==================== alarm_register_module
alarm_register_module, clock routing:
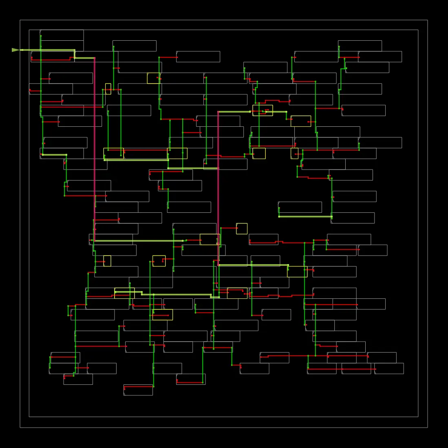
alarm_register_module, layout detail:
Window x 52 to 102, y 52 to 102 µm. Cells in grey, sequential cells in the stronger grey; small squares are vias.
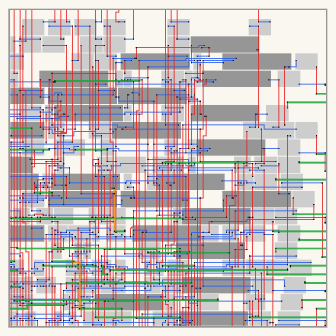
## src/rtl/alarm_register_module.sv

```systemverilog
`default_nettype none
// ============================================================================
// Module      : alarm_register_module
// Description : Per-weekday alarm store and buzzer controller. Sits downstream
//               of the set-time block: captures its 16-bit STI bundle into one
//               of seven 13-bit alarm registers (one per weekday) and feeds the
//               registers back as Q_r0..Q_r6 for display/editing. Once per
//               minute (MIN_TICK) the current time is compared against the
//               alarm stored for the current day. A match starts an alarm
//               event handled by an IDLE/RING/SNOOZE state machine with a ring
//               timeout and a per-event snooze limit.
//
// Ports       : Clk        - system clock, rising-edge active
//               CLEAR      - synchronous active-high reset
//               STI[15:0]  - set-time bundle {on, day[2:0], hh[4:0], m10[2:0], m1[3:0]}
//               LD_ALARM   - store STI into the register chosen by STI[14:12]
//               CTI[14:0]  - current time {day[2:0], hh/mm[11:0]}
//               MIN_TICK   - one-cycle pulse on the first cycle of a new minute
//               STOP       - level, ends ringing or snoozing
//               SNOOZE     - level, snooze request while ringing
//               Q_r0..Q_r6 - stored alarms {enable, hh/mm[11:0]}
//               ALARM      - buzzer drive
//               SNOOZED    - high while snoozing
//               ACTIVE_DAY - day index of the current/last alarm event
//
// Revision    : 1.0 - initial release
// ============================================================================
module alarm_register_module #(
    parameter int RING_MIN   = 5,   // minutes of ringing before auto-stop (1..15)
    parameter int SNOOZE_MIN = 9,   // minutes of snooze before re-ringing (1..15)
    parameter int MAX_SNOOZE = 3    // snoozes allowed per alarm event (0..15)
) (
    input  logic        Clk,
    input  logic        CLEAR,
    input  logic [15:0] STI,
    input  logic        LD_ALARM,
    input  logic [14:0] CTI,
    input  logic        MIN_TICK,
    input  logic        STOP,
    input  logic        SNOOZE,
    output logic [12:0] Q_r0,
    output logic [12:0] Q_r1,
    output logic [12:0] Q_r2,
    output logic [12:0] Q_r3,
    output logic [12:0] Q_r4,
    output logic [12:0] Q_r5,
    output logic [12:0] Q_r6,
    output logic        ALARM,
    output logic        SNOOZED,
    output logic [2:0]  ACTIVE_DAY
);

    // ------------------------------------------------------------------------
    // Constants
    // ------------------------------------------------------------------------
    // Timeouts are detected on the count *before* the increment, so the last
    // minute of a phase corresponds to a count of N-1.
    localparam logic [3:0] c_ring_last   = 4'(RING_MIN - 1);
    localparam logic [3:0] c_snooze_last = 4'(SNOOZE_MIN - 1);
    localparam logic [3:0] c_max_snooze  = 4'(MAX_SNOOZE);
    localparam logic [2:0] c_no_day      = 3'd7;

    localparam logic [1:0] c_st_idle   = 2'd0;
    localparam logic [1:0] c_st_ring   = 2'd1;
    localparam logic [1:0] c_st_snooze = 2'd2;

    // ------------------------------------------------------------------------
    // Alarm register file
    // ------------------------------------------------------------------------
    logic [12:0] r_alarm [0:6];
    logic [2:0]  w_wr_day;

    assign w_wr_day = STI[14:12];

    // Day code 7 has no register behind it, so such a load is dropped.
    always_ff @(posedge Clk) begin
        if (CLEAR) begin
            for (int i = 0; i < 7; i++) begin
                r_alarm[i] <= '0;
            end
        end else if (LD_ALARM && (w_wr_day != c_no_day)) begin
            r_alarm[w_wr_day] <= {STI[15], STI[11:0]};
        end
    end

    assign Q_r0 = r_alarm[0];
    assign Q_r1 = r_alarm[1];
    assign Q_r2 = r_alarm[2];
    assign Q_r3 = r_alarm[3];
    assign Q_r4 = r_alarm[4];
    assign Q_r5 = r_alarm[5];
    assign Q_r6 = r_alarm[6];

    // ------------------------------------------------------------------------
    // Minute compare
    // ------------------------------------------------------------------------
    // The selected register reads the pre-write value, so a load landing in
    // the same cycle as the tick compares against the old alarm. Day 7 selects
    // nothing and yields an all-zero (disabled) entry, which never matches.
    logic [2:0]  w_cur_day;
    logic [12:0] w_sel_alarm;
    logic        w_match;

    assign w_cur_day = CTI[14:12];

    always_comb begin
        w_sel_alarm = '0;
        for (int i = 0; i < 7; i++) begin
            if (w_cur_day == 3'(i)) begin
                w_sel_alarm = r_alarm[i];
            end
        end
    end

    assign w_match = MIN_TICK && w_sel_alarm[12] && (w_sel_alarm[11:0] == CTI[11:0]);

    // ------------------------------------------------------------------------
    // Ring / snooze state machine
    // ------------------------------------------------------------------------
    logic [1:0] r_state;
    logic [3:0] r_ring_cnt;
    logic [3:0] r_snz_cnt;
    logic [3:0] r_snooze_used;
    logic [2:0] r_active_day;
    logic       r_alarm_out;
    logic       r_snoozed;

    logic [1:0] w_state_nxt;
    logic [3:0] w_ring_cnt_nxt;
    logic [3:0] w_snz_cnt_nxt;
    logic [3:0] w_snooze_used_nxt;
    logic [2:0] w_active_day_nxt;

    always_comb begin
        w_state_nxt       = r_state;
        w_ring_cnt_nxt    = r_ring_cnt;
        w_snz_cnt_nxt     = r_snz_cnt;
        w_snooze_used_nxt = r_snooze_used;
        w_active_day_nxt  = r_active_day;

        case (r_state)
            c_st_idle: begin
                // Only an IDLE match starts an event; it latches the day so a
                // later edit or disable of that register cannot disturb it.
                if (w_match) begin
                    w_state_nxt       = c_st_ring;
                    w_ring_cnt_nxt    = '0;
                    w_snooze_used_nxt = '0;
                    w_active_day_nxt  = w_cur_day;
                end
            end

            c_st_ring: begin
                // STOP beats SNOOZE beats the minute timeout. An accepted
                // snooze consumes this cycle's tick; a refused one (limit
                // reached) lets the tick count as a ringing minute.
                if (STOP) begin
                    w_state_nxt = c_st_idle;
                end else if (SNOOZE && (r_snooze_used < c_max_snooze)) begin
                    w_state_nxt       = c_st_snooze;
                    w_snz_cnt_nxt     = '0;
                    w_snooze_used_nxt = r_snooze_used + 4'd1;
                end else if (MIN_TICK) begin
                    w_ring_cnt_nxt = r_ring_cnt + 4'd1;
                    if (r_ring_cnt == c_ring_last) begin
                        w_state_nxt = c_st_idle;
                    end
                end
            end

            c_st_snooze: begin
                // SNOOZE is deliberately not looked at here.
                if (STOP) begin
                    w_state_nxt = c_st_idle;
                end else if (MIN_TICK) begin
                    w_snz_cnt_nxt = r_snz_cnt + 4'd1;
                    if (r_snz_cnt == c_snooze_last) begin
                        w_state_nxt    = c_st_ring;
                        w_ring_cnt_nxt = '0;
                    end
                end
            end

            default: begin
                w_state_nxt = c_st_idle;
            end
        endcase
    end

    // Outputs are flopped from the next-state decode so they change on the
    // same edge as the state register and carry no combinational glitches.
    always_ff @(posedge Clk) begin
        if (CLEAR) begin
            r_state       <= c_st_idle;
            r_ring_cnt    <= '0;
            r_snz_cnt     <= '0;
            r_snooze_used <= '0;
            r_active_day  <= '0;
            r_alarm_out   <= 1'b0;
            r_snoozed     <= 1'b0;
        end else begin
            r_state       <= w_state_nxt;
            r_ring_cnt    <= w_ring_cnt_nxt;
            r_snz_cnt     <= w_snz_cnt_nxt;
            r_snooze_used <= w_snooze_used_nxt;
            r_active_day  <= w_active_day_nxt;
            r_alarm_out   <= (w_state_nxt == c_st_ring);
            r_snoozed     <= (w_state_nxt == c_st_snooze);
        end
    end

    assign ALARM      = r_alarm_out;
    assign SNOOZED    = r_snoozed;
    assign ACTIVE_DAY = r_active_day;

endmodule
`default_nettype wire

```

## config.mk

```make
export PLATFORM = sky130hd
export DESIGN_NAME = alarm_register_module
export DESIGN_NICKNAME = d
export VERILOG_FILES = /design/src/rtl/alarm_register_module.sv
export SDC_FILE = /design/constraint.sdc
export NUM_CORES = 1
export LEC_CHECK = 0
export CAP_MARGIN = 20
export CORE_MARGIN = 2
export CORE_UTILIZATION = 53
export CTS_CLUSTER_SIZE = 28
export DETAILED_ROUTE_END_ITERATION = 10
export HOLD_SLACK_MARGIN = 0.03
export PLACE_DENSITY_LB_ADDON = 0.08
export SLEW_MARGIN = 40
export SYNTH_ARGS = -nofsm -noshare
export SYNTH_HDL_FRONTEND = slang
export SYNTH_SLANG_ARGS = --single-unit
```

## constraint.sdc

```tcl
create_clock -name Clk -period 5.05 [get_ports Clk]
set_input_delay 1.01 -clock Clk [delete_from_list [all_inputs] [get_ports Clk]]
set_output_delay 1.01 -clock Clk [all_outputs]
set_load 0.02 [all_outputs]
```

==> reports/results.txt <==
Post-route insts no fill: 711
Largest class: flip-flops and latches
Pwr per Cell Area: 271 nW/µm²
Total tool warning count: 28
Status: finished clean
Initial antenna violation count: 0
Clk tree area frac: 0.0252
Yosys cell count: 448
Headroom to the max-slew limit: 0.449
Yosys aoi share: 0.0699
Final Core Density: 0.706
Top non-seq family: simple AND/OR/NAND/NOR gates
Placed inst area: 6630 µm²
Simple share: 0.164
H-tree lvl count: 3
Sequential area share after synthesis: 0.573
Seq. pwr: 1.04 mW
Mapped Nets: 490
Chip Width: 103 µm
## Picture notes: 'clock routing' of alarm_register_module
Clock Sink Count: 110
Flops: 110
P_clk: 0.491 mW

## Picture notes: 'layout detail' of alarm_register_module
layer	colour
met3	green
met1	blue
met2	red
met4	orange
cells with their middle in the window	137
netlist names of flops here include	r_alarm (22)
sequential cells in the window	22
most frequent	clkdlybuf4s50_1 (36), edfxtp_1 (22), nor2_1 (20)

## per-layer routing
metal	part of all wire	wire length (µm)
met1	0.40	5740
met5	0	0
met2	0.50	7090
met4	0.015	219
met3	0.085	1210
## critical path, stage by stage
cell and delay (ns):
clkdlybuf4s50_1 0.46, buf_4 0.33, mux4_2 0.56, mux2i_1 0.20, xor2_1 0.19, nand4_1 0.22
nor4_4 0.56, or2_1 0.24, a311oi_1 0.11
## layout by cell type, fill, tap and decap left out, types with 3 or more instances in the layout
cell type and count:
mux2i_1 47, inv_1 19, ha_1 5, mux4_2 7, xnor2_1 4, nand4_1 3, nand2b_1 9, nand2_1 27
nand3b_1 8, xor2_1 7, inv_6 3, nor3_1 8, edfxtp_1 78, nand2b_2 3, nor2b_1 5, dfxtp_1 32
clkbuf_8 9, nor2_1 81, o2bb2ai_1 3, a21oi_1 6, o21ai_0 3, and2_1 16, clkdlybuf4s50_1 131, a211oi_1 5
o211ai_1 4, buf_4 7
## state kept, by name, indices dropped and copies added (netlist names)
signal,cells
ACTIVE_DAY,3
ALARM,1
SNOOZED,1
r_alarm,91
r_ring_cnt,4
r_snooze_used,4
r_snz_cnt,4
r_state,2

==================== sd_block_read_engine
`config.mk`:
```
export PLATFORM = sky130hd
export DESIGN_NAME = sd_block_read_engine
export DESIGN_NICKNAME = d
export VERILOG_FILES = /design/src/rtl/sd_block_read_engine.sv
export SDC_FILE = /design/constraint.sdc
export NUM_CORES = 1
export LEC_CHECK = 0
export ABC_AREA = 1
export CAP_MARGIN = 20
export CORE_ASPECT_RATIO = 2
export CORE_UTILIZATION = 40
export CTS_CLUSTER_DIAMETER = 60
export DETAILED_ROUTE_END_ITERATION = 16
export GPL_TIMING_DRIVEN = 0
export PLACE_DENSITY = 0.6
export SKIP_CTS_REPAIR_TIMING = 1
export SLEW_MARGIN = 0
export SYNTH_ARGS = -nofsm -noshare
export SYNTH_HDL_FRONTEND = slang
export SYNTH_SLANG_ARGS = --single-unit
```
`constraint.sdc`:
```
create_clock -name sdClk -period 5.9 [get_ports sdClk]
set_input_delay 1.475 -clock sdClk [delete_from_list [all_inputs] [get_ports sdClk]]
set_output_delay 1.475 -clock sdClk [all_outputs]
set_load 0.01 [all_outputs]
```
`src/rtl/sd_block_read_engine.sv`:
```
// -----------------------------------------------------------------------------
// sd_block_read_engine
//
// Multi-block SD card read data path. It waits for a start bit on all DAT
// lanes, deserialises one block of LANES bits per sdClk (MSB first, highest
// lane carries the highest bit), and packs the bits into WORD_W-bit words for
// the read FIFO. It then checks one CRC16 per lane and the end bit, and counts
// the blocks that arrive with a good CRC. Between blocks it can ask for the
// card clock to be stopped while the read FIFO is almost full.
//
// Ports
//   sdClk              in   free-running data-path clock
//   sysRstN            in   asynchronous active-low reset
//   readCmd            in   one-cycle start pulse, ignored while busy
//   blockCount         in   number of blocks to read, sampled on readCmd
//   sdDataIn           in   DAT[LANES-1:0] from the pads
//   readFifoAlmostFull in   read FIFO programmable-full flag
//   readDataOut        out  packed word, valid while readFifoWe is high
//   readFifoWe         out  one-cycle write strobe to the read FIFO
//   readDone           out  one-cycle pulse at the end of a transfer
//   crcErr             out  sticky CRC / end-bit error flag
//   timeOut            out  sticky start-bit timeout flag
//   sdClkStop          out  card clock stop request (block boundary only)
//   busy               out  transfer in progress, drops the cycle after readDone
//   blocksDone         out  blocks received with good CRC in this transfer
// -----------------------------------------------------------------------------
module sd_block_read_engine #(
   parameter int LANES       = 4,
   parameter int BLOCK_BYTES = 512,
   parameter int WORD_W      = 64,
   parameter int TIMEOUT     = 65535
) (
   input  logic              sdClk,
   input  logic              sysRstN,
   input  logic              readCmd,
   input  logic [15:0]       blockCount,
   input  logic [LANES-1:0]  sdDataIn,
   input  logic              readFifoAlmostFull,
   output logic [WORD_W-1:0] readDataOut,
   output logic              readFifoWe,
   output logic              readDone,
   output logic              crcErr,
   output logic              timeOut,
   output logic              sdClkStop,
   output logic              busy,
   output logic [15:0]       blocksDone
);

   localparam int DATA_CYCLES     = BLOCK_BYTES * 8 / LANES;
   localparam int SHIFTS_PER_WORD = WORD_W / LANES;
   localparam int DCNT_W = (DATA_CYCLES > 1) ? $clog2(DATA_CYCLES) : 1;
   localparam int WCNT_W = (SHIFTS_PER_WORD > 1) ? $clog2(SHIFTS_PER_WORD) : 1;
   localparam int TMR_W  = 20;

   typedef enum logic [2:0] {
      IDLE,
      WAIT_ST,
      DATA,
      CRC,
      END,
      GAP,
      DONE
   } stateT;

   stateT                   state, nextState;
   logic [TMR_W-1:0]        timer;
   logic [DCNT_W-1:0]       dataCnt;
   logic [WCNT_W-1:0]       wordCnt;
   logic [3:0]              crcCnt;
   logic [LANES-1:0][15:0]  crcReg;
   logic                    crcBad;
   logic [15:0]             blockTarget;
   logic [WORD_W-1:0]       shifted;

   // FSM decode strobes
   logic accept;
   logic setTimeOut;
   logic setCrcErr;
   logic blockGood;

   // One step of x^16 + x^12 + x^5 + 1, MSB first.
   function automatic logic [15:0] crc16Step(input logic [15:0] crc, input logic bitIn);
      logic fb;
      // NOTE: blocking assignments are right inside a function (pure combinational scope); registers below use <= only.
      fb = crc[15] ^ bitIn;
      crc16Step = {crc[14:0], 1'b0} ^ (fb ? 16'h1021 : 16'h0000);
   endfunction

   // --------------------------------------------------------------------------
   // Word packing. The partial word holds the groups already received for the
   // current word; "shifted" is that partial word with this cycle's lanes
   // appended, so it is the finished word on the last shift of a word.
   // --------------------------------------------------------------------------
   generate
      if (WORD_W > LANES) begin : gPack
         logic [WORD_W-LANES-1:0] partial;

         assign shifted = {partial, sdDataIn};

         always_ff @(posedge sdClk or negedge sysRstN) begin
            if (!sysRstN) begin
               partial <= '0;
            end else if (state == DATA) begin
               partial <= shifted[WORD_W-LANES-1:0];
            end
         end
      end else begin : gNoPack
         assign shifted = sdDataIn;
      end
   endgenerate

   // --------------------------------------------------------------------------
   // Next-state logic
   // --------------------------------------------------------------------------
   always_comb begin
      // NOTE: every signal driven here gets a default first, so no latch is inferred.
      nextState  = state;
      accept     = 1'b0;
      setTimeOut = 1'b0;
      setCrcErr  = 1'b0;
      blockGood  = 1'b0;

      case (state)
         IDLE: begin
            // busy is still high in the readDone cycle, so a command there is dropped
            if (readCmd && !busy) begin
               accept    = 1'b1;
               nextState = (blockCount == 16'd0) ? DONE : WAIT_ST;
            end
         end

         WAIT_ST: begin
            if (sdDataIn == '0) begin
               nextState = DATA;
            end else if (timer == TMR_W'(TIMEOUT - 1)) begin
               setTimeOut = 1'b1;
               nextState  = DONE;
            end
         end

         DATA: begin
            if (dataCnt == DCNT_W'(DATA_CYCLES - 1)) begin
               nextState = CRC;
            end
         end

         CRC: begin
            if (crcCnt == 4'd15) begin
               nextState = END;
            end
         end

         END: begin
            if (!(&sdDataIn) || crcBad) begin
               setCrcErr = 1'b1;
               nextState = DONE;
            end else begin
               blockGood = 1'b1;
               nextState = ((blocksDone + 16'd1) == blockTarget) ? DONE : GAP;
            end
         end

         GAP: begin
            if (!readFifoAlmostFull) begin
               nextState = WAIT_ST;
            end
         end

         DONE: begin
            nextState = IDLE;
         end

         default: begin
            nextState = IDLE;
         end
      endcase
   end

   // Clock stop is only ever requested between blocks and follows the FIFO
   // flag combinationally, so it releases in the same cycle almostFull falls.
   assign sdClkStop = (state == GAP) && readFifoAlmostFull;

   // --------------------------------------------------------------------------
   // State register and data path
   // --------------------------------------------------------------------------
   always_ff @(posedge sdClk or negedge sysRstN) begin
      if (!sysRstN) begin
         state       <= IDLE;
         timer       <= '0;
         dataCnt     <= '0;
         wordCnt     <= '0;
         crcCnt      <= '0;
         // NOTE: the per-lane CRC array is a handful of flops, not a RAM, so it is reset with everything else.
         crcReg      <= '0;
         crcBad      <= 1'b0;
         blockTarget <= '0;
         readDataOut <= '0;
         readFifoWe  <= 1'b0;
         readDone    <= 1'b0;
         crcErr      <= 1'b0;
         timeOut     <= 1'b0;
         busy        <= 1'b0;
         blocksDone  <= '0;
      end else begin
         state      <= nextState;
         readFifoWe <= 1'b0;
         readDone   <= (state == DONE);
         busy       <= (nextState != IDLE) || (state == DONE);

         if (accept) begin
            blockTarget <= blockCount;
            crcErr      <= 1'b0;
            timeOut     <= 1'b0;
            blocksDone  <= '0;
         end
         if (setTimeOut) begin
            timeOut <= 1'b1;
         end
         if (setCrcErr) begin
            crcErr <= 1'b1;
         end
         if (blockGood) begin
            blocksDone <= blocksDone + 16'd1;
         end

         // Start-bit timer: cleared on every entry to WAIT_ST, counts only
         // there (frozen in GAP), saturates at TIMEOUT.
         if ((state != WAIT_ST) && (nextState == WAIT_ST)) begin
            timer <= '0;
         end else if ((state == WAIT_ST) && (timer != TMR_W'(TIMEOUT))) begin
            timer <= timer + 1'b1;
         end

         case (state)
            WAIT_ST: begin
               if (nextState == DATA) begin
                  dataCnt <= '0;
                  wordCnt <= '0;
                  crcCnt  <= '0;
                  crcReg  <= '0;
                  crcBad  <= 1'b0;
               end
            end

            DATA: begin
               dataCnt <= dataCnt + 1'b1;
               for (int l = 0; l < LANES; l++) begin
                  crcReg[l] <= crc16Step(crcReg[l], sdDataIn[l]);
               end
               // Writes are not gated by almostFull here: the FIFO's
               // programmable-full margin is sized to absorb a whole block.
               if (wordCnt == WCNT_W'(SHIFTS_PER_WORD - 1)) begin
                  wordCnt     <= '0;
                  readDataOut <= shifted;
                  readFifoWe  <= 1'b1;
               end else begin
                  wordCnt <= wordCnt + 1'b1;
               end
            end

            CRC: begin
               crcCnt <= crcCnt + 1'b1;
               // Each lane's computed CRC is shifted out MSB first and
               // compared bit by bit with what the card sends on that lane.
               for (int l = 0; l < LANES; l++) begin
                  if (sdDataIn[l] != crcReg[l][15]) begin
                     crcBad <= 1'b1;
                  end
                  crcReg[l] <= {crcReg[l][14:0], 1'b0};
               end
            end

            default: begin
            end
         endcase
      end
   end

endmodule

```
sd_block_read_engine, M3 wires:
Scale: 2 px per µm. Cells faint in the background.
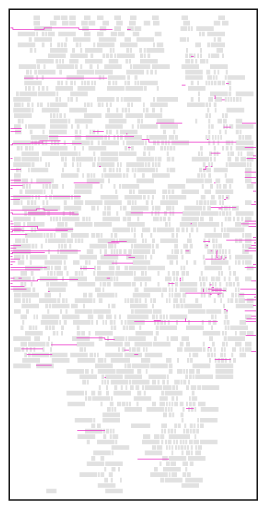
longest straight run	43.5 µm
main direction	horizontal
share of all routed wire	3.8%
wire length on this layer	1120 µm
nets with wire on the layer	105

sd_block_read_engine, met4 routing:
Scale: 2 px per µm. Supply wires on this layer in grey. Cells faint in the background.
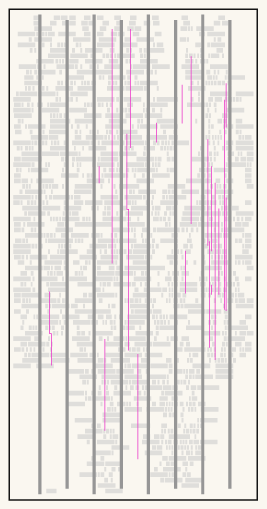
share of all routed wire	3.5%
wire length on this layer	1030 µm

==> reports/results.txt <==
Worst path slowest cell: clkdlybuf4s50_1
Slew @ Worst Pin: 0.814 ns
ANT nets after route: 0
Final hold violations: 0
Comb gates: 787
Global route overflow: 0
Final WL: 29.3 mm
Starting Density: 0.408
Cell mode on critical path: clkdlybuf4s50_1
Main flop type: dfrtp_1
Vias per cell: 4.97
Mean Syn Cell Area: 8.79 µm²
EDFF count, synth: 0
Repair and plain buffers: 161
DP HPWL: 21.4 mm
Critical path arrival: 3.06 ns
Reg2Reg Setup Slack: 3.14 ns
Num CTS Buffers: 26
Sequential Area: 6680 µm²
Status: finished clean
Netlist cell types: 40
Crit path cell chain: clkdlybuf4s50_1 -> inv_1 -> nor4_1 -> clkdlybuf4s50_1
Vias in the first global route: 9444
Area leader, netlist: dfrtp_1
Clock transition at the registers of the reported paths: 0.06 ns
==> metal layers <==
layer | track usage | vias to the layer above | wire length [µm]
met5 | 0 | - | 0
met4 | 0.0815 | 0 | 1030
met3 | 0.0308 | 46 | 1120
met2 | 0.396 | 178 | 16500
met1 | 0.204 | 4441 | 10700
li1 | - | 4571 | -
==> where the power goes <==
group | internal, mW | switching (mW) | total, mW
sequential | 2.36 | 0.346 | 2.71
combinational | 0.769 | 1.39 | 2.16
clock | 1.06 | 0.739 | 1.80
total | 4.20 | 2.48 | 6.67
==> stage by stage <==
stage | total power [mW] | hold WS [ns] | worst slack, ns | utilization | setup TNS [ns]
finish | 6.67 | 0.480 | 1.36 | 0.496 | 0
global route | 7.15 | 0.504 | 1.33 | 0.496 | 0
CTS | 6.75 | 0.486 | 1.36 | 0.496 | 0
detailed placement | 4.91 | 0.469 | 1.37 | 0.463 | 0
global placement | 4.86 | 0.462 | -8.38 | 0.461 | -2228.47
floorplan | 4.12 | 0.453 | 2.45 | - | 0

==================== multicycle_control
multicycle_control, cell classes on the final placement:
Scale: 12 px per µm.
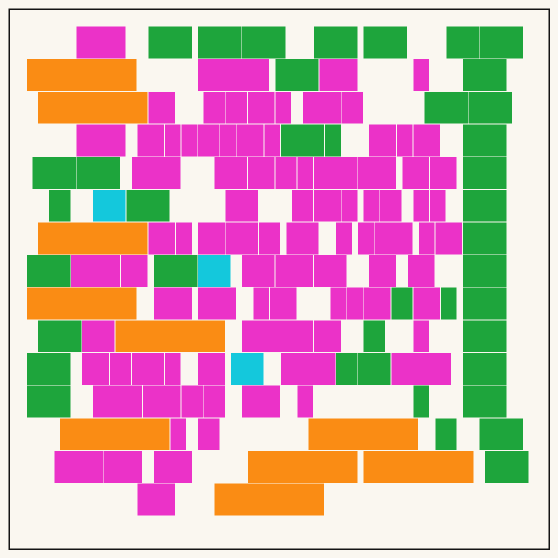
multicycle_control, M3 wires:
Scale: 12 px per µm. Cells faint in the background.
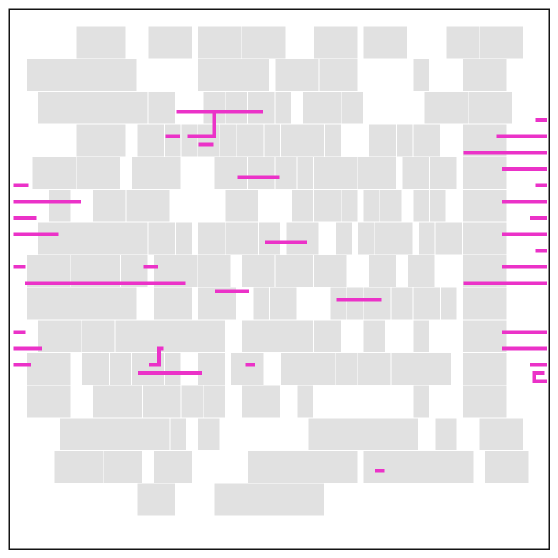
multicycle_control, wire density map:
Scale: 6 px per µm. 9 x 9 tiles, from dark purple (low) to yellow (high), scaled to the fullest tile. Values are wire area over tile area, all layers added.
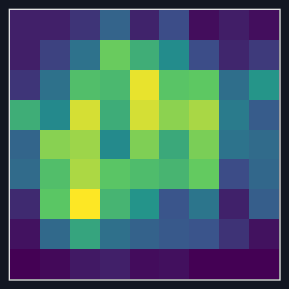
==> config.mk <==
export PLATFORM = sky130hd
export DESIGN_NAME = multicycle_control
export DESIGN_NICKNAME = d
export VERILOG_FILES = /design/src/rtl/mc_ctrl_pkg.sv /design/src/rtl/mc_opdecode.sv /design/src/rtl/multicycle_control.sv
export SDC_FILE = /design/constraint.sdc
export NUM_CORES = 1
export LEC_CHECK = 0
export CAP_MARGIN = 15
export CORE_UTILIZATION = 48
export CTS_CLUSTER_DIAMETER = 40
export DETAILED_ROUTE_END_ITERATION = 8
export GPL_TIMING_DRIVEN = 0
export PLACE_DENSITY = 0.95
export SLEW_MARGIN = 20
export SYNTH_ARGS = -nofsm -noshare
export SYNTH_HDL_FRONTEND = slang
export SYNTH_SLANG_ARGS = --single-unit
==> constraint.sdc <==
create_clock -name clk -period 3.2 [get_ports clk]
set_clock_uncertainty 0.2 [all_clocks]
set_input_delay 0.48 -clock clk [delete_from_list [all_inputs] [get_ports clk]]
set_output_delay 0.48 -clock clk [all_outputs]
set_load 0.02 [all_outputs]
==> src/rtl/mc_ctrl_pkg.sv <==
// Shared definitions for the multicycle sequencing controller: opcodes,
// FSM state encoding, datapath mux encodings and the control bundle.
package mc_ctrl_pkg;

  localparam logic [5:0] OP_RTYPE = 6'b000000;
  localparam logic [5:0] OP_ADDI  = 6'b001000;
  localparam logic [5:0] OP_LW    = 6'b100011;
  localparam logic [5:0] OP_SW    = 6'b101011;
  localparam logic [5:0] OP_ANDI  = 6'b001100;
  localparam logic [5:0] OP_BEQ   = 6'b000100;
  localparam logic [5:0] OP_SHIFT = 6'b110000;
  localparam logic [5:0] OP_J     = 6'b000010;

  typedef enum logic [3:0] {
    S_FETCH  = 4'd0,
    S_DECODE = 4'd1,
    S_MEMADR = 4'd2,
    S_MEMRD  = 4'd3,
    S_MEMWB  = 4'd4,
    S_MEMWR  = 4'd5,
    S_EXEC   = 4'd6,
    S_ALUWB  = 4'd7,
    S_IEXEC  = 4'd8,
    S_IWB    = 4'd9,
    S_BRANCH = 4'd10,
    S_JUMP   = 4'd11,
    S_TRAP   = 4'd12
  } state_e;

  typedef enum logic [1:0] {
    ALU_ADD   = 2'b00,
    ALU_SUB   = 2'b01,
    ALU_FUNCT = 2'b10,
    ALU_AND   = 2'b11
  } alu_op_e;

  typedef enum logic [1:0] {
    SRCB_REG     = 2'b00,
    SRCB_FOUR    = 2'b01,
    SRCB_IMM     = 2'b10,
    SRCB_IMM_SH2 = 2'b11
  } alu_src_b_e;

  typedef enum logic [1:0] {
    PCSRC_ALU    = 2'b00,
    PCSRC_ALUOUT = 2'b01,
    PCSRC_JUMP   = 2'b10,
    PCSRC_RSVD   = 2'b11
  } pc_src_e;

  typedef struct packed {
    logic       pc_write;
    logic       pc_write_cond;
    logic       i_or_d;
    logic       mem_read;
    logic       mem_write;
    logic       ir_write;
    logic       reg_dst;
    logic       mem_to_reg;
    logic       reg_write;
    logic       alu_src_a;
    alu_src_b_e alu_src_b;
    alu_op_e    alu_op;
    pc_src_e    pc_src;
    logic       instr_done;
    logic       illegal_op;
  } ctrl_t;

endpackage

==> src/rtl/mc_opdecode.sv <==
// Combinational opcode classifier: picks the state that follows DECODE.
module mc_opdecode
  import mc_ctrl_pkg::*;
#(
  parameter int OPW = 6
) (
  input  logic [OPW-1:0] opcode,
  output state_e         next_state
);

  always_comb begin
    next_state = S_TRAP;
    case (opcode)
      OP_RTYPE, OP_SHIFT: next_state = S_EXEC;
      OP_LW, OP_SW:       next_state = S_MEMADR;
      OP_ADDI, OP_ANDI:   next_state = S_IEXEC;
      OP_BEQ:             next_state = S_BRANCH;
      OP_J:               next_state = S_JUMP;
      default:            next_state = S_TRAP;
    endcase
  end

endmodule

==> src/rtl/multicycle_control.sv <==
// Multicycle datapath sequencer: walks fetch/decode/execute states and drives
// every datapath mux select and write enable, stalling on mem_ready.
module multicycle_control
  import mc_ctrl_pkg::*;
#(
  parameter int OPW = 6
) (
  input  logic           clk,
  input  logic           reset_n,
  input  logic [OPW-1:0] opcode,
  input  logic           mem_ready,
  output logic           pc_write,
  output logic           pc_write_cond,
  output logic           i_or_d,
  output logic           mem_read,
  output logic           mem_write,
  output logic           ir_write,
  output logic           reg_dst,
  output logic           mem_to_reg,
  output logic           reg_write,
  output logic           alu_src_a,
  output logic [1:0]     alu_src_b,
  output logic [1:0]     alu_op,
  output logic [1:0]     pc_src,
  output logic           instr_done,
  output logic           illegal_op,
  output logic [3:0]     state
);

  state_e         state_q, state_d;
  logic [OPW-1:0] op_q, op_d;
  state_e         dec_next;
  ctrl_t          ctrl;
  ctrl_t          ctrl_gated;

  mc_opdecode #(.OPW(OPW)) u_opdecode (
    .opcode     (opcode),
    .next_state (dec_next)
  );

  // Next-state and opcode capture; op_q is frozen once DECODE is left.
  always_comb begin
    state_d = state_q;
    op_d    = op_q;
    case (state_q)
      S_FETCH:  if (mem_ready) state_d = S_DECODE;
      S_DECODE: begin
        op_d    = opcode;
        state_d = dec_next;
      end
      S_MEMADR: state_d = (op_q == OP_LW) ? S_MEMRD : S_MEMWR;
      S_MEMRD:  if (mem_ready) state_d = S_MEMWB;
      S_MEMWB:  state_d = S_FETCH;
      S_MEMWR:  if (mem_ready) state_d = S_FETCH;
      S_EXEC:   state_d = S_ALUWB;
      S_ALUWB:  state_d = S_FETCH;
      S_IEXEC:  state_d = S_IWB;
      S_IWB:    state_d = S_FETCH;
      S_BRANCH: state_d = S_FETCH;
      S_JUMP:   state_d = S_FETCH;
      S_TRAP:   state_d = S_FETCH;
      default:  state_d = S_FETCH;
    endcase
  end

  always_ff @(posedge clk or negedge reset_n) begin
    if (!reset_n) begin
      state_q <= S_FETCH;
      op_q    <= '0;
    end else begin
      state_q <= state_d;
      op_q    <= op_d;
    end
  end

  // Control decode per state; anything not set here stays 0.
  always_comb begin
    ctrl = '0;
    case (state_q)
      S_FETCH: begin
        ctrl.mem_read  = 1'b1;
        ctrl.alu_src_b = SRCB_FOUR;
        ctrl.ir_write  = mem_ready;
        ctrl.pc_write  = mem_ready;
      end
      S_DECODE: begin
        ctrl.alu_src_b = SRCB_IMM_SH2;
      end
      S_MEMADR: begin
        ctrl.alu_src_a = 1'b1;
        ctrl.alu_src_b = SRCB_IMM;
      end
      S_MEMRD: begin
        ctrl.mem_read = 1'b1;
        ctrl.i_or_d   = 1'b1;
      end
      S_MEMWB: begin
        ctrl.reg_write  = 1'b1;
        ctrl.mem_to_reg = 1'b1;
        ctrl.instr_done = 1'b1;
      end
      S_MEMWR: begin
        ctrl.mem_write  = 1'b1;
        ctrl.i_or_d     = 1'b1;
        ctrl.instr_done = mem_ready;
      end
      S_EXEC: begin
        ctrl.alu_src_a = 1'b1;
        ctrl.alu_op    = ALU_FUNCT;
        ctrl.alu_src_b = (op_q == OP_SHIFT) ? SRCB_IMM : SRCB_REG;
      end
      S_ALUWB: begin
        ctrl.reg_write  = 1'b1;
        ctrl.reg_dst    = 1'b1;
        ctrl.instr_done = 1'b1;
      end
      S_IEXEC: begin
        ctrl.alu_src_a = 1'b1;
        ctrl.alu_src_b = SRCB_IMM;
        ctrl.alu_op    = (op_q == OP_ANDI) ? ALU_AND : ALU_ADD;
      end
      S_IWB: begin
        ctrl.reg_write  = 1'b1;
        ctrl.instr_done = 1'b1;
      end
      S_BRANCH: begin
        ctrl.alu_src_a     = 1'b1;
        ctrl.alu_src_b     = SRCB_REG;
        ctrl.alu_op        = ALU_SUB;
        ctrl.pc_src        = PCSRC_ALUOUT;
        ctrl.pc_write_cond = 1'b1;
        ctrl.instr_done    = 1'b1;
      end
      S_JUMP: begin
        ctrl.pc_src     = PCSRC_JUMP;
        ctrl.pc_write   = 1'b1;
        ctrl.instr_done = 1'b1;
      end
      S_TRAP: begin
        ctrl.illegal_op = 1'b1;
      end
      default: ctrl = '0;
    endcase
  end

  // Outputs are held at 0 for the whole reset window, not just after the edge.
  assign ctrl_gated = reset_n ? ctrl : '0;

  assign pc_write      = ctrl_gated.pc_write;
  assign pc_write_cond = ctrl_gated.pc_write_cond;
  assign i_or_d        = ctrl_gated.i_or_d;
  assign mem_read      = ctrl_gated.mem_read;
  assign mem_write     = ctrl_gated.mem_write;
  assign ir_write      = ctrl_gated.ir_write;
  assign reg_dst       = ctrl_gated.reg_dst;
  assign mem_to_reg    = ctrl_gated.mem_to_reg;
  assign reg_write     = ctrl_gated.reg_write;
  assign alu_src_a     = ctrl_gated.alu_src_a;
  assign alu_src_b     = ctrl_gated.alu_src_b;
  assign alu_op        = ctrl_gated.alu_op;
  assign pc_src        = ctrl_gated.pc_src;
  assign instr_done    = ctrl_gated.instr_done;
  assign illegal_op    = ctrl_gated.illegal_op;
  assign state         = state_q;

endmodule

==> reports/results.txt <==
NonClk Buf Share: 0.283
Slew @ Worst Pin: 0.466 ns
Critical Path End: pc_write
CTS tree: done
Clk root buf: clkbuf_4
Cts hold-fix bufs: 0
Top power group: combinational logic
Clk latency of the worst-skew pair: 0.26 ns
Setup bufs post-CTS: 0
Overall Global Routing Usage: 0.260
Clock buffer depth: 2
Clock power frac: 0.092
Clock transition at the registers of the reported paths: 0.06 ns
Final WS setup: 0.338 ns
Status: finished clean
Seq pwr share: 0.266
Minimum clock period: 2.86 ns
Max-Cap Viols: 0
Most numerous logic cells after layout: 29 x clkdlybuf4s50_1, 13 x nor2_1, 10 x dfrtp_1
About 'cell classes on the final placement' of multicycle_control:
class	colour	cells
other buffers and delay cells	green	40
cells driving clock nets	cyan	3
flip-flops	orange	10
all other logic	magenta	88

About 'M3 wires' of multicycle_control:
longest straight run	13.1 µm
wire length on this layer	108 µm
nets with wire on the layer	33

About 'wire density map' of multicycle_control:
densest ninth of the die	centre
tiles over half the peak	37%
emptiest ninth of the die	lower right
nearly empty tiles	4.9%
mean over tiles	0.18
fullest tile	0.44

[cell usage after synthesis (2+ instances only)]
cell type	n
nor3_1	4
buf_2	4
buf_4	2
clkbuf_1	3
o21ai_0	4
xnor2_1	2
a21oi_1	3
dfrtp_1	10
nand4_1	2
and2_1	2
xor2_1	2
nand2_1	9
mux2_2	6
nand2b_1	6
nor2_1	13
o21a_1	2
nor4_1	3
o22ai_1	2
nor2b_1	4
[worst min path at each step]
stage	endpoint	cells past startpoint	slack (ns)
floorplan	op_q[0]	0	-0.02
global placement	op_q[4]	1	0.33
detailed placement	op_q[4]	1	0.34
CTS	op_q[1]	1	0.09
global route	op_q[0]	1	0.38
finish	op_q[3]	1	0.36
[logic make-up (layout without fill, tap and decap cells)]
kind of cell / Yosys count / after routing / synth area share
and+or+nand+nor: 57 / 57 / 0.374
xor gates and xnor gates: 4 / 4 / 0.0397
AOI/OAI and AO/OA: 19 / 19 / 0.157
muxes: 7 / 7 / 0.0879
buffers and inverters: 10 / 44 / 0.0567
DFF: 10 / 10 / 0.284
[flip-flops by register name, indices dropped and copies added (netlist names)]
name and flops:
state 4, op_q 6

==================== boot_test_ctrl
boot_test_ctrl, M3 wires:
Scale: 4 px per µm. Cells faint in the background.
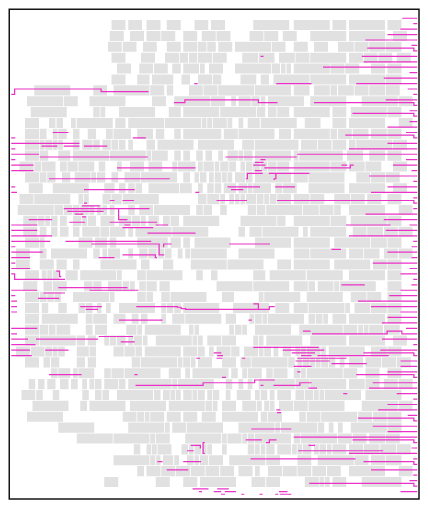
boot_test_ctrl, layout detail:
Window x 52 to 102, y 67 to 117 µm. Cells in grey, sequential cells in the stronger grey; small squares are vias.
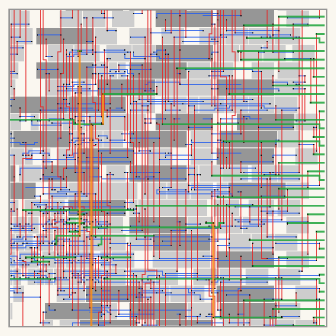
**src/rtl/boot_test_ctrl.sv**
```systemverilog
// Boot and self-test controller for the single-cycle RISC-V core.
// Streams a program into imem and holds the core in reset while loading.
// It then runs the core until a store to tohost or until the watchdog
// expires, and reports the outcome.
module boot_test_ctrl #(
  parameter int unsigned DATA_W         = 32,
  parameter int unsigned ADDR_W         = 8,
  parameter int unsigned IMEM_DEPTH     = 256,
  parameter int unsigned RST_HOLD       = 4,
  parameter int unsigned TIMEOUT_CYCLES = 500,
  parameter int unsigned CNT_W          = 32,
  parameter logic [31:0] TOHOST_ADDR    = 32'h0000_00FC
) (
  input  logic              clk,
  input  logic              rst,
  input  logic              start,
  input  logic              ld_valid,
  output logic              ld_ready,
  input  logic [DATA_W-1:0] ld_data,
  input  logic              ld_last,
  output logic              imem_we,
  output logic [ADDR_W-1:0] imem_waddr,
  output logic [DATA_W-1:0] imem_wdata,
  output logic              core_rst,
  input  logic              mon_we,
  input  logic [31:0]       mon_addr,
  input  logic [DATA_W-1:0] mon_wdata,
  output logic [CNT_W-1:0]  cycle_cnt,
  output logic              done,
  output logic              pass,
  output logic              timeout,
  output logic              trunc,
  output logic [DATA_W-1:0] result
);

  typedef enum logic [2:0] {IDLE, LOAD, HOLD, RUN, DONE} state_t;

  // The hold counter only has to reach RST_HOLD-1; keep at least one bit.
  localparam int unsigned HOLD_W = (RST_HOLD < 2) ? 1 : $clog2(RST_HOLD);
  localparam logic [ADDR_W-1:0] LAST_ADDR = ADDR_W'(IMEM_DEPTH - 1);
  localparam logic [CNT_W-1:0]  TO_LAST   = CNT_W'(TIMEOUT_CYCLES - 1);
  localparam logic [CNT_W-1:0]  CNT_MAX   = '1;

  state_t            state;
  logic [ADDR_W-1:0] wptr;
  logic [HOLD_W-1:0] hold_cnt;

  logic handshake_c;
  logic tohost_hit_c;
  logic hold_done_c;

  // Load handshake, tohost detection and end-of-hold decode.
  assign handshake_c  = ld_valid & ld_ready;
  assign tohost_hit_c = mon_we && (mon_addr == TOHOST_ADDR);
  // RST_HOLD of zero still spends a single cycle in HOLD.
  assign hold_done_c  = (32'(hold_cnt) + 32'd1) >= RST_HOLD;

  // Controller state machine with registered outputs.
  always_ff @(posedge clk or negedge rst) begin
    if (!rst) begin
      state      <= IDLE;
      wptr       <= '0;
      hold_cnt   <= '0;
      ld_ready   <= 1'b0;
      imem_we    <= 1'b0;
      imem_waddr <= '0;
      imem_wdata <= '0;
      core_rst   <= 1'b1;
      cycle_cnt  <= '0;
      done       <= 1'b0;
      pass       <= 1'b0;
      timeout    <= 1'b0;
      trunc      <= 1'b0;
      result     <= '0;
    end else begin
      imem_we <= 1'b0;
      case (state)
        IDLE, DONE: begin
          if (start) begin
            state     <= LOAD;
            ld_ready  <= 1'b1;
            wptr      <= '0;
            cycle_cnt <= '0;
            done      <= 1'b0;
            pass      <= 1'b0;
            timeout   <= 1'b0;
            trunc     <= 1'b0;
            result    <= '0;
          end
        end
        LOAD: begin
          if (handshake_c) begin
            imem_we    <= 1'b1;
            imem_waddr <= wptr;
            imem_wdata <= ld_data;
            wptr       <= wptr + ADDR_W'(1);
            // Stop on the final word, or when imem is full without it.
            if (ld_last || (wptr == LAST_ADDR)) begin
              state    <= HOLD;
              ld_ready <= 1'b0;
              hold_cnt <= '0;
              trunc    <= ~ld_last;
            end
          end
        end
        HOLD: begin
          if (hold_done_c) begin
            state    <= RUN;
            core_rst <= 1'b0;
          end else begin
            hold_cnt <= hold_cnt + HOLD_W'(1);
          end
        end
        RUN: begin
          // The tohost store takes priority over a coincident timeout.
          if (tohost_hit_c) begin
            state    <= DONE;
            core_rst <= 1'b1;
            done     <= 1'b1;
            result   <= mon_wdata;
            pass     <= (mon_wdata == DATA_W'(1));
            timeout  <= 1'b0;
          end else if (cycle_cnt == TO_LAST) begin
            state    <= DONE;
            core_rst <= 1'b1;
            done     <= 1'b1;
            pass     <= 1'b0;
            timeout  <= 1'b1;
          end else if (cycle_cnt != CNT_MAX) begin
            cycle_cnt <= cycle_cnt + CNT_W'(1);
          end
        end
        default: begin
          state    <= IDLE;
          ld_ready <= 1'b0;
          core_rst <= 1'b1;
        end
      endcase
    end
  end

endmodule

```
**config.mk**
```make
export PLATFORM = sky130hd
export DESIGN_NAME = boot_test_ctrl
export DESIGN_NICKNAME = d
export VERILOG_FILES = /design/src/rtl/boot_test_ctrl.sv
export SDC_FILE = /design/constraint.sdc
export NUM_CORES = 1
export LEC_CHECK = 0
export ABC_CLOCK_PERIOD_IN_PS = 3300
export CAP_MARGIN = 20
export CORE_ASPECT_RATIO = 1.2
export CORE_UTILIZATION = 48
export CTS_CLUSTER_SIZE = 8
export DETAILED_ROUTE_END_ITERATION = 8
export GPL_ROUTABILITY_DRIVEN = 1
export GPL_TIMING_DRIVEN = 0
export HOLD_SLACK_MARGIN = 0.05
export PLACE_DENSITY = 0.86
export SYNTH_ARGS = -nofsm -noshare
export SYNTH_HDL_FRONTEND = slang
export SYNTH_SLANG_ARGS = --single-unit
```
**constraint.sdc**
```tcl
create_clock -name clk -period 3.3 [get_ports clk]
set_clock_uncertainty 0.15 [all_clocks]
set_input_delay 0.66 -clock clk [delete_from_list [all_inputs] [get_ports clk]]
set_output_delay 0.66 -clock clk [all_outputs]
set_load 0.05 [all_outputs]
```
==> reports/results.txt <==
# DRC: 0
Fillers: 808
Cts hold-fix bufs: 1
EDFF count, synth: 0
Synth warnings: 0
Overall Global Routing Usage: 0.302
Xor+xnor area frac: 0.0106
Count leader, synth: dfrtp_1
Maximum fanout along the worst path: 10
Mean Syn Cell Area: 10.1 µm²
Vias after detailed routing: 5632
Layout cells sized above 1: 0.124
Setup TNS: 0 ns
M1 wire length: 6.60 mm
Status: finished clean
Tot Pwr: 3.75 mW
Starting Density: 0.496
Slew @ Worst Pin: 0.641 ns
Fmax: 337 MHz
Mapped cell area: 5770 µm²
Row cnt: 43
Wire length per cell: 18.9 µm
Synthesis-to-finish area growth: 51.9%
Clk root buf: clkbuf_16
About 'M3 wires' of boot_test_ctrl:
main direction	horizontal
share of all routed wire	9.4%
wire length on this layer	1720 µm

About 'layout detail' of boot_test_ctrl:
layer	colour
met3	green
met2	red
met1	blue
met4	orange
netlist names of flops here include	imem_wdata (14), wptr (8), imem_waddr (6)
sequential cells in the window	29
most frequent	clkdlybuf4s50_1 (50), dfrtp_1 (29), mux2_2 (25)
cells with their middle in the window	164

-- worst paths after layout --
check                        startpoint  slack [ns]       endpoint  depth (start not counted)
setup / recovery           mon_addr[12]        0.33     result[26]                          9
hold / removal                     done        0.33           done                          2
setup reg to reg           cycle_cnt[0]        0.66  cycle_cnt[20]                          9
hold reg to reg                    done        0.33           done                          2
max in group asynchronous           rst        1.63       core_rst                          3
min in group asynchronous           rst        0.60  imem_wdata[8]                          2
-- registers in the layout (all words and copies together) (netlist names), 2 cells and up --
name and count:
cycle_cnt 32, hold_cnt 2, imem_waddr 8, imem_wdata 32, result 32, state 3, wptr 8
-- layout by cell type, fill, tap and decap left out, drive strengths merged, types with 3 or more instances in the layout --
cell	count
or3	6
nand2	99
nor4	16
a21oi	18
a21o	4
and4	3
xor2	7
bufinv	4
nand4	22
buf	19
clkdlybuf4s50	211
clkinv	5
and3	13
o21ai	72
nor2	22
nor4b	5
inv	12
nand3	31
or4	4
mux2	40
ha	3
a31oi	9
clkbuf	33
nor3	5
dfrtp	123
o31ai	4
-- report_power, final --
group	switching (mW)	internal (mW)	total, mW
Clock	0.725	1.28	2.00
Combinational	0.0858	0.126	0.212
Sequential	0.00894	1.53	1.54

==================== mem_port_arbiter
mem_port_arbiter, met4 routing:
Scale: 2 px per µm. Supply wires on this layer in grey. Cells faint in the background.
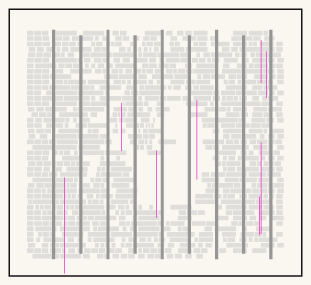
mem_port_arbiter, pin map:
Scale: 2 px per µm. Pins as bars across the die edge, other pins in grey.
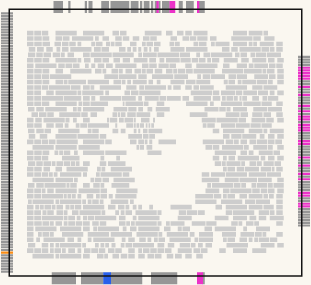
mem_port_arbiter, M3 wires:
Scale: 3 px per µm. Cells faint in the background.
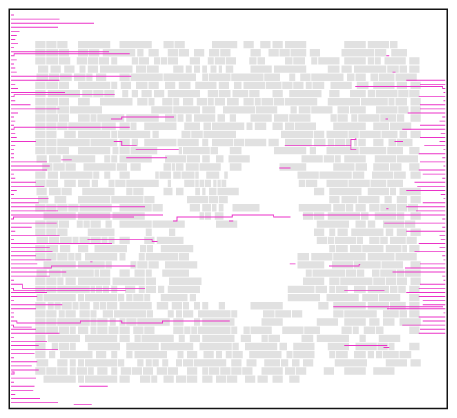
$ cat config.mk
export PLATFORM = sky130hd
export DESIGN_NAME = mem_port_arbiter
export DESIGN_NICKNAME = d
export VERILOG_FILES = /design/src/rtl/cpu_pkg.sv /design/src/rtl/arb_starve_ctr.sv /design/src/rtl/mem_port_arbiter.sv
export SDC_FILE = /design/constraint.sdc
export NUM_CORES = 1
export LEC_CHECK = 0
export CAP_MARGIN = 20
export CORE_ASPECT_RATIO = 0.9
export CORE_MARGIN = 8
export CORE_UTILIZATION = 48
export DETAILED_ROUTE_END_ITERATION = 6
export PLACE_DENSITY = 0.94
export SLEW_MARGIN = 5
export SYNTH_ARGS = -nofsm -noshare
export SYNTH_HDL_FRONTEND = slang
export SYNTH_SLANG_ARGS = --single-unit
$ cat constraint.sdc
create_clock -name clk -period 12.5 [get_ports clk]
set_clock_uncertainty 0.15 [all_clocks]
set_input_delay 3.125 -clock clk [delete_from_list [all_inputs] [get_ports clk]]
set_output_delay 3.125 -clock clk [all_outputs]
set_load 0.01 [all_outputs]
$ cat src/rtl/cpu_pkg.sv
// Shared definitions for the memory port arbiter: FSM states, owner
// encoding, default widths and counter widths.
package cpu_pkg;

    localparam int DEF_ADDR_W     = 32;
    localparam int DEF_DATA_W     = 32;
    localparam int DEF_MEM_LAT    = 2;
    localparam int DEF_STARVE_MAX = 4;

    // Both counters cover the 1-15 parameter range.
    localparam int LAT_CNT_W    = 4;
    localparam int STARVE_CNT_W = 4;

    typedef enum logic [1:0] {
        ST_IDLE  = 2'd0,
        ST_ISSUE = 2'd1,
        ST_WAIT  = 2'd2,
        ST_RESP  = 2'd3
    } arb_state_e;

    typedef enum logic {
        OWN_FETCH = 1'b0,
        OWN_DATA  = 1'b1
    } arb_owner_e;

endpackage

$ cat src/rtl/arb_starve_ctr.sv
// Fetch starvation counter for mem_port_arbiter. Present only when
// ARB_STARVE_GUARD_EN is defined; counts data grants that overtake a
// waiting fetch and flags when the fetch must win the next grant.
`ifdef ARB_STARVE_GUARD_EN
module arb_starve_ctr
    import cpu_pkg::*;
#(
    parameter int STARVE_MAX = DEF_STARVE_MAX
) (
    input  logic clk,
    input  logic rst,
    input  logic i_if_req,
    input  logic i_data_grant,
    input  logic i_fetch_grant,
    output logic o_starve
);

    logic [STARVE_CNT_W-1:0] r_cnt;

    // Count data grants while fetch waits; any fetch grant or idle fetch side restarts the count.
    always_ff @(posedge clk) begin
        if (rst) begin
            r_cnt <= '0;
        end else if (i_fetch_grant || !i_if_req) begin
            r_cnt <= '0;
        end else if (i_data_grant && (r_cnt != '1)) begin
            r_cnt <= r_cnt + 1'b1;
        end
    end

    assign o_starve = (r_cnt >= STARVE_CNT_W'(STARVE_MAX));

endmodule
`endif

$ cat src/rtl/mem_port_arbiter.sv
// Single-ported memory arbiter between instruction fetch and data access.
// IDLE -> ISSUE (one-cycle mem_req) -> WAIT (MEM_LAT cycles) -> RESP (ack).
// Data wins simultaneous requests. Optional fetch starvation guard is
// enabled by defining ARB_STARVE_GUARD_EN.
module mem_port_arbiter
    import cpu_pkg::*;
#(
    parameter int ADDR_W     = DEF_ADDR_W,
    parameter int DATA_W     = DEF_DATA_W,
    parameter int MEM_LAT    = DEF_MEM_LAT,
    parameter int STARVE_MAX = DEF_STARVE_MAX
) (
    input  logic                  clk,
    input  logic                  rst,
    input  logic                  if_req,
    input  logic [ADDR_W-1:0]     if_addr,
    input  logic                  if_flush,
    output logic                  if_ack,
    output logic [DATA_W-1:0]     if_rdata,
    input  logic                  d_req,
    input  logic                  d_we,
    input  logic [ADDR_W-1:0]     d_addr,
    input  logic [DATA_W-1:0]     d_wdata,
    input  logic [DATA_W/8-1:0]   d_be,
    output logic                  d_ack,
    output logic [DATA_W-1:0]     d_rdata,
    output logic                  mem_req,
    output logic                  mem_we,
    output logic [ADDR_W-1:0]     mem_addr,
    output logic [DATA_W-1:0]     mem_wdata,
    output logic [DATA_W/8-1:0]   mem_be,
    input  logic [DATA_W-1:0]     mem_rdata,
    output logic                  arb_busy
);

    arb_state_e             r_state;
    arb_state_e             w_next;
    arb_owner_e             r_owner;
    logic [LAT_CNT_W-1:0]   r_lat_cnt;
    logic                   r_flushed;
    logic                   r_we;
    logic [ADDR_W-1:0]      r_addr;
    logic [DATA_W-1:0]      r_wdata;
    logic [DATA_W/8-1:0]    r_be;
    logic [DATA_W-1:0]      r_cap;
    logic [DATA_W-1:0]      r_if_rdata;
    logic [DATA_W-1:0]      r_d_rdata;

    logic                   w_starve;
    logic                   w_pick_fetch;
    logic                   w_idle_grant;
    logic                   w_fetch_grant;
    logic                   w_data_grant;
    logic                   w_rdata_ready;

    assign w_idle_grant  = (r_state == ST_IDLE) && (if_req || d_req);
    assign w_pick_fetch  = if_req && (!d_req || w_starve);
    assign w_fetch_grant = w_idle_grant && w_pick_fetch;
    assign w_data_grant  = w_idle_grant && !w_pick_fetch;
    assign w_rdata_ready = (r_state == ST_WAIT) && (r_lat_cnt == '0);
    assign arb_busy      = (r_state != ST_IDLE);

`ifdef ARB_STARVE_GUARD_EN
    arb_starve_ctr #(
        .STARVE_MAX (STARVE_MAX)
    ) u_starve (
        .clk           (clk),
        .rst           (rst),
        .i_if_req      (if_req),
        .i_data_grant  (w_data_grant),
        .i_fetch_grant (w_fetch_grant),
        .o_starve      (w_starve)
    );
`else
    // Strict data priority: STARVE_MAX is never zero, so fetch never overrides.
    assign w_starve = (STARVE_MAX == 0);
`endif

    // Next-state and command/ack decode; mem command fields are zero outside ISSUE.
    always_comb begin
        w_next    = r_state;
        mem_req   = 1'b0;
        mem_we    = 1'b0;
        mem_addr  = '0;
        mem_wdata = '0;
        mem_be    = '0;
        if_ack    = 1'b0;
        d_ack     = 1'b0;
        case (r_state)
            ST_IDLE: begin
                if (if_req || d_req) w_next = ST_ISSUE;
            end
            ST_ISSUE: begin
                w_next    = ST_WAIT;
                mem_req   = 1'b1;
                mem_we    = r_we;
                mem_addr  = r_addr;
                mem_wdata = r_wdata;
                mem_be    = r_be;
            end
            ST_WAIT: begin
                if (r_lat_cnt == '0) w_next = ST_RESP;
            end
            ST_RESP: begin
                w_next = ST_IDLE;
                if (r_owner == OWN_FETCH) begin
                    if_ack = !r_flushed && !if_flush;
                end else begin
                    d_ack = 1'b1;
                end
            end
            default: w_next = ST_IDLE;
        endcase
        // Read data is presented alongside the ack, otherwise the last delivered value holds.
        if_rdata = if_ack ? r_cap : r_if_rdata;
        d_rdata  = (d_ack && !r_we) ? r_cap : r_d_rdata;
    end

    // Control state: FSM, owner, latency counter, flush marker and delivered read data.
    always_ff @(posedge clk) begin
        if (rst) begin
            r_state    <= ST_IDLE;
            r_owner    <= OWN_FETCH;
            r_lat_cnt  <= '0;
            r_flushed  <= 1'b0;
            r_if_rdata <= '0;
            r_d_rdata  <= '0;
        end else begin
            r_state <= w_next;
            if (w_idle_grant) begin
                r_owner   <= w_pick_fetch ? OWN_FETCH : OWN_DATA;
                r_flushed <= 1'b0;
            end else if (if_flush && (r_owner == OWN_FETCH) &&
                         ((r_state == ST_ISSUE) || (r_state == ST_WAIT))) begin
                r_flushed <= 1'b1;
            end
            if (r_state == ST_ISSUE) begin
                r_lat_cnt <= LAT_CNT_W'(MEM_LAT - 1);
            end else if ((r_state == ST_WAIT) && (r_lat_cnt != '0)) begin
                r_lat_cnt <= r_lat_cnt - 1'b1;
            end
            if (if_ack) r_if_rdata <= r_cap;
            if (d_ack && !r_we) r_d_rdata <= r_cap;
        end
    end

    // Datapath: latch the winner's command at grant and capture memory data when it lands.
    always_ff @(posedge clk) begin
        if (w_idle_grant) begin
            if (w_pick_fetch) begin
                r_addr  <= if_addr;
                r_we    <= 1'b0;
                r_wdata <= '0;
                r_be    <= '1;
            end else begin
                r_addr  <= d_addr;
                r_we    <= d_we;
                r_wdata <= d_wdata;
                r_be    <= d_be;
            end
        end
        if (w_rdata_ready) r_cap <= mem_rdata;
    end

endmodule

==> reports/results.txt <==
Crit path largest cell delay: 0.53 ns
Mapped cell area: 7250 µm²
Cell mode on critical path: clkdlybuf4s50_1
Fmax: 117 MHz
Tot Pwr: 1.82 mW
Cts hold-fix bufs: 0
Slew @ Worst Pin: 0.958 ns
EDFF count, synth: 101
Clk latency of the worst-skew pair: 0.42 ns
Vias per cell: 4.87
Gr busiest metal: met2
Status: finished clean
DRT iter0 DRCs: 223
M1 wire length: 7.51 mm
Crit path cell chain: clkdlybuf4s50_1 -> nor4b_4 -> buf_4 -> mux2_2 -> clkdlybuf4s50_1
## Picture notes: 'met4 routing' of mem_port_arbiter
main direction	vertical
nets with wire on the layer	7
wire length on this layer	253 µm
share of all routed wire	1.3%

## Picture notes: 'pin map' of mem_port_arbiter
port	colour	pins	direction	edge
d_we	orange	1	input	left
if_rdata	magenta	32	output	24 right, 5 top, 3 bottom
mem_be	blue	4	output	bottom
all pins by edge	96 left, 64 bottom, 63 right, 52 top

## Picture notes: 'M3 wires' of mem_port_arbiter
main direction	horizontal
nets with wire on the layer	168
wire length on this layer	1880 µm

state kept, by name (all words and copies together) (netlist names):
register,cells
r_we,1
r_lat_cnt,4
r_wdata,32
r_flushed,1
r_d_rdata,32
r_owner,1
r_cap,32
r_addr,32
r_be,4
r_if_rdata,32
r_state,2
path summary, 6_finish.rpt:
check | start | endpoint | slack, ns | cells past startpoint
max reg2reg | r_lat_cnt[0] | r_cap[20] | 10.12 | 4
max | if_flush | if_rdata[1] | 3.93 | 5
min | r_flushed | r_flushed | 0.43 | 2
min reg2reg | r_flushed | r_flushed | 0.43 | 2
layout make-up:
class                   count  area, µm²
flip-flops and latches    173       4470
fillers                   930       3940
repair buffers            280       2810
multi-input cells         305       2610
clock buffers              22        507
well taps                 198        248
clock inverters             9       98.8
inverters                   8       30.0
cells in the mapped netlist (all sizes together) (2+ instances only):
master / count
and2: 103
and2b: 29
clkbuf: 23
nor2: 4
nor4b: 2
nor2b: 35
edfxtp: 101
buf: 9
nand2b: 7
mux2: 96
a211oi: 2
inv: 8
ha: 6
dfxtp: 72
nor3: 6
worst reg2reg max path, stage by stage, from the launching register on:
cell and delay (ns):
dfxtp_1 0.33, inv_1 0.08, ha_1 0.17, or3b_1 0.49, nor2_4 0.77

==================== ram_port_master
==> src/rtl/ram_port_master.sv <==
// rtl/ram_port_master.sv - request/response front-end for one port of a byte-masked RAM
//
// Purpose: turns a valid/ready request stream into RAM port cycles and buffers
// read data (1-cycle RAM latency) in a 2-entry response FIFO so the consumer
// may apply backpressure. Reads beyond DEPTH return zero data with rsp_err set.
//
// Ports:
//   clock, reset_n                     clock (rising edge), async active-low reset
//   req_valid/req_ready                request handshake
//   req_wen/req_bwen/req_addr/req_wdata request fields (1 = write)
//   rsp_valid/rsp_ready                response handshake
//   rsp_rdata/rsp_err                  response payload, registered from FIFO head
//   ram_cen/ram_wen/ram_bwen/ram_addr/ram_din  RAM port command
//   ram_dout                           RAM read data, valid the cycle after a read
module ram_port_master #(
  parameter int DATA_WIDTH = 32,
  parameter int DEPTH      = 16,
  localparam int ADDR_WIDTH = $clog2(DEPTH),
  localparam int BWEN_WIDTH = DATA_WIDTH / 8
) (
  input  logic                  clock,
  input  logic                  reset_n,
  input  logic                  req_valid,
  output logic                  req_ready,
  input  logic                  req_wen,
  input  logic [BWEN_WIDTH-1:0] req_bwen,
  input  logic [ADDR_WIDTH-1:0] req_addr,
  input  logic [DATA_WIDTH-1:0] req_wdata,
  output logic                  rsp_valid,
  input  logic                  rsp_ready,
  output logic [DATA_WIDTH-1:0] rsp_rdata,
  output logic                  rsp_err,
  output logic                  ram_cen,
  output logic                  ram_wen,
  output logic [BWEN_WIDTH-1:0] ram_bwen,
  output logic [ADDR_WIDTH-1:0] ram_addr,
  output logic [DATA_WIDTH-1:0] ram_din,
  input  logic [DATA_WIDTH-1:0] ram_dout
);

  // One extra bit so DEPTH itself is representable in the comparison.
  localparam logic [ADDR_WIDTH:0] DEPTH_W = (ADDR_WIDTH + 1)'(DEPTH);

  // Response FIFO entry: {err, data}
  logic [DATA_WIDTH:0] fifo_q [2];
  logic                wr_ptr_q, wr_ptr_d;
  logic                rd_ptr_q, rd_ptr_d;
  logic [1:0]          count_q, count_d;
  logic                inflight_q, inflight_d;
  logic                err_q, err_d;

  logic                in_range;
  logic                acc;
  logic                push;
  logic                pop;
  logic [1:0]          occ;
  logic [DATA_WIDTH:0] push_entry;

  assign in_range = ({1'b0, req_addr} < DEPTH_W);
  assign occ      = count_q + {1'b0, inflight_q};
  assign pop      = rsp_valid && rsp_ready;

  // A pop in the same cycle frees a slot, so ready may follow rsp_ready
  // combinationally; this sustains one request per cycle under full flow.
  assign req_ready = reset_n && ((occ < 2'd2) || pop);
  assign acc       = req_valid && req_ready;

  // RAM command is a combinational pass-through, held at zero during reset.
  assign ram_cen  = acc && in_range;
  assign ram_wen  = reset_n && req_wen;
  assign ram_bwen = (reset_n && req_wen) ? req_bwen : '0;
  assign ram_addr = reset_n ? req_addr : '0;
  assign ram_din  = reset_n ? req_wdata : '0;

  // The read launched last cycle lands now; out-of-range reads never touched
  // the RAM, so their data is forced to zero.
  assign push       = inflight_q;
  assign push_entry = {err_q, (err_q ? {DATA_WIDTH{1'b0}} : ram_dout)};

  assign rsp_valid = (count_q != 2'd0);
  assign rsp_rdata = fifo_q[rd_ptr_q][DATA_WIDTH-1:0];
  assign rsp_err   = fifo_q[rd_ptr_q][DATA_WIDTH];

  always_comb begin
    inflight_d = acc && !req_wen;
    err_d      = err_q;
    if (acc && !req_wen) begin
      err_d = !in_range;
    end
    wr_ptr_d = push ? ~wr_ptr_q : wr_ptr_q;
    rd_ptr_d = pop  ? ~rd_ptr_q : rd_ptr_q;
    count_d  = count_q;
    case ({push, pop})
      2'b10:   count_d = count_q + 2'd1;
      2'b01:   count_d = count_q - 2'd1;
      default: count_d = count_q;
    endcase
  end

  always_ff @(posedge clock or negedge reset_n) begin
    if (!reset_n) begin
      fifo_q[0]  <= '0;
      fifo_q[1]  <= '0;
      wr_ptr_q   <= 1'b0;
      rd_ptr_q   <= 1'b0;
      count_q    <= 2'd0;
      inflight_q <= 1'b0;
      err_q      <= 1'b0;
    end else begin
      if (push) begin
        fifo_q[wr_ptr_q] <= push_entry;
      end
      wr_ptr_q   <= wr_ptr_d;
      rd_ptr_q   <= rd_ptr_d;
      count_q    <= count_d;
      inflight_q <= inflight_d;
      err_q      <= err_d;
    end
  end

endmodule
==> config.mk <==
export PLATFORM = sky130hd
export DESIGN_NAME = ram_port_master
export DESIGN_NICKNAME = d
export VERILOG_FILES = /design/src/rtl/ram_port_master.sv
export SDC_FILE = /design/constraint.sdc
export NUM_CORES = 1
export LEC_CHECK = 0
export CORE_ASPECT_RATIO = 0.9
export CORE_MARGIN = 5
export CORE_UTILIZATION = 37
export DETAILED_ROUTE_END_ITERATION = 7
export PLACE_DENSITY = 0.83
export SLEW_MARGIN = 20
export SYNTH_ARGS = -nofsm -noshare
export SYNTH_HDL_FRONTEND = slang
export SYNTH_SLANG_ARGS = --single-unit
==> constraint.sdc <==
create_clock -name clock -period 1.5 [get_ports clock]
set_input_delay 0.225 -clock clock [delete_from_list [all_inputs] [get_ports clock]]
set_output_delay 0.225 -clock clock [all_outputs]
set_load 0.02 [all_outputs]
ram_port_master, clock routing:
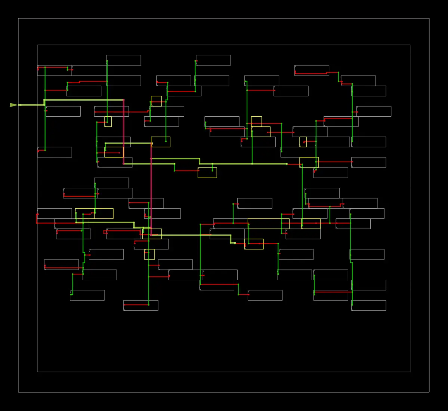
Flops: 69
clock buf count: 10
P_clk: 1.50 mW
Clock Sink Count: 69
clk latency of the worst-skew pair: 0.33 ns

ram_port_master, layout detail:
Window x 57 to 107, y 50 to 100 µm. Cells in grey, sequential cells in the stronger grey; small squares are vias.
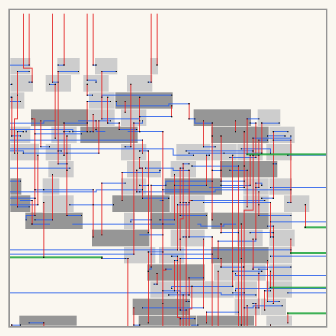
layer	colour
met3	green
met1	blue
met2	red
most frequent	mux2_2 (20), dfrtp_1 (18), buf_6 (10)
cells with their middle in the window	70
sequential cells in the window	18
netlist names of flops here include	fifo_q (18)

ram_port_master, pin map:
Scale: 3 px per µm. Pins as bars across the die edge, other pins in grey.
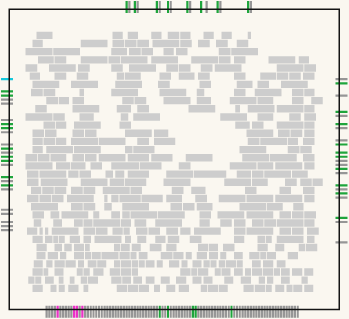
port	colour	pins	direction	edge
ram_bwen	magenta	4	output	bottom
rsp_rdata	green	32	output	10 right, 9 left, 8 top, 5 bottom
clock	cyan	1	input	left
all pins by edge	92 bottom, 24 left, 22 right, 16 top

==> reports/results.txt <==
Status: finished with violations
Failing checks: setup timing
Clock transition at the registers of the reported paths: 0.07 ns
N_taps: 119
Adder Area Share: 0.00379
Endpoints failing setup: 35
Final WS setup: -0.217 ns
Fmax: 582 MHz
Clock skew: 0.00489 ns
Clk root buf: clkbuf_8
Most numerous logic cells after layout: 78 x mux2_2, 75 x clkdlybuf4s50_1, 68 x dfrtp_1
CP Class: reg2out
Worst setup startpoint: rd_ptr_q
Comb gates: 156
Final weighted congestion in routability-driven placement: 0.704
Slew @ Worst Pin: 0.864 ns
Seq pwr share: 0.305
H-tree lvl count: 3
==> worst min-delay path by stage <==
stage            endpoint  slack, ns
6_report       fifo_q[47]       0.36
2_1_floorplan  count_q[0]      -0.07
3_5_place_dp    fifo_q[0]       0.49
5_1_grt        inflight_q       0.40
4_1_cts        inflight_q       0.36
3_3_place_gp   fifo_q[60]       0.46
==> sequential cells by signal, indices dropped and copies added (netlist names) <==
signal	cells
fifo_q	64
count_q	2
inflight_q	1
wr_ptr_q	1
rd_ptr_q	1
==> critical path, stage by stage (launching register included) <==
cell and delay (ns):
dfrtp_2 0.40, buf_12 0.12, clkbuf_16 0.15, mux2_2 0.35
buf_6 0.14
==> stage by stage <==
| stage | cells | setup TNS, ns | setup slack [ns] | utilization | total power [mW] |
|---|---|---|---|---|---|
| CTS | 531 | -6.98 | -0.244 | 0.609 | 10.2 |
| global route | 540 | -8.35 | -0.274 | 0.644 | 11.4 |
| global placement | 509 | -12.60 | -0.256 | 0.582 | 8.28 |
| finish | 540 | -5.93 | -0.217 | 0.644 | 10.8 |
| floorplan | 241 | 0 | 0.00356 | - | 6.15 |
| detailed placement | 509 | -13.72 | -0.284 | 0.582 | 8.43 |

==================== controller
**config.mk**
```make
export PLATFORM = sky130hd
export DESIGN_NAME = controller
export DESIGN_NICKNAME = d
export VERILOG_FILES = /design/src/rtl/risc_pkg.sv /design/src/rtl/controller.sv
export SDC_FILE = /design/constraint.sdc
export NUM_CORES = 1
export LEC_CHECK = 0
export CORE_AREA = 2 2 39 41
export CTS_BUF_LIST = sky130_fd_sc_hd__clkbuf_16
export DETAILED_ROUTE_END_ITERATION = 16
export DIE_AREA = 0 0 41 43
export GPL_TIMING_DRIVEN = 0
export PLACE_DENSITY = 0.53
export SYNTH_ARGS = -nofsm -noshare
export SYNTH_HDL_FRONTEND = slang
export SYNTH_SLANG_ARGS = --single-unit
```
**constraint.sdc**
```tcl
create_clock -name clk -period 3.1 [get_ports clk]
set_input_delay 0.62 -clock clk [delete_from_list [all_inputs] [get_ports clk]]
set_output_delay 0.62 -clock clk [all_outputs]
set_load 0.1 [all_outputs]
```
**src/rtl/risc_pkg.sv**
```systemverilog
`default_nettype none
// ============================================================================
// Module      : risc_pkg
// Description : Shared definitions for the small RISC datapath: opcode
//               encodings, controller state/phase encodings and an ALU-op
//               classifier used by the controller, ALU and decoder logic.
// Ports       : none (package)
// Revision    : 1.0 - initial release
// ============================================================================
package risc_pkg;

   typedef enum logic [2:0] {
      OP_HLT = 3'd0,
      OP_SKZ = 3'd1,
      OP_ADD = 3'd2,
      OP_AND = 3'd3,
      OP_XOR = 3'd4,
      OP_LDA = 3'd5,
      OP_STO = 3'd6,
      OP_JMP = 3'd7
   } opcode_e;

   // Normal states use their phase index as encoding so phase is just the
   // low three bits; HALTED sits outside the 0..7 range.
   typedef enum logic [3:0] {
      ST_INST_ADDR  = 4'd0,
      ST_INST_FETCH = 4'd1,
      ST_INST_LOAD  = 4'd2,
      ST_IDLE       = 4'd3,
      ST_OP_ADDR    = 4'd4,
      ST_OP_FETCH   = 4'd5,
      ST_ALU_OP     = 4'd6,
      ST_STORE      = 4'd7,
      ST_HALTED     = 4'd8
   } state_e;

   // HALTED reports the phase in which the halt was taken.
   localparam logic [2:0] c_HALTED_PHASE = 3'd4;

   // Opcodes whose result comes from the ALU and so need an operand read.
   function automatic logic is_aluop(input logic [2:0] op);
      return (op == OP_ADD) || (op == OP_AND) || (op == OP_XOR) || (op == OP_LDA);
   endfunction

endpackage : risc_pkg
`default_nettype wire

```
**src/rtl/controller.sv**
```systemverilog
`default_nettype none
// ============================================================================
// Module      : controller
// Description : Eight-phase sequencer for the small RISC CPU. A state
//               register plus a combinational decode of state and opcode
//               produces the datapath control strobes.
// Ports       : clk     - clock, rising edge
//               rst     - synchronous active-high reset
//               opcode  - IR opcode field
//               zero    - accumulator-zero flag
//               sel     - address mux select (1 = PC, 0 = IR operand)
//               rd      - memory read enable
//               ld_ir   - instruction register load
//               inc_pc  - program counter increment
//               ld_pc   - program counter load
//               ld_ac   - accumulator load
//               wr      - memory write strobe
//               data_e  - accumulator drives data bus
//               halt    - CPU halted indication
//               phase   - current phase index
// Parameters  : HALT_STICKY - 1: HLT parks in HALTED until reset,
//                             0: HLT pulses halt for one cycle only
// Revision    : 1.0 - initial release
// ============================================================================
module controller
   import risc_pkg::*;
#(
   parameter bit HALT_STICKY = 1'b1
) (
   input  logic       clk,
   input  logic       rst,
   input  logic [2:0] opcode,
   input  logic       zero,
   output logic       sel,
   output logic       rd,
   output logic       ld_ir,
   output logic       inc_pc,
   output logic       ld_pc,
   output logic       ld_ac,
   output logic       wr,
   output logic       data_e,
   output logic       halt,
   output logic [2:0] phase
);

   state_e state_q;
   state_e state_d;
   logic   w_aluop;
   logic   w_is_hlt;
   logic   w_is_skz;
   logic   w_is_sto;
   logic   w_is_jmp;

   assign w_aluop  = is_aluop(opcode);
   assign w_is_hlt = (opcode == OP_HLT);
   assign w_is_skz = (opcode == OP_SKZ);
   assign w_is_sto = (opcode == OP_STO);
   assign w_is_jmp = (opcode == OP_JMP);

   always_ff @(posedge clk) begin
      if (rst) begin
         state_q <= ST_INST_ADDR;
      end else begin
         state_q <= state_d;
      end
   end

   always_comb begin
      state_d = state_q;
      sel     = 1'b0;
      rd      = 1'b0;
      ld_ir   = 1'b0;
      inc_pc  = 1'b0;
      ld_pc   = 1'b0;
      ld_ac   = 1'b0;
      wr      = 1'b0;
      data_e  = 1'b0;
      halt    = 1'b0;
      phase   = state_q[2:0];

      unique case (state_q)
         ST_INST_ADDR: begin
            sel     = 1'b1;
            state_d = ST_INST_FETCH;
         end
         ST_INST_FETCH: begin
            sel     = 1'b1;
            rd      = 1'b1;
            state_d = ST_INST_LOAD;
         end
         ST_INST_LOAD: begin
            sel     = 1'b1;
            rd      = 1'b1;
            ld_ir   = 1'b1;
            state_d = ST_IDLE;
         end
         ST_IDLE: begin
            sel     = 1'b1;
            rd      = 1'b1;
            ld_ir   = 1'b1;
            state_d = ST_OP_ADDR;
         end
         ST_OP_ADDR: begin
            inc_pc  = 1'b1;
            halt    = w_is_hlt;
            state_d = (HALT_STICKY && w_is_hlt) ? ST_HALTED : ST_OP_FETCH;
         end
         ST_OP_FETCH: begin
            rd      = w_aluop;
            state_d = ST_ALU_OP;
         end
         ST_ALU_OP: begin
            rd      = w_aluop;
            // Skip-if-zero: second PC increment jumps over the next word.
            inc_pc  = w_is_skz && zero;
            ld_pc   = w_is_jmp;
            data_e  = w_is_sto;
            state_d = ST_STORE;
         end
         ST_STORE: begin
            rd      = w_aluop;
            ld_ac   = w_aluop;
            ld_pc   = w_is_jmp;
            inc_pc  = w_is_jmp;
            wr      = w_is_sto;
            data_e  = w_is_sto;
            state_d = ST_INST_ADDR;
         end
         ST_HALTED: begin
            halt    = 1'b1;
            phase   = c_HALTED_PHASE;
         end
         default: begin
            state_d = ST_INST_ADDR;
         end
      endcase
   end

endmodule : controller
`default_nettype wire
```
controller, wire density map:
Scale: 6 px per µm. 8 x 9 tiles, from dark purple (low) to yellow (high), scaled to the fullest tile. Values are wire area over tile area, all layers added.
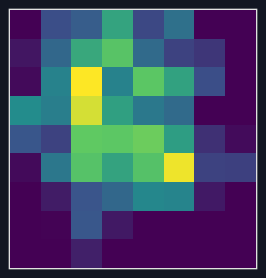
densest ninth of the die	centre
nearly empty tiles	31%
emptiest ninth of the die	lower right
fullest tile	0.27
mean over tiles	0.074

controller, cell classes on the final placement:
Scale: 12 px per µm.
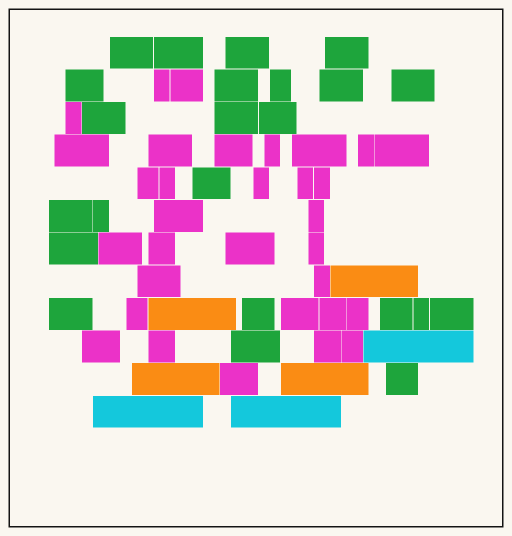
class	colour	cells
other buffers and delay cells	green	23
all other logic	magenta	32
cells driving clock nets	cyan	3
flip-flops	orange	4

==> reports/results.txt <==
Status: finished clean
Reg2reg start: state_q[1]
Critical path arrival: 2.39 ns
Largest class: multi-input combinational cells
Worst setup startpoint: opcode[1]
Flops: 4
Pre-CTS setup slack: -0.381 ns
Vias per cell: 4.68
First-pass GRT wire length: 1.32 mm
Row cnt: 14
Top power group: clock
Switching Share: 0.317
Overall Global Routing Usage: 0.115
Total tool warning count: 26
Synthesis-to-finish area growth: 87.1%
Fillers: 139
CP endpoint kind: primary output
Share of flip-flops with an asynchronous set or reset: 0
Max-area cell share: 0.250
controller, pin map:
Scale: 8 px per µm. Pins as bars across the die edge, other pins in grey.
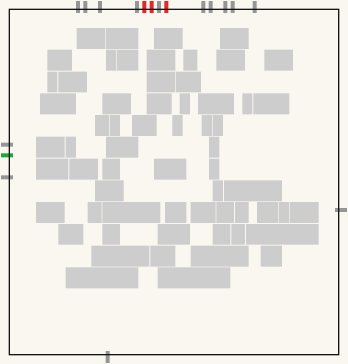
port	colour	pins	direction	edge
halt	green	1	output	left
opcode	red	3	input	top
all pins by edge	13 top, 3 left, 1 bottom, 1 right

==> logic make-up after synthesis <==
| group | Yosys count | share of synthesized area |
|---|---|---|
| buf+inv | 7 | 0.141 |
| simple gates | 23 | 0.402 |
| mux | 1 | 0.0313 |
| compound gates | 5 | 0.121 |
| flops | 4 | 0.250 |
| xor+xnor | 2 | 0.0547 |
==> layer usage <==
layer | vias to the layer above | GRT usage
met5 | - | 0
li1 | 191 | -
met1 | 168 | 0.143
met2 | 6 | 0.163
met3 | 0 | 0.0628
met4 | 0 | 0.0400
==> tightest hold or removal path: cells and delay by family, from the launching register on <==
| family | cells | cell delay (ns) |
|---|---|---|
| buffers and inverters | 1 | 0.14 |
| flip-flops | 1 | 0.32 |
| AND/OR/NAND/NOR | 1 | 0.06 |
==> cells in the mapped netlist (all sizes together) (2+ instances only) <==
cell / number
nand2: 4
buf: 4
nor3b: 2
nand3: 2
nor3: 2
dfxtp: 4
xnor2: 2
nor2: 6
nor4: 4
clkbuf: 2
==> repair_timing <==
item | 4_1_cts | 5_1_grt
setup buffers | 0 | 0
cloned | 0 | 0
resized | 11 | 3
setup endpoints to repair | 7 | 2

==================== calc_memory_bank
===== src/rtl/calc_mem_pkg.sv =====
// calc_mem_pkg: command codes, FSM states and digit type shared by the memory bank
package calc_mem_pkg;
  localparam logic [2:0] CMD_NOP       = 3'd0;
  localparam logic [2:0] CMD_STORE     = 3'd1;
  localparam logic [2:0] CMD_RECALL    = 3'd2;
  localparam logic [2:0] CMD_CLEAR     = 3'd3;
  localparam logic [2:0] CMD_CLEAR_ALL = 3'd4;
  localparam logic [2:0] CMD_ADD       = 3'd5;
  localparam logic [2:0] CMD_SUB       = 3'd6;
  typedef enum logic [1:0] {S_IDLE, S_ARITH, S_WRITE} state_t;
  typedef logic [3:0] bcd_digit_t;
endpackage


===== src/rtl/bcd_digit_addsub.sv =====
// bcd_digit_addsub: combinational single-digit BCD add (a+b+cin) or subtract (a-b-cin)
module bcd_digit_addsub
  import calc_mem_pkg::*;
(
  input  bcd_digit_t a,
  input  bcd_digit_t b,
  input  logic       cin,
  input  logic       sub,
  output bcd_digit_t digit,
  output logic       cout
);
  logic [4:0] s, d;
  assign s = {1'b0, a} + {1'b0, b} + {4'b0, cin};
  assign d = {1'b0, a} - {1'b0, b} - {4'b0, cin};
  assign cout  = sub ? d[4] : (s > 5'd9);
  assign digit = sub ? (d[4] ? 4'(d + 5'd10) : d[3:0]) : (s > 5'd9 ? 4'(s - 5'd10) : s[3:0]);
endmodule


===== src/rtl/calc_memory_bank.sv =====
// calc_memory_bank: BCD memory slots with store/recall/clear and digit-serial M+/M-; CALC_MEM_SATURATE_EN clamps overflow results
module calc_memory_bank
  import calc_mem_pkg::*;
#(
  parameter int DIGITS = 3,
  parameter int SLOTS  = 4,
  localparam int SW = (SLOTS > 1) ? $clog2(SLOTS) : 1,
  localparam int IW = (DIGITS > 1) ? $clog2(DIGITS) : 1,
  localparam int W  = 4 * DIGITS
) (
  input  logic             clock,
  input  logic             reset,
  input  logic             cmd_valid,
  input  logic [2:0]       cmd,
  input  logic [SW-1:0]    slot,
  input  logic [W-1:0]     display_digits,
  output logic             busy,
  output logic             done,
  output logic             overflow,
  output logic [W-1:0]     recall_digits,
  output logic [SLOTS-1:0] mem_nonzero
);
  logic [W-1:0] mem [SLOTS];
  logic [W-1:0] op_c, a_q, b_q, res, wres;
  logic [IW-1:0] idx;
  logic [SW-1:0] slot_q;
  logic carry, sub_q, acc, slot_ok, arith_cmd, co;
  bcd_digit_t dg;
  state_t state, next;
  assign slot_ok   = {1'b0, slot} < (SW+1)'(SLOTS);
  assign acc       = cmd_valid && state == S_IDLE;
  assign arith_cmd = slot_ok && (cmd == CMD_ADD || cmd == CMD_SUB);
  assign busy      = state != S_IDLE;
`ifdef CALC_MEM_SATURATE_EN
  assign wres = carry ? (sub_q ? '0 : {DIGITS{4'h9}}) : res;
`else
  assign wres = res;
`endif
  bcd_digit_addsub u_addsub (
    .a(a_q[idx*4 +: 4]), .b(b_q[idx*4 +: 4]), .cin(carry), .sub(sub_q), .digit(dg), .cout(co)
  );
  // operand digits above 9 are clamped to 9
  always_comb begin
    op_c = '0;
    for (int d = 0; d < DIGITS; d++)
      op_c[d*4 +: 4] = display_digits[d*4 +: 4] > 4'd9 ? 4'd9 : display_digits[d*4 +: 4];
  end
  // "M" indicators reflect any non-zero slot
  always_comb begin
    mem_nonzero = '0;
    for (int i = 0; i < SLOTS; i++) mem_nonzero[i] = |mem[i];
  end
  // next-state: IDLE -> ARITH (one digit per cycle) -> WRITE -> IDLE
  always_comb begin
    next = state;
    case (state)
      S_IDLE:  next = (acc && arith_cmd) ? S_ARITH : S_IDLE;
      S_ARITH: next = (idx == IW'(DIGITS-1)) ? S_WRITE : S_ARITH;
      default: next = S_IDLE;
    endcase
  end
  // state register
  always_ff @(posedge clock or posedge reset)
    if (reset) state <= S_IDLE;
    else state <= next;
  // slot storage, command execution and serial arithmetic datapath
  always_ff @(posedge clock or posedge reset) begin
    if (reset) begin
      for (int i = 0; i < SLOTS; i++) mem[i] <= '0;
      {a_q, b_q, res, recall_digits} <= '0;
      {idx, slot_q, carry, sub_q, done, overflow} <= '0;
    end else begin
      done <= 1'b0;
      if (acc && cmd == CMD_CLEAR_ALL) begin
        for (int i = 0; i < SLOTS; i++) mem[i] <= '0;
        done     <= 1'b1;
        overflow <= 1'b0;
      end else if (acc && slot_ok) begin
        case (cmd)
          CMD_STORE:  mem[slot] <= op_c;
          CMD_RECALL: recall_digits <= mem[slot];
          CMD_CLEAR:  mem[slot] <= '0;
          CMD_ADD, CMD_SUB: begin
            a_q    <= mem[slot];
            b_q    <= op_c;
            idx    <= '0;
            carry  <= 1'b0;
            sub_q  <= cmd == CMD_SUB;
            slot_q <= slot;
          end
          default: ;
        endcase
        if (cmd == CMD_STORE || cmd == CMD_RECALL || cmd == CMD_CLEAR) begin
          done     <= 1'b1;
          overflow <= 1'b0;
        end
      end
      if (state == S_ARITH) begin
        res[idx*4 +: 4] <= dg;
        carry <= co;
        idx   <= idx + 1'b1;
      end
      if (state == S_WRITE) begin
        mem[slot_q] <= wres;
        overflow    <= carry;
        done        <= 1'b1;
      end
    end
  end
endmodule


===== config.mk =====
export PLATFORM = sky130hd
export DESIGN_NAME = calc_memory_bank
export DESIGN_NICKNAME = d
export VERILOG_FILES = /design/src/rtl/calc_mem_pkg.sv /design/src/rtl/bcd_digit_addsub.sv /design/src/rtl/calc_memory_bank.sv
export SDC_FILE = /design/constraint.sdc
export NUM_CORES = 1
export LEC_CHECK = 0
export ABC_AREA = 1
export CORE_UTILIZATION = 60
export DETAILED_ROUTE_END_ITERATION = 10
export GPL_TIMING_DRIVEN = 1
export PLACE_DENSITY = 0.84
export SLEW_MARGIN = 10
export SYNTH_ARGS = -nofsm -noshare
export SYNTH_HDL_FRONTEND = slang
export SYNTH_SLANG_ARGS = --single-unit
export TNS_END_PERCENT = 50

===== constraint.sdc =====
create_clock -name clock -period 10.7 [get_ports clock]
set_input_delay 2.675 -clock clock [delete_from_list [all_inputs] [get_ports clock]]
set_output_delay 2.675 -clock clock [all_outputs]
set_load 0.02 [all_outputs]

==> reports/results.txt <==
Clk tree area frac: 0.0327
Headroom to the max-slew limit: 0.357
Die Y: 101 µm
Vias per cell: 6.00
Initial antenna violation count: 0
Hold EP: a_q[6]
DP HPWL: 12.9 mm
Synth warnings: 0
RR Endpoint: res[1]
Fillers: 846
Num CTS Buffers: 9
Hold slack: 0.490 ns
Gate Area: 2650 µm²
Tot Pwr: 2.12 mW
Mapped Nets: 754
Status: finished clean
Sequential Area: 2650 µm²
Minimum clock period: 4.66 ns
Placed cells: 862
Met2 WL: 7.24 mm
ANT nets after route: 0
layout by cell type, fill, tap and decap left out, types with 2 or more instances in the layout:
master	Yosys	routed
clkdlybuf4s50_1	0	38
o21ai_2	4	4
buf_4	4	2
inv_6	0	2
bufinv_16	0	2
nand4_1	4	4
o21ai_1	22	22
nand3_1	40	40
nor4_1	12	12
a21oi_1	21	21
ha_1	14	14
a22oi_1	12	12
mux2_2	12	12
nand2_4	4	4
dfrtp_1	106	106
fa_1	4	4
o22ai_1	39	39
or2_2	5	5
o211ai_1	7	7
nand3_2	3	3
clkbuf_8	0	9
inv_2	12	12
nor2_1	34	34
inv_1	105	104
nand2_1	128	128
o21a_1	4	4
nand2_2	3	3
o21ai_0	82	82
nor2_2	7	7
tightest hold or removal path: stages (launching register included):
cell and delay (ns):
dfrtp_1 0.36, nand2_1 0.05, nand2_1 0.05
flip-flops by register name, summed over array words and instances (netlist names):
name           count
mem               48
a_q               12
b_q               12
recall_digits     12
res               12
idx                2
slot_q             2
state              2
carry              1
done               1
overflow           1
sub_q              1
where the power goes:
part,switching [mW],internal [mW]
registers,0.145,0.566
clock network,0.138,0.132
logic,0.715,0.418
total,0.999,1.12
calc_memory_bank, M3 wires:
Scale: 4 px per µm. Cells faint in the background.
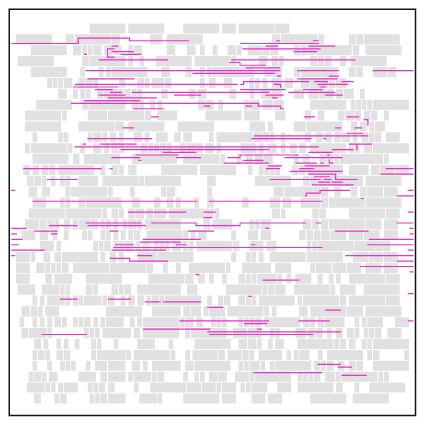
nets with wire on the layer	122
main direction	horizontal
wire length on this layer	1570 µm
share of all routed wire	9.4%

calc_memory_bank, clock routing:
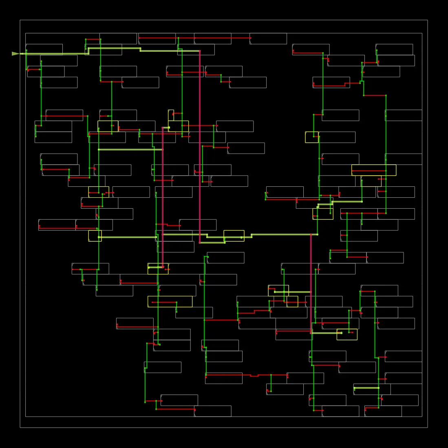
clk latency of the worst-skew pair: 0.37 ns
P_clk: 0.270 mW


==================== uart_rx2
uart_rx2, clock routing:
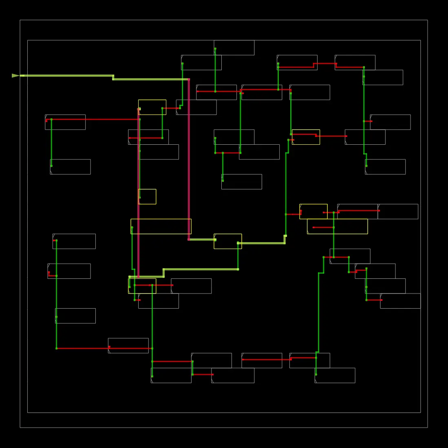
===== src/rtl/uart_rx2.sv =====
// uart_rx2: 8N1 UART receiver. Two-flop input synchronizer, mid-bit sampling,
// one-cycle RX_DV / RX_ERR pulses and break (stuck-low line) handling.
module uart_rx2 #(
  parameter int unsigned F_CLK        = 12_000_000,
  parameter int unsigned UART_BAUD    = 9600,
  parameter int unsigned CLKS_PER_BIT = F_CLK / UART_BAUD
) (
  input  logic       CLK,
  input  logic       RST,
  input  logic       RX_DATA,
  output logic       RX_DV,
  output logic [7:0] RX_BYTE,
  output logic       RX_ERR,
  output logic       BUSY
);

  localparam int unsigned CntW = (CLKS_PER_BIT > 1) ? $clog2(CLKS_PER_BIT) : 1;
  localparam logic [CntW-1:0] BitMax  = CntW'(CLKS_PER_BIT - 1);
  localparam logic [CntW-1:0] HalfMax = CntW'((CLKS_PER_BIT - 1) / 2);

  typedef enum logic [2:0] {
    StIdle,
    StStart,
    StData,
    StStop,
    StCleanup
  } state_e;

  state_e          state_q, state_d;
  logic            sync_q;
  logic            rx_s_q;
  logic [CntW-1:0] cnt_q, cnt_d;
  logic [2:0]      idx_q, idx_d;
  logic [7:0]      shift_q, shift_d;
  logic [7:0]      byte_q, byte_d;
  logic            dv_q, dv_d;
  logic            err_q, err_d;

  always_ff @(posedge CLK) begin
    if (RST) begin
      state_q <= StIdle;
      sync_q  <= 1'b1;
      rx_s_q  <= 1'b1;
      cnt_q   <= '0;
      idx_q   <= '0;
      shift_q <= '0;
      byte_q  <= '0;
      dv_q    <= 1'b0;
      err_q   <= 1'b0;
    end else begin
      state_q <= state_d;
      sync_q  <= RX_DATA;
      rx_s_q  <= sync_q;
      cnt_q   <= cnt_d;
      idx_q   <= idx_d;
      shift_q <= shift_d;
      byte_q  <= byte_d;
      dv_q    <= dv_d;
      err_q   <= err_d;
    end
  end

  always_comb begin
    state_d = state_q;
    cnt_d   = cnt_q;
    idx_d   = idx_q;
    shift_d = shift_q;
    byte_d  = byte_q;
    dv_d    = 1'b0;
    err_d   = 1'b0;
    case (state_q)
      StIdle: begin
        cnt_d = '0;
        idx_d = '0;
        if (!rx_s_q) state_d = StStart;
      end
      StStart: begin
        // Re-check the line at mid start bit to reject short glitches.
        if (cnt_q == HalfMax) begin
          cnt_d   = '0;
          state_d = rx_s_q ? StIdle : StData;
        end else begin
          cnt_d = cnt_q + CntW'(1);
        end
      end
      StData: begin
        if (cnt_q == BitMax) begin
          cnt_d          = '0;
          shift_d[idx_q] = rx_s_q;
          idx_d          = idx_q + 3'd1;
          if (idx_q == 3'd7) state_d = StStop;
        end else begin
          cnt_d = cnt_q + CntW'(1);
        end
      end
      StStop: begin
        if (cnt_q == BitMax) begin
          cnt_d   = '0;
          state_d = StCleanup;
          if (rx_s_q) begin
            byte_d = shift_q;
            dv_d   = 1'b1;
          end else begin
            err_d = 1'b1;
          end
        end else begin
          cnt_d = cnt_q + CntW'(1);
        end
      end
      StCleanup: begin
        // Hold here on a break until the line is seen idle again.
        if (rx_s_q) state_d = StIdle;
      end
      default: begin
        state_d = StIdle;
        cnt_d   = '0;
        idx_d   = '0;
      end
    endcase
  end

  always_comb begin
    BUSY    = (state_q != StIdle);
    RX_DV   = dv_q;
    RX_ERR  = err_q;
    RX_BYTE = byte_q;
  end

endmodule

===== config.mk =====
export PLATFORM = sky130hd
export DESIGN_NAME = uart_rx2
export DESIGN_NICKNAME = d
export VERILOG_FILES = /design/src/rtl/uart_rx2.sv
export SDC_FILE = /design/constraint.sdc
export NUM_CORES = 1
export LEC_CHECK = 0
export CAP_MARGIN = 20
export CELL_PAD_IN_SITES_DETAIL_PLACEMENT = 0
export CELL_PAD_IN_SITES_GLOBAL_PLACEMENT = 2
export CORE_UTILIZATION = 35
export DETAILED_ROUTE_END_ITERATION = 10
export DONT_BUFFER_PORTS = 1
export PLACE_DENSITY = 0.78
export SYNTH_ARGS = -nofsm -noshare
export SYNTH_HDL_FRONTEND = slang
export SYNTH_SLANG_ARGS = --single-unit

===== constraint.sdc =====
create_clock -name CLK -period 1.9 [get_ports CLK]
set_clock_uncertainty 0.05 [all_clocks]
set_input_delay 0.285 -clock CLK [delete_from_list [all_inputs] [get_ports CLK]]
set_output_delay 0.285 -clock CLK [all_outputs]
set_load 0.03 [all_outputs]

==> reports/results.txt <==
DRT iter0 DRCs: 85
Area leader, netlist: dfxtp_1
Status: finished with violations
EDFF count, synth: 0
Clock power frac: 0.481
Hold slack: -0.00222 ns
Seq. pwr: 0.797 mW
Startpoint types: flop
Clock buffer depth: 2
Met2 WL: 2.02 mm
Switching Share: 0.211
Yosys cell count: 207
Slew @ Worst Pin: 0.330 ns
Final hold violations: 1
Failing checks: hold timing
Maximum fanout along the worst path: 5
## Picture notes: 'clock routing' of uart_rx2
Clock Sink Count: 37
P_clk: 0.825 mW

==> metal layers <==
metal  global-route usage  vias up
met5                    0        -
met4               0.0860        0
met3               0.0420        4
met2                0.254       18
met1                0.202      740
li1                     -      780
==> worst paths after layout <==
check,from,to,slack (ns)
worst max-delay path,cnt_q[1],idx_q[0],0.03
worst min-delay path,RST,RX_BYTE[1],-0.002
worst min register to register,sync_q,rx_s_q,0.36
worst max register to register,cnt_q[1],idx_q[0],0.03
==> repair_timing <==
item                                   in CTS  in global routing
buffers inserted                            0                  2
setup endpoints to repair                   0                  5
resized                                     0                  3
endpoints found under the hold margin      18                 24
==> area by class of cell <==
cell class                 count  share of cell area
clock buffer                   5              0.0319
clock inverter                 3              0.0319
inverter                       2             0.00348
multi-input combinational    155               0.479
sequential                    37               0.345
tap                           67              0.0389
timing repair buffer          20              0.0696
==> worst max-delay path, cell delays in order, from the launching register on <==
cell and delay (ns):
dfxtp_2 0.34, inv_1 0.08, ha_1 0.15, nand4bb_1 0.14, o31a_1 0.37, or4_1 0.53
a21oi_1 0.14

==================== inst_fetch_queue
inst_fetch_queue, pin map:
Scale: 2 px per µm. Pins as bars across the die edge, other pins in grey.
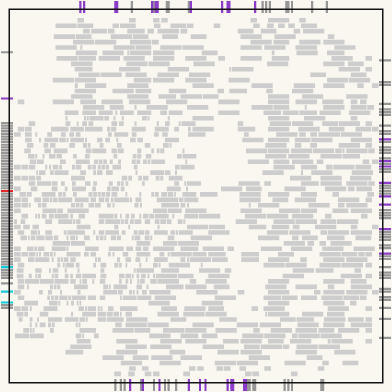
inst_fetch_queue, M3 wires:
Scale: 2 px per µm. Cells faint in the background.
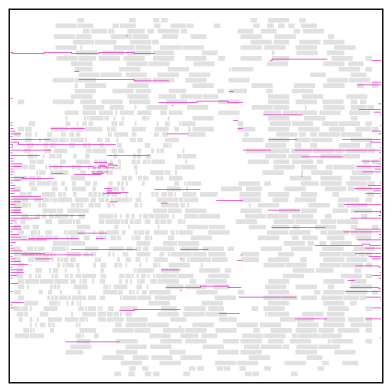
===== src/rtl/inst_fetch_queue.sv =====
// Purpose : instruction fetch front end; owns fetch PC, issues word fetches, buffers {inst, PC+step} for decode.
// Latency : response valid in cycle N -> out_valid in cycle N+1; one fetch outstanding, 1 instr / 2 cycles with 1-cycle memory.
// Backpressure: out_ready low fills the DEPTH-entry FIFO; no request is issued unless the response has a free slot.
//
// Ports:
//    clk, rst                    clock, synchronous active-high reset
//    imem_req/addr/gnt           fetch request (addr = fetch_pc), accepted on req && gnt
//    imem_rvalid/rdata           in-order response, at most one outstanding
//    out_valid/ready/inst/pc     head of the FIFO toward IF2ID (out_pc = fetch PC + PC_STEP)
//    redirect/redirect_pc        taken branch: flush FIFO, refetch from redirect_pc
//    occupancy                   number of valid FIFO entries
module inst_fetch_queue #(
   parameter int unsigned DEPTH    = 4,
   parameter logic [31:0] RESET_PC = 32'd0,
   parameter logic [31:0] PC_STEP  = 32'd1
) (
   input  logic                       clk,
   input  logic                       rst,
   output logic                       imem_req,
   output logic [31:0]                imem_addr,
   input  logic                       imem_gnt,
   input  logic                       imem_rvalid,
   input  logic [31:0]                imem_rdata,
   output logic                       out_valid,
   input  logic                       out_ready,
   output logic [31:0]                out_inst,
   output logic [31:0]                out_pc,
   input  logic                       redirect,
   input  logic [31:0]                redirect_pc,
   output logic [$clog2(DEPTH):0]     occupancy
);

   localparam int PW = $clog2(DEPTH);
   localparam int OW = PW + 1;

   typedef enum logic [1:0] {
      IDLE    = 2'd0,
      WAIT    = 2'd1,
      DISCARD = 2'd2
   } state_t;

   state_t        state;
   logic [31:0]   fetch_pc;
   logic [31:0]   tag_pc;
   logic [31:0]   inst_mem [DEPTH];
   logic [31:0]   pc_mem   [DEPTH];
   logic [PW-1:0] wr_ptr;
   logic [PW-1:0] rd_ptr;

   logic fire;
   logic push;
   logic pop;
   logic outstanding;

   // Only one fetch is ever in flight and only the in-flight response can
   // push, so checking occupancy < DEPTH at request time reserves its slot.
   assign imem_req  = (state == IDLE) && (occupancy < OW'(DEPTH)) && !rst;
   assign imem_addr = fetch_pc;
   assign fire      = imem_req && imem_gnt;

   // A response that lands in the same cycle as a redirect belongs to the
   // old path and is dropped.
   assign push      = (state == WAIT) && imem_rvalid && !redirect;
   assign pop       = out_valid && out_ready;

   // A response is still owed after this cycle if one is in flight and not
   // arriving now, or if a new fetch is granted this cycle. A redirect in
   // DISCARD that coincides with the stale response therefore returns to
   // IDLE rather than waiting for a response that will never come.
   assign outstanding = (((state == WAIT) || (state == DISCARD)) && !imem_rvalid) || fire;

   assign out_valid = (occupancy != '0);
   assign out_inst  = inst_mem[rd_ptr];
   assign out_pc    = pc_mem[rd_ptr];

   // Storage array, no reset needed: entries are only visible through occupancy.
   always_ff @(posedge clk) begin
      if (push) begin
         inst_mem[wr_ptr] <= imem_rdata;
         pc_mem[wr_ptr]   <= tag_pc;
      end
   end

   always_ff @(posedge clk) begin
      if (rst) begin
         state     <= IDLE;
         fetch_pc  <= RESET_PC;
         tag_pc    <= RESET_PC;
         wr_ptr    <= '0;
         rd_ptr    <= '0;
         occupancy <= '0;
      end else if (redirect) begin
         // Flush; a pop in this cycle has already been taken by decode.
         fetch_pc  <= redirect_pc;
         wr_ptr    <= '0;
         rd_ptr    <= '0;
         occupancy <= '0;
         state     <= outstanding ? DISCARD : IDLE;
      end else begin
         case (state)
            IDLE: begin
               if (fire) begin
                  fetch_pc <= fetch_pc + PC_STEP;
                  tag_pc   <= fetch_pc + PC_STEP;
                  state    <= WAIT;
               end
            end
            WAIT: begin
               if (imem_rvalid) state <= IDLE;
            end
            DISCARD: begin
               if (imem_rvalid) state <= IDLE;
            end
            default: state <= IDLE;
         endcase

         if (push) wr_ptr <= wr_ptr + PW'(1);
         if (pop)  rd_ptr <= rd_ptr + PW'(1);

         case ({push, pop})
            2'b10:   occupancy <= occupancy + OW'(1);
            2'b01:   occupancy <= occupancy - OW'(1);
            default: occupancy <= occupancy;
         endcase
      end
   end

endmodule


===== config.mk =====
export PLATFORM = sky130hd
export DESIGN_NAME = inst_fetch_queue
export DESIGN_NICKNAME = d
export VERILOG_FILES = /design/src/rtl/inst_fetch_queue.sv
export SDC_FILE = /design/constraint.sdc
export NUM_CORES = 1
export LEC_CHECK = 0
export CAP_MARGIN = 20
export CORE_MARGIN = 1.5
export CORE_UTILIZATION = 39
export CTS_CLUSTER_DIAMETER = 60
export DETAILED_ROUTE_END_ITERATION = 8
export HOLD_SLACK_MARGIN = 0.08
export PLACE_DENSITY = 0.6
export SYNTH_ARGS = -nofsm -noshare
export SYNTH_HDL_FRONTEND = slang
export SYNTH_SLANG_ARGS = --single-unit
export TNS_END_PERCENT = 50

===== constraint.sdc =====
create_clock -name clk -period 7.3 [get_ports clk]
set_input_delay 1.095 -clock clk [delete_from_list [all_inputs] [get_ports clk]]
set_output_delay 1.095 -clock clk [all_outputs]
set_load 0.02 [all_outputs]

==> reports/results.txt <==
Status: finished clean
Maximum fanout along the worst path: 41
Flop share of the area: 0.557
Pwr per Cell Area: 254 nW/µm²
Final WL: 28.5 mm
Fmax: 233 MHz
Sequential area share after synthesis: 0.703
DR pass1 iterations: 5
Switching Share: 0.200
Setup TNS: 0 ns
Hold slack: 0.481 ns
Chip Width: 186 µm
N_taps: 442
#FFs+latches synth: 331
Die area: 34600 µm²
Endpoints failing setup: 0
Largest net degree at the start of global routing: 70
Initial antenna violation count: 0
H-tree lvl count: 2
Notes on 'pin map' of inst_fetch_queue above:
port	colour	pins	direction	edge
out_pc	purple	32	output	12 top, 11 bottom, 8 right, 1 left
redirect	red	1	input	left
occupancy	cyan	3	output	left

Notes on 'M3 wires' of inst_fetch_queue above:
longest straight run	48.5 µm
wire length on this layer	1610 µm

-- worst max-delay path by stage --
stage	slack (ns)	cells past startpoint	endpoint	startpoint
after global routing	2.74	3	out_pc[29]	flop
after global placement	3.41	3	out_pc[29]	flop
after floorplan	3.86	3	inst_mem[0][0]	redirect
final	3.01	3	out_pc[31]	flop
after CTS	2.85	3	out_pc[31]	flop
after detailed placement	3.41	3	out_pc[31]	flop
-- routing by layer --
layer,track usage,up-vias
met5,0,-
met4,0.0413,0
met3,0.0354,35
met2,0.262,220
met1,0.240,3688
li1,-,3468
-- power by group through the flow --
stage / Combinational (mW) / Clock, mW / Sequential, mW
3_5_place_dp: 0.175 / 0 / 2.13
3_3_place_gp: 0.174 / 0 / 2.13
4_1_cts: 0.176 / 1.98 / 2.09
6_report: 0.175 / 1.94 / 2.09
5_1_grt: 0.190 / 2.05 / 2.09
2_1_floorplan: 0.0737 / 0 / 2.13
-- cells by family after synthesis --
logic type,after synthesis,share of synthesized area
AOI/OAI and AO/OA,87,0.0442
xor gates and xnor gates,54,0.0362
adders and majority gates,9,0.00919
buffers and inverters,57,0.0172
DFF,331,0.703
muxes,64,0.110
and+or+nand+nor,195,0.0795

==================== pe_credit_node_flat
pe_credit_node_flat, layout detail:
Window x 99 to 149, y 99 to 149 µm. Cells in grey, sequential cells in the stronger grey; small squares are vias.
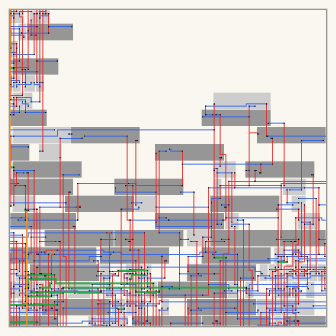
pe_credit_node_flat, clock routing:
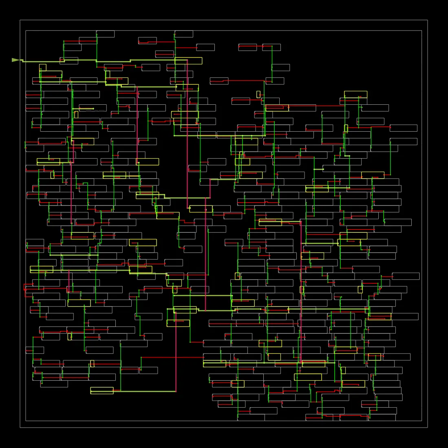
<file path="src/rtl/noc_pkg.sv">
// Shared NoC definitions: default flit geometry, credit depth and the VC index width helper.
package noc_pkg;

  localparam int DATA_W_DEF   = 20;
  localparam int NUM_VC_DEF   = 2;
  localparam int CREDITS_DEF  = 4;
  localparam int TX_DEPTH_DEF = 4;

  // Buffered flits are stored as {vc, data}; data sits at the bottom.
  localparam int FLIT_DATA_LSB = 0;

  function automatic int vc_width(input int num_vc);
    return (num_vc > 1) ? $clog2(num_vc) : 1;
  endfunction

endpackage

</file>
<file path="src/rtl/pe_credit_node_if.sv">
// Bus bundle between a PE endpoint and its environment (local source/sink and router port).
interface pe_credit_node_if
  import noc_pkg::*;
#(
  parameter int DATA_W = DATA_W_DEF,
  parameter int NUM_VC = NUM_VC_DEF
);
  localparam int VC_W = vc_width(NUM_VC);

  logic [DATA_W-1:0] src_data;
  logic [VC_W-1:0]   src_vc;
  logic              src_valid;
  logic              src_ready;

  logic [DATA_W-1:0] dataout;
  logic [VC_W-1:0]   out_vc;
  logic              out_valid;
  logic [NUM_VC-1:0] ci;

  logic [DATA_W-1:0] datain;
  logic [VC_W-1:0]   in_vc;
  logic              in_valid;
  logic [NUM_VC-1:0] co;

  logic [DATA_W-1:0] sink_data;
  logic [VC_W-1:0]   sink_vc;
  logic              sink_valid;
  logic              sink_ready;

  logic              err_credit;
  logic              err_ovf;
  logic [15:0]       tx_cnt;
  logic [15:0]       rx_cnt;

  // master: the PE node itself; slave: the surrounding source, sink and router.
  modport master (
    input  src_data, src_vc, src_valid, ci, datain, in_vc, in_valid, sink_ready,
    output src_ready, dataout, out_vc, out_valid, co, sink_data, sink_vc, sink_valid,
           err_credit, err_ovf, tx_cnt, rx_cnt
  );

  modport slave (
    output src_data, src_vc, src_valid, ci, datain, in_vc, in_valid, sink_ready,
    input  src_ready, dataout, out_vc, out_valid, co, sink_data, sink_vc, sink_valid,
           err_credit, err_ovf, tx_cnt, rx_cnt
  );

endinterface

</file>
<file path="src/rtl/pe_sync_fifo.sv">
// Synchronous FIFO with show-ahead head output; a push into a full FIFO is taken when a pop frees a slot.
module pe_sync_fifo #(
  parameter int W     = 8,
  parameter int DEPTH = 4
) (
  input  logic         clk,
  input  logic         rst,
  input  logic         push,
  input  logic         pop,
  input  logic [W-1:0] wdata,
  output logic [W-1:0] rdata,
  output logic         full,
  output logic         empty
);

  localparam int AW  = (DEPTH > 1) ? $clog2(DEPTH) : 1;
  localparam int CNW = $clog2(DEPTH + 1);

  logic [W-1:0]   mem [DEPTH];
  logic [AW-1:0]  wptr;
  logic [AW-1:0]  rptr;
  logic [CNW-1:0] count;
  logic           do_push;
  logic           do_pop;

  function automatic logic [AW-1:0] ptr_next(input logic [AW-1:0] p);
    return (p == AW'(DEPTH - 1)) ? '0 : p + 1'b1;
  endfunction

  assign empty   = (count == '0);
  assign full    = (count == CNW'(DEPTH));
  assign do_pop  = pop && !empty;
  assign do_push = push && (!full || do_pop);
  assign rdata   = mem[rptr];

  always_ff @(posedge clk) begin
    if (rst) begin
      wptr  <= '0;
      rptr  <= '0;
      count <= '0;
    end else begin
      if (do_push) wptr <= ptr_next(wptr);
      if (do_pop)  rptr <= ptr_next(rptr);
      case ({do_push, do_pop})
        2'b10:   count <= count + 1'b1;
        2'b01:   count <= count - 1'b1;
        default: count <= count;
      endcase
    end
  end

  always_ff @(posedge clk) begin
    if (do_push) mem[wptr] <= wdata;
  end

endmodule

</file>
<file path="src/rtl/pe_credit_node.sv">
// NoC PE endpoint: credit-controlled injection toward the router, buffered ejection to the local sink.
module pe_credit_node
  import noc_pkg::*;
#(
  parameter int DATA_W   = DATA_W_DEF,
  parameter int NUM_VC   = NUM_VC_DEF,
  parameter int CREDITS  = CREDITS_DEF,
  parameter int TX_DEPTH = TX_DEPTH_DEF
) (
  input  logic              clk,
  input  logic              RST,
  pe_credit_node_if.master  bus
);

  localparam int VC_W     = vc_width(NUM_VC);
  localparam int FW       = VC_W + DATA_W;
  localparam int CW       = $clog2(CREDITS + 1);
  localparam int RX_DEPTH = NUM_VC * CREDITS;

  logic [FW-1:0]     tx_head;
  logic              tx_full;
  logic              tx_empty;
  logic              tx_push;
  logic [VC_W-1:0]   head_vc;
  logic              send;

  logic [FW-1:0]     rx_head;
  logic              rx_full;
  logic              rx_empty;
  logic              rx_pop;
  logic              rx_accept;
  logic [VC_W-1:0]   rx_head_vc;

  logic [NUM_VC-1:0][CW-1:0] cred_q;
  logic [NUM_VC-1:0][CW-1:0] cred_d;
  logic                      credit_err_set;

  logic [DATA_W-1:0] dataout_p1;
  logic [VC_W-1:0]   out_vc_p1;
  logic              vld_p1;
  logic [NUM_VC-1:0] co_p1;
  logic              err_credit_q;
  logic              err_ovf_q;
  logic [15:0]       tx_cnt_q;
  logic [15:0]       rx_cnt_q;

  function automatic logic [CW-1:0] cred_next(input logic [CW-1:0] c, input logic dec,
                                              input logic inc);
    if (dec && !inc)               return c - 1'b1;
    if (inc && !dec && c != CW'(CREDITS)) return c + 1'b1;
    return c;
  endfunction

  assign tx_push = bus.src_valid && !tx_full;
  assign head_vc = tx_head[FW-1 -: VC_W];
  // A head without credit stalls everything behind it; flits never overtake each other.
  assign send    = !tx_empty && (cred_q[head_vc] != '0);

  pe_sync_fifo #(.W(FW), .DEPTH(TX_DEPTH)) u_tx_fifo (
    .clk   (clk),
    .rst   (RST),
    .push  (tx_push),
    .pop   (send),
    .wdata ({bus.src_vc, bus.src_data}),
    .rdata (tx_head),
    .full  (tx_full),
    .empty (tx_empty)
  );

  always_comb begin
    cred_d         = cred_q;
    credit_err_set = 1'b0;
    for (int v = 0; v < NUM_VC; v++) begin
      cred_d[v] = cred_next(cred_q[v], send && (head_vc == VC_W'(v)), bus.ci[v]);
      if (bus.ci[v] && !(send && (head_vc == VC_W'(v))) && cred_q[v] == CW'(CREDITS))
        credit_err_set = 1'b1;
    end
  end

  assign rx_pop     = !rx_empty && bus.sink_ready;
  assign rx_accept  = bus.in_valid && (!rx_full || rx_pop);
  assign rx_head_vc = rx_head[FW-1 -: VC_W];

  pe_sync_fifo #(.W(FW), .DEPTH(RX_DEPTH)) u_rx_fifo (
    .clk   (clk),
    .rst   (RST),
    .push  (bus.in_valid),
    .pop   (rx_pop),
    .wdata ({bus.in_vc, bus.datain}),
    .rdata (rx_head),
    .full  (rx_full),
    .empty (rx_empty)
  );

  // Stage p1: registered router-side outputs, credit state, co pulses and statistics.
  always_ff @(posedge clk) begin
    if (RST) begin
      for (int v = 0; v < NUM_VC; v++) cred_q[v] <= CW'(CREDITS);
      dataout_p1   <= '0;
      out_vc_p1    <= '0;
      vld_p1       <= 1'b0;
      co_p1        <= '0;
      err_credit_q <= 1'b0;
      err_ovf_q    <= 1'b0;
      tx_cnt_q     <= '0;
      rx_cnt_q     <= '0;
    end else begin
      cred_q <= cred_d;
      vld_p1 <= send;
      if (send) begin
        dataout_p1 <= tx_head[FLIT_DATA_LSB +: DATA_W];
        out_vc_p1  <= head_vc;
        tx_cnt_q   <= tx_cnt_q + 16'd1;
      end
      co_p1 <= rx_pop ? (NUM_VC'(1) << rx_head_vc) : '0;
      if (rx_accept) rx_cnt_q <= rx_cnt_q + 16'd1;
      if (credit_err_set) err_credit_q <= 1'b1;
      if (bus.in_valid && !rx_accept) err_ovf_q <= 1'b1;
    end
  end

  assign bus.src_ready  = !tx_full;
  assign bus.dataout    = dataout_p1;
  assign bus.out_vc     = out_vc_p1;
  assign bus.out_valid  = vld_p1;
  assign bus.co         = co_p1;
  assign bus.sink_valid = !rx_empty;
  assign bus.sink_data  = rx_empty ? '0 : rx_head[FLIT_DATA_LSB +: DATA_W];
  assign bus.sink_vc    = rx_empty ? '0 : rx_head_vc;
  assign bus.err_credit = err_credit_q;
  assign bus.err_ovf    = err_ovf_q;
  assign bus.tx_cnt     = tx_cnt_q;
  assign bus.rx_cnt     = rx_cnt_q;

endmodule

</file>
<file path="src/flat_wrapper.sv">
// flat-port wrapper written by rule: the top's interface ports become plain ports
module pe_credit_node_flat import noc_pkg::*;
#(
  parameter int DATA_W   = DATA_W_DEF,
  parameter int NUM_VC   = NUM_VC_DEF,
  parameter int CREDITS  = CREDITS_DEF,
  parameter int TX_DEPTH = TX_DEPTH_DEF
)
  (clk, RST, bus_src_data, bus_src_vc, bus_src_valid, bus_ci, bus_datain, bus_in_vc, bus_in_valid, bus_sink_ready, bus_src_ready, bus_dataout, bus_out_vc, bus_out_valid, bus_co, bus_sink_data, bus_sink_vc, bus_sink_valid, bus_err_credit, bus_err_ovf, bus_tx_cnt, bus_rx_cnt);
  pe_credit_node_if #(.DATA_W(DATA_W), .NUM_VC(NUM_VC)) bus_i ();
  input  logic clk;
  input  logic RST;
  input wire logic [$bits(bus_i.src_data)-1:0] bus_src_data;
  input wire logic [$bits(bus_i.src_vc)-1:0] bus_src_vc;
  input wire logic [$bits(bus_i.src_valid)-1:0] bus_src_valid;
  input wire logic [$bits(bus_i.ci)-1:0] bus_ci;
  input wire logic [$bits(bus_i.datain)-1:0] bus_datain;
  input wire logic [$bits(bus_i.in_vc)-1:0] bus_in_vc;
  input wire logic [$bits(bus_i.in_valid)-1:0] bus_in_valid;
  input wire logic [$bits(bus_i.sink_ready)-1:0] bus_sink_ready;
  output wire logic [$bits(bus_i.src_ready)-1:0] bus_src_ready;
  output wire logic [$bits(bus_i.dataout)-1:0] bus_dataout;
  output wire logic [$bits(bus_i.out_vc)-1:0] bus_out_vc;
  output wire logic [$bits(bus_i.out_valid)-1:0] bus_out_valid;
  output wire logic [$bits(bus_i.co)-1:0] bus_co;
  output wire logic [$bits(bus_i.sink_data)-1:0] bus_sink_data;
  output wire logic [$bits(bus_i.sink_vc)-1:0] bus_sink_vc;
  output wire logic [$bits(bus_i.sink_valid)-1:0] bus_sink_valid;
  output wire logic [$bits(bus_i.err_credit)-1:0] bus_err_credit;
  output wire logic [$bits(bus_i.err_ovf)-1:0] bus_err_ovf;
  output wire logic [$bits(bus_i.tx_cnt)-1:0] bus_tx_cnt;
  output wire logic [$bits(bus_i.rx_cnt)-1:0] bus_rx_cnt;
  assign bus_i.src_data = bus_src_data;
  assign bus_i.src_vc = bus_src_vc;
  assign bus_i.src_valid = bus_src_valid;
  assign bus_i.ci = bus_ci;
  assign bus_i.datain = bus_datain;
  assign bus_i.in_vc = bus_in_vc;
  assign bus_i.in_valid = bus_in_valid;
  assign bus_i.sink_ready = bus_sink_ready;
  assign bus_src_ready = bus_i.src_ready;
  assign bus_dataout = bus_i.dataout;
  assign bus_out_vc = bus_i.out_vc;
  assign bus_out_valid = bus_i.out_valid;
  assign bus_co = bus_i.co;
  assign bus_sink_data = bus_i.sink_data;
  assign bus_sink_vc = bus_i.sink_vc;
  assign bus_sink_valid = bus_i.sink_valid;
  assign bus_err_credit = bus_i.err_credit;
  assign bus_err_ovf = bus_i.err_ovf;
  assign bus_tx_cnt = bus_i.tx_cnt;
  assign bus_rx_cnt = bus_i.rx_cnt;
  pe_credit_node #(.DATA_W(DATA_W), .NUM_VC(NUM_VC), .CREDITS(CREDITS), .TX_DEPTH(TX_DEPTH)) u_core (.clk(clk), .RST(RST), .bus(bus_i));
endmodule
</file>
<file path="config.mk">
export PLATFORM = sky130hd
export DESIGN_NAME = pe_credit_node_flat
export DESIGN_NICKNAME = d
export VERILOG_FILES = /design/src/rtl/noc_pkg.sv /design/src/rtl/pe_credit_node_if.sv /design/src/rtl/pe_sync_fifo.sv /design/src/rtl/pe_credit_node.sv /design/src/flat_wrapper.sv
export SDC_FILE = /design/constraint.sdc
export NUM_CORES = 1
export LEC_CHECK = 0
export ABC_AREA = 1
export CORE_MARGIN = 2
export CORE_UTILIZATION = 55
export DETAILED_ROUTE_END_ITERATION = 10
export MAX_ROUTING_LAYER = met4
export PLACE_DENSITY = 0.82
export SYNTH_ARGS = -nofsm -noshare
export SYNTH_HDL_FRONTEND = slang
export SYNTH_HIERARCHICAL = 1
export SYNTH_SLANG_ARGS = --single-unit
</file>
<file path="constraint.sdc">
create_clock -name clk -period 7.4 [get_ports clk]
set_input_delay 1.85 -clock clk [delete_from_list [all_inputs] [get_ports clk]]
set_output_delay 1.85 -clock clk [all_outputs]
set_load 0.01 [all_outputs]
</file>
==> reports/results.txt <==
Status: finished clean
Overall Global Routing Usage: 0.232
Final hold violations: 0
Max-area cell share: 0.532
Largest net degree at the start of global routing: 86
Crit path cell chain: inv_4 -> nor2_1 -> o22ai_1 -> nand2_1 -> nand2_1 -> inv_1 -> nor2_1 -> clkdlybuf4s50_1
Period utilisation layout: 0.698
Total tool warning count: 33
Sequential Area: 9290 µm²
Buffers on Ports: 129
Pwr per Cell Area: 375 nW/µm²
Starting Density: 0.563
Count leader, synth: edfxtp_1
Clock transition at the registers of the reported paths: 0.06 ns
#FFs+latches synth: 338
Post-route insts no fill: 1762
Minimum clock period: 5.16 ns
Clock buffer depth: 3
Maximum VDD drop: 265 µV
Pre-CTS setup slack: 2.81 ns
Type of the tightest min-delay check: reg2reg
Yosys cell count: 1289
Final Core Density: 0.666
Vias in the first global route: 9702
Synth warnings: 6
Setup bufs post-CTS: 0
Placed cells: 1700
Gate Area: 4180 µm²
## Picture notes: 'layout detail' of pe_credit_node_flat
layer	colour
met1	blue
met2	red
met4	orange
met3	green
netlist names of flops here include	u_core/u_rx_fifo/mem (28), u_core/bus.rx_cnt (3)
most frequent	edfxtp_1 (28), nand2_1 (16), o22ai_1 (10)
sequential cells in the window	31
cells with their middle in the window	92

## Picture notes: 'clock routing' of pe_credit_node_flat
Clock Sink Count: 338
Num CTS Buffers: 34
P_clk: 1.79 mW
Flops: 338
clock skew: 0.0231 ns

[flip-flops by register name (all words and copies together), names as in the netlist, named ones only]
signal,cells
u_core/bus.co,2
u_core/bus.dataout,20
u_core/bus.err_credit,1
u_core/bus.err_ovf,1
u_core/bus.out_valid,1
u_core/bus.out_vc,1
u_core/bus.rx_cnt,16
u_core/bus.tx_cnt,16
u_core/cred_q,6
u_core/u_rx_fifo/count,4
u_core/u_rx_fifo/mem,168
u_core/u_rx_fifo/rptr,3
u_core/u_rx_fifo/wptr,3
u_core/u_tx_fifo/count,3
u_core/u_tx_fifo/mem,84
u_core/u_tx_fifo/rptr,2
u_core/u_tx_fifo/wptr,2
[metal layers]
metal	vias up	part of all wire
li1	4710	-
met1	4760	0.41
met2	344	0.51
met3	43	0.067
met4	0	0.017
met5	-	0
[kinds of logic (layout without fill, tap and decap cells)]
family,count (synthesis),in the layout,synth area share
AND-OR/OR-AND,232,232,0.0902
XOR/XNOR,11,11,0.00678
adder cells (fa/ha/maj),21,21,0.0195
buffers and inverters,162,303,0.0543
flip-flops,338,338,0.654
multiplexers,42,42,0.0296
other,0,2,0
AND/OR/NAND/NOR,483,483,0.146

==================== ps_if_arbiter_flat
ps_if_arbiter_flat, layout detail:
Window x 57 to 107, y 58 to 108 µm. Cells in grey, sequential cells in the stronger grey; small squares are vias.
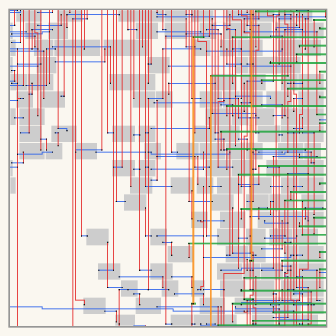
ps_if_arbiter_flat, M3 wires:
Scale: 4 px per µm. Cells faint in the background.
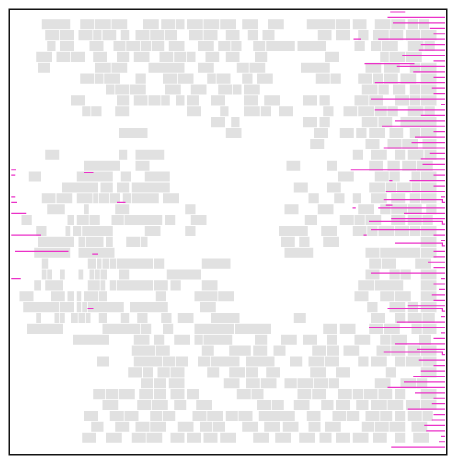
--- config.mk ---
export PLATFORM = sky130hd
export DESIGN_NAME = ps_if_arbiter_flat
export DESIGN_NICKNAME = d
export VERILOG_FILES = /design/src/rtl/ps_if_arbiter_pkg.sv /design/src/rtl/ps_if_arbiter_if.sv /design/src/rtl/ps_if_arbiter_rr_arbiter.sv /design/src/rtl/ps_if_arbiter.sv /design/src/flat_wrapper.sv
export SDC_FILE = /design/constraint.sdc
export NUM_CORES = 1
export LEC_CHECK = 0
export CORE_AREA = 2 2 107 109
export CTS_CLUSTER_DIAMETER = 80
export DETAILED_ROUTE_END_ITERATION = 7
export DIE_AREA = 0 0 109 111
export HOLD_SLACK_MARGIN = 0.15
export PLACE_DENSITY = 0.58
export SLEW_MARGIN = 25
export SYNTH_ARGS = -nofsm -noshare
export SYNTH_HDL_FRONTEND = slang
export SYNTH_SLANG_ARGS = --single-unit
--- constraint.sdc ---
create_clock -name clk -period 1.8 [get_ports clk]
set_input_delay 0.36 -clock clk [delete_from_list [all_inputs] [get_ports clk]]
set_output_delay 0.36 -clock clk [all_outputs]
set_load 0.03 [all_outputs]
--- src/rtl/ps_if_arbiter_pkg.sv ---
// Shared types and helpers for the ps_if register-port arbiter.
package ps_if_arbiter_pkg;

  // Arbiter FSM states; IDLE is the only state in which the port is free.
  typedef enum logic [1:0] {
    IDLE    = 2'd0,
    WR_DATA = 2'd1,
    WR_RESP = 2'd2,
    RD      = 2'd3
  } arb_state_t;

  // Width of a requester index; never below one bit.
  function automatic int idx_w(input int n);
    return (n > 1) ? $clog2(n) : 1;
  endfunction

endpackage

--- src/rtl/ps_if_arbiter_if.sv ---
// ps_if register port bundle. NP=N for the flattened upstream side, NP=1
// for the single downstream port. rdata is shared across all NP slices.
//
// Handshake: a write is accepted on the cycle wvalid && wready are both high
// and completes on wresp; a read request (arvalid) is held until rvalid && rready,
// on which cycle rdata is taken. Requesters must not drop a valid once raised
// unless they mean to abandon the transaction.
interface ps_if_arbiter_if #(
  parameter int NP     = 1,
  parameter int ADDR_W = 32,
  parameter int DATA_W = 32
);
  logic [NP*ADDR_W-1:0] waddr;
  logic [NP*DATA_W-1:0] wdata;
  logic [NP-1:0]        wvalid;
  logic [NP-1:0]        wready;
  logic [NP-1:0]        wresp;
  logic [NP*ADDR_W-1:0] raddr;
  logic [NP-1:0]        arvalid;
  logic [DATA_W-1:0]    rdata;
  logic [NP-1:0]        rvalid;
  logic [NP-1:0]        rready;

  // Side that issues transactions.
  modport master (
    output waddr, wdata, wvalid, raddr, arvalid, rready,
    input  wready, wresp, rdata, rvalid
  );

  // Side that serves transactions.
  modport slave (
    input  waddr, wdata, wvalid, raddr, arvalid, rready,
    output wready, wresp, rdata, rvalid
  );
endinterface

--- src/rtl/ps_if_arbiter_rr_arbiter.sv ---
// Combinational round-robin picker: first set request after last_grant, wrapping at N.
module rr_arbiter
  import ps_if_arbiter_pkg::*;
#(
  parameter  int N  = 4,
  localparam int IW = idx_w(N)
) (
  input  logic [N-1:0]  req,
  input  logic [IW-1:0] last_grant,
  output logic [N-1:0]  gnt_oh,
  output logic [IW-1:0] gnt_idx,
  output logic          found
);

  logic [IW-1:0] cand;

  // Scan last_grant+1 .. last_grant+N (mod N); the first hit wins.
  always_comb begin
    gnt_idx = '0;
    found   = 1'b0;
    cand    = '0;
    for (int k = 1; k <= N; k++) begin
      cand = IW'((int'(last_grant) + k) % N);
      if (!found && req[cand]) begin
        found   = 1'b1;
        gnt_idx = cand;
      end
    end
    gnt_oh = found ? (N'(1) << gnt_idx) : '0;
  end

endmodule

--- src/rtl/ps_if_arbiter.sv ---
// Shares one downstream ps_if register port between N requesters.
// A grant is held for one whole transaction (write through wresp, or read
// through rvalid); a watchdog frees the port if the downstream hangs.
module ps_if_arbiter
  import ps_if_arbiter_pkg::*;
#(
  parameter  int N        = 4,
  parameter  int ADDR_W   = 32,
  parameter  int DATA_W   = 32,
  parameter  int WRESP_EN = 1,
  parameter  int TIMEOUT  = 255,
  localparam int IW       = idx_w(N)
) (
  input  logic                  clk,
  input  logic                  rst,
  ps_if_arbiter_if.slave        s,
  ps_if_arbiter_if.master       m,
  output logic [IW-1:0]         grant_id,
  output logic                  busy,
  output logic                  timeout_err,
  output arb_state_t            dbg_state
);

  localparam int TW = $clog2(TIMEOUT + 1);

  arb_state_t        state;
  logic [IW-1:0]     last_grant;
  logic [TW-1:0]     timer;
  logic [N-1:0]      req;
  logic [N-1:0]      arb_oh;
  logic [IW-1:0]     arb_idx;
  logic              arb_found;
  logic              done;
  logic              to_resp;
  logic              drop;
  logic              tmo;
  logic [ADDR_W-1:0] waddr_a [N];
  logic [DATA_W-1:0] wdata_a [N];
  logic [ADDR_W-1:0] raddr_a [N];

  // Unflatten the per-requester address/data slices.
  for (genvar gi = 0; gi < N; gi++) begin : g_slice
    assign waddr_a[gi] = s.waddr[gi*ADDR_W +: ADDR_W];
    assign wdata_a[gi] = s.wdata[gi*DATA_W +: DATA_W];
    assign raddr_a[gi] = s.raddr[gi*ADDR_W +: ADDR_W];
  end

  assign req       = s.wvalid | s.arvalid;
  assign dbg_state = state;

  rr_arbiter #(.N(N)) u_rr (
    .req        (req),
    .last_grant (last_grant),
    .gnt_oh     (arb_oh),
    .gnt_idx    (arb_idx),
    .found      (arb_found)
  );

  // Downstream mux and one-hot response demux, driven from the registered owner.
  always_comb begin
    m.waddr   = '0;
    m.wdata   = '0;
    m.wvalid  = '0;
    m.raddr   = '0;
    m.arvalid = '0;
    m.rready  = '0;
    s.wready  = '0;
    s.wresp   = '0;
    s.rvalid  = '0;
    s.rdata   = '0;
    done      = 1'b0;
    to_resp   = 1'b0;
    drop      = 1'b0;
    unique case (state)
      WR_DATA: begin
        m.waddr            = waddr_a[grant_id];
        m.wdata            = wdata_a[grant_id];
        m.wvalid[0]        = s.wvalid[grant_id];
        s.wready[grant_id] = s.wvalid[grant_id] & m.wready[0];
        if (WRESP_EN != 0) begin
          to_resp = s.wready[grant_id];
        end else begin
          s.wresp[grant_id] = s.wready[grant_id];
          done              = s.wready[grant_id];
        end
        drop = !s.wvalid[grant_id];
      end
      WR_RESP: begin
        s.wresp[grant_id] = m.wresp[0];
        done              = m.wresp[0];
      end
      RD: begin
        m.raddr            = raddr_a[grant_id];
        m.arvalid[0]       = s.arvalid[grant_id];
        m.rready[0]        = s.rready[grant_id];
        s.rvalid[grant_id] = m.rvalid[0] & s.rready[grant_id];
        if (s.rvalid[grant_id]) s.rdata = m.rdata;
        done = s.rvalid[grant_id];
        drop = !s.arvalid[grant_id] && !s.rvalid[grant_id];
      end
      default: ;
    endcase
    // Last allowed cycle: a completion or a quiet drop takes priority over the abort.
    tmo = (state != IDLE) && (timer == TW'(TIMEOUT - 1)) && !done && !drop;
  end

  assign timeout_err = tmo;

  // Arbitration, ownership and watchdog state.
  always_ff @(posedge clk or posedge rst) begin
    if (rst) begin
      state      <= IDLE;
      grant_id   <= '0;
      last_grant <= IW'(N - 1);
      timer      <= '0;
      busy       <= 1'b0;
    end else begin
      unique case (state)
        IDLE: begin
          if (arb_found) begin
            grant_id   <= arb_idx;
            last_grant <= arb_idx;
            timer      <= '0;
            busy       <= 1'b1;
            // A requester raising both valids gets its write first.
            state      <= (|(arb_oh & s.wvalid)) ? WR_DATA : RD;
          end
        end
        default: begin
          timer <= timer + TW'(1);
          if (done || drop || tmo) begin
            state <= IDLE;
            busy  <= 1'b0;
          end else if (to_resp) begin
            state <= WR_RESP;
          end
        end
      endcase
    end
  end

endmodule
--- src/flat_wrapper.sv ---
// flat-port wrapper written by rule: the top's interface ports become plain ports
module ps_if_arbiter_flat import ps_if_arbiter_pkg::*;
#(
  parameter  int N        = 4,
  parameter  int ADDR_W   = 32,
  parameter  int DATA_W   = 32,
  parameter  int WRESP_EN = 1,
  parameter  int TIMEOUT  = 255,
  localparam int IW       = idx_w(N)
)
  (clk, rst, grant_id, busy, timeout_err, dbg_state, s_waddr, s_wdata, s_wvalid, s_raddr, s_arvalid, s_rready, s_wready, s_wresp, s_rdata, s_rvalid, m_waddr, m_wdata, m_wvalid, m_raddr, m_arvalid, m_rready, m_wready, m_wresp, m_rdata, m_rvalid);
  ps_if_arbiter_if #(.ADDR_W(ADDR_W), .DATA_W(DATA_W)) s_i ();
  ps_if_arbiter_if #(.ADDR_W(ADDR_W), .DATA_W(DATA_W)) m_i ();
  input  logic clk;
  input  logic rst;
  output logic [IW-1:0] grant_id;
  output logic busy;
  output logic timeout_err;
  output arb_state_t dbg_state;
  input wire logic [$bits(s_i.waddr)-1:0] s_waddr;
  input wire logic [$bits(s_i.wdata)-1:0] s_wdata;
  input wire logic [$bits(s_i.wvalid)-1:0] s_wvalid;
  input wire logic [$bits(s_i.raddr)-1:0] s_raddr;
  input wire logic [$bits(s_i.arvalid)-1:0] s_arvalid;
  input wire logic [$bits(s_i.rready)-1:0] s_rready;
  output wire logic [$bits(s_i.wready)-1:0] s_wready;
  output wire logic [$bits(s_i.wresp)-1:0] s_wresp;
  output wire logic [$bits(s_i.rdata)-1:0] s_rdata;
  output wire logic [$bits(s_i.rvalid)-1:0] s_rvalid;
  output wire logic [$bits(m_i.waddr)-1:0] m_waddr;
  output wire logic [$bits(m_i.wdata)-1:0] m_wdata;
  output wire logic [$bits(m_i.wvalid)-1:0] m_wvalid;
  output wire logic [$bits(m_i.raddr)-1:0] m_raddr;
  output wire logic [$bits(m_i.arvalid)-1:0] m_arvalid;
  output wire logic [$bits(m_i.rready)-1:0] m_rready;
  input wire logic [$bits(m_i.wready)-1:0] m_wready;
  input wire logic [$bits(m_i.wresp)-1:0] m_wresp;
  input wire logic [$bits(m_i.rdata)-1:0] m_rdata;
  input wire logic [$bits(m_i.rvalid)-1:0] m_rvalid;
  assign s_i.waddr = s_waddr;
  assign s_i.wdata = s_wdata;
  assign s_i.wvalid = s_wvalid;
  assign s_i.raddr = s_raddr;
  assign s_i.arvalid = s_arvalid;
  assign s_i.rready = s_rready;
  assign s_wready = s_i.wready;
  assign s_wresp = s_i.wresp;
  assign s_rdata = s_i.rdata;
  assign s_rvalid = s_i.rvalid;
  assign m_waddr = m_i.waddr;
  assign m_wdata = m_i.wdata;
  assign m_wvalid = m_i.wvalid;
  assign m_raddr = m_i.raddr;
  assign m_arvalid = m_i.arvalid;
  assign m_rready = m_i.rready;
  assign m_i.wready = m_wready;
  assign m_i.wresp = m_wresp;
  assign m_i.rdata = m_rdata;
  assign m_i.rvalid = m_rvalid;
  ps_if_arbiter #(.N(N), .ADDR_W(ADDR_W), .DATA_W(DATA_W), .WRESP_EN(WRESP_EN), .TIMEOUT(TIMEOUT)) u_core (.clk(clk), .rst(rst), .s(s_i), .m(m_i), .grant_id(grant_id), .busy(busy), .timeout_err(timeout_err), .dbg_state(dbg_state));
endmodule
==> reports/results.txt <==
Minimum clock period: 2.04 ns
Design area: 5530 µm²
DRT iter0 DRCs: 78
Startpoint types: flop
P_clk: 0.416 mW
Top cells, area: and2_1 49%, dfrtp_1 20%, buf_4 3.2%
Most common logic cell in the routed design: clkdlybuf4s50_1
Final WS setup: -0.243 ns
Endpoints failing setup: 131
Final weighted congestion in routability-driven placement: 0.831
Starting Density: 0.150
Yosys cell count: 223
Mapped Nets: 361
Status: finished with violations
Count leader, synth: and2_1
Core region area: 11100 µm²
Share of flip-flops with an asynchronous set or reset: 1.00
Failing checks: setup timing
Seq pwr share: 0.078
About 'layout detail' of ps_if_arbiter_flat:
layer	colour
met3	green
met2	red
met4	orange
met1	blue
cells with their middle in the window	133
most frequent	buf_6 (41), clkdlybuf4s50_1 (40), and2_2 (33)
sequential cells in the window	0

About 'M3 wires' of ps_if_arbiter_flat:
wire length on this layer	683 µm
nets with wire on the layer	92
share of all routed wire	6.3%

[cells by family after synthesis]
family	count (synthesis)	synth area share
DFF	13	0.196
buffers and inverters	20	0.0672
xor gates and xnor gates	1	0.00528
adders and majority gates	2	0.0151
AOI/OAI and AO/OA	18	0.0702
and+or+nand+nor	166	0.627
muxes	3	0.0189
[cell type report]
class / instances / share of cell area
sequential: 13 / 0.0597
tap: 143 / 0.0323
inverter: 5 / 0.00384
antenna: 1 / 0.000452
timing repair buffer: 305 / 0.615
multi-input combinational: 190 / 0.275
clock buffer: 4 / 0.0142
[registers in the layout (all words and copies together) (netlist names)]
signal and cells:
u_core.grant_id 2, u_core.busy 1, u_core.timer 8, u_core.dbg_state 2
[per-layer routing]
layer,wire length (µm),GRT usage
met1,3840,0.171
met2,6160,0.282
met3,682,0.0223
met4,181,0.0453
met5,0,0
[stage by stage]
stage	setup WS [ns]	setup TNS [ns]	hold slack (ns)	util	cells
floorplan	0.00420	0	0.237	-	223
global placement	-0.237	-10.28	0.464	0.414	643
detailed placement	-0.244	-8.90	0.484	0.414	643
CTS	-0.230	-20.82	0.478	0.454	655
global route	-0.294	-29.65	0.521	0.500	661
finish	-0.243	-21.51	0.443	0.500	661

==================== aes_sbox_out_stage
--- src/rtl/aes_masked_pkg.sv ---
// Shared types and constants for the masked AES S-box datapath.
//   sbox_shares_t          : the three Boolean shares of one S-box byte
//   prd_sbox_t             : fresh randomness for one refresh; the bit layout
//                            matches prd_i ({r1, r0})
//   AES_SBOX_AFFINE_CONST  : affine constant of the S-box output map
package aes_masked_pkg;

    typedef struct packed {
        logic [7:0] data;
        logic [7:0] mask0;
        logic [7:0] mask1;
    } sbox_shares_t;

    typedef struct packed {
        logic [7:0] r1;
        logic [7:0] r0;
    } prd_sbox_t;

    localparam logic [7:0] AES_SBOX_AFFINE_CONST = 8'h63;

endpackage

--- src/rtl/aes_share_fifo.sv ---
// Small elastic FIFO holding masked S-box results.
//   i_clk, i_rst : clock, asynchronous active-high reset
//   i_push/i_din : write one entry (caller guarantees not full)
//   i_pop        : drop the head entry (caller guarantees not empty)
//   i_flush      : synchronous clear; wins over push and pop
//   o_dout       : head entry, all-zero when empty
//   o_count      : occupancy, 0..Depth
//   o_full       : count == Depth
module aes_share_fifo
    import aes_masked_pkg::*;
#(
    parameter int Depth = 2
) (
    input  logic                       i_clk,
    input  logic                       i_rst,
    input  logic                       i_push,
    input  sbox_shares_t               i_din,
    input  logic                       i_pop,
    input  logic                       i_flush,
    output sbox_shares_t               o_dout,
    output logic [$clog2(Depth):0]     o_count,
    output logic                       o_full
);

    localparam int PW = $clog2(Depth);
    localparam int CW = PW + 1;

    sbox_shares_t      r_mem [Depth];
    logic [PW-1:0]     r_wptr;
    logic [PW-1:0]     r_rptr;
    logic [CW-1:0]     r_count;

    // Depth is a power of two, so pointers wrap by natural overflow.
    always_ff @(posedge i_clk or posedge i_rst) begin
        if (i_rst) begin
            for (int i = 0; i < Depth; i++) r_mem[i] <= '0;
            r_wptr  <= '0;
            r_rptr  <= '0;
            r_count <= '0;
        end else if (i_flush) begin
            // Zero the storage too so no old share lingers in a register.
            for (int i = 0; i < Depth; i++) r_mem[i] <= '0;
            r_wptr  <= '0;
            r_rptr  <= '0;
            r_count <= '0;
        end else begin
            // Storage is only written on push, so X on the data inputs
            // while idle never reaches state.
            if (i_push) begin
                r_mem[r_wptr] <= i_din;
                r_wptr        <= r_wptr + PW'(1);
            end
            if (i_pop) r_rptr <= r_rptr + PW'(1);
            case ({i_push, i_pop})
                2'b10:   r_count <= r_count + CW'(1);
                2'b01:   r_count <= r_count - CW'(1);
                default: r_count <= r_count;
            endcase
        end
    end

    // Empty FIFO shows zero shares rather than whatever sits at the head.
    assign o_dout  = (r_count != '0) ? r_mem[r_rptr] : '0;
    assign o_count = r_count;
    assign o_full  = (r_count == CW'(Depth));

endmodule

--- src/rtl/aes_sbox_out_stage.sv ---
// Registered output stage of the 3-share masked S-box.
// Folds the affine constant into the data share, re-randomises both masks
// with fresh PRD and buffers the result in an elastic FIFO.
//   clk_i, rst_i                 : clock, asynchronous active-high reset
//   in_valid_i / in_ready_o      : input handshake (ready = not full)
//   data_i, mask0_i, mask1_i     : input shares from the linear map
//   prd_valid_i, prd_i, prd_ack_o: PRD handshake; ack == accept
//   out_valid_o / out_ready_i    : output handshake
//   data_o, mask0_o, mask1_o     : output shares (zero when empty)
//   flush_i                      : synchronous clear of all entries
//   count_o                      : occupancy
module aes_sbox_out_stage
    import aes_masked_pkg::*;
#(
    parameter int         Depth       = 2,
    parameter logic [7:0] AffineConst = AES_SBOX_AFFINE_CONST,
    parameter bit         RefreshEn   = 1'b1
) (
    input  logic                    clk_i,
    input  logic                    rst_i,
    input  logic                    in_valid_i,
    output logic                    in_ready_o,
    input  logic [7:0]              data_i,
    input  logic [7:0]              mask0_i,
    input  logic [7:0]              mask1_i,
    input  logic                    prd_valid_i,
    input  logic [15:0]             prd_i,
    output logic                    prd_ack_o,
    output logic                    out_valid_o,
    input  logic                    out_ready_i,
    output logic [7:0]              data_o,
    output logic [7:0]              mask0_o,
    output logic [7:0]              mask1_o,
    input  logic                    flush_i,
    output logic [$clog2(Depth):0]  count_o
);

    prd_sbox_t    w_prd;
    logic [7:0]   w_r0;
    logic [7:0]   w_r1;
    logic         w_full;
    logic         w_accept;
    logic         w_pop;
    sbox_shares_t w_push_shares;
    sbox_shares_t w_head;

    assign w_prd = prd_sbox_t'(prd_i);
    assign w_r0  = RefreshEn ? w_prd.r0 : 8'h00;
    assign w_r1  = RefreshEn ? w_prd.r1 : 8'h00;

    // in_ready_o comes straight from the registered count, so a pop in a
    // full cycle only frees a slot from the next cycle on.
    assign in_ready_o  = ~w_full;
    assign out_valid_o = (count_o != '0);

    assign w_accept  = in_valid_i & in_ready_o & prd_valid_i & ~flush_i;
    assign w_pop     = out_valid_o & out_ready_i & ~flush_i;
    assign prd_ack_o = w_accept;

    // Each share is refreshed on its own; r0 ^ r1 goes into the data share
    // so the unmasked value only picks up the affine constant.
    assign w_push_shares.data  = data_i  ^ AffineConst ^ w_r0 ^ w_r1;
    assign w_push_shares.mask0 = mask0_i ^ w_r0;
    assign w_push_shares.mask1 = mask1_i ^ w_r1;

    aes_share_fifo #(.Depth(Depth)) u_fifo (
        .i_clk   (clk_i),
        .i_rst   (rst_i),
        .i_push  (w_accept),
        .i_din   (w_push_shares),
        .i_pop   (w_pop),
        .i_flush (flush_i),
        .o_dout  (w_head),
        .o_count (count_o),
        .o_full  (w_full)
    );

    assign data_o  = w_head.data;
    assign mask0_o = w_head.mask0;
    assign mask1_o = w_head.mask1;

endmodule
--- config.mk ---
export PLATFORM = sky130hd
export DESIGN_NAME = aes_sbox_out_stage
export DESIGN_NICKNAME = d
export VERILOG_FILES = /design/src/rtl/aes_masked_pkg.sv /design/src/rtl/aes_share_fifo.sv /design/src/rtl/aes_sbox_out_stage.sv
export SDC_FILE = /design/constraint.sdc
export NUM_CORES = 1
export LEC_CHECK = 0
export CAP_MARGIN = 10
export CORE_MARGIN = 5
export CORE_UTILIZATION = 35
export DETAILED_ROUTE_END_ITERATION = 10
export SLEW_MARGIN = 20
export SYNTH_ARGS = -nofsm -noshare
export SYNTH_HDL_FRONTEND = slang
export SYNTH_SLANG_ARGS = --single-unit
--- constraint.sdc ---
create_clock -name clk_i -period 2.5 [get_ports clk_i]
set_clock_uncertainty 0.1 [all_clocks]
set_input_delay 0.25 -clock clk_i [delete_from_list [all_inputs] [get_ports clk_i]]
set_output_delay 0.25 -clock clk_i [all_outputs]
set_load 0.02 [all_outputs]
aes_sbox_out_stage, cell classes on the final placement:
Scale: 6 px per µm.
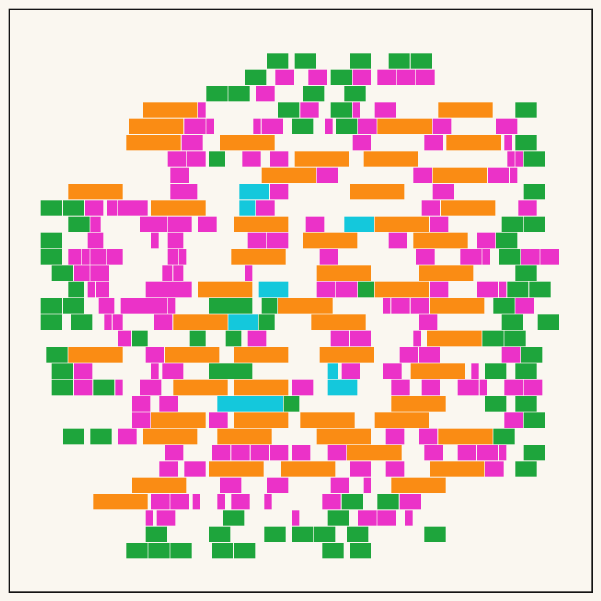
class	colour	cells
all other logic	magenta	159
other buffers and delay cells	green	85
flip-flops	orange	52
clock drivers and dummy loads	cyan	8

aes_sbox_out_stage, clock routing:
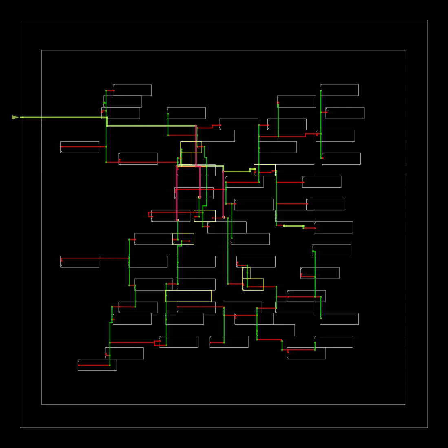
Flops: 52
Num CTS Buffers: 5
clock buf count: 5
clk latency of the worst-skew pair: 0.30 ns

state kept, by name, summed over array words and instances (netlist names):
register / count
u_fifo.r_mem: 48
u_fifo.r_wptr: 1
u_fifo.o_count: 2
u_fifo.r_rptr: 1
power groups by stage:
stage          Combinational, mW  Sequential [mW]  Clock, mW
3_3_place_gp               0.361            0.916          0
6_report                   0.357            0.900      0.579
3_5_place_dp               0.361            0.916          0
2_1_floorplan              0.198            0.909          0
5_1_grt                    0.390            0.905      0.625
4_1_cts                    0.363            0.900      0.593
final timing paths:
path | startpoint | end | cells after the start
worst max register to register | u_fifo.o_count[1] | u_fifo.r_mem[16] | 5
max in group asynchronous | rst_i | u_fifo.r_mem[6] | 3
worst min-delay path | rst_i | u_fifo.r_mem[27] | 2
min in group clk_i | u_fifo.r_mem[47] | u_fifo.r_mem[47] | 1
worst min register to register | u_fifo.r_mem[47] | u_fifo.r_mem[47] | 1
worst max-delay path | u_fifo.o_count[0] | data_o[7] | 4
worst register-to-register path: stages (launching register included):
cell and delay [ns]:
dfrtp_1 0.48, nor2b_4 0.28, inv_2 0.12, a31oi_4 0.48
buf_4 0.28, a22o_1 0.16
==> reports/results.txt <==
Gate Area: 1250 µm²
EDFF count, synth: 0
Final Slew Violations: 0
Gr busiest metal: met2
Cells after synthesis: 225
Status: finished clean
Pre-CTS setup slack: 0.364 ns
Crit path cell chain: nor2_2 -> buf_4 -> nor2_1 -> clkdlybuf4s50_1
Placed inst area: 3540 µm²
ANT cells: 0
Die area: 9390 µm²
Clock Sink Count: 52
Period utilisation layout: 0.928
NonClk Buf Share: 0.232
NumNets Final: 349
Repair and plain buffers: 85
Share of flip-flops with an asynchronous set or reset: 1.00
Placed cells: 395
#FFs+latches synth: 52
Mapped Nets: 271
Met2 usage: 0.232
Clk tree area frac: 0.0305
Yosys cell count: 225
Crit path largest cell delay: 0.64 ns
First-pass GRT wire length: 11.3 mm

==================== param_fifo_flat
File: config.mk
export PLATFORM = sky130hd
export DESIGN_NAME = param_fifo_flat
export DESIGN_NICKNAME = d
export VERILOG_FILES = /design/src/rtl/param_fifo_pkg.sv /design/src/rtl/param_fifo_if.sv /design/src/rtl/param_fifo_mem.sv /design/src/rtl/param_fifo.sv /design/src/flat_wrapper.sv
export SDC_FILE = /design/constraint.sdc
export NUM_CORES = 1
export LEC_CHECK = 0
export CAP_MARGIN = 15
export CORE_UTILIZATION = 45
export DETAILED_ROUTE_END_ITERATION = 16
export SLEW_MARGIN = 20
export SYNTH_ARGS = -nofsm -noshare
export SYNTH_HDL_FRONTEND = slang
export SYNTH_SLANG_ARGS = --single-unit
File: constraint.sdc
create_clock -name clk -period 4 [get_ports clk]
set_clock_uncertainty 0.2 [all_clocks]
set_input_delay 0.8 -clock clk [delete_from_list [all_inputs] [get_ports clk]]
set_output_delay 0.8 -clock clk [all_outputs]
set_load 0.05 [all_outputs]
File: src/rtl/param_fifo_pkg.sv
// Shared constants, helpers and error-kind enum for the param_fifo family.
// The optional first-word fall-through mode is selected by PARAM_FIFO_FWFT_EN.
package param_fifo_pkg;

    localparam int unsigned DefWidth = 8;
    localparam int unsigned DefAddrW = 4;

    typedef enum logic [1:0] {
        FIFO_OK,
        FIFO_OVF,
        FIFO_UDF
    } fifo_err_e;

    function automatic int unsigned fifo_depth(input int unsigned addr_w);
        return 32'd1 << addr_w;
    endfunction

endpackage

File: src/rtl/param_fifo_if.sv
// Producer/consumer bundle for param_fifo; master drives requests, slave is the FIFO.
// Read-side timing depends on PARAM_FIFO_FWFT_EN in the FIFO build.
interface param_fifo_if
    import param_fifo_pkg::*;
#(
    parameter int unsigned WIDTH  = DefWidth,
    parameter int unsigned ADDR_W = DefAddrW
) ();

    logic              wr_en;
    logic [WIDTH-1:0]  wr_data;
    logic              rd_en;
    logic              clear_err;
    logic [WIDTH-1:0]  rd_data;
    logic              rd_valid;
    logic              empty;
    logic              full;
    logic              almost_empty;
    logic              almost_full;
    logic [ADDR_W:0]   count;
    logic              overflow;
    logic              underflow;

    modport master (
        output wr_en, wr_data, rd_en, clear_err,
        input  rd_data, rd_valid, empty, full, almost_empty, almost_full, count,
               overflow, underflow
    );

    modport slave (
        input  wr_en, wr_data, rd_en, clear_err,
        output rd_data, rd_valid, empty, full, almost_empty, almost_full, count,
               overflow, underflow
    );

endinterface

File: src/rtl/param_fifo_mem.sv
// Dual-port storage for param_fifo: synchronous write, asynchronous read, no reset.
module param_fifo_mem #(
    parameter int unsigned WIDTH  = 8,
    parameter int unsigned ADDR_W = 4
) (
    input  logic              clk_i,
    input  logic              we_i,
    input  logic [ADDR_W-1:0] waddr_i,
    input  logic [WIDTH-1:0]  wdata_i,
    input  logic [ADDR_W-1:0] raddr_i,
    output logic [WIDTH-1:0]  rdata_o
);

    localparam int unsigned Depth = 32'd1 << ADDR_W;

    logic [WIDTH-1:0] mem_q [Depth];

    always_ff @(posedge clk_i) begin
        if (we_i) begin
            mem_q[waddr_i] <= wdata_i;
        end
    end

    assign rdata_o = mem_q[raddr_i];

endmodule

File: src/rtl/param_fifo.sv
// Single-clock FIFO with programmable almost flags and sticky error flags.
// Define PARAM_FIFO_FWFT_EN for first-word fall-through reads; default is registered reads.
module param_fifo
    import param_fifo_pkg::*;
#(
    parameter int unsigned WIDTH     = DefWidth,
    parameter int unsigned ADDR_W    = DefAddrW,
    parameter int unsigned AF_THRESH = fifo_depth(ADDR_W) - 1,
    parameter int unsigned AE_THRESH = 1
) (
    input logic         clk,
    input logic         reset,
    param_fifo_if.slave bus
);

    localparam int unsigned Depth = fifo_depth(ADDR_W);

    typedef logic [ADDR_W:0] ptr_t;

    localparam ptr_t DepthP = ptr_t'(Depth);
    localparam ptr_t AfThr  = ptr_t'(AF_THRESH);
    localparam ptr_t AeThr  = ptr_t'(AE_THRESH);

    ptr_t             wr_ptr_q, wr_ptr_d;
    ptr_t             rd_ptr_q, rd_ptr_d;
    ptr_t             count_q, count_d;
    logic             overflow_q, overflow_d;
    logic             underflow_q, underflow_d;
    logic             empty, full;
    logic             wr_accept, rd_accept;
    logic [WIDTH-1:0] mem_rdata;

    assign empty     = (count_q == '0);
    assign full      = (count_q == DepthP);
    assign wr_accept = bus.wr_en && !full;
    assign rd_accept = bus.rd_en && !empty;

    always_comb begin
        wr_ptr_d    = wr_ptr_q + ptr_t'(wr_accept);
        rd_ptr_d    = rd_ptr_q + ptr_t'(rd_accept);
        count_d     = wr_ptr_d - rd_ptr_d;
        // A fresh error in the same cycle as clear_err must survive the clear.
        overflow_d  = overflow_q && !bus.clear_err;
        underflow_d = underflow_q && !bus.clear_err;
        if (bus.wr_en && full) begin
            overflow_d = 1'b1;
        end
        if (bus.rd_en && empty) begin
            underflow_d = 1'b1;
        end
    end

    always_ff @(posedge clk) begin
        if (!reset) begin
            wr_ptr_q    <= '0;
            rd_ptr_q    <= '0;
            count_q     <= '0;
            overflow_q  <= 1'b0;
            underflow_q <= 1'b0;
        end else begin
            wr_ptr_q    <= wr_ptr_d;
            rd_ptr_q    <= rd_ptr_d;
            count_q     <= count_d;
            overflow_q  <= overflow_d;
            underflow_q <= underflow_d;
        end
    end

    param_fifo_mem #(
        .WIDTH  (WIDTH),
        .ADDR_W (ADDR_W)
    ) u_mem (
        .clk_i   (clk),
        .we_i    (wr_accept),
        .waddr_i (wr_ptr_q[ADDR_W-1:0]),
        .wdata_i (bus.wr_data),
        .raddr_i (rd_ptr_q[ADDR_W-1:0]),
        .rdata_o (mem_rdata)
    );

`ifdef PARAM_FIFO_FWFT_EN
    assign bus.rd_data  = mem_rdata;
    assign bus.rd_valid = !empty;
`else
    logic [WIDTH-1:0] rd_data_q;
    logic             rd_valid_q;

    always_ff @(posedge clk) begin
        if (!reset) begin
            rd_data_q  <= '0;
            rd_valid_q <= 1'b0;
        end else begin
            rd_valid_q <= rd_accept;
            if (rd_accept) begin
                rd_data_q <= mem_rdata;
            end
        end
    end

    assign bus.rd_data  = rd_data_q;
    assign bus.rd_valid = rd_valid_q;
`endif

    assign bus.empty        = empty;
    assign bus.full         = full;
    assign bus.almost_empty = (count_q <= AeThr);
    assign bus.almost_full  = (count_q >= AfThr);
    assign bus.count        = count_q;
    assign bus.overflow     = overflow_q;
    assign bus.underflow    = underflow_q;

endmodule
File: src/flat_wrapper.sv
// flat-port wrapper written by rule: the top's interface ports become plain ports
module param_fifo_flat import param_fifo_pkg::*;
#(
    parameter int unsigned WIDTH     = DefWidth,
    parameter int unsigned ADDR_W    = DefAddrW,
    parameter int unsigned AF_THRESH = fifo_depth(ADDR_W) - 1,
    parameter int unsigned AE_THRESH = 1
)
  (clk, reset, bus_wr_en, bus_wr_data, bus_rd_en, bus_clear_err, bus_rd_data, bus_rd_valid, bus_empty, bus_full, bus_almost_empty, bus_almost_full, bus_count, bus_overflow, bus_underflow);
  param_fifo_if #(.WIDTH(WIDTH), .ADDR_W(ADDR_W)) bus_i ();
  input logic clk;
  input logic reset;
  input wire logic [$bits(bus_i.wr_en)-1:0] bus_wr_en;
  input wire logic [$bits(bus_i.wr_data)-1:0] bus_wr_data;
  input wire logic [$bits(bus_i.rd_en)-1:0] bus_rd_en;
  input wire logic [$bits(bus_i.clear_err)-1:0] bus_clear_err;
  output wire logic [$bits(bus_i.rd_data)-1:0] bus_rd_data;
  output wire logic [$bits(bus_i.rd_valid)-1:0] bus_rd_valid;
  output wire logic [$bits(bus_i.empty)-1:0] bus_empty;
  output wire logic [$bits(bus_i.full)-1:0] bus_full;
  output wire logic [$bits(bus_i.almost_empty)-1:0] bus_almost_empty;
  output wire logic [$bits(bus_i.almost_full)-1:0] bus_almost_full;
  output wire logic [$bits(bus_i.count)-1:0] bus_count;
  output wire logic [$bits(bus_i.overflow)-1:0] bus_overflow;
  output wire logic [$bits(bus_i.underflow)-1:0] bus_underflow;
  assign bus_i.wr_en = bus_wr_en;
  assign bus_i.wr_data = bus_wr_data;
  assign bus_i.rd_en = bus_rd_en;
  assign bus_i.clear_err = bus_clear_err;
  assign bus_rd_data = bus_i.rd_data;
  assign bus_rd_valid = bus_i.rd_valid;
  assign bus_empty = bus_i.empty;
  assign bus_full = bus_i.full;
  assign bus_almost_empty = bus_i.almost_empty;
  assign bus_almost_full = bus_i.almost_full;
  assign bus_count = bus_i.count;
  assign bus_overflow = bus_i.overflow;
  assign bus_underflow = bus_i.underflow;
  param_fifo #(.WIDTH(WIDTH), .ADDR_W(ADDR_W), .AF_THRESH(AF_THRESH), .AE_THRESH(AE_THRESH)) u_core (.clk(clk), .reset(reset), .bus(bus_i));
endmodule
param_fifo_flat, M3 wires:
Scale: 4 px per µm. Cells faint in the background.
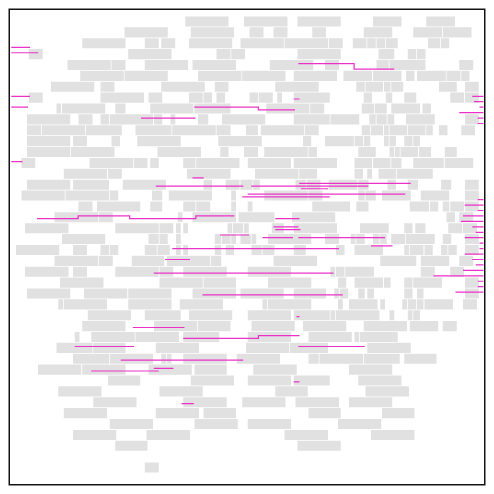
wire length on this layer	674 µm
main direction	horizontal
nets with wire on the layer	46

param_fifo_flat, met4 routing:
Scale: 3 px per µm. Supply wires on this layer in grey. Cells faint in the background.
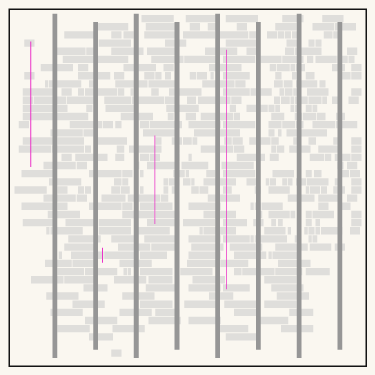
main direction	vertical
longest straight run	79.6 µm
nets with wire on the layer	3
wire length on this layer	155 µm

param_fifo_flat, pin map:
Scale: 3 px per µm. Pins as bars across the die edge, other pins in grey.
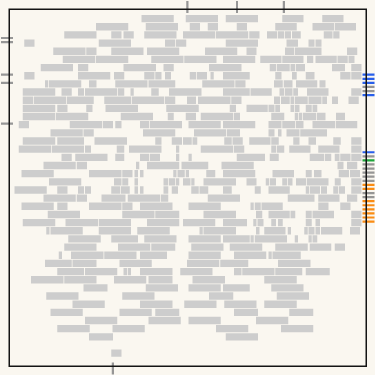
port	colour	pins	direction	edge
bus_count	blue	5	output	right
bus_rd_data	orange	8	output	right
bus_full	green	1	output	right
all pins by edge	24 right, 5 left, 3 top, 1 bottom

-- cell type report --
cell class / instances / area (µm²) / area share
Multi-Input combinational cell: 180 / 1600 / 0.225
Tap cell: 176 / 220 / 0.0310
Clock buffer: 25 / 455 / 0.0642
Sequential cell: 154 / 4370 / 0.615
Timing Repair Buffer: 42 / 395 / 0.0557
Clock inverter: 5 / 47.5 / 0.00670
Inverter: 5 / 18.8 / 0.00264
-- cell usage after synthesis, types with 8 or more instances --
library cell and instances:
edfxtp_1 128, mux2i_1 32, dfxtp_1 26, o22ai_1 15
mux4_2 13, nor2_1 13, nor2b_1 11, and2_1 10
nand2_1 9, a311oi_1 8, a31oi_1 8, ha_1 8
o21ai_0 8
-- worst max path at each step --
stage / cells after the start / endpoint / slack (ns) / from
2_1_floorplan: 13 / u_core.bus.count[4] / 0.35 / u_core.bus.count[2]
3_3_place_gp: 10 / u_core.bus.count[4] / 0.52 / bus_rd_en
3_5_place_dp: 10 / u_core.bus.count[4] / 0.48 / bus_rd_en
4_1_cts: 3 / bus_empty / 0.84 / u_core.bus.count[2]
5_1_grt: 11 / u_core.bus.count[4] / 0.69 / u_core.bus.count[2]
6_report: 3 / bus_empty / 0.88 / u_core.bus.count[2]
==> reports/results.txt <==
First-pass GRT wire length: 19.2 mm
#FFs+latches synth: 154
Max Used Layer: met4
Fillers: 1096
Synth warnings: 0
ANT cells: 0
ANT nets after route: 0
Synthesis-to-finish area growth: 16.3%
Sequential area share after synthesis: 0.715
Starting Density: 0.461
EDFF count, synth: 128
Worst path slowest cell: clkdlybuf4s50_1
Max-Cap Viols: 0
Core region area: 13200 µm²
H-tree lvl count: 4
Reg2Reg Setup Slack: 0.92 ns
Chip Width: 118 µm
Seq pwr share: 0.432
Vias per cell: 5.38
Area leader, netlist: edfxtp_1
Clock power frac: 0.315
Die area: 14000 µm²
Placed inst area: 6600 µm²
Maximum VDD drop: 390 µV
Share of flip-flops with an asynchronous set or reset: 0
Setup TNS: 0 ns
Minimum clock period: 3.12 ns
Final Slew Violations: 0
Status: finished clean

==================== seq_alu_unit
seq_alu_unit, pin map:
Scale: 4 px per µm. Pins as bars across the die edge, other pins in grey.
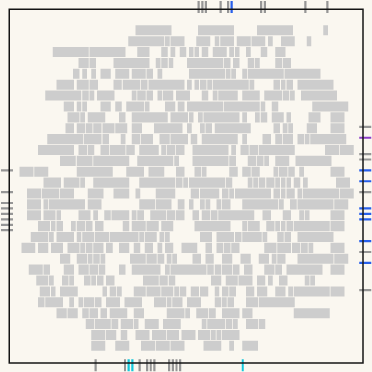
seq_alu_unit, layout detail:
Window x 38 to 88, y 38 to 88 µm. Cells in grey, sequential cells in the stronger grey; small squares are vias.
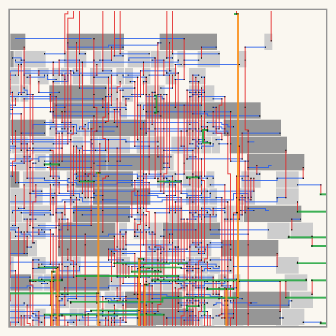
`config.mk`:
```
export PLATFORM = sky130hd
export DESIGN_NAME = seq_alu_unit
export DESIGN_NICKNAME = d
export VERILOG_FILES = /design/src/rtl/seq_alu_unit.sv
export SDC_FILE = /design/constraint.sdc
export NUM_CORES = 1
export LEC_CHECK = 0
export CORE_MARGIN = 2
export CORE_UTILIZATION = 52
export CTS_BUF_LIST = sky130_fd_sc_hd__clkbuf_8 sky130_fd_sc_hd__clkbuf_16
export DETAILED_ROUTE_END_ITERATION = 6
export GPL_TIMING_DRIVEN = 0
export MAX_ROUTING_LAYER = met4
export PLACE_DENSITY = 0.82
export RECOVER_POWER = 50
export SYNTH_ARGS = -nofsm -noshare
export SYNTH_HDL_FRONTEND = slang
export SYNTH_SLANG_ARGS = --single-unit
```
`constraint.sdc`:
```
create_clock -name clk -period 6.5 [get_ports clk]
set_clock_uncertainty 0.15 [all_clocks]
set_input_delay 1.3 -clock clk [delete_from_list [all_inputs] [get_ports clk]]
set_output_delay 1.3 -clock clk [all_outputs]
set_load 0.01 [all_outputs]
```
`src/rtl/seq_alu_unit.sv`:
```
// Registered ALU: single-cycle add/sub/logic/shift ops plus a multi-cycle
// unsigned shift-add multiply, with registered N/Z/C/V flags.
module seq_alu_unit #(
    parameter int N  = 8,
    parameter int CW = 4
) (
    input  logic         clk,
    input  logic         rst_n,
    input  logic         start,
    input  logic [2:0]   op,
    input  logic         mod,
    input  logic [N-1:0] a,
    input  logic [N-1:0] b,
    output logic [N-1:0] f,
    output logic [N-1:0] f_hi,
    output logic         busy,
    output logic         done,
    output logic         flag_c,
    output logic         flag_v,
    output logic         flag_z,
    output logic         flag_n
);

    typedef enum logic {
        S_IDLE,
        S_MUL
    } state_t;

    localparam logic [2:0] OP_ADD = 3'b000;
    localparam logic [2:0] OP_OR  = 3'b001;
    localparam logic [2:0] OP_AND = 3'b010;
    localparam logic [2:0] OP_NOT = 3'b011;
    localparam logic [2:0] OP_SH  = 3'b100;
    localparam logic [2:0] OP_ROT = 3'b101;
    localparam logic [2:0] OP_MUL = 3'b110;
    localparam logic [2:0] OP_ADC = 3'b111;

    localparam logic [CW-1:0] CNT_LAST = CW'(N - 1);
    localparam logic [CW-1:0] CNT_END  = CW'(N);

    state_t        state_q;
    state_t        state_d;
    logic [N-1:0]  a_q;
    logic [N-1:0]  hi_q;
    logic [N-1:0]  lo_q;
    logic [CW-1:0] cnt_q;

    logic          sc_go;
    logic          mul_go;
    logic          mul_step;
    logic          mul_last;

    logic [N-1:0]  y;
    logic          cin;
    logic [N:0]    sum;
    logic          c_msb;
    logic [N-1:0]  alu_f;
    logic          alu_c;
    logic          alu_v;
    logic [N:0]    mul_sum;

    // Adder shared by ADD/SUB and ADC/SBC; ADC reads the registered carry.
    always_comb begin
        y     = mod ? ~b : b;
        cin   = (op == OP_ADC) ? flag_c : mod;
        sum   = {1'b0, a} + {1'b0, y} + {{N{1'b0}}, cin};
        c_msb = a[N-1] ^ y[N-1] ^ sum[N-1];
    end

    always_comb begin
        alu_f = '0;
        alu_c = 1'b0;
        alu_v = 1'b0;
        unique case (op)
            OP_ADD, OP_ADC: begin
                alu_f = sum[N-1:0];
                alu_c = sum[N];
                alu_v = c_msb ^ sum[N];
            end
            OP_OR:  alu_f = mod ? (a | ~b) : (a | b);
            OP_AND: alu_f = mod ? (a & ~b) : (a & b);
            OP_NOT: alu_f = mod ? ~b : ~a;
            OP_SH: begin
                alu_f = mod ? {1'b0, a[N-1:1]} : {a[N-2:0], 1'b0};
                alu_c = mod ? a[0] : a[N-1];
            end
            OP_ROT: begin
                alu_f = mod ? {a[0], a[N-1:1]} : {a[N-2:0], a[N-1]};
                alu_c = mod ? a[0] : a[N-1];
            end
            default: ;
        endcase
    end

    // Keep the adder carry: the max product needs the (N+1)th bit.
    always_comb begin
        mul_sum = {1'b0, hi_q} + (lo_q[0] ? {1'b0, a_q} : '0);
    end

    always_comb begin
        state_d  = state_q;
        sc_go    = 1'b0;
        mul_go   = 1'b0;
        mul_step = 1'b0;
        mul_last = 1'b0;
        unique case (state_q)
            S_IDLE: begin
                if (start) begin
                    if (op == OP_MUL) begin
                        mul_go  = 1'b1;
                        state_d = S_MUL;
                    end else begin
                        sc_go = 1'b1;
                    end
                end
            end
            S_MUL: begin
                if (cnt_q == CNT_END) begin
                    mul_last = 1'b1;
                    state_d  = S_IDLE;
                end else begin
                    mul_step = 1'b1;
                end
            end
            default: state_d = S_IDLE;
        endcase
    end

    always_ff @(posedge clk or negedge rst_n) begin
        if (!rst_n) begin
            state_q <= S_IDLE;
        end else begin
            state_q <= state_d;
        end
    end

    always_ff @(posedge clk or negedge rst_n) begin
        if (!rst_n) begin
            a_q    <= '0;
            hi_q   <= '0;
            lo_q   <= '0;
            cnt_q  <= '0;
            f      <= '0;
            f_hi   <= '0;
            busy   <= 1'b0;
            done   <= 1'b0;
            flag_c <= 1'b0;
            flag_v <= 1'b0;
            flag_z <= 1'b0;
            flag_n <= 1'b0;
        end else begin
            done <= 1'b0;
            if (sc_go) begin
                f      <= alu_f;
                f_hi   <= '0;
                flag_c <= alu_c;
                flag_v <= alu_v;
                flag_z <= (alu_f == '0);
                flag_n <= alu_f[N-1];
                done   <= 1'b1;
            end else if (mul_go) begin
                a_q   <= a;
                hi_q  <= '0;
                lo_q  <= b;
                cnt_q <= '0;
                busy  <= 1'b1;
            end else if (mul_step) begin
                hi_q  <= mul_sum[N:1];
                lo_q  <= {mul_sum[0], lo_q[N-1:1]};
                cnt_q <= cnt_q + CW'(1);
                if (cnt_q == CNT_LAST) begin
                    busy <= 1'b0;
                end
            end else if (mul_last) begin
                f      <= lo_q;
                f_hi   <= hi_q;
                flag_c <= (hi_q != '0);
                flag_v <= 1'b0;
                flag_z <= ({hi_q, lo_q} == '0);
                flag_n <= hi_q[N-1];
                done   <= 1'b1;
            end
        end
    end

endmodule

```
==> reports/results.txt <==
Max-Cap Viols: 1
# DRC: 1
Pwr per Cell Area: 318 nW/µm²
Failing checks: DRC, capacitance limit, slew limit
Mean Syn Cell Area: 8.54 µm²
Final WL: 10.1 mm
Critical Path End: flag_z
Share of flip-flops with an asynchronous set or reset: 1.00
Delay-heaviest family, CP: AND-OR/OR-AND gates
Count leader, synth: nand2_1
Logic share of the area: 0.509
Critical path depth: 13
Seq pwr share: 0.383
Sequential Area: 1280 µm²
Final Slew Violations: 36
Reg2Reg Setup Slack: 3.20 ns
ANT nets after route: 0
EDFF count, synth: 0
Repair and plain buffers: 65
ANT cells: 0
Clock Sink Count: 51
Most numerous logic cells after layout: 62 x nand2_1, 51 x dfrtp_1, 37 x a21oi_1
Status: finished with violations
Combinational group share of total power: 0.473
Mux frac, synth: 0.0474
Clk tree area frac: 0.0227
Switching Share: 0.416
## Picture notes: 'pin map' of seq_alu_unit
port	colour	pins	direction	edge
f	blue	8	output	7 right, 1 top
op	cyan	3	input	bottom
flag_n	purple	1	output	right
all pins by edge	14 right, 13 bottom, 10 top, 8 left

## Picture notes: 'layout detail' of seq_alu_unit
layer	colour
met2	red
met1	blue
met4	orange
met3	green
cells with their middle in the window	167
netlist names of flops here include	f_hi (6), lo_q (5), cnt_q (4)
sequential cells in the window	26
most frequent	nand2_1 (38), dfrtp_1 (26), a21oi_1 (13)

## stage by stage
step | instances | area (µm²) | total power, mW | setup slack [ns]
6_report | 577 | 4310 | 1.37 | 1.73
3_5_place_dp | 569 | 4230 | 1.18 | 1.53
4_1_cts | 577 | 4330 | 1.38 | 1.83
5_1_grt | 577 | 4310 | 1.47 | 1.62
3_3_place_gp | 568 | 4210 | 1.15 | 1.53
2_1_floorplan | 430 | 3670 | 0.916 | 2.12
## state kept, by name, indices dropped and copies added (netlist names)
name	flops
flag_n	1
cnt_q	4
state_q	1
f	8
done	1
flag_v	1
busy	1
hi_q	8
flag_z	1
a_q	8
f_hi	8
flag_c	1
lo_q	8
## power groups by stage
stage / Combinational (mW) / Sequential [mW] / Clock [mW]
floorplan: 0.389 / 0.527 / 0
global placement: 0.623 / 0.523 / 0
detailed placement: 0.648 / 0.531 / 0
CTS: 0.652 / 0.525 / 0.199
global route: 0.714 / 0.540 / 0.212
finish: 0.648 / 0.526 / 0.197
## per-layer routing
layer / wire, µm / track usage
met5: 0 / -
met4: 246 / 0.0799
met3: 894 / 0.0528
met2: 4640 / 0.435
met1: 4300 / 0.377

==================== lif_neuron
File: config.mk
export PLATFORM = sky130hd
export DESIGN_NAME = lif_neuron
export DESIGN_NICKNAME = d
export VERILOG_FILES = /design/src/rtl/lif_neuron.sv
export SDC_FILE = /design/constraint.sdc
export NUM_CORES = 1
export LEC_CHECK = 0
export ABC_AREA = 1
export CELL_PAD_IN_SITES_DETAIL_PLACEMENT = 0
export CELL_PAD_IN_SITES_GLOBAL_PLACEMENT = 1
export CORE_MARGIN = 2
export CORE_UTILIZATION = 36
export CTS_CLUSTER_SIZE = 12
export DETAILED_ROUTE_END_ITERATION = 16
export PLACE_DENSITY_LB_ADDON = 0.1
export SLEW_MARGIN = 20
export SYNTH_ARGS = -nofsm -noshare
export SYNTH_HDL_FRONTEND = slang
export SYNTH_SLANG_ARGS = --single-unit
File: constraint.sdc
create_clock -name clk -period 2.2 [get_ports clk]
set_input_delay 0.22 -clock clk [delete_from_list [all_inputs] [get_ports clk]]
set_output_delay 0.22 -clock clk [all_outputs]
set_load 0.01 [all_outputs]
File: src/rtl/lif_neuron.sv
// -----------------------------------------------------------------------------
// lif_neuron
//   Leaky integrate-and-fire neuron core. One timestep request serially sums
//   the gated synaptic weights into a saturating signed membrane potential,
//   applies a shift-based leak, compares against a threshold, optionally
//   fires, and then holds off a fixed number of timesteps (refractory).
//
// Ports
//   clk        in   rising-edge clock
//   rst        in   synchronous, active-high reset
//   start      in   timestep request, sampled only while idle
//   spikes_in  in   input spike vector, latched when a start is accepted
//   weight_in  in   signed weight for synapse w_idx (driven combinationally
//                   by upstream from w_idx in the same cycle)
//   w_idx      out  synapse index being integrated (0 outside integration)
//   busy       out  high from the cycle after an accepted start through done
//   done       out  one-cycle pulse at the end of a timestep
//   spike_out  out  one-cycle pulse coincident with done when the neuron fires
//   vmem       out  registered signed membrane potential
// -----------------------------------------------------------------------------
module lif_neuron #(
  parameter int N_INPUTS      = 8,
  parameter int W_WIDTH       = 8,
  parameter int V_WIDTH       = 16,
  parameter int THRESHOLD     = 100,
  parameter int LEAK_SHIFT    = 3,
  parameter int REFRACT_STEPS = 2,
  localparam int IDX_W        = $clog2(N_INPUTS)
) (
  input  logic                clk,
  input  logic                rst,
  input  logic                start,
  input  logic [N_INPUTS-1:0] spikes_in,
  input  logic [W_WIDTH-1:0]  weight_in,
  output logic [IDX_W-1:0]    w_idx,
  output logic                busy,
  output logic                done,
  output logic                spike_out,
  output logic [V_WIDTH-1:0]  vmem
);

  localparam int RC_W = (REFRACT_STEPS > 0) ? $clog2(REFRACT_STEPS + 1) : 1;

  localparam logic [2:0] S_IDLE  = 3'd0;
  localparam logic [2:0] S_INTEG = 3'd1;
  localparam logic [2:0] S_LEAK  = 3'd2;
  localparam logic [2:0] S_FIRE  = 3'd3;
  localparam logic [2:0] S_REFR  = 3'd4;

  localparam logic signed [V_WIDTH-1:0] V_MAX = {1'b0, {(V_WIDTH-1){1'b1}}};
  localparam logic signed [V_WIDTH-1:0] V_MIN = {1'b1, {(V_WIDTH-1){1'b0}}};
  localparam logic signed [V_WIDTH-1:0] THR   = V_WIDTH'(THRESHOLD);
  localparam logic [IDX_W-1:0]          LAST  = IDX_W'(N_INPUTS - 1);

  logic [2:0]                 state_q,  state_d;
  logic [N_INPUTS-1:0]        spikes_q, spikes_d;
  logic [IDX_W-1:0]           idx_q,    idx_d;
  logic signed [V_WIDTH-1:0]  vmem_q,   vmem_d;
  logic                       fire_q,   fire_d;
  logic [RC_W-1:0]            refr_q,   refr_d;

  // Datapath: one extra bit of headroom so a single add can never wrap
  // before the clamp sees it.
  logic signed [V_WIDTH:0]    sum;
  logic signed [V_WIDTH-1:0]  sum_sat;
  logic signed [V_WIDTH-1:0]  v_leak;

  always_comb begin
    sum = {vmem_q[V_WIDTH-1], vmem_q}
        + {{(V_WIDTH+1-W_WIDTH){weight_in[W_WIDTH-1]}}, weight_in};
    if (sum[V_WIDTH] != sum[V_WIDTH-1]) begin
      sum_sat = sum[V_WIDTH] ? V_MIN : V_MAX;
    end else begin
      sum_sat = sum[V_WIDTH-1:0];
    end
    // Subtracting the arithmetically shifted value always moves toward zero,
    // so no clamp is needed here.
    v_leak = vmem_q - (vmem_q >>> LEAK_SHIFT);
  end

  always_comb begin
    // NOTE: every next-state signal gets a hold default first; a path that
    // leaves one unassigned would infer a latch.
    state_d  = state_q;
    spikes_d = spikes_q;
    idx_d    = '0;
    vmem_d   = vmem_q;
    fire_d   = fire_q;
    refr_d   = refr_q;

    case (state_q)
      S_IDLE: begin
        if (start) begin
          if (refr_q == '0) begin
            spikes_d = spikes_in;
            state_d  = S_INTEG;
          end else begin
            state_d  = S_REFR;
          end
        end
      end
      S_INTEG: begin
        if (spikes_q[idx_q]) begin
          vmem_d = sum_sat;
        end
        if (idx_q == LAST) begin
          state_d = S_LEAK;
        end else begin
          idx_d = idx_q + 1'b1;
        end
      end
      S_LEAK: begin
        // The fire decision is taken on the leaked value here so that the
        // membrane shown alongside done is already the final one (0 on fire).
        fire_d  = (v_leak >= THR);
        vmem_d  = (v_leak >= THR) ? '0 : v_leak;
        state_d = S_FIRE;
      end
      S_FIRE: begin
        if (fire_q) begin
          refr_d = RC_W'(REFRACT_STEPS);
        end
        fire_d  = 1'b0;
        state_d = S_IDLE;
      end
      S_REFR: begin
        refr_d  = refr_q - 1'b1;
        state_d = S_IDLE;
      end
      default: begin
        state_d = S_IDLE;
      end
    endcase
  end

  // NOTE: sequential state uses non-blocking assignments only, so every
  // register samples the pre-edge values regardless of statement order.
  always_ff @(posedge clk) begin
    if (rst) begin
      state_q  <= S_IDLE;
      spikes_q <= '0;
      idx_q    <= '0;
      vmem_q   <= '0;
      fire_q   <= 1'b0;
      refr_q   <= '0;
    end else begin
      state_q  <= state_d;
      spikes_q <= spikes_d;
      idx_q    <= idx_d;
      vmem_q   <= vmem_d;
      fire_q   <= fire_d;
      refr_q   <= refr_d;
    end
  end

  assign w_idx     = idx_q;
  assign busy      = (state_q != S_IDLE);
  assign done      = (state_q == S_FIRE) || (state_q == S_REFR);
  assign spike_out = (state_q == S_FIRE) && fire_q;
  assign vmem      = vmem_q;

endmodule

lif_neuron, pin map:
Scale: 4 px per µm. Pins as bars across the die edge, other pins in grey.
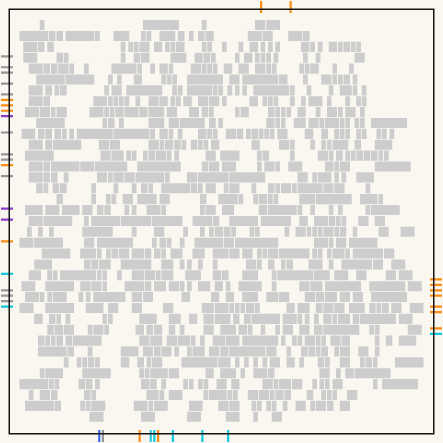
port	colour	pins	direction	edge
vmem	orange	16	output	7 right, 5 left, 2 bottom, 2 top
weight_in	cyan	8	input	5 bottom, 2 left, 1 right
w_idx	purple	3	output	left
done	blue	1	output	bottom

lif_neuron, cell classes on the final placement:
Scale: 6 px per µm.
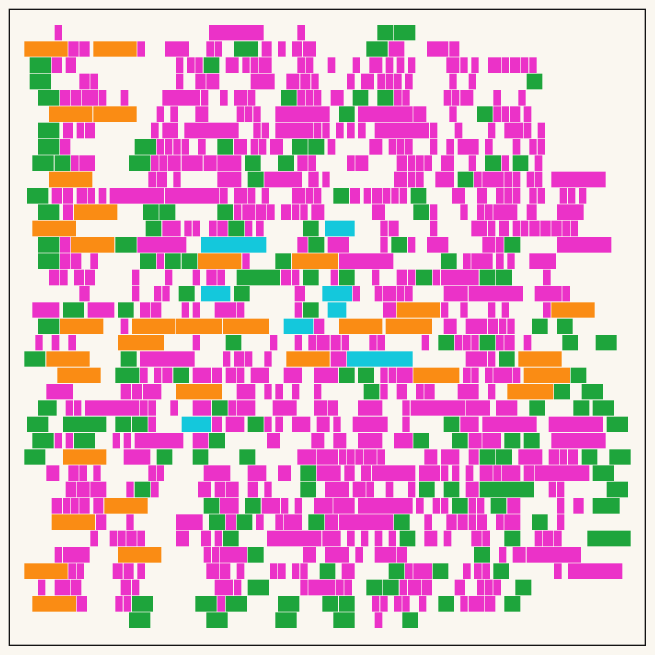
class	colour	cells
clock drivers and dummy loads	cyan	8
other buffers and delay cells	green	153
flip-flops	orange	33
all other logic	magenta	597

cell type report:
| type | instances | area (µm²) | area share |
|---|---|---|---|
| Multi-Input combinational cell | 482 | 3180 | 0.538 |
| Timing Repair Buffer | 153 | 1310 | 0.222 |
| Sequential cell | 33 | 672 | 0.114 |
| Inverter | 115 | 437 | 0.0739 |
| Tap cell | 136 | 170 | 0.0288 |
| Clock buffer | 5 | 68.8 | 0.0116 |
| Clock inverter | 3 | 68.8 | 0.0116 |
cells by family after synthesis:
group	Yosys count
DFF	33
xor gates and xnor gates	12
AOI/OAI and AO/OA	80
and+or+nand+nor	354
buffers and inverters	125
adders and majority gates	36
worst max path at each step:
stage,cells after the start,startpoint,slack (ns),to
6_report,18,vmem[0],-0.08,vmem[3]
5_1_grt,18,vmem[0],-0.21,vmem[8]
4_1_cts,16,vmem[0],-0.05,vmem[0]
3_5_place_dp,18,weight_in[0],-0.46,vmem[3]
3_3_place_gp,18,weight_in[0],-0.42,vmem[2]
2_1_floorplan,16,vmem[1],0.01,vmem[3]
registers in the layout (all words and copies together), names as in the netlist:
register,count
w_idx,3
state_q,3
refr_q,2
fire_q,1
spikes_q,8
vmem,16
==> reports/results.txt <==
Final Core Density: 0.580
Req. time, crit path: 2.43 ns
Mapped cell area: 3730 µm²
Placed inst area: 5060 µm²
#FFs+latches synth: 33
Starting Density: 0.366
Endpoints failing setup: 15
Final weighted congestion in routability-driven placement: 0.875
Failing checks: setup timing
Final WS setup: -0.0838 ns
Worst hold path cell count: 2
Met2 usage: 0.376
Layout cells sized above 1: 0.326
Clk root buf: clkbuf_8
Status: finished with violations
Hold slack: 0.451 ns

==================== pipe_stage_skid
--- src/rtl/pipe_stage_skid.sv ---
// Generic inter-stage pipeline register with valid/ready handshake, optional 2-entry skid
// buffer, stall/flush control and saturating stall/flush event counters.
module pipe_stage_skid #(
    parameter int DATA_W     = 64,
    parameter int SKID_EN    = 1,
    parameter int FLUSH_ZERO = 1,
    parameter int CNT_W      = 16
) (
    input  logic              clk_i,
    input  logic              rst_ni,
    input  logic              flush_i,
    input  logic              stall_i,
    input  logic              cnt_clr_i,
    input  logic              in_valid_i,
    output logic              in_ready_o,
    input  logic [DATA_W-1:0] in_data_i,
    output logic              out_valid_o,
    input  logic              out_ready_i,
    output logic [DATA_W-1:0] out_data_o,
    output logic [CNT_W-1:0]  stall_cnt_o,
    output logic [CNT_W-1:0]  flush_cnt_o
);

    typedef enum logic [1:0] {
        EMPTY = 2'd0,
        ONE   = 2'd1,
        TWO   = 2'd2
    } state_e;

    state_e            state_q, state_d;
    logic [DATA_W-1:0] main_q, main_d;
    logic [DATA_W-1:0] skid_q, skid_d;
    logic [CNT_W-1:0]  stall_cnt_q, stall_cnt_d;
    logic [CNT_W-1:0]  flush_cnt_q, flush_cnt_d;

    logic accept;
    logic consume;
    logic stall_inc;

    assign out_valid_o = (state_q != EMPTY);
    assign out_data_o  = main_q;
    assign stall_cnt_o = stall_cnt_q;
    assign flush_cnt_o = flush_cnt_q;

    assign consume = out_valid_o & out_ready_i & ~stall_i;

    // With the skid buffer in_ready is a pure register decode, breaking the ready timing path.
    generate
        if (SKID_EN != 0) begin : g_skid_ready
            assign in_ready_o = (state_q != TWO);
        end else begin : g_pass_ready
            assign in_ready_o = (state_q == EMPTY) | consume;
        end
    endgenerate

    assign accept    = in_valid_i & in_ready_o;
    assign stall_inc = out_valid_o & ~consume & ~flush_i;

    always_comb begin
        state_d = state_q;
        main_d  = main_q;
        skid_d  = skid_q;
        if (flush_i) begin
            state_d = EMPTY;
            if (FLUSH_ZERO != 0) begin
                main_d = '0;
                skid_d = '0;
            end
        end else begin
            unique case (state_q)
                EMPTY: begin
                    if (accept) begin
                        main_d  = in_data_i;
                        state_d = ONE;
                    end
                end
                ONE: begin
                    if (consume && accept) begin
                        main_d = in_data_i;
                    end else if (consume) begin
                        state_d = EMPTY;
                    end else if (accept && (SKID_EN != 0)) begin
                        skid_d  = in_data_i;
                        state_d = TWO;
                    end
                end
                TWO: begin
                    if (consume) begin
                        main_d  = skid_q;
                        state_d = ONE;
                    end
                end
                default: state_d = EMPTY;
            endcase
        end
    end

    // Counters saturate at all-ones; a clear request beats a same-cycle increment.
    always_comb begin
        stall_cnt_d = stall_cnt_q;
        flush_cnt_d = flush_cnt_q;
        if (cnt_clr_i) begin
            stall_cnt_d = '0;
            flush_cnt_d = '0;
        end else begin
            if (stall_inc && (stall_cnt_q != {CNT_W{1'b1}})) begin
                stall_cnt_d = stall_cnt_q + CNT_W'(1);
            end
            if (flush_i && (flush_cnt_q != {CNT_W{1'b1}})) begin
                flush_cnt_d = flush_cnt_q + CNT_W'(1);
            end
        end
    end

    always_ff @(posedge clk_i or negedge rst_ni) begin
        if (!rst_ni) begin
            state_q     <= EMPTY;
            main_q      <= '0;
            skid_q      <= '0;
            stall_cnt_q <= '0;
            flush_cnt_q <= '0;
        end else begin
            state_q     <= state_d;
            main_q      <= main_d;
            skid_q      <= skid_d;
            stall_cnt_q <= stall_cnt_d;
            flush_cnt_q <= flush_cnt_d;
        end
    end

endmodule
--- config.mk ---
export PLATFORM = sky130hd
export DESIGN_NAME = pipe_stage_skid
export DESIGN_NICKNAME = d
export VERILOG_FILES = /design/src/rtl/pipe_stage_skid.sv
export SDC_FILE = /design/constraint.sdc
export NUM_CORES = 1
export LEC_CHECK = 0
export CORE_MARGIN = 10
export CORE_UTILIZATION = 55
export CTS_BUF_LIST = sky130_fd_sc_hd__clkbuf_8 sky130_fd_sc_hd__clkbuf_16
export CTS_CLUSTER_DIAMETER = 100
export CTS_CLUSTER_SIZE = 40
export DETAILED_ROUTE_END_ITERATION = 8
export GPL_TIMING_DRIVEN = 0
export PLACE_DENSITY = 0.86
export SLEW_MARGIN = 20
export SYNTH_ARGS = -nofsm -noshare
export SYNTH_HDL_FRONTEND = slang
export SYNTH_SLANG_ARGS = --single-unit
--- constraint.sdc ---
create_clock -name clk_i -period 4.6 [get_ports clk_i]
set_input_delay 0.92 -clock clk_i [delete_from_list [all_inputs] [get_ports clk_i]]
set_output_delay 0.92 -clock clk_i [all_outputs]
set_load 0.02 [all_outputs]
pipe_stage_skid, M3 wires:
Scale: 3 px per µm. Cells faint in the background.
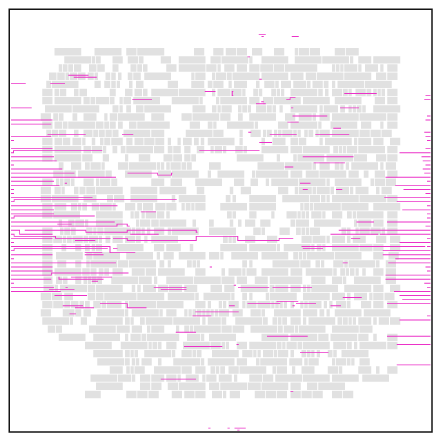
main direction	horizontal
nets with wire on the layer	149
share of all routed wire	8.1%

worst reg2reg max path, cell delays in order (launching register included):
cell and delay (ns):
dfrtp_1 0.42, inv_1 0.11, ha_1 0.29, or4b_1 0.54
a221oi_1 0.39, buf_4 0.28, buf_2 0.34, a211oi_2 0.12
through the flow:
step	TNS (ns)	total power [mW]	setup slack, ns	hold WS [ns]	util
finish	0	6.11	1.69	0.464	0.755
global route	0	6.43	1.60	0.509	0.755
global placement	-652.50	4.41	-4.04	0.509	0.703
detailed placement	0	4.48	1.27	0.515	0.705
floorplan	0	3.59	2.14	0.501	-
CTS	0	6.15	1.69	0.496	0.754
per-layer routing:
| layer | routed length (µm) | GRT usage | share of wire |
|---|---|---|---|
| met3 | 1800 | 0.0751 | 0.081 |
| met1 | 9330 | 0.280 | 0.42 |
| met5 | 15 | 0 | 0.00067 |
| met2 | 10600 | 0.353 | 0.48 |
| met4 | 532 | 0.0788 | 0.024 |
worst paths after layout:
check	to
setup / recovery	skid_q[63]
hold / removal	out_data_o[5]
setup reg to reg	out_data_o[3]
hold reg to reg	skid_q[57]
max in group asynchronous	skid_q[42]
min in group clk_i	skid_q[57]
==> reports/results.txt <==
# DRC: 0
Seq pwr share: 0.305
Main flop type: dfrtp_1
N_taps: 180
#FFs+latches synth: 162
Final WL: 22.3 mm
Sequential Area: 4050 µm²
Flop share of the area: 0.383
CP endpoint kind: flop
Buffers on Ports: 167
Clk tree area frac: 0.0654
Mapped Nets: 866
Status: finished clean
Mux frac, synth: 0.0926
CP bufs+invs: 4
Cells after synthesis: 789
DP HPWL: 15.6 mm
Delay-heaviest family, CP: buffers and inverters
Sequential area share after synthesis: 0.509
CTS tree: done
Switching Share: 0.368
H-tree lvl count: 4
CP Class: in2reg
Lkg Pwr: 4.15 nW
P_comb: 2.60 mW
Placed inst area: 9900 µm²
Largest class: flip-flops and latches

==================== sysid_wait_timer
sysid_wait_timer, the metal 2 layer:
Scale: 6 px per µm. Cells faint in the background.
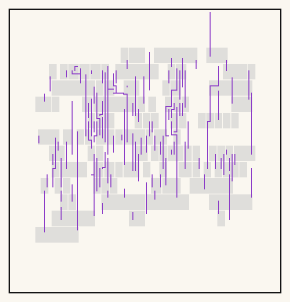
sysid_wait_timer, wire density map:
Scale: 6 px per µm. 9 x 9 tiles, from dark purple (low) to yellow (high), scaled to the fullest tile. Values are wire area over tile area, all layers added.
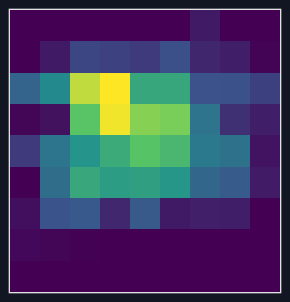
<file path="src/rtl/sysid_wait_timer.sv">
// Per-read wait counter: cleared when a read request starts, counts busy
// cycles, and flags expiry on the last allowed cycle without data.
module sysid_wait_timer #(
   parameter int unsigned TIMEOUT_CYCLES = 1024
) (
   input  logic clock,
   input  logic reset_n,
   input  logic clear,
   input  logic enable,
   output logic expired
);

   localparam int unsigned CNT_W = $clog2(TIMEOUT_CYCLES + 1);

   logic [CNT_W-1:0] count_reg;

   always_ff @(posedge clock) begin
      if (!reset_n) begin
         count_reg <= '0;
      end else if (clear) begin
         count_reg <= '0;
      end else if (enable && !expired) begin
         count_reg <= count_reg + 1'b1;
      end
   end

   // Count k means this is the (k+1)-th cycle of the read; the last one allowed is TIMEOUT_CYCLES.
   assign expired = (count_reg == CNT_W'(TIMEOUT_CYCLES - 1));

endmodule

</file>
<file path="config.mk">
export PLATFORM = sky130hd
export DESIGN_NAME = sysid_wait_timer
export DESIGN_NICKNAME = d
export VERILOG_FILES = /design/src/rtl/sysid_wait_timer.sv
export SDC_FILE = /design/constraint.sdc
export NUM_CORES = 1
export LEC_CHECK = 0
export ABC_AREA = 1
export CAP_MARGIN = 20
export CORE_AREA = 4 4 41 43
export CTS_CLUSTER_DIAMETER = 30
export DETAILED_ROUTE_END_ITERATION = 8
export DIE_AREA = 0 0 45 47
export GPL_ROUTABILITY_DRIVEN = 0
export PLACE_DENSITY = 0.71
export SLEW_MARGIN = 20
export SYNTH_ARGS = -nofsm -noshare
export SYNTH_HDL_FRONTEND = slang
export SYNTH_SLANG_ARGS = --single-unit
</file>
<file path="constraint.sdc">
create_clock -name clock -period 3.2 [get_ports clock]
set_clock_uncertainty 0.2 [all_clocks]
set_input_delay 0.96 -clock clock [delete_from_list [all_inputs] [get_ports clock]]
set_output_delay 0.96 -clock clock [all_outputs]
set_load 0.05 [all_outputs]
</file>
==> reports/results.txt <==
Status: finished clean
Chip Width: 45 µm
Clock transition at the registers of the reported paths: 0.07 ns
Total tool warning count: 26
Setup bufs post-CTS: 0
NumNets Final: 107
Chip Area, Yosys: 612 µm²
Period utilisation layout: 0.834
Max-area cell share: 0.360
Reg2Reg Setup Slack: 1.61 ns
Netlist cell types: 19
Num CTS Buffers: 3
M1 wire length: 502 µm
Design area: 683 µm²
Largest net degree at the start of global routing: 14
Final hold violations: 0
Headroom to the max-slew limit: 0.803
Final Slew Violations: 0
CP bufs+invs: 2
Layout cells sized above 1: 0.119
CP Class: reg2out
DRT iter0 DRCs: 13
Placed inst area: 657 µm²
Pre-CTS setup slack: 0.747 ns
Pwr per Cell Area: 362 nW/µm²
Clk latency of the worst-skew pair: 0.27 ns
Hold Startpoint: count_reg[10]
Wire length per cell: 8.71 µm
Notes on 'the metal 2 layer' of sysid_wait_timer above:
longest straight run	16.3 µm
share of all routed wire	44%
nets with wire on the layer	78
main direction	vertical

Notes on 'wire density map' of sysid_wait_timer above:
nearly empty tiles	37%
mean over tiles	0.077
tiles over half the peak	20%
densest ninth of the die	centre
fullest tile	0.34

==> area by class of cell <==
cell class,count,share of cell area
multi-input cells,67,0.474
flip-flops and latches,11,0.322
inverters,15,0.0824
repair buffers,4,0.0549
clock buffers,4,0.0385
well taps,15,0.0275
==> kinds of logic (layout without fill, tap and decap cells) <==
family,after synthesis,after routing,share of synthesized area
xor+xnor,1,1,0.0143
compound gates,8,8,0.0695
fa+ha+maj,1,1,0.0204
flops,11,11,0.360
simple gates,57,57,0.425
buf+inv,16,23,0.110
==> cell usage in the layout, fill, tap and decap left out <==
cell / n
a21oi_1: 6
buf_4: 1
clkbuf_1: 1
clkbuf_4: 3
clkdlybuf4s50_1: 3
dfxtp_1: 11
ha_1: 1
inv_1: 13
inv_2: 2
nand2_1: 23
nand2_2: 1
nand3_1: 5
nand3_2: 2
nand3b_1: 2
nor2_1: 19
nor2_2: 2
nor2_4: 1
nor3_1: 1
nor3b_1: 1
o211ai_1: 1
o21ai_1: 1
xor2_1: 1
==> where the power goes <==
| part | switching, mW | internal (mW) | leakage (nW) |
|---|---|---|---|
| clock network | 0.0451 | 0.0483 | 0.0150 |
| logic | 0.00799 | 0.00684 | 0.187 |
| registers | 0.000996 | 0.138 | 0.0888 |

==================== clock_enable_ctrl
clock_enable_ctrl, clock routing:
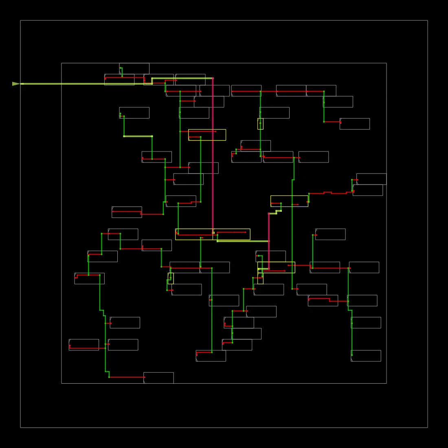
===== src/rtl/clock_enable_ctrl.sv =====
// Runtime-programmable clock-enable generator: free-run or counted bursts of
// one-cycle enable strobes at a period configured through a valid/ready port.
module clock_enable_ctrl #(
  parameter int WIDTH = 16,
  parameter int CNT_W = 16
) (
  input  logic             clk,
  input  logic             reset,
  input  logic             cfg_valid,
  output logic             cfg_ready,
  input  logic [1:0]       cfg_mode,
  input  logic [WIDTH-1:0] cfg_period,
  input  logic [CNT_W-1:0] cfg_count,
  input  logic             stop,
  output logic             enable,
  output logic             busy,
  output logic             burst_done,
  output logic [1:0]       state_dbg
);

  // Config handshake: a transfer happens in a cycle where cfg_valid and
  // cfg_ready are both high; cfg_mode/period/count are sampled only then.
  // cfg_ready is low during a burst and in any cycle with stop or reset.

  typedef enum logic [1:0] {
    S_IDLE  = 2'd0,
    S_RUN   = 2'd1,
    S_BURST = 2'd2
  } state_t;

  localparam logic [1:0]       MODE_RUN   = 2'b01;
  localparam logic [1:0]       MODE_BURST = 2'b10;
  localparam logic [WIDTH-1:0] ONE_W      = WIDTH'(1);
  localparam logic [CNT_W-1:0] ONE_C      = CNT_W'(1);

  state_t           state, state_n;
  logic [WIDTH-1:0] period_r, period_n;
  logic [WIDTH-1:0] phase, phase_n;
  logic [CNT_W-1:0] remain, remain_n;
  logic             enable_n, done_n, busy_n;
  logic             accept;
  logic [WIDTH-1:0] period_cl;

  assign cfg_ready = (state != S_BURST) && !stop && !reset;
  assign accept    = cfg_valid && cfg_ready;
  assign period_cl = (cfg_period == '0) ? ONE_W : cfg_period;
  assign state_dbg = state;

  always_ff @(posedge clk) begin
    if (reset) begin
      state      <= S_IDLE;
      period_r   <= '0;
      phase      <= '0;
      remain     <= '0;
      enable     <= 1'b0;
      burst_done <= 1'b0;
      busy       <= 1'b0;
    end else begin
      state      <= state_n;
      period_r   <= period_n;
      phase      <= phase_n;
      remain     <= remain_n;
      enable     <= enable_n;
      burst_done <= done_n;
      busy       <= busy_n;
    end
  end

  always_comb begin
    state_n  = state;
    period_n = period_r;
    phase_n  = phase;
    remain_n = remain;
    enable_n = 1'b0;
    done_n   = 1'b0;

    if (stop) begin
      state_n  = S_IDLE;
      phase_n  = '0;
      remain_n = '0;
    end else if (accept) begin
      // Every accept restarts the phase; the first strobe is the next cycle.
      period_n = period_cl;
      case (cfg_mode)
        MODE_RUN: begin
          state_n  = S_RUN;
          enable_n = 1'b1;
          phase_n  = period_cl - ONE_W;
        end
        MODE_BURST: begin
          if (cfg_count == '0) begin
            state_n  = S_IDLE;
            done_n   = 1'b1;
            phase_n  = '0;
            remain_n = '0;
          end else begin
            state_n  = S_BURST;
            enable_n = 1'b1;
            phase_n  = period_cl - ONE_W;
            remain_n = cfg_count - ONE_C;
          end
        end
        default: begin
          state_n  = S_IDLE;
          phase_n  = '0;
          remain_n = '0;
        end
      endcase
    end else begin
      case (state)
        S_RUN: begin
          if (phase == '0) begin
            enable_n = 1'b1;
            phase_n  = period_r - ONE_W;
          end else begin
            phase_n = phase - ONE_W;
          end
        end
        S_BURST: begin
          // remain reaches zero in the cycle of the last strobe, so done follows it.
          if (remain == '0) begin
            state_n = S_IDLE;
            done_n  = 1'b1;
            phase_n = '0;
          end else if (phase == '0) begin
            enable_n = 1'b1;
            phase_n  = period_r - ONE_W;
            remain_n = remain - ONE_C;
          end else begin
            phase_n = phase - ONE_W;
          end
        end
        default: ;
      endcase
    end

    busy_n = (state_n != S_IDLE);
  end

endmodule


===== config.mk =====
export PLATFORM = sky130hd
export DESIGN_NAME = clock_enable_ctrl
export DESIGN_NICKNAME = d
export VERILOG_FILES = /design/src/rtl/clock_enable_ctrl.sv
export SDC_FILE = /design/constraint.sdc
export NUM_CORES = 1
export LEC_CHECK = 0
export CORE_MARGIN = 10
export CORE_UTILIZATION = 57
export CTS_BUF_LIST = sky130_fd_sc_hd__clkbuf_16
export CTS_CLUSTER_DIAMETER = 100
export CTS_CLUSTER_SIZE = 28
export DETAILED_ROUTE_END_ITERATION = 8
export PLACE_DENSITY = 0.84
export RECOVER_POWER = 100
export REMOVE_ABC_BUFFERS = 1
export SLEW_MARGIN = 0
export SYNTH_ARGS = -nofsm -noshare
export SYNTH_HDL_FRONTEND = slang
export SYNTH_SLANG_ARGS = --single-unit
export TNS_END_PERCENT = 50

===== constraint.sdc =====
create_clock -name clk -period 2.85 [get_ports clk]
set_input_delay 0.285 -clock clk [delete_from_list [all_inputs] [get_ports clk]]
set_output_delay 0.285 -clock clk [all_outputs]
set_load 0.02 [all_outputs]

==> reports/results.txt <==
Status: finished clean
Final Slew Violations: 0
M1 wire length: 4.45 mm
Synthesis-to-finish area growth: 22.4%
Clk root buf: clkbuf_16
Mux frac, synth: 0.0116
Met3 WL: 840 µm
RR Endpoint: phase[8]
# IOs: 44
Gate Area: 2460 µm²
Final WL: 11.2 mm
ANT cells: 0
Fmax: 379 MHz
Chip Width: 100 µm
Adder Area Share: 0.0272
Overall Global Routing Usage: 0.217
Layout cells sized above 1: 0.108
Initial antenna violation count: 0
Gr busiest metal: met2
H-tree lvl count: 2
Reg2Reg Setup Slack: 0.21 ns
Sequential area share after synthesis: 0.289
DP HPWL: 8.23 mm
Clock skew: 0.00853 ns
Maximum fanout along the worst path: 7
Endpoints failing setup: 0
Placed inst area: 4390 µm²
Notes on 'clock routing' of clock_enable_ctrl above:
clock buf count: 5
clk latency of the worst-skew pair: 0.29 ns
Num CTS Buffers: 5

-- metrics by stage --
stage          setup WS [ns]   util
6_report               0.209  0.712
3_5_place_dp          0.0465  0.695
3_3_place_gp           0.150  0.695
4_1_cts               0.0990  0.716
2_1_floorplan         -0.692      -
5_1_grt               0.0319  0.712
-- sequential cells by signal (all words and copies together), names as in the netlist --
signal / flops
burst_done: 1
busy: 1
enable: 1
period_r: 16
phase: 16
remain: 16
state_dbg: 2
-- power by group --
part           switching (mW)  leakage [nW]  internal [mW]
registers              0.0302         0.430          0.765
clock network           0.263        0.0776          0.317
logic                   0.371          1.15          0.289
total                   0.664          1.66           1.37
-- cells in the mapped netlist (all sizes together), types with 10 or more instances --
cell type   n  share of area
nor3       19          0.026
o22ai      13          0.022
nand2      68          0.072
clkbuf     16          0.019
dfxtp      53           0.29
xnor2      16          0.038
nand3      10          0.014
nor2       40          0.041
o21ai      37          0.050
xor2       13          0.031
a31oi      11          0.025
nor4       14          0.032
inv        11          0.011
a21oi      53          0.072
-- area by class of cell --
cell class,instances,area share
flip-flops and latches,53,0.236
repair buffers,81,0.157
well taps,77,0.0214
inverters,11,0.00918
clock buffers,5,0.0278
clock inverters,3,0.00250
multi-input cells,402,0.547

==================== key_event_arbiter
key_event_arbiter, cell classes on the final placement:
Scale: 8 px per µm.
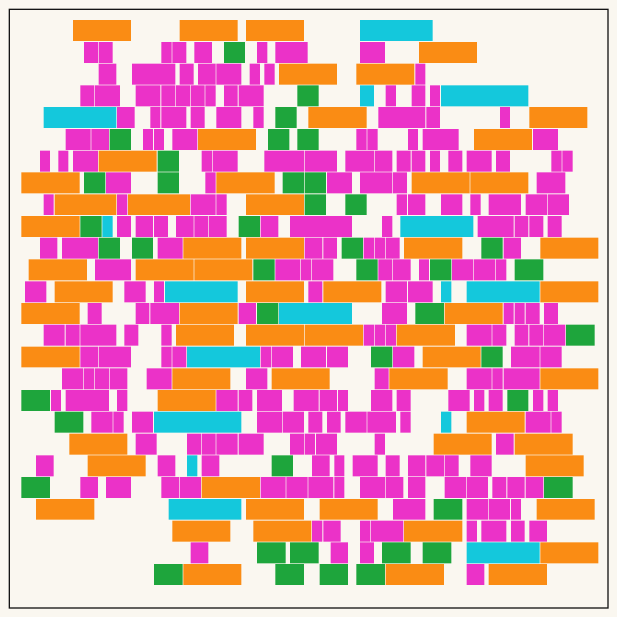
key_event_arbiter, pin map:
Scale: 4 px per µm. Pins as bars across the die edge, other pins in grey.
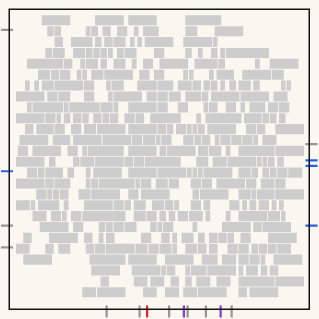
File: config.mk
export PLATFORM = sky130hd
export DESIGN_NAME = key_event_arbiter
export DESIGN_NICKNAME = d
export VERILOG_FILES = /design/src/rtl/key_event_arbiter.sv
export SDC_FILE = /design/constraint.sdc
export NUM_CORES = 1
export LEC_CHECK = 0
export ABC_CLOCK_PERIOD_IN_PS = 2200
export CAP_MARGIN = 20
export CORE_MARGIN = 1
export CORE_UTILIZATION = 53
export CTS_BUF_LIST = sky130_fd_sc_hd__clkbuf_16
export CTS_CLUSTER_DIAMETER = 100
export DETAILED_ROUTE_END_ITERATION = 7
export PLACE_DENSITY = 0.75
export SYNTH_ARGS = -nofsm -noshare
export SYNTH_HDL_FRONTEND = slang
export SYNTH_SLANG_ARGS = --single-unit
File: constraint.sdc
create_clock -name clk -period 2.2 [get_ports clk]
set_input_delay 0.44 -clock clk [delete_from_list [all_inputs] [get_ports clk]]
set_output_delay 0.44 -clock clk [all_outputs]
set_load 0.05 [all_outputs]
File: src/rtl/key_event_arbiter.sv
// key_event_arbiter: shared-tick debouncer for N_KEYS buttons feeding one valid/ready event stream.
// Auto-repeat events are built only when AUTO_REPEAT_EN is defined.
module key_event_arbiter #(
    parameter int N_KEYS       = 4,
    parameter int TICK_DIV     = 50000,
    parameter int STABLE_TICKS = 20,
    parameter int REPEAT_DELAY = 500,
    parameter int REPEAT_RATE  = 100,
    localparam int CW = (N_KEYS > 1) ? $clog2(N_KEYS) : 1
) (
    input  logic              clk,
    input  logic              rst_n,
    input  logic [N_KEYS-1:0] keys_in,
    output logic [N_KEYS-1:0] key_level,
    output logic              ev_valid,
    input  logic              ev_ready,
    output logic [CW-1:0]     ev_code,
    output logic [1:0]        ev_type,
    output logic              ev_ovf
);
    localparam int PW = $clog2(TICK_DIV);
    localparam int SW = $clog2(STABLE_TICKS + 1);
    localparam logic [PW-1:0] PRE_LAST = PW'(TICK_DIV - 1);
    localparam logic [SW-1:0] CNT_LAST = SW'(STABLE_TICKS - 1);

    localparam logic [1:0] EV_PRESS = 2'b01;
    localparam logic [1:0] EV_REL   = 2'b10;

    logic [N_KEYS-1:0] sync1_q, sync1_d;
    logic [N_KEYS-1:0] sync2_q, sync2_d;
    logic [PW-1:0]     pre_q, pre_d;
    logic              tick;

    logic [N_KEYS-1:0] level_q, level_d;
    logic [SW-1:0]     cnt_q [N_KEYS];
    logic [SW-1:0]     cnt_d [N_KEYS];

    logic [N_KEYS-1:0] press_pend_q, press_pend_d;
    logic [N_KEYS-1:0] rel_pend_q, rel_pend_d;
    logic [N_KEYS-1:0] press_set, rel_set;
    logic [N_KEYS-1:0] press_clr, rel_clr;
    logic [N_KEYS-1:0] drop;

    logic              valid_q, valid_d;
    logic [CW-1:0]     code_q, code_d;
    logic [1:0]        type_q, type_d;
    logic              ovf_q, ovf_d;

    logic              load;
    logic              found;
    logic [CW-1:0]     sel_code;
    logic [1:0]        sel_type;

`ifdef AUTO_REPEAT_EN
    localparam logic [1:0] EV_REP = 2'b11;
    localparam int RMAX = (REPEAT_DELAY > REPEAT_RATE) ? REPEAT_DELAY : REPEAT_RATE;
    localparam int RW = $clog2(RMAX + 1);
    localparam logic [RW-1:0] DLY_LAST  = RW'(REPEAT_DELAY - 1);
    localparam logic [RW-1:0] RATE_LAST = RW'(REPEAT_RATE - 1);

    logic [RW-1:0]     rcnt_q [N_KEYS];
    logic [RW-1:0]     rcnt_d [N_KEYS];
    logic [N_KEYS-1:0] rfirst_q, rfirst_d;
    logic [N_KEYS-1:0] rep_pend_q, rep_pend_d;
    logic [N_KEYS-1:0] rep_set, rep_clr;
`endif

    assign tick = (pre_q == PRE_LAST);

    always_comb begin
        sync1_d = keys_in;
        sync2_d = sync1_q;
        pre_d   = tick ? '0 : pre_q + 1'b1;
    end

    // Integrator: a new level is accepted after STABLE_TICKS differing ticks.
    always_comb begin
        level_d   = level_q;
        press_set = '0;
        rel_set   = '0;
        for (int k = 0; k < N_KEYS; k++) begin
            cnt_d[k] = cnt_q[k];
            if (tick) begin
                if (sync2_q[k] != level_q[k]) begin
                    if (cnt_q[k] == CNT_LAST) begin
                        level_d[k]   = sync2_q[k];
                        cnt_d[k]     = '0;
                        press_set[k] = sync2_q[k];
                        rel_set[k]   = !sync2_q[k];
                    end else begin
                        cnt_d[k] = cnt_q[k] + 1'b1;
                    end
                end else begin
                    cnt_d[k] = '0;
                end
            end
        end
    end

`ifdef AUTO_REPEAT_EN
    // rfirst marks that the initial delay has elapsed and the rate applies.
    always_comb begin
        rep_set  = '0;
        rfirst_d = rfirst_q;
        for (int k = 0; k < N_KEYS; k++) begin
            rcnt_d[k] = rcnt_q[k];
            if (tick) begin
                if (level_d[k] != level_q[k]) begin
                    rcnt_d[k]   = '0;
                    rfirst_d[k] = 1'b0;
                end else if (level_q[k]) begin
                    if (!rfirst_q[k] && rcnt_q[k] == DLY_LAST) begin
                        rep_set[k]  = 1'b1;
                        rcnt_d[k]   = '0;
                        rfirst_d[k] = 1'b1;
                    end else if (rfirst_q[k] && rcnt_q[k] == RATE_LAST) begin
                        rep_set[k] = 1'b1;
                        rcnt_d[k]  = '0;
                    end else begin
                        rcnt_d[k] = rcnt_q[k] + 1'b1;
                    end
                end
            end
        end
    end
`endif

    always_comb begin
        load      = !valid_q || ev_ready;
        found     = 1'b0;
        sel_code  = '0;
        sel_type  = EV_PRESS;
        press_clr = '0;
        rel_clr   = '0;
`ifdef AUTO_REPEAT_EN
        rep_clr   = '0;
`endif
        for (int k = 0; k < N_KEYS; k++) begin
            if (!found && press_pend_q[k]) begin
                found        = 1'b1;
                sel_code     = CW'(k);
                sel_type     = EV_PRESS;
                press_clr[k] = 1'b1;
            end
        end
`ifdef AUTO_REPEAT_EN
        for (int k = 0; k < N_KEYS; k++) begin
            if (!found && rep_pend_q[k]) begin
                found      = 1'b1;
                sel_code   = CW'(k);
                sel_type   = EV_REP;
                rep_clr[k] = 1'b1;
            end
        end
`endif
        for (int k = 0; k < N_KEYS; k++) begin
            if (!found && rel_pend_q[k]) begin
                found      = 1'b1;
                sel_code   = CW'(k);
                sel_type   = EV_REL;
                rel_clr[k] = 1'b1;
            end
        end
        if (!load) begin
            press_clr = '0;
            rel_clr   = '0;
`ifdef AUTO_REPEAT_EN
            rep_clr   = '0;
`endif
        end

        valid_d = valid_q;
        code_d  = code_q;
        type_d  = type_q;
        if (load) begin
            valid_d = found;
            if (found) begin
                code_d = sel_code;
                type_d = sel_type;
            end
        end
    end

    // A set landing on a bit that is not being drained this cycle loses the event.
    always_comb begin
        press_pend_d = (press_pend_q & ~press_clr) | press_set;
        rel_pend_d   = (rel_pend_q & ~rel_clr) | rel_set;
        drop         = (press_set & press_pend_q & ~press_clr)
                     | (rel_set & rel_pend_q & ~rel_clr);
`ifdef AUTO_REPEAT_EN
        rep_pend_d   = (rep_pend_q & ~rep_clr) | rep_set;
        drop         = drop | (rep_set & rep_pend_q & ~rep_clr);
`endif
        ovf_d        = ovf_q | (|drop);
    end

    always_ff @(posedge clk) begin
        if (!rst_n) begin
            sync1_q      <= '0;
            sync2_q      <= '0;
            pre_q        <= '0;
            level_q      <= '0;
            press_pend_q <= '0;
            rel_pend_q   <= '0;
            valid_q      <= 1'b0;
            code_q       <= '0;
            type_q       <= '0;
            ovf_q        <= 1'b0;
            for (int k = 0; k < N_KEYS; k++) begin
                cnt_q[k] <= '0;
            end
        end else begin
            sync1_q      <= sync1_d;
            sync2_q      <= sync2_d;
            pre_q        <= pre_d;
            level_q      <= level_d;
            press_pend_q <= press_pend_d;
            rel_pend_q   <= rel_pend_d;
            valid_q      <= valid_d;
            code_q       <= code_d;
            type_q       <= type_d;
            ovf_q        <= ovf_d;
            cnt_q        <= cnt_d;
        end
    end

`ifdef AUTO_REPEAT_EN
    always_ff @(posedge clk) begin
        if (!rst_n) begin
            rfirst_q   <= '0;
            rep_pend_q <= '0;
            for (int k = 0; k < N_KEYS; k++) begin
                rcnt_q[k] <= '0;
            end
        end else begin
            rfirst_q   <= rfirst_d;
            rep_pend_q <= rep_pend_d;
            rcnt_q     <= rcnt_d;
        end
    end
`endif

    assign key_level = level_q;
    assign ev_valid  = valid_q;
    assign ev_code   = code_q;
    assign ev_type   = type_q;
    assign ev_ovf    = ovf_q;

endmodule

==> reports/results.txt <==
Global route overflow: 0
Status: finished clean
Simple share: 0.289
Placed cells: 415
Layout cells sized above 1: 0.154
CP bufs+invs: 0
CP endpoint kind: flop
NonClk Buf Share: 0.102
Flops: 62
Chip Area, Yosys: 2800 µm²
Vias after detailed routing: 2434
Comb gates: 236
Met2 WL: 2.69 mm
Mean Syn Cell Area: 8.91 µm²
#FFs+latches synth: 62
About 'cell classes on the final placement' of key_event_arbiter:
class	colour	cells
clock drivers and dummy loads	cyan	16
other buffers and delay cells	green	43
all other logic	magenta	243
flip-flops	orange	62

About 'pin map' of key_event_arbiter:
port	colour	pins	direction	edge
ev_code	purple	2	output	bottom
ev_ovf	red	1	output	bottom
key_level	blue	4	output	3 right, 1 left
all pins by edge	9 bottom, 4 left, 4 right

-- metrics by stage --
| step | instance area (µm²) | setup TNS (ns) | worst slack [ns] | util | hold slack, ns |
|---|---|---|---|---|---|
| after global routing | 3570 | 0 | 0.00602 | 0.699 | 0.444 |
| after CTS | 3500 | 0 | 0.00877 | 0.686 | 0.431 |
| after floorplan | 2810 | -0.559 | -0.172 | - | 0.412 |
| after global placement | 3190 | -0.169 | -0.0765 | 0.625 | 0.414 |
| final | 3570 | 0 | 0.0664 | 0.699 | 0.430 |
| after detailed placement | 3190 | -0.437 | -0.148 | 0.625 | 0.419 |
-- sequential cells by signal (all words and copies together) (netlist names) --
| name | flops |
|---|---|
| cnt_q | 20 |
| ev_code | 2 |
| ev_ovf | 1 |
| ev_type | 2 |
| ev_valid | 1 |
| key_level | 4 |
| pre_q | 16 |
| press_pend_q | 4 |
| rel_pend_q | 4 |
| sync1_q | 4 |
| sync2_q | 4 |
-- Yosys cell counts (all sizes together) (8+ instances only) --
master   n
a21boi  15
clkbuf   8
nand3   24
nand2   29
dfxtp   62
xnor2    9
and2    11
nor2    27
o21ai   19
nor3     9

==================== fir_tap_loader
File: src/rtl/fir_tap_loader.sv
// Double-buffered FIR coefficient loader: beats fill a shadow bank, which is
// copied to the active bank in one step once a full set has arrived.
//
// state  | meaning
// IDLE   | waiting for i_start; active bank drives o_taps
// LOAD   | accepting beats into the shadow bank
// COMMIT | one cycle: shadow bank copied to active bank
module fir_tap_loader #(
  parameter int NTAPS = 41,
  parameter int TW    = 16
) (
  input  logic                 i_clk,
  input  logic                 i_reset,
  input  logic                 i_start,
  input  logic                 i_coef_valid,
  input  logic signed [TW-1:0] i_coef,
  output logic                 o_coef_ready,
  output logic [NTAPS*TW-1:0]  o_taps,
  output logic                 o_taps_valid,
  output logic                 o_busy,
  output logic                 o_done,
  output logic                 o_error
);

  localparam int CW = (NTAPS > 1) ? $clog2(NTAPS) : 1;
  localparam logic [CW-1:0] LAST = CW'(NTAPS - 1);

  typedef enum logic [1:0] {
    IDLE   = 2'd0,
    LOAD   = 2'd1,
    COMMIT = 2'd2
  } state_t;

  state_t               state;
  logic [CW-1:0]        count;
  logic signed [TW-1:0] shadow [NTAPS];

  always_ff @(posedge i_clk or posedge i_reset) begin
    if (i_reset) begin
      state        <= IDLE;
      count        <= '0;
      o_coef_ready <= 1'b0;
      o_taps       <= '0;
      o_taps_valid <= 1'b0;
      o_busy       <= 1'b0;
      o_done       <= 1'b0;
      o_error      <= 1'b0;
      for (int k = 0; k < NTAPS; k++) shadow[k] <= '0;
    end else begin
      o_done  <= 1'b0;
      o_error <= 1'b0;
      case (state)
        IDLE: begin
          if (i_start) begin
            state        <= LOAD;
            count        <= '0;
            o_coef_ready <= 1'b1;
            o_busy       <= 1'b1;
          end
        end
        LOAD: begin
          // A restart wins over a beat arriving in the same cycle.
          if (i_start) begin
            count   <= '0;
            o_error <= 1'b1;
          end else if (i_coef_valid && o_coef_ready) begin
            shadow[count] <= i_coef;
            if (count == LAST) begin
              state        <= COMMIT;
              count        <= '0;
              o_coef_ready <= 1'b0;
            end else begin
              count <= count + CW'(1);
            end
          end
        end
        COMMIT: begin
          for (int k = 0; k < NTAPS; k++) o_taps[k*TW +: TW] <= shadow[k];
          o_taps_valid <= 1'b1;
          o_done       <= 1'b1;
          o_busy       <= 1'b0;
          state        <= IDLE;
        end
        default: begin
          state        <= IDLE;
          count        <= '0;
          o_coef_ready <= 1'b0;
          o_busy       <= 1'b0;
        end
      endcase
    end
  end

endmodule
File: config.mk
export PLATFORM = sky130hd
export DESIGN_NAME = fir_tap_loader
export DESIGN_NICKNAME = d
export VERILOG_FILES = /design/src/rtl/fir_tap_loader.sv
export SDC_FILE = /design/constraint.sdc
export NUM_CORES = 2
export LEC_CHECK = 0
export CORE_MARGIN = 2
export CORE_UTILIZATION = 30
export DETAILED_ROUTE_END_ITERATION = 16
export PLACE_DENSITY = 0.48
export SLEW_MARGIN = 20
export SYNTH_ARGS = -nofsm -noshare
export SYNTH_HDL_FRONTEND = slang
export SYNTH_SLANG_ARGS = --single-unit
File: constraint.sdc
create_clock -name i_clk -period 60.7 [get_ports i_clk]
set_input_delay 9.105 -clock i_clk [delete_from_list [all_inputs] [get_ports i_clk]]
set_output_delay 9.105 -clock i_clk [all_outputs]
set_load 0.01 [all_outputs]
==> reports/results.txt <==
Comb gates: 1422
Synthesis-to-finish area growth: 28.0%
Vias in the first global route: 28900
Cts hold-fix bufs: 0
Share of flip-flops with an asynchronous set or reset: 1.00
Final hold violations: 0
Post_cts resized: 0
Global route overflow: 0
Routing usage on met1: 0.238
Max Used Layer: met4
Vias after detailed routing: 27500
Crit path largest cell delay: 0.79 ns
Hold EP: o_taps[189]
Status: finished clean
P_comb: 0.0494 mW
RSZ-0062 raised after global routing: no
CP Class: in2async
M1 wire length: 67.7 mm
Pwr per Cell Area: 28.7 nW/µm²
Met2 usage: 0.268
Switching Share: 0.230
==> Yosys cell counts, types with 3 or more instances <==
cell and count:
and3_1 3, and3b_1 4, buf_12 7, buf_2 102
buf_4 9, buf_6 4, clkbuf_1 76, dfrtp_1 1325
inv_1 9, mux2_2 1233, mux2_4 79, nand2b_1 4
nand3_1 10, nand3_2 20, nand3b_1 5, nor2_1 3
nor3_1 3, nor3_2 6, nor3_4 9, nor3b_1 4
nor4bb_1 3, o2111ai_1 3, o21ai_0 4, or3b_2 3
==> worst max-delay path by stage <==
stage                 start          end  slack [ns]  cells past startpoint
detailed placement  i_reset  o_taps[252]       46.13                      7
CTS                 i_reset   o_taps[17]       47.03                      7
finish              i_reset   o_taps[17]       47.22                      7
global placement    i_reset  o_taps[252]       46.22                      7
global route        i_reset  o_taps[277]       46.45                      7
floorplan           i_reset     count[0]       14.24                      1
==> through the flow <==
stage,cells,cell area (µm²)
floorplan,2956,50300
global placement,5686,59200
detailed placement,5686,59200
CTS,5951,64200
global route,5959,64300
finish,5964,64300
==> logic make-up after synthesis <==
group	share of synthesized area
simple gates	0.0165
mux	0.300
flops	0.659
compound gates	0.00189
buf+inv	0.0217
fa+ha+maj	0.000498
fir_tap_loader, pin map:
Scale: 1 px per µm. Pins as bars across the die edge, other pins in grey.
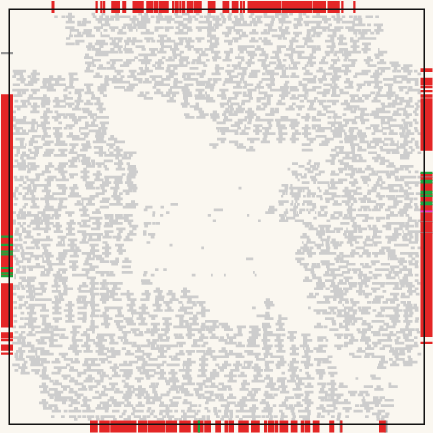
port	colour	pins	direction	edge
o_taps	red	656	output	169 left, 168 bottom, 161 top, 158 right
i_coef	green	16	input	8 right, 7 left, 1 bottom
i_start	magenta	1	input	right

fir_tap_loader, clock routing:
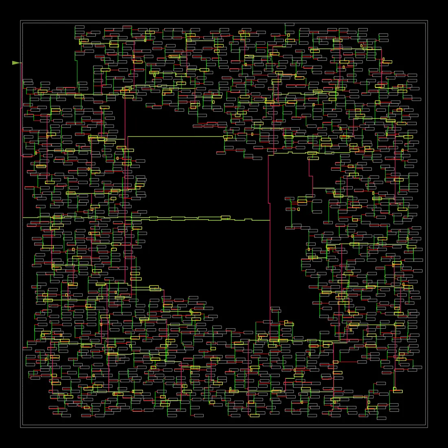
Clock Sink Count: 1325
Flops: 1325
P_clk: 0.900 mW
clock buf count: 224

fir_tap_loader, layout detail:
Window x 285 to 335, y 285 to 335 µm. Cells in grey, sequential cells in the stronger grey; small squares are vias.
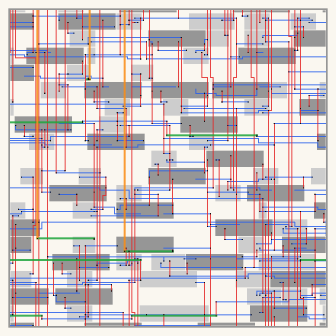
layer	colour
met3	green
met2	red
met4	orange
met1	blue
most frequent	dfrtp_1 (26), mux2_2 (24), clkdlybuf4s50_1 (8)
cells with their middle in the window	69
netlist names of flops here include	o_taps (13), shadow (13)
sequential cells in the window	26


==================== vc_buffer
===== src/rtl/vc_buffer.sv =====
// vc_buffer: router input VC buffer with FIFO storage, XY route computation and allocator handshake.
// Optional malformed-head discard enabled by defining VC_ERR_CHECK_EN.
module vc_buffer #(
   parameter int FLIT_W         = 8,
   parameter int FLIT_ID_W      = 2,
   parameter int COL_ADDR_W     = 2,
   parameter int ROW_ADDR_W     = 2,
   parameter int X_CORD         = 0,
   parameter int Y_CORD         = 0,
   parameter int BUFFER_DEPTH_W = 2,
   parameter int OUT_M          = 5
) (
   input  logic                     clk_i,
   input  logic                     rst_ni,
   input  logic [FLIT_W-1:0]        data_i,
   input  logic                     data_vld_i,
   output logic                     rdy_o,
   output logic [FLIT_W-1:0]        data_o,
   output logic [FLIT_ID_W-1:0]     flit_id_o,
   output logic                     data_vld_o,
   output logic [$clog2(OUT_M)-1:0] rtr_res_o,
   output logic                     rtr_res_vld_o,
   input  logic                     chan_alloc_i,
   output logic                     err_o
);
   localparam int DEPTH = 2**BUFFER_DEPTH_W;
   localparam int RES_W = $clog2(OUT_M);
   localparam logic [FLIT_ID_W-1:0] ID_HT = FLIT_ID_W'(0);
   localparam logic [FLIT_ID_W-1:0] ID_BD = FLIT_ID_W'(2);
   localparam logic [FLIT_ID_W-1:0] ID_TL = FLIT_ID_W'(3);
   localparam logic [COL_ADDR_W-1:0] X_C = COL_ADDR_W'(X_CORD);
   localparam logic [ROW_ADDR_W-1:0] Y_C = ROW_ADDR_W'(Y_CORD);

   typedef enum logic {IDLE, ACTIVE} state_t;

   state_t                    state, state_nxt;
   logic [FLIT_W-1:0]         mem [DEPTH];
   logic [BUFFER_DEPTH_W-1:0] wr_ptr, rd_ptr;
   logic [BUFFER_DEPTH_W:0]   count;
   logic                      empty, push, pop, grant, drop, route_en, last;
   logic [COL_ADDR_W-1:0]     dx;
   logic [ROW_ADDR_W-1:0]     dy;
   logic [RES_W-1:0]          route;

   assign empty     = count == '0;
   assign rdy_o     = count != (BUFFER_DEPTH_W+1)'(DEPTH);
   assign data_o    = mem[rd_ptr];
   assign flit_id_o = data_o[FLIT_W-1 -: FLIT_ID_W];
   assign dx        = data_o[COL_ADDR_W-1:0];
   assign dy        = data_o[COL_ADDR_W+ROW_ADDR_W-1:COL_ADDR_W];
   assign push      = data_vld_i && rdy_o;
   assign grant     = chan_alloc_i && data_vld_o;
   assign pop       = grant || drop;
   assign last      = flit_id_o == ID_HT || flit_id_o == ID_TL;
   // XY dimension-order routing: resolve the column first, then the row
   assign route     = dx > X_C ? RES_W'(3) :
                      dx < X_C ? RES_W'(1) :
                      dy > Y_C ? RES_W'(4) :
                      dy < Y_C ? RES_W'(2) : RES_W'(0);

   always_comb begin
      state_nxt  = state;
      route_en   = 1'b0;
      drop       = 1'b0;
      data_vld_o = 1'b0;
      if (state == IDLE && !empty) begin
`ifdef VC_ERR_CHECK_EN
         drop      = flit_id_o == ID_BD || flit_id_o == ID_TL;
         route_en  = !drop;
         state_nxt = drop ? IDLE : ACTIVE;
`else
         route_en  = 1'b1;
         state_nxt = ACTIVE;
`endif
      end
      if (state == ACTIVE) begin
         data_vld_o = rtr_res_vld_o && !empty;
         state_nxt  = grant && last ? IDLE : ACTIVE;
      end
   end

   always_ff @(posedge clk_i)
      if (push) mem[wr_ptr] <= data_i;

   always_ff @(posedge clk_i) begin
      if (!rst_ni) begin
         state         <= IDLE;
         wr_ptr        <= '0;
         rd_ptr        <= '0;
         count         <= '0;
         rtr_res_o     <= '0;
         rtr_res_vld_o <= 1'b0;
      end else begin
         state  <= state_nxt;
         wr_ptr <= push ? wr_ptr + BUFFER_DEPTH_W'(1) : wr_ptr;
         rd_ptr <= pop ? rd_ptr + BUFFER_DEPTH_W'(1) : rd_ptr;
         count  <= count + (BUFFER_DEPTH_W+1)'(push) - (BUFFER_DEPTH_W+1)'(pop);
         if (route_en) begin
            rtr_res_o     <= route;
            rtr_res_vld_o <= 1'b1;
         end else if (grant && last) begin
            rtr_res_vld_o <= 1'b0;
         end
      end
   end

`ifdef VC_ERR_CHECK_EN
   always_ff @(posedge clk_i)
      err_o <= rst_ni && drop;
`else
   assign err_o = 1'b0;
`endif
endmodule


===== config.mk =====
export PLATFORM = sky130hd
export DESIGN_NAME = vc_buffer
export DESIGN_NICKNAME = d
export VERILOG_FILES = /design/src/rtl/vc_buffer.sv
export SDC_FILE = /design/constraint.sdc
export NUM_CORES = 1
export LEC_CHECK = 0
export ABC_AREA = 1
export CAP_MARGIN = 40
export CORE_MARGIN = 3
export CORE_UTILIZATION = 50
export DETAILED_ROUTE_END_ITERATION = 10
export GPL_ROUTABILITY_DRIVEN = 0
export PLACE_DENSITY = 0.75
export SLEW_MARGIN = 20
export SYNTH_ARGS = -nofsm -noshare
export SYNTH_HDL_FRONTEND = slang
export SYNTH_SLANG_ARGS = --single-unit

===== constraint.sdc =====
create_clock -name clk_i -period 3.2 [get_ports clk_i]
set_clock_uncertainty 0.1 [all_clocks]
set_input_delay 0.48 -clock clk_i [delete_from_list [all_inputs] [get_ports clk_i]]
set_output_delay 0.48 -clock clk_i [all_outputs]
set_load 0.01 [all_outputs]

vc_buffer, pin map:
Scale: 6 px per µm. Pins as bars across the die edge, other pins in grey.
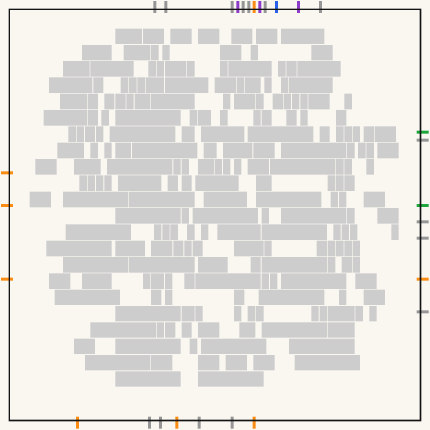
port	colour	pins	direction	edge
clk_i	blue	1	input	top
data_i	orange	8	input	3 bottom, 3 left, 1 right, 1 top
flit_id_o	green	2	output	right
rtr_res_o	purple	3	output	top
all pins by edge	12 top, 7 bottom, 7 right, 3 left

vc_buffer, cell classes on the final placement:
Scale: 8 px per µm.
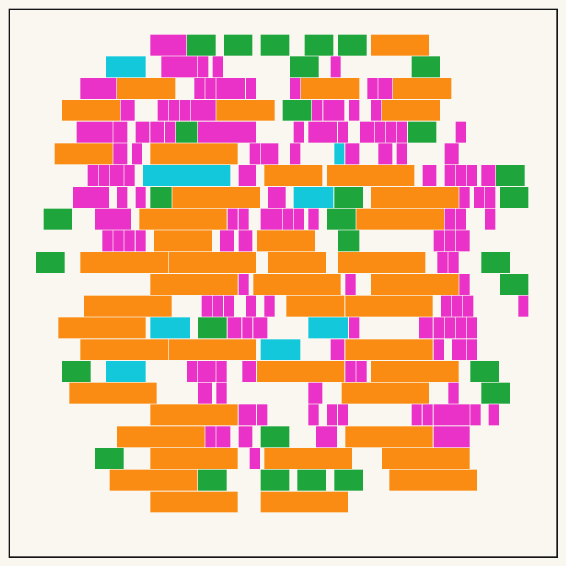
class	colour	cells
other buffers and delay cells	green	30
flip-flops	orange	45
all other logic	magenta	134
clock drivers and dummy loads	cyan	8

==> reports/results.txt <==
Cells after synthesis: 187
Most numerous logic cells after layout: 47 x nand2_1, 32 x edfxtp_1, 27 x clkdlybuf4s50_1
Internal power consumption: 1.17 mW
Critical path arrival: 1.96 ns
Largest class: flip-flops and latches
Xor+xnor area frac: 0.00451
Flop share of the area: 0.519
RSZ-0062 raised after global routing: no
Top power group: registers
Clock power frac: 0.265
Setup bufs post-CTS: 0
Row cnt: 22
Headroom to the max-slew limit: 0.497
Vias per cell: 5.00
Status: finished clean
Worst hold path cell count: 2
Pwr per Cell Area: 694 nW/µm²
Maximum VDD drop: 371 µV
Synth warnings: 0
Wire length per cell: 13.6 µm
Die Y: 68.3 µm
Chip Width: 68.3 µm
Comb gates: 110
ANT nets after route: 0
vc_buffer, clock routing:
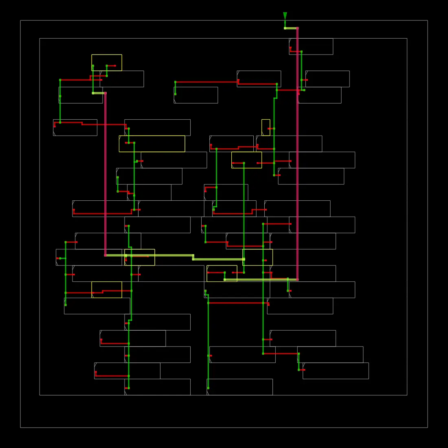
clk latency of the worst-skew pair: 0.29 ns
Flops: 45

==> layer usage <==
| layer | track usage | up-vias | part of all wire |
|---|---|---|---|
| met3 | 0.0328 | 4 | 0.042 |
| met1 | 0.197 | 629 | 0.40 |
| met5 | 0 | - | 0 |
| met2 | 0.302 | 27 | 0.53 |
| li1 | - | 665 | - |
| met4 | 0.0893 | 0 | 0.019 |
==> per-stage QoR <==
| stage | power [mW] | util | worst slack [ns] | instances |
|---|---|---|---|---|
| final | 1.63 | 0.638 | 0.660 | 265 |
| after global placement | 1.18 | 0.602 | 0.654 | 255 |
| after detailed placement | 1.21 | 0.602 | 0.536 | 255 |
| after floorplan | 1.03 | - | 1.17 | 187 |
| after CTS | 1.63 | 0.634 | 0.645 | 263 |
| after global routing | 1.72 | 0.638 | 0.512 | 265 |
==> state kept, by name, indices dropped and copies added, names as in the netlist, named ones only <==
signal,flops
state,1
rd_ptr,2
mem,32
rtr_res_o,2
wr_ptr,2
count,3
rtr_res_vld_o,1
==> critical path, delay by kind of cell, from the launching register on <==
family	cells	cell delay, ns
AND/OR/NAND/NOR	2	0.24
buffers and inverters	3	0.79
flip-flops	1	0.63

==================== ram_scan_arbiter_flat
ram_scan_arbiter_flat, pin map:
Scale: 4 px per µm. Pins as bars across the die edge, other pins in grey.
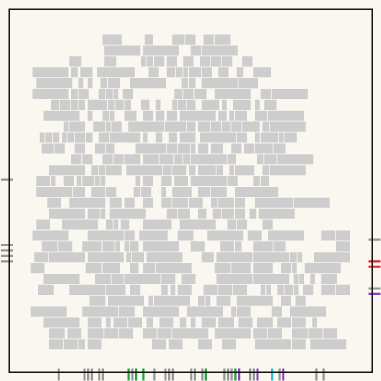
ram_scan_arbiter_flat, M3 wires:
Scale: 4 px per µm. Cells faint in the background.
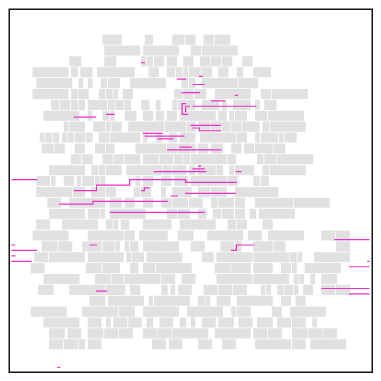
ram_scan_arbiter_flat, layout detail:
Window x 40 to 90, y 40 to 90 µm. Cells in grey, sequential cells in the stronger grey; small squares are vias.
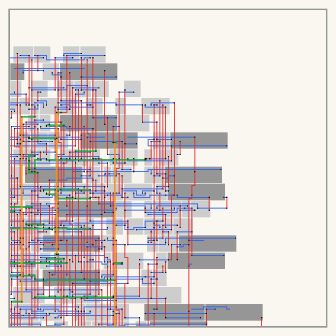
[config.mk]
export PLATFORM = sky130hd
export DESIGN_NAME = ram_scan_arbiter_flat
export DESIGN_NICKNAME = d
export VERILOG_FILES = /design/src/rtl/ram_scan_arbiter_if.sv /design/src/rtl/ram_scan_arbiter.sv /design/src/flat_wrapper.sv
export SDC_FILE = /design/constraint.sdc
export NUM_CORES = 1
export LEC_CHECK = 0
export CAP_MARGIN = 10
export CORE_MARGIN = 5
export CORE_UTILIZATION = 45
export CTS_CLUSTER_DIAMETER = 80
export DETAILED_ROUTE_END_ITERATION = 10
export MAX_ROUTING_LAYER = met4
export PLACE_DENSITY = 0.7
export SYNTH_ARGS = -nofsm -noshare
export SYNTH_HDL_FRONTEND = slang
export SYNTH_SLANG_ARGS = --single-unit
[constraint.sdc]
create_clock -name clock -period 1.9 [get_ports clock]
set_clock_uncertainty 0.2 [all_clocks]
set_input_delay 0.285 -clock clock [delete_from_list [all_inputs] [get_ports clock]]
set_output_delay 0.285 -clock clock [all_outputs]
set_load 0.005 [all_outputs]
[src/rtl/ram_scan_arbiter_if.sv]
// Bus between the write requester / RAM / display path and the arbiter.
//
// Write handshake (req/ack): the requester raises wr_req and holds wr_req,
// wr_addr and wr_data stable until it observes wr_ack high for one cycle.
// wr_ack marks the cycle the write is presented to the RAM. wr_req may
// then be dropped or held for a further write. There is no back-pressure
// on the display side: rd_valid is a one-cycle strobe that is never stalled.
interface ram_scan_arbiter_if;
  logic       wr_req;
  logic [4:0] wr_addr;
  logic [3:0] wr_data;
  logic       wr_ack;
  logic [4:0] ram_addr;
  logic [3:0] ram_data;
  logic       ram_wren;
  logic [3:0] ram_q;
  logic [4:0] disp_addr;
  logic [3:0] disp_data;
  logic       rd_valid;
  logic       overrun;

  // Arbiter side
  modport slave (
    input  wr_req, wr_addr, wr_data, ram_q,
    output wr_ack, ram_addr, ram_data, ram_wren,
           disp_addr, disp_data, rd_valid, overrun
  );

  // Requester / RAM / display side
  modport master (
    output wr_req, wr_addr, wr_data, ram_q,
    input  wr_ack, ram_addr, ram_data, ram_wren,
           disp_addr, disp_data, rd_valid, overrun
  );
endinterface

[src/rtl/ram_scan_arbiter.sv]
// Single-port 32x4 RAM arbiter: a switch-driven write requester shares the
// RAM with a periodic scanner that feeds the 7-segment display path.
// Contention alternates between the two; missed scan ticks set a sticky flag.
module ram_scan_arbiter #(
  parameter int unsigned TICK_DIV = 25000000
) (
  input  logic                clock,
  input  logic                resetn,
  input  logic                scan_en,
  ram_scan_arbiter_if.slave   bus,
  output logic [1:0]          dbg_state
);

  typedef enum logic [1:0] {
    IDLE    = 2'd0,
    WRITE   = 2'd1,
    RD_WAIT = 2'd2,
    RD_CAP  = 2'd3
  } state_t;

  localparam logic [31:0] TICK_LAST = 32'(TICK_DIV - 1);

  state_t      state;
  state_t      state_next;
  logic [31:0] tick_cnt;
  logic        tick;
  logic        read_pend;
  logic        last_grant_wr;
  logic [4:0]  scan_addr;
  logic        grant_wr;
  logic        grant_rd;
  logic        rd_done;

  assign tick      = scan_en && (tick_cnt == TICK_LAST);
  assign dbg_state = state;

  // Free-running scan tick divider; holds its value while scan_en is low.
  always_ff @(posedge clock or negedge resetn) begin
    if (!resetn) begin
      tick_cnt <= '0;
    end else if (scan_en) begin
      if (tick_cnt == TICK_LAST) tick_cnt <= '0;
      else                       tick_cnt <= tick_cnt + 32'd1;
    end
  end

  // Pending-read bookkeeping: ticks do not queue, a tick that finds a read
  // still pending is recorded as an overrun unless that read completes now.
  always_ff @(posedge clock or negedge resetn) begin
    if (!resetn) begin
      read_pend   <= 1'b0;
      bus.overrun <= 1'b0;
    end else if (tick) begin
      read_pend <= 1'b1;
      if (read_pend && !rd_done) bus.overrun <= 1'b1;
    end else if (rd_done) begin
      read_pend <= 1'b0;
    end
  end

  // FSM state register.
  always_ff @(posedge clock or negedge resetn) begin
    if (!resetn) state <= IDLE;
    else         state <= state_next;
  end

  // Next-state and grant decisions; the loser of the last contention wins the next.
  always_comb begin
    state_next = state;
    grant_wr   = 1'b0;
    grant_rd   = 1'b0;
    rd_done    = 1'b0;
    case (state)
      IDLE: begin
        if (bus.wr_req && (!read_pend || !last_grant_wr)) begin
          grant_wr   = 1'b1;
          state_next = WRITE;
        end else if (read_pend) begin
          grant_rd   = 1'b1;
          state_next = RD_WAIT;
        end
      end
      WRITE:   state_next = IDLE;
      RD_WAIT: state_next = RD_CAP;
      RD_CAP: begin
        rd_done    = 1'b1;
        state_next = IDLE;
      end
      default: state_next = IDLE;
    endcase
  end

  // RAM port, write acknowledge and display capture registers.
  always_ff @(posedge clock or negedge resetn) begin
    if (!resetn) begin
      bus.ram_addr  <= '0;
      bus.ram_data  <= '0;
      bus.ram_wren  <= 1'b0;
      bus.wr_ack    <= 1'b0;
      bus.disp_addr <= '0;
      bus.disp_data <= '0;
      bus.rd_valid  <= 1'b0;
      scan_addr     <= '0;
      last_grant_wr <= 1'b0;
    end else begin
      bus.wr_ack   <= grant_wr;
      bus.ram_wren <= grant_wr;
      bus.rd_valid <= rd_done;
      if (grant_wr) begin
        bus.ram_addr  <= bus.wr_addr;
        bus.ram_data  <= bus.wr_data;
        last_grant_wr <= 1'b1;
      end else if (grant_rd) begin
        // ram_data keeps the last written value during reads
        bus.ram_addr  <= scan_addr;
        last_grant_wr <= 1'b0;
      end
      if (rd_done) begin
        bus.disp_data <= bus.ram_q;
        bus.disp_addr <= scan_addr;
        scan_addr     <= scan_addr + 5'd1;
      end
    end
  end

endmodule
[src/flat_wrapper.sv]
// flat-port wrapper written by rule: the top's interface ports become plain ports
module ram_scan_arbiter_flat 
#(
  parameter int unsigned TICK_DIV = 25000000
)
  (clock, resetn, scan_en, dbg_state, bus_wr_req, bus_wr_addr, bus_wr_data, bus_ram_q, bus_wr_ack, bus_ram_addr, bus_ram_data, bus_ram_wren, bus_disp_addr, bus_disp_data, bus_rd_valid, bus_overrun);
  ram_scan_arbiter_if bus_i ();
  input  logic clock;
  input  logic resetn;
  input  logic scan_en;
  output logic [1:0] dbg_state;
  input wire logic [$bits(bus_i.wr_req)-1:0] bus_wr_req;
  input wire logic [$bits(bus_i.wr_addr)-1:0] bus_wr_addr;
  input wire logic [$bits(bus_i.wr_data)-1:0] bus_wr_data;
  input wire logic [$bits(bus_i.ram_q)-1:0] bus_ram_q;
  output wire logic [$bits(bus_i.wr_ack)-1:0] bus_wr_ack;
  output wire logic [$bits(bus_i.ram_addr)-1:0] bus_ram_addr;
  output wire logic [$bits(bus_i.ram_data)-1:0] bus_ram_data;
  output wire logic [$bits(bus_i.ram_wren)-1:0] bus_ram_wren;
  output wire logic [$bits(bus_i.disp_addr)-1:0] bus_disp_addr;
  output wire logic [$bits(bus_i.disp_data)-1:0] bus_disp_data;
  output wire logic [$bits(bus_i.rd_valid)-1:0] bus_rd_valid;
  output wire logic [$bits(bus_i.overrun)-1:0] bus_overrun;
  assign bus_i.wr_req = bus_wr_req;
  assign bus_i.wr_addr = bus_wr_addr;
  assign bus_i.wr_data = bus_wr_data;
  assign bus_i.ram_q = bus_ram_q;
  assign bus_wr_ack = bus_i.wr_ack;
  assign bus_ram_addr = bus_i.ram_addr;
  assign bus_ram_data = bus_i.ram_data;
  assign bus_ram_wren = bus_i.ram_wren;
  assign bus_disp_addr = bus_i.disp_addr;
  assign bus_disp_data = bus_i.disp_data;
  assign bus_rd_valid = bus_i.rd_valid;
  assign bus_overrun = bus_i.overrun;
  ram_scan_arbiter #(.TICK_DIV(TICK_DIV)) u_core (.clock(clock), .resetn(resetn), .scan_en(scan_en), .bus(bus_i), .dbg_state(dbg_state));
endmodule
==> reports/results.txt <==
Worst Reg-to-Reg Cells: 5
Internal power consumption: 2.38 mW
Max FFs per register: 32
Max-area cell share: 0.534
Period utilisation layout: 0.996
Area leader, netlist: dfrtp_1
Clk root buf: clkbuf_8
Largest class: flip-flops and latches
Clock transition at the registers of the reported paths: 0.07 ns
Combinational group share of total power: 0.178
CP Class: reg2reg
Status: finished clean
Sequential area share after synthesis: 0.534
Placed cells: 419
Gate Area: 1370 µm²
ANT cells: 0
Reg2Reg Setup Slack: 0.008 ns
Row cnt: 29
Vias in the first global route: 2367
About 'pin map' of ram_scan_arbiter_flat:
port	colour	pins	direction	edge
dbg_state	red	2	output	right
bus_wr_req	cyan	1	input	bottom
bus_ram_data	purple	4	output	3 bottom, 1 right
bus_disp_addr	green	5	output	bottom

About 'M3 wires' of ram_scan_arbiter_flat:
wire length on this layer	282 µm
longest straight run	23.5 µm
main direction	horizontal
share of all routed wire	4.1%
nets with wire on the layer	31

About 'layout detail' of ram_scan_arbiter_flat:
layer	colour
met1	blue
met4	orange
met2	red
met3	green
netlist names of flops here include	u_core.tick_cnt (13), u_core.dbg_state (1)
sequential cells in the window	14
most frequent	buf_4 (22), dfrtp_1 (13)
cells with their middle in the window	102

==> metrics by stage <==
step,setup TNS [ns],utilization,hold slack (ns),setup WS (ns)
after global placement,-3.17,0.589,0.0677,-0.227
after detailed placement,-3.76,0.589,0.0728,-0.273
after CTS,-0.00699,0.624,0.239,-0.00699
final,0,0.645,0.225,0.00810
after floorplan,0,-,-0.211,0.0107
after global routing,-0.214,0.645,0.271,-0.139
==> repair_timing <==
action	CTS	global route
endpoints found under the setup margin	2	16
setup buffers	2	4
cloned	0	1
hold endpoints to repair	18	0
pin swaps	0	4
gates resized	1	21
hold buffers	1	0
==> logic make-up (layout without fill, tap and decap cells) <==
group / Yosys count / after routing / synth area share
xor gates and xnor gates: 24 / 24 / 0.0723
adders and majority gates: 2 / 2 / 0.00861
buffers and inverters: 20 / 116 / 0.0336
and+or+nand+nor: 105 / 106 / 0.201
DFF: 62 / 62 / 0.534
muxes: 20 / 20 / 0.0749
AOI/OAI and AO/OA: 35 / 35 / 0.0753
==> layer usage <==
layer  share of wire  routed length (µm)  up-vias
met5               0                   0        -
met3           0.040                 281       18
met4           0.030                 205        0
met1            0.44                3020     1193
li1                -                   -     1160
met2            0.49                3430       67

==================== alarm_controller
==> src/rtl/alarm_controller.sv <==
// Alarm-clock control block: button handling, time/alarm editing, alarm match and ring timing.
// The state code on `mode` doubles as the observable FSM state.
module alarm_controller #(
    parameter int unsigned RING_SECONDS = 60
) (
    input  logic       clk_in,
    input  logic       reset,
    input  logic       tick_1hz,
    input  logic       btn_mode,
    input  logic       btn_inc,
    input  logic       btn_alarm,
    input  logic [5:0] cur_hour,
    input  logic [7:0] cur_min,
    input  logic [7:0] cur_sec,
    output logic       time_load,
    output logic [5:0] load_hour,
    output logic [7:0] load_min,
    output logic [5:0] alarm_hour,
    output logic [7:0] alarm_min,
    output logic       alarm_armed,
    output logic       buzzer,
    output logic [5:0] disp_hour,
    output logic [7:0] disp_min,
    output logic [3:0] blink_mask,
    output logic [2:0] mode
);
    typedef enum logic [2:0] {
        RUN      = 3'd0,
        SET_HOUR = 3'd1,
        SET_MIN  = 3'd2,
        ALM_HOUR = 3'd3,
        ALM_MIN  = 3'd4,
        RINGING  = 3'd5
    } state_t;

    localparam logic [7:0] RING_LAST = 8'(RING_SECONDS);

    function automatic logic [5:0] inc_hour(input logic [5:0] h);
        if (h == 6'h23) return 6'h00;
        if (h[3:0] == 4'd9) return {h[5:4] + 2'd1, 4'd0};
        return {h[5:4], h[3:0] + 4'd1};
    endfunction

    function automatic logic [7:0] inc_min(input logic [7:0] m);
        if (m == 8'h59) return 8'h00;
        if (m[3:0] == 4'd9) return {m[7:4] + 4'd1, 4'd0};
        return {m[7:4], m[3:0] + 4'd1};
    endfunction

    state_t     state_q, state_d;
    logic [2:0] btn_s1_q, btn_s2_q, btn_s3_q;
    logic [1:0] warm_q, warm_d;
    logic [5:0] edit_hour_q, edit_hour_d, alarm_hour_q, alarm_hour_d, load_hour_q, load_hour_d;
    logic [7:0] edit_min_q, edit_min_d, alarm_min_q, alarm_min_d, load_min_q, load_min_d;
    logic [7:0] ring_cnt_q, ring_cnt_d;
    logic       armed_q, armed_d, buzzer_q, buzzer_d, time_load_q, time_load_d;
    logic       match_q, match_d, phase_q, phase_d;
    logic [3:0] blink_q, blink_d;
    logic [2:0] press;
    logic       p_alarm, p_mode, p_inc;

    // Edge detection is held off until the synchronizer has refilled after reset,
    // so a button already held at release never looks like a fresh press.
    assign press   = btn_s2_q & ~btn_s3_q & {3{warm_q == 2'd3}};
    assign p_alarm = press[2];
    assign p_mode  = press[1] & ~press[2];
    assign p_inc   = press[0] & ~press[1] & ~press[2];
    assign warm_d  = (warm_q == 2'd3) ? 2'd3 : warm_q + 2'd1;

    always_comb begin
        state_d      = state_q;
        edit_hour_d  = edit_hour_q;
        edit_min_d   = edit_min_q;
        alarm_hour_d = alarm_hour_q;
        alarm_min_d  = alarm_min_q;
        load_hour_d  = load_hour_q;
        load_min_d   = load_min_q;
        ring_cnt_d   = ring_cnt_q;
        armed_d      = armed_q;
        buzzer_d     = buzzer_q;
        time_load_d  = 1'b0;
        match_d      = (cur_hour == alarm_hour_q) && (cur_min == alarm_min_q) && (cur_sec == 8'h00);

        unique case (state_q)
            RUN: begin
                if (p_alarm) armed_d = ~armed_q;
                else if (p_mode) begin
                    state_d     = SET_HOUR;
                    edit_hour_d = cur_hour;
                    edit_min_d  = cur_min;
                end else if (match_d && !match_q && armed_q) begin
                    state_d    = RINGING;
                    ring_cnt_d = 8'd0;
                    buzzer_d   = 1'b1;
                end
            end
            SET_HOUR: begin
                if (p_alarm) armed_d = ~armed_q;
                else if (p_mode) state_d = SET_MIN;
                else if (p_inc) edit_hour_d = inc_hour(edit_hour_q);
            end
            SET_MIN: begin
                if (p_alarm) armed_d = ~armed_q;
                else if (p_mode) begin
                    state_d     = ALM_HOUR;
                    time_load_d = 1'b1;
                    load_hour_d = edit_hour_q;
                    load_min_d  = edit_min_q;
                end else if (p_inc) edit_min_d = inc_min(edit_min_q);
            end
            ALM_HOUR: begin
                if (p_alarm) armed_d = ~armed_q;
                else if (p_mode) state_d = ALM_MIN;
                else if (p_inc) alarm_hour_d = inc_hour(alarm_hour_q);
            end
            ALM_MIN: begin
                if (p_alarm) armed_d = ~armed_q;
                else if (p_mode) state_d = RUN;
                else if (p_inc) alarm_min_d = inc_min(alarm_min_q);
            end
            RINGING: begin
                // A silence press wins over a coinciding timeout; armed is left alone either way.
                if (p_alarm) begin
                    state_d  = RUN;
                    buzzer_d = 1'b0;
                end else if (tick_1hz) begin
                    if (ring_cnt_q + 8'd1 == RING_LAST) begin
                        state_d  = RUN;
                        buzzer_d = 1'b0;
                    end else begin
                        buzzer_d   = ~buzzer_q;
                        ring_cnt_d = ring_cnt_q + 8'd1;
                    end
                end
            end
            default: state_d = RUN;
        endcase

        phase_d = (state_d != state_q) ? 1'b1 : (tick_1hz ? ~phase_q : phase_q);
        blink_d = 4'b0000;
        if (!phase_d) begin
            if (state_d == SET_HOUR || state_d == ALM_HOUR) blink_d = 4'b1100;
            else if (state_d == SET_MIN || state_d == ALM_MIN) blink_d = 4'b0011;
        end
    end

    always_ff @(posedge clk_in or negedge reset) begin
        if (!reset) begin
            state_q      <= RUN;
            btn_s1_q     <= 3'b000;
            btn_s2_q     <= 3'b000;
            btn_s3_q     <= 3'b000;
            warm_q       <= 2'd0;
            edit_hour_q  <= 6'h00;
            edit_min_q   <= 8'h00;
            alarm_hour_q <= 6'h06;
            alarm_min_q  <= 8'h00;
            load_hour_q  <= 6'h00;
            load_min_q   <= 8'h00;
            ring_cnt_q   <= 8'd0;
            armed_q      <= 1'b0;
            buzzer_q     <= 1'b0;
            time_load_q  <= 1'b0;
            match_q      <= 1'b0;
            phase_q      <= 1'b1;
            blink_q      <= 4'b0000;
        end else begin
            state_q      <= state_d;
            btn_s1_q     <= {btn_alarm, btn_mode, btn_inc};
            btn_s2_q     <= btn_s1_q;
            btn_s3_q     <= btn_s2_q;
            warm_q       <= warm_d;
            edit_hour_q  <= edit_hour_d;
            edit_min_q   <= edit_min_d;
            alarm_hour_q <= alarm_hour_d;
            alarm_min_q  <= alarm_min_d;
            load_hour_q  <= load_hour_d;
            load_min_q   <= load_min_d;
            ring_cnt_q   <= ring_cnt_d;
            armed_q      <= armed_d;
            buzzer_q     <= buzzer_d;
            time_load_q  <= time_load_d;
            match_q      <= match_d;
            phase_q      <= phase_d;
            blink_q      <= blink_d;
        end
    end

    always_comb begin
        disp_hour = cur_hour;
        disp_min  = cur_min;
        if (state_q == SET_HOUR || state_q == SET_MIN) begin
            disp_hour = edit_hour_q;
            disp_min  = edit_min_q;
        end else if (state_q == ALM_HOUR || state_q == ALM_MIN) begin
            disp_hour = alarm_hour_q;
            disp_min  = alarm_min_q;
        end
    end

    assign mode        = state_q;
    assign time_load   = time_load_q;
    assign load_hour   = load_hour_q;
    assign load_min    = load_min_q;
    assign alarm_hour  = alarm_hour_q;
    assign alarm_min   = alarm_min_q;
    assign alarm_armed = armed_q;
    assign buzzer      = buzzer_q;
    assign blink_mask  = blink_q;
endmodule

==> config.mk <==
export PLATFORM = sky130hd
export DESIGN_NAME = alarm_controller
export DESIGN_NICKNAME = d
export VERILOG_FILES = /design/src/rtl/alarm_controller.sv
export SDC_FILE = /design/constraint.sdc
export NUM_CORES = 1
export LEC_CHECK = 0
export ABC_AREA = 1
export CORE_UTILIZATION = 40
export DETAILED_ROUTE_END_ITERATION = 10
export HOLD_SLACK_MARGIN = 0.1
export PLACE_DENSITY = 0.75
export SETUP_SLACK_MARGIN = 0.05
export SKIP_CTS_REPAIR_TIMING = 1
export SLEW_MARGIN = 15
export SYNTH_ARGS = -nofsm -noshare
export SYNTH_HDL_FRONTEND = slang
export SYNTH_SLANG_ARGS = --single-unit
==> constraint.sdc <==
create_clock -name clk_in -period 3.08 [get_ports clk_in]
set_clock_uncertainty 0.2 [all_clocks]
set_input_delay 0.616 -clock clk_in [delete_from_list [all_inputs] [get_ports clk_in]]
set_output_delay 0.616 -clock clk_in [all_outputs]
set_load 0.05 [all_outputs]
alarm_controller, pin map:
Scale: 4 px per µm. Pins as bars across the die edge, other pins in grey.
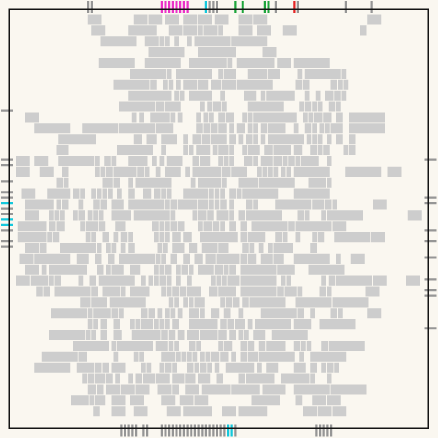
port	colour	pins	direction	edge
blink_mask	green	4	output	top
cur_sec	magenta	8	input	top
buzzer	red	1	output	top
disp_hour	cyan	6	output	3 left, 2 bottom, 1 top

==> reports/results.txt <==
Lkg Pwr: 2.54 nW
Gate Area: 2100 µm²
Synthesis-to-finish area growth: 35.5%
Critical Path End: disp_hour[3]
DRT iter0 DRCs: 322
Status: finished with violations
CTS tree: done
Pwr per Cell Area: 1120 nW/µm²
Failing checks: DRC
Hold EP: btn_s2_q[2]
Chip Width: 104 µm
Period utilisation layout: 0.953
Mapped Nets: 584
Fmax: 341 MHz
# DRC: 1
Share of flip-flops with an asynchronous set or reset: 1.00
Reg2Reg Setup Slack: 0.77 ns
Crit path cell chain: nor2_4 -> inv_1 -> nor2_2 -> inv_2 -> nand2_4 -> clkinvlp_4 -> buf_4 -> o21ai_2 -> buf_12
First-pass GRT wire length: 18.2 mm
CP Class: reg2out
Largest net degree at the start of global routing: 35
Final Slew Violations: 0
Gr busiest metal: met2
Slew @ Worst Pin: 0.519 ns
Mean Syn Cell Area: 7.71 µm²
Most common logic cell in the routed design: nand2_1
Chip Area, Yosys: 4190 µm²
[power by group]
part / switching [mW] / total, mW / internal, mW
clock: 0.371 / 0.828 / 0.457
combinational: 2.51 / 4.07 / 1.56
sequential: 0.268 / 1.47 / 1.20
[critical path: cells and delay by family, from the launching register on]
| family | cells | cell delay, ns |
|---|---|---|
| compound gates | 1 | 0.18 |
| buf+inv | 5 | 0.74 |
| flops | 1 | 0.45 |
| simple gates | 3 | 0.40 |
[area by class of cell]
| class | instances | area share |
|---|---|---|
| clock inverter | 7 | 0.0172 |
| tap | 136 | 0.0300 |
| timing repair inverter | 1 | 0.00132 |
| timing repair buffer | 93 | 0.185 |
| sequential | 71 | 0.314 |
| clock buffer | 9 | 0.0218 |
| multi-input combinational | 375 | 0.370 |
| inverter | 86 | 0.0608 |
[kinds of logic (layout without fill, tap and decap cells)]
| kind of cell | Yosys count | after routing | synth area share |
|---|---|---|---|
| AND-OR/OR-AND | 129 | 129 | 0.174 |
| AND/OR/NAND/NOR | 223 | 223 | 0.248 |
| buffers and inverters | 98 | 196 | 0.0946 |
| flip-flops | 71 | 71 | 0.425 |
| adder cells (fa/ha/maj) | 12 | 12 | 0.0358 |
| XOR/XNOR | 11 | 11 | 0.0230 |

==================== vc_input_buffer
vc_input_buffer, clock routing:
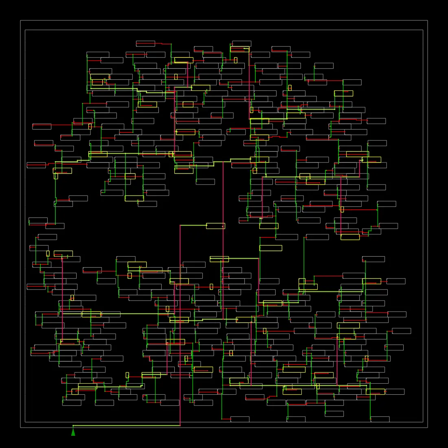
vc_input_buffer, pin map:
Scale: 2 px per µm. Pins as bars across the die edge, other pins in grey.
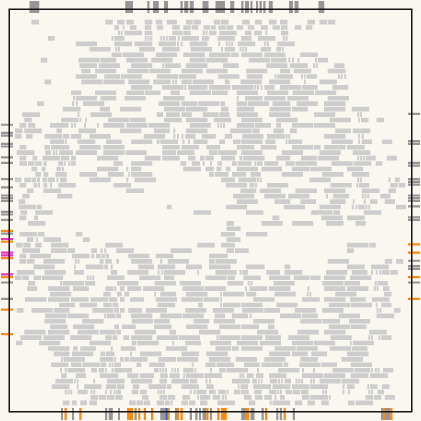
`src/rtl/vc_input_buffer.sv`:
```
// Per-port virtual-channel input buffer: two independent FWFT FIFOs, one per VC,
// each with a packet-ownership state machine that reports free/owner info back to the VC allocator.

module vc_input_buffer_lane #(
    parameter int bit_of_flit    = 32,
    parameter int bit_of_address = 4,
    parameter int fifo_depth     = 4
) (
    input  logic                      clk,
    input  logic                      rst_n,
    input  logic [bit_of_flit-1:0]    flit_in,
    input  logic                      wr_en,
    input  logic                      rd_en,
    output logic [bit_of_flit-1:0]    flit_out,
    output logic                      valid,
    output logic                      vc_free,
    output logic [bit_of_address-1:0] src_addr,
    output logic                      overflow_hit,
    output logic                      protocol_hit
);

    localparam int PTR_W = (fifo_depth > 1) ? $clog2(fifo_depth) : 1;
    localparam int CNT_W = PTR_W + 1;
    localparam logic [CNT_W-1:0] DEPTH = CNT_W'(fifo_depth);

    localparam logic [1:0] IDLE   = 2'd0;
    localparam logic [1:0] ACTIVE = 2'd1;
    localparam logic [1:0] DRAIN  = 2'd2;

    logic [bit_of_flit-1:0] mem [fifo_depth];
    logic [PTR_W-1:0]       wr_ptr;
    logic [PTR_W-1:0]       rd_ptr;
    logic [CNT_W-1:0]       count;
    logic [1:0]             state;
    logic [1:0]             state_next;
    logic [bit_of_flit-1:0] head_flit;
    logic [bit_of_flit-1:0] last_out;
    logic [1:0]             wr_type;
    logic                   type_ok;
    logic                   pop;
    logic                   has_room;
    logic                   accept;

    assign wr_type   = flit_in[bit_of_flit-1 -: 2];
    assign head_flit = mem[rd_ptr];
    assign pop       = rd_en && (count != '0);
    assign has_room  = (count < DEPTH) || pop;

    // Legality depends only on the VC state; capacity is checked afterwards.
    always_comb begin
        type_ok = 1'b0;
        case (state)
            IDLE:    type_ok = wr_type[1];
            ACTIVE:  type_ok = ~wr_type[1];
            default: type_ok = 1'b0;
        endcase
    end

    assign accept       = wr_en && type_ok && has_room;
    assign overflow_hit = wr_en && type_ok && !has_room;
    assign protocol_hit = wr_en && !type_ok;

    // A VC is released only when its tail (01 or 11, i.e. type bit 0 set) leaves the FIFO.
    always_comb begin
        state_next = state;
        case (state)
            IDLE: begin
                if (accept) state_next = (wr_type == 2'b11) ? DRAIN : ACTIVE;
            end
            ACTIVE: begin
                if (accept && (wr_type == 2'b01)) state_next = DRAIN;
            end
            DRAIN: begin
                if (pop && head_flit[bit_of_flit-2]) state_next = IDLE;
            end
            default: state_next = IDLE;
        endcase
    end

    always_ff @(posedge clk or negedge rst_n) begin
        if (!rst_n) begin
            state    <= IDLE;
            src_addr <= '0;
        end else begin
            state <= state_next;
            if (accept && (state == IDLE))
                src_addr <= flit_in[bit_of_flit-3 -: bit_of_address];
        end
    end

    always_ff @(posedge clk) begin
        if (accept) mem[wr_ptr] <= flit_in;
    end

    always_ff @(posedge clk or negedge rst_n) begin
        if (!rst_n) begin
            wr_ptr   <= '0;
            rd_ptr   <= '0;
            count    <= '0;
            last_out <= '0;
        end else begin
            if (accept) wr_ptr <= wr_ptr + PTR_W'(1);
            if (pop) begin
                rd_ptr   <= rd_ptr + PTR_W'(1);
                last_out <= head_flit;
            end
            case ({accept, pop})
                2'b10:   count <= count + CNT_W'(1);
                2'b01:   count <= count - CNT_W'(1);
                default: count <= count;
            endcase
        end
    end

    // Once empty, the output keeps showing the most recently popped flit.
    assign flit_out = (count != '0) ? head_flit : last_out;
    assign valid    = (count != '0);
    assign vc_free  = (state == IDLE);

endmodule

module vc_input_buffer #(
    parameter int bit_of_flit    = 32,
    parameter int bit_of_address = 4,
    parameter int fifo_depth     = 4
) (
    input  logic                      clk,
    input  logic                      rst_n,
    input  logic [bit_of_flit-1:0]    flit_in_vc0,
    input  logic                      wr_en_vc0,
    input  logic [bit_of_flit-1:0]    flit_in_vc1,
    input  logic                      wr_en_vc1,
    input  logic                      rd_en_vc0,
    input  logic                      rd_en_vc1,
    output logic [bit_of_flit-1:0]    flit_out_vc0,
    output logic [bit_of_flit-1:0]    flit_out_vc1,
    output logic                      valid_vc0,
    output logic                      valid_vc1,
    output logic                      vc_free0,
    output logic                      vc_free1,
    output logic [bit_of_address-1:0] src_addr_vc0,
    output logic [bit_of_address-1:0] src_addr_vc1,
    output logic                      overflow,
    output logic                      protocol_err
);

    logic overflow_hit0;
    logic overflow_hit1;
    logic protocol_hit0;
    logic protocol_hit1;

    vc_input_buffer_lane #(
        .bit_of_flit   (bit_of_flit),
        .bit_of_address(bit_of_address),
        .fifo_depth    (fifo_depth)
    ) u_lane0 (
        .clk         (clk),
        .rst_n       (rst_n),
        .flit_in     (flit_in_vc0),
        .wr_en       (wr_en_vc0),
        .rd_en       (rd_en_vc0),
        .flit_out    (flit_out_vc0),
        .valid       (valid_vc0),
        .vc_free     (vc_free0),
        .src_addr    (src_addr_vc0),
        .overflow_hit(overflow_hit0),
        .protocol_hit(protocol_hit0)
    );

    vc_input_buffer_lane #(
        .bit_of_flit   (bit_of_flit),
        .bit_of_address(bit_of_address),
        .fifo_depth    (fifo_depth)
    ) u_lane1 (
        .clk         (clk),
        .rst_n       (rst_n),
        .flit_in     (flit_in_vc1),
        .wr_en       (wr_en_vc1),
        .rd_en       (rd_en_vc1),
        .flit_out    (flit_out_vc1),
        .valid       (valid_vc1),
        .vc_free     (vc_free1),
        .src_addr    (src_addr_vc1),
        .overflow_hit(overflow_hit1),
        .protocol_hit(protocol_hit1)
    );

    // Error flags are sticky until reset so firmware can poll them at leisure.
    always_ff @(posedge clk or negedge rst_n) begin
        if (!rst_n) begin
            overflow     <= 1'b0;
            protocol_err <= 1'b0;
        end else begin
            if (overflow_hit0 || overflow_hit1) overflow <= 1'b1;
            if (protocol_hit0 || protocol_hit1) protocol_err <= 1'b1;
        end
    end

endmodule

```
`config.mk`:
```
export PLATFORM = sky130hd
export DESIGN_NAME = vc_input_buffer
export DESIGN_NICKNAME = d
export VERILOG_FILES = /design/src/rtl/vc_input_buffer.sv
export SDC_FILE = /design/constraint.sdc
export NUM_CORES = 1
export LEC_CHECK = 0
export ABC_AREA = 0
export CAP_MARGIN = 20
export CORE_MARGIN = 2
export CORE_UTILIZATION = 36
export CTS_CLUSTER_SIZE = 30
export DETAILED_ROUTE_END_ITERATION = 10
export SYNTH_ARGS = -nofsm -noshare
export SYNTH_HDL_FRONTEND = slang
export SYNTH_SLANG_ARGS = --single-unit
```
`constraint.sdc`:
```
create_clock -name clk -period 3.15 [get_ports clk]
set_clock_uncertainty 0.1 [all_clocks]
set_input_delay 0.945 -clock clk [delete_from_list [all_inputs] [get_ports clk]]
set_output_delay 0.945 -clock clk [all_outputs]
set_load 0.05 [all_outputs]
```
==> reports/results.txt <==
Mapped cell area: 13900 µm²
Max Used Layer: met4
Status: finished with violations
Wire length per cell: 19.8 µm
Placed inst area: 16200 µm²
Failing checks: setup timing
Post-synth top cells: 256 x edfxtp_1, 194 x nand2_1, 92 x dfrtp_1
Starting Density: 0.367
#FFs+latches synth: 348
Clock buf count: 54
Pwr per Cell Area: 1130 nW/µm²
Final WS setup: -0.0928 ns
Seq. pwr: 6.44 mW
Endpoints failing setup: 59
Num CTS Buffers: 39
NumNets Final: 1107
Switching power: 7.64 mW
Final Slew Violations: 0
Internal power consumption: 13.1 mW
Count leader, synth: edfxtp_1
Mean Syn Cell Area: 17.4 µm²
Notes on 'clock routing' of vc_input_buffer above:
clk latency of the worst-skew pair: 0.52 ns
Flops: 348
P_clk: 4.56 mW

Notes on 'pin map' of vc_input_buffer above:
port	colour	pins	direction	edge
flit_in_vc0	orange	32	input	22 bottom, 6 left, 4 right
valid_vc0	blue	1	output	bottom
src_addr_vc0	magenta	4	output	left
all pins by edge	52 bottom, 46 top, 28 left, 22 right

-- cell families (layout without fill, tap and decap cells) --
kind of cell             after synthesis  after routing  share of synthesized area
flip-flops                           348            348                      0.719
AND/OR/NAND/NOR                      219            219                     0.0644
multiplexers                         140            140                      0.167
buffers and inverters                 56            310                     0.0207
XOR/XNOR                              14             14                    0.00882
adder cells (fa/ha/maj)               12             12                     0.0119
AND-OR/OR-AND                         12             12                    0.00846
-- sequential cells by signal, summed over array words and instances (netlist names) --
name	cells
overflow	1
protocol_err	1
u_lane0.count	3
u_lane0.last_out	32
u_lane0.mem	128
u_lane0.rd_ptr	2
u_lane0.src_addr	4
u_lane0.state	2
u_lane0.wr_ptr	2
u_lane1.count	3
u_lane1.last_out	32
u_lane1.mem	128
u_lane1.rd_ptr	2
u_lane1.src_addr	4
u_lane1.state	2
u_lane1.wr_ptr	2
-- critical path, cell delays in order, from the launching register on --
cell     delay [ns]
dfrtp_2        0.39
buf_12         0.13
buf_12         0.14
mux4_2         0.55
mux2_4         0.31
buf_6          0.16
-- timing repair --
action	CTS	global route
pin swaps	0	1
gates resized	121	26
endpoints found under the setup margin	64	64
buffers inserted	14	9
gates cloned	5	3


## Gallery

Clock routing.
Plate I
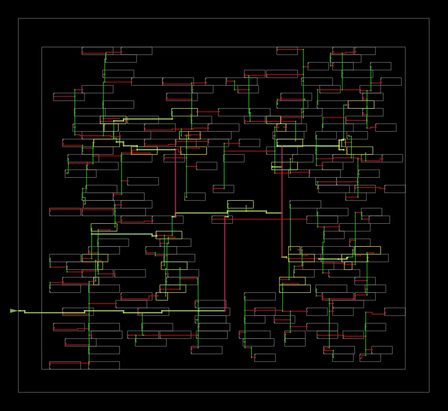
Plate II
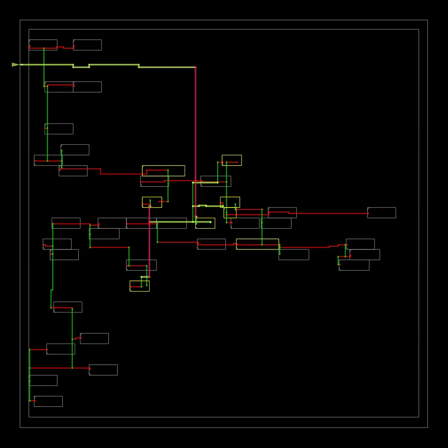
Plate III
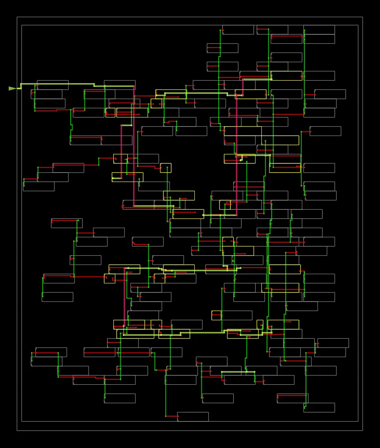
Plate IV
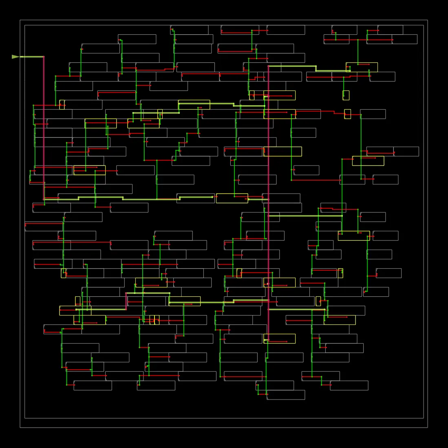
Plate V
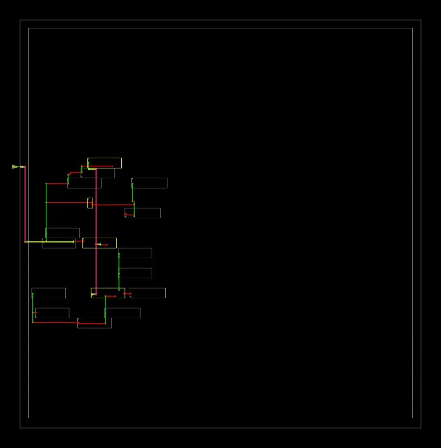
Plate VI
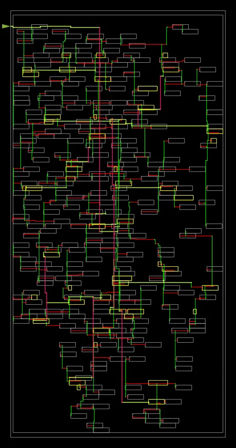
Plate IV -> param_fifo_flat
Plate III -> boot_test_ctrl
Plate VI -> sd_block_read_engine
Plate I -> mem_port_arbiter
Plate V -> ps_if_arbiter_flat
Plate II -> lif_neuron
- most sequential cells: Plate VI


==> layout pictures side by side <==
Cell classes on the final placement.
picture 1
Scale: 12 px per µm.
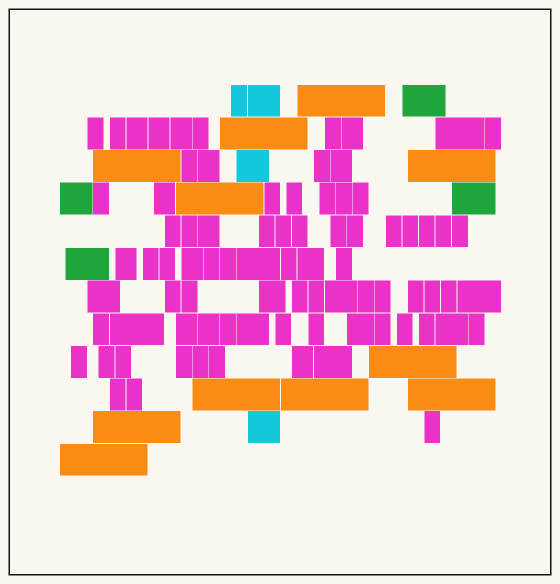
picture 2
Scale: 8 px per µm.
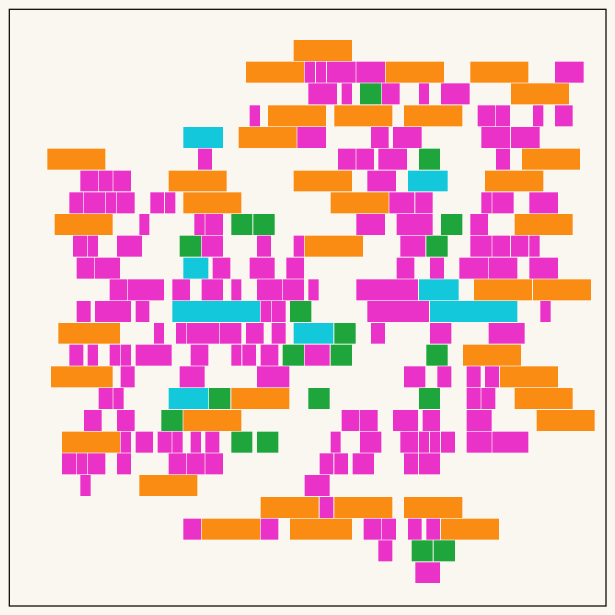
picture 3
Scale: 4 px per µm.
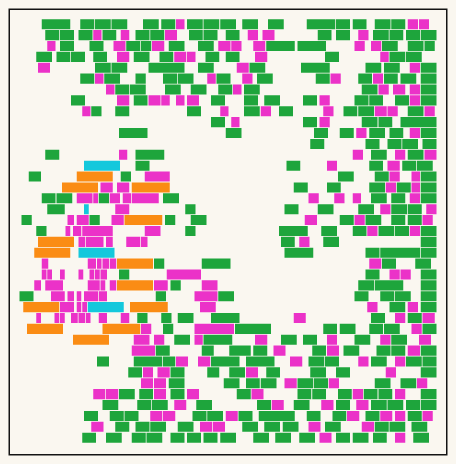
Picture 3 is ps_if_arbiter_flat.
Picture 1 is sysid_wait_timer.
Picture 2 is uart_rx2.

Key to picture 2:
class	colour	cells
other buffers and delay cells	green	20
all other logic	magenta	157
flip-flops	orange	37
clock drivers and dummy loads	cyan	8

Power and IR drop assume default switching activity.
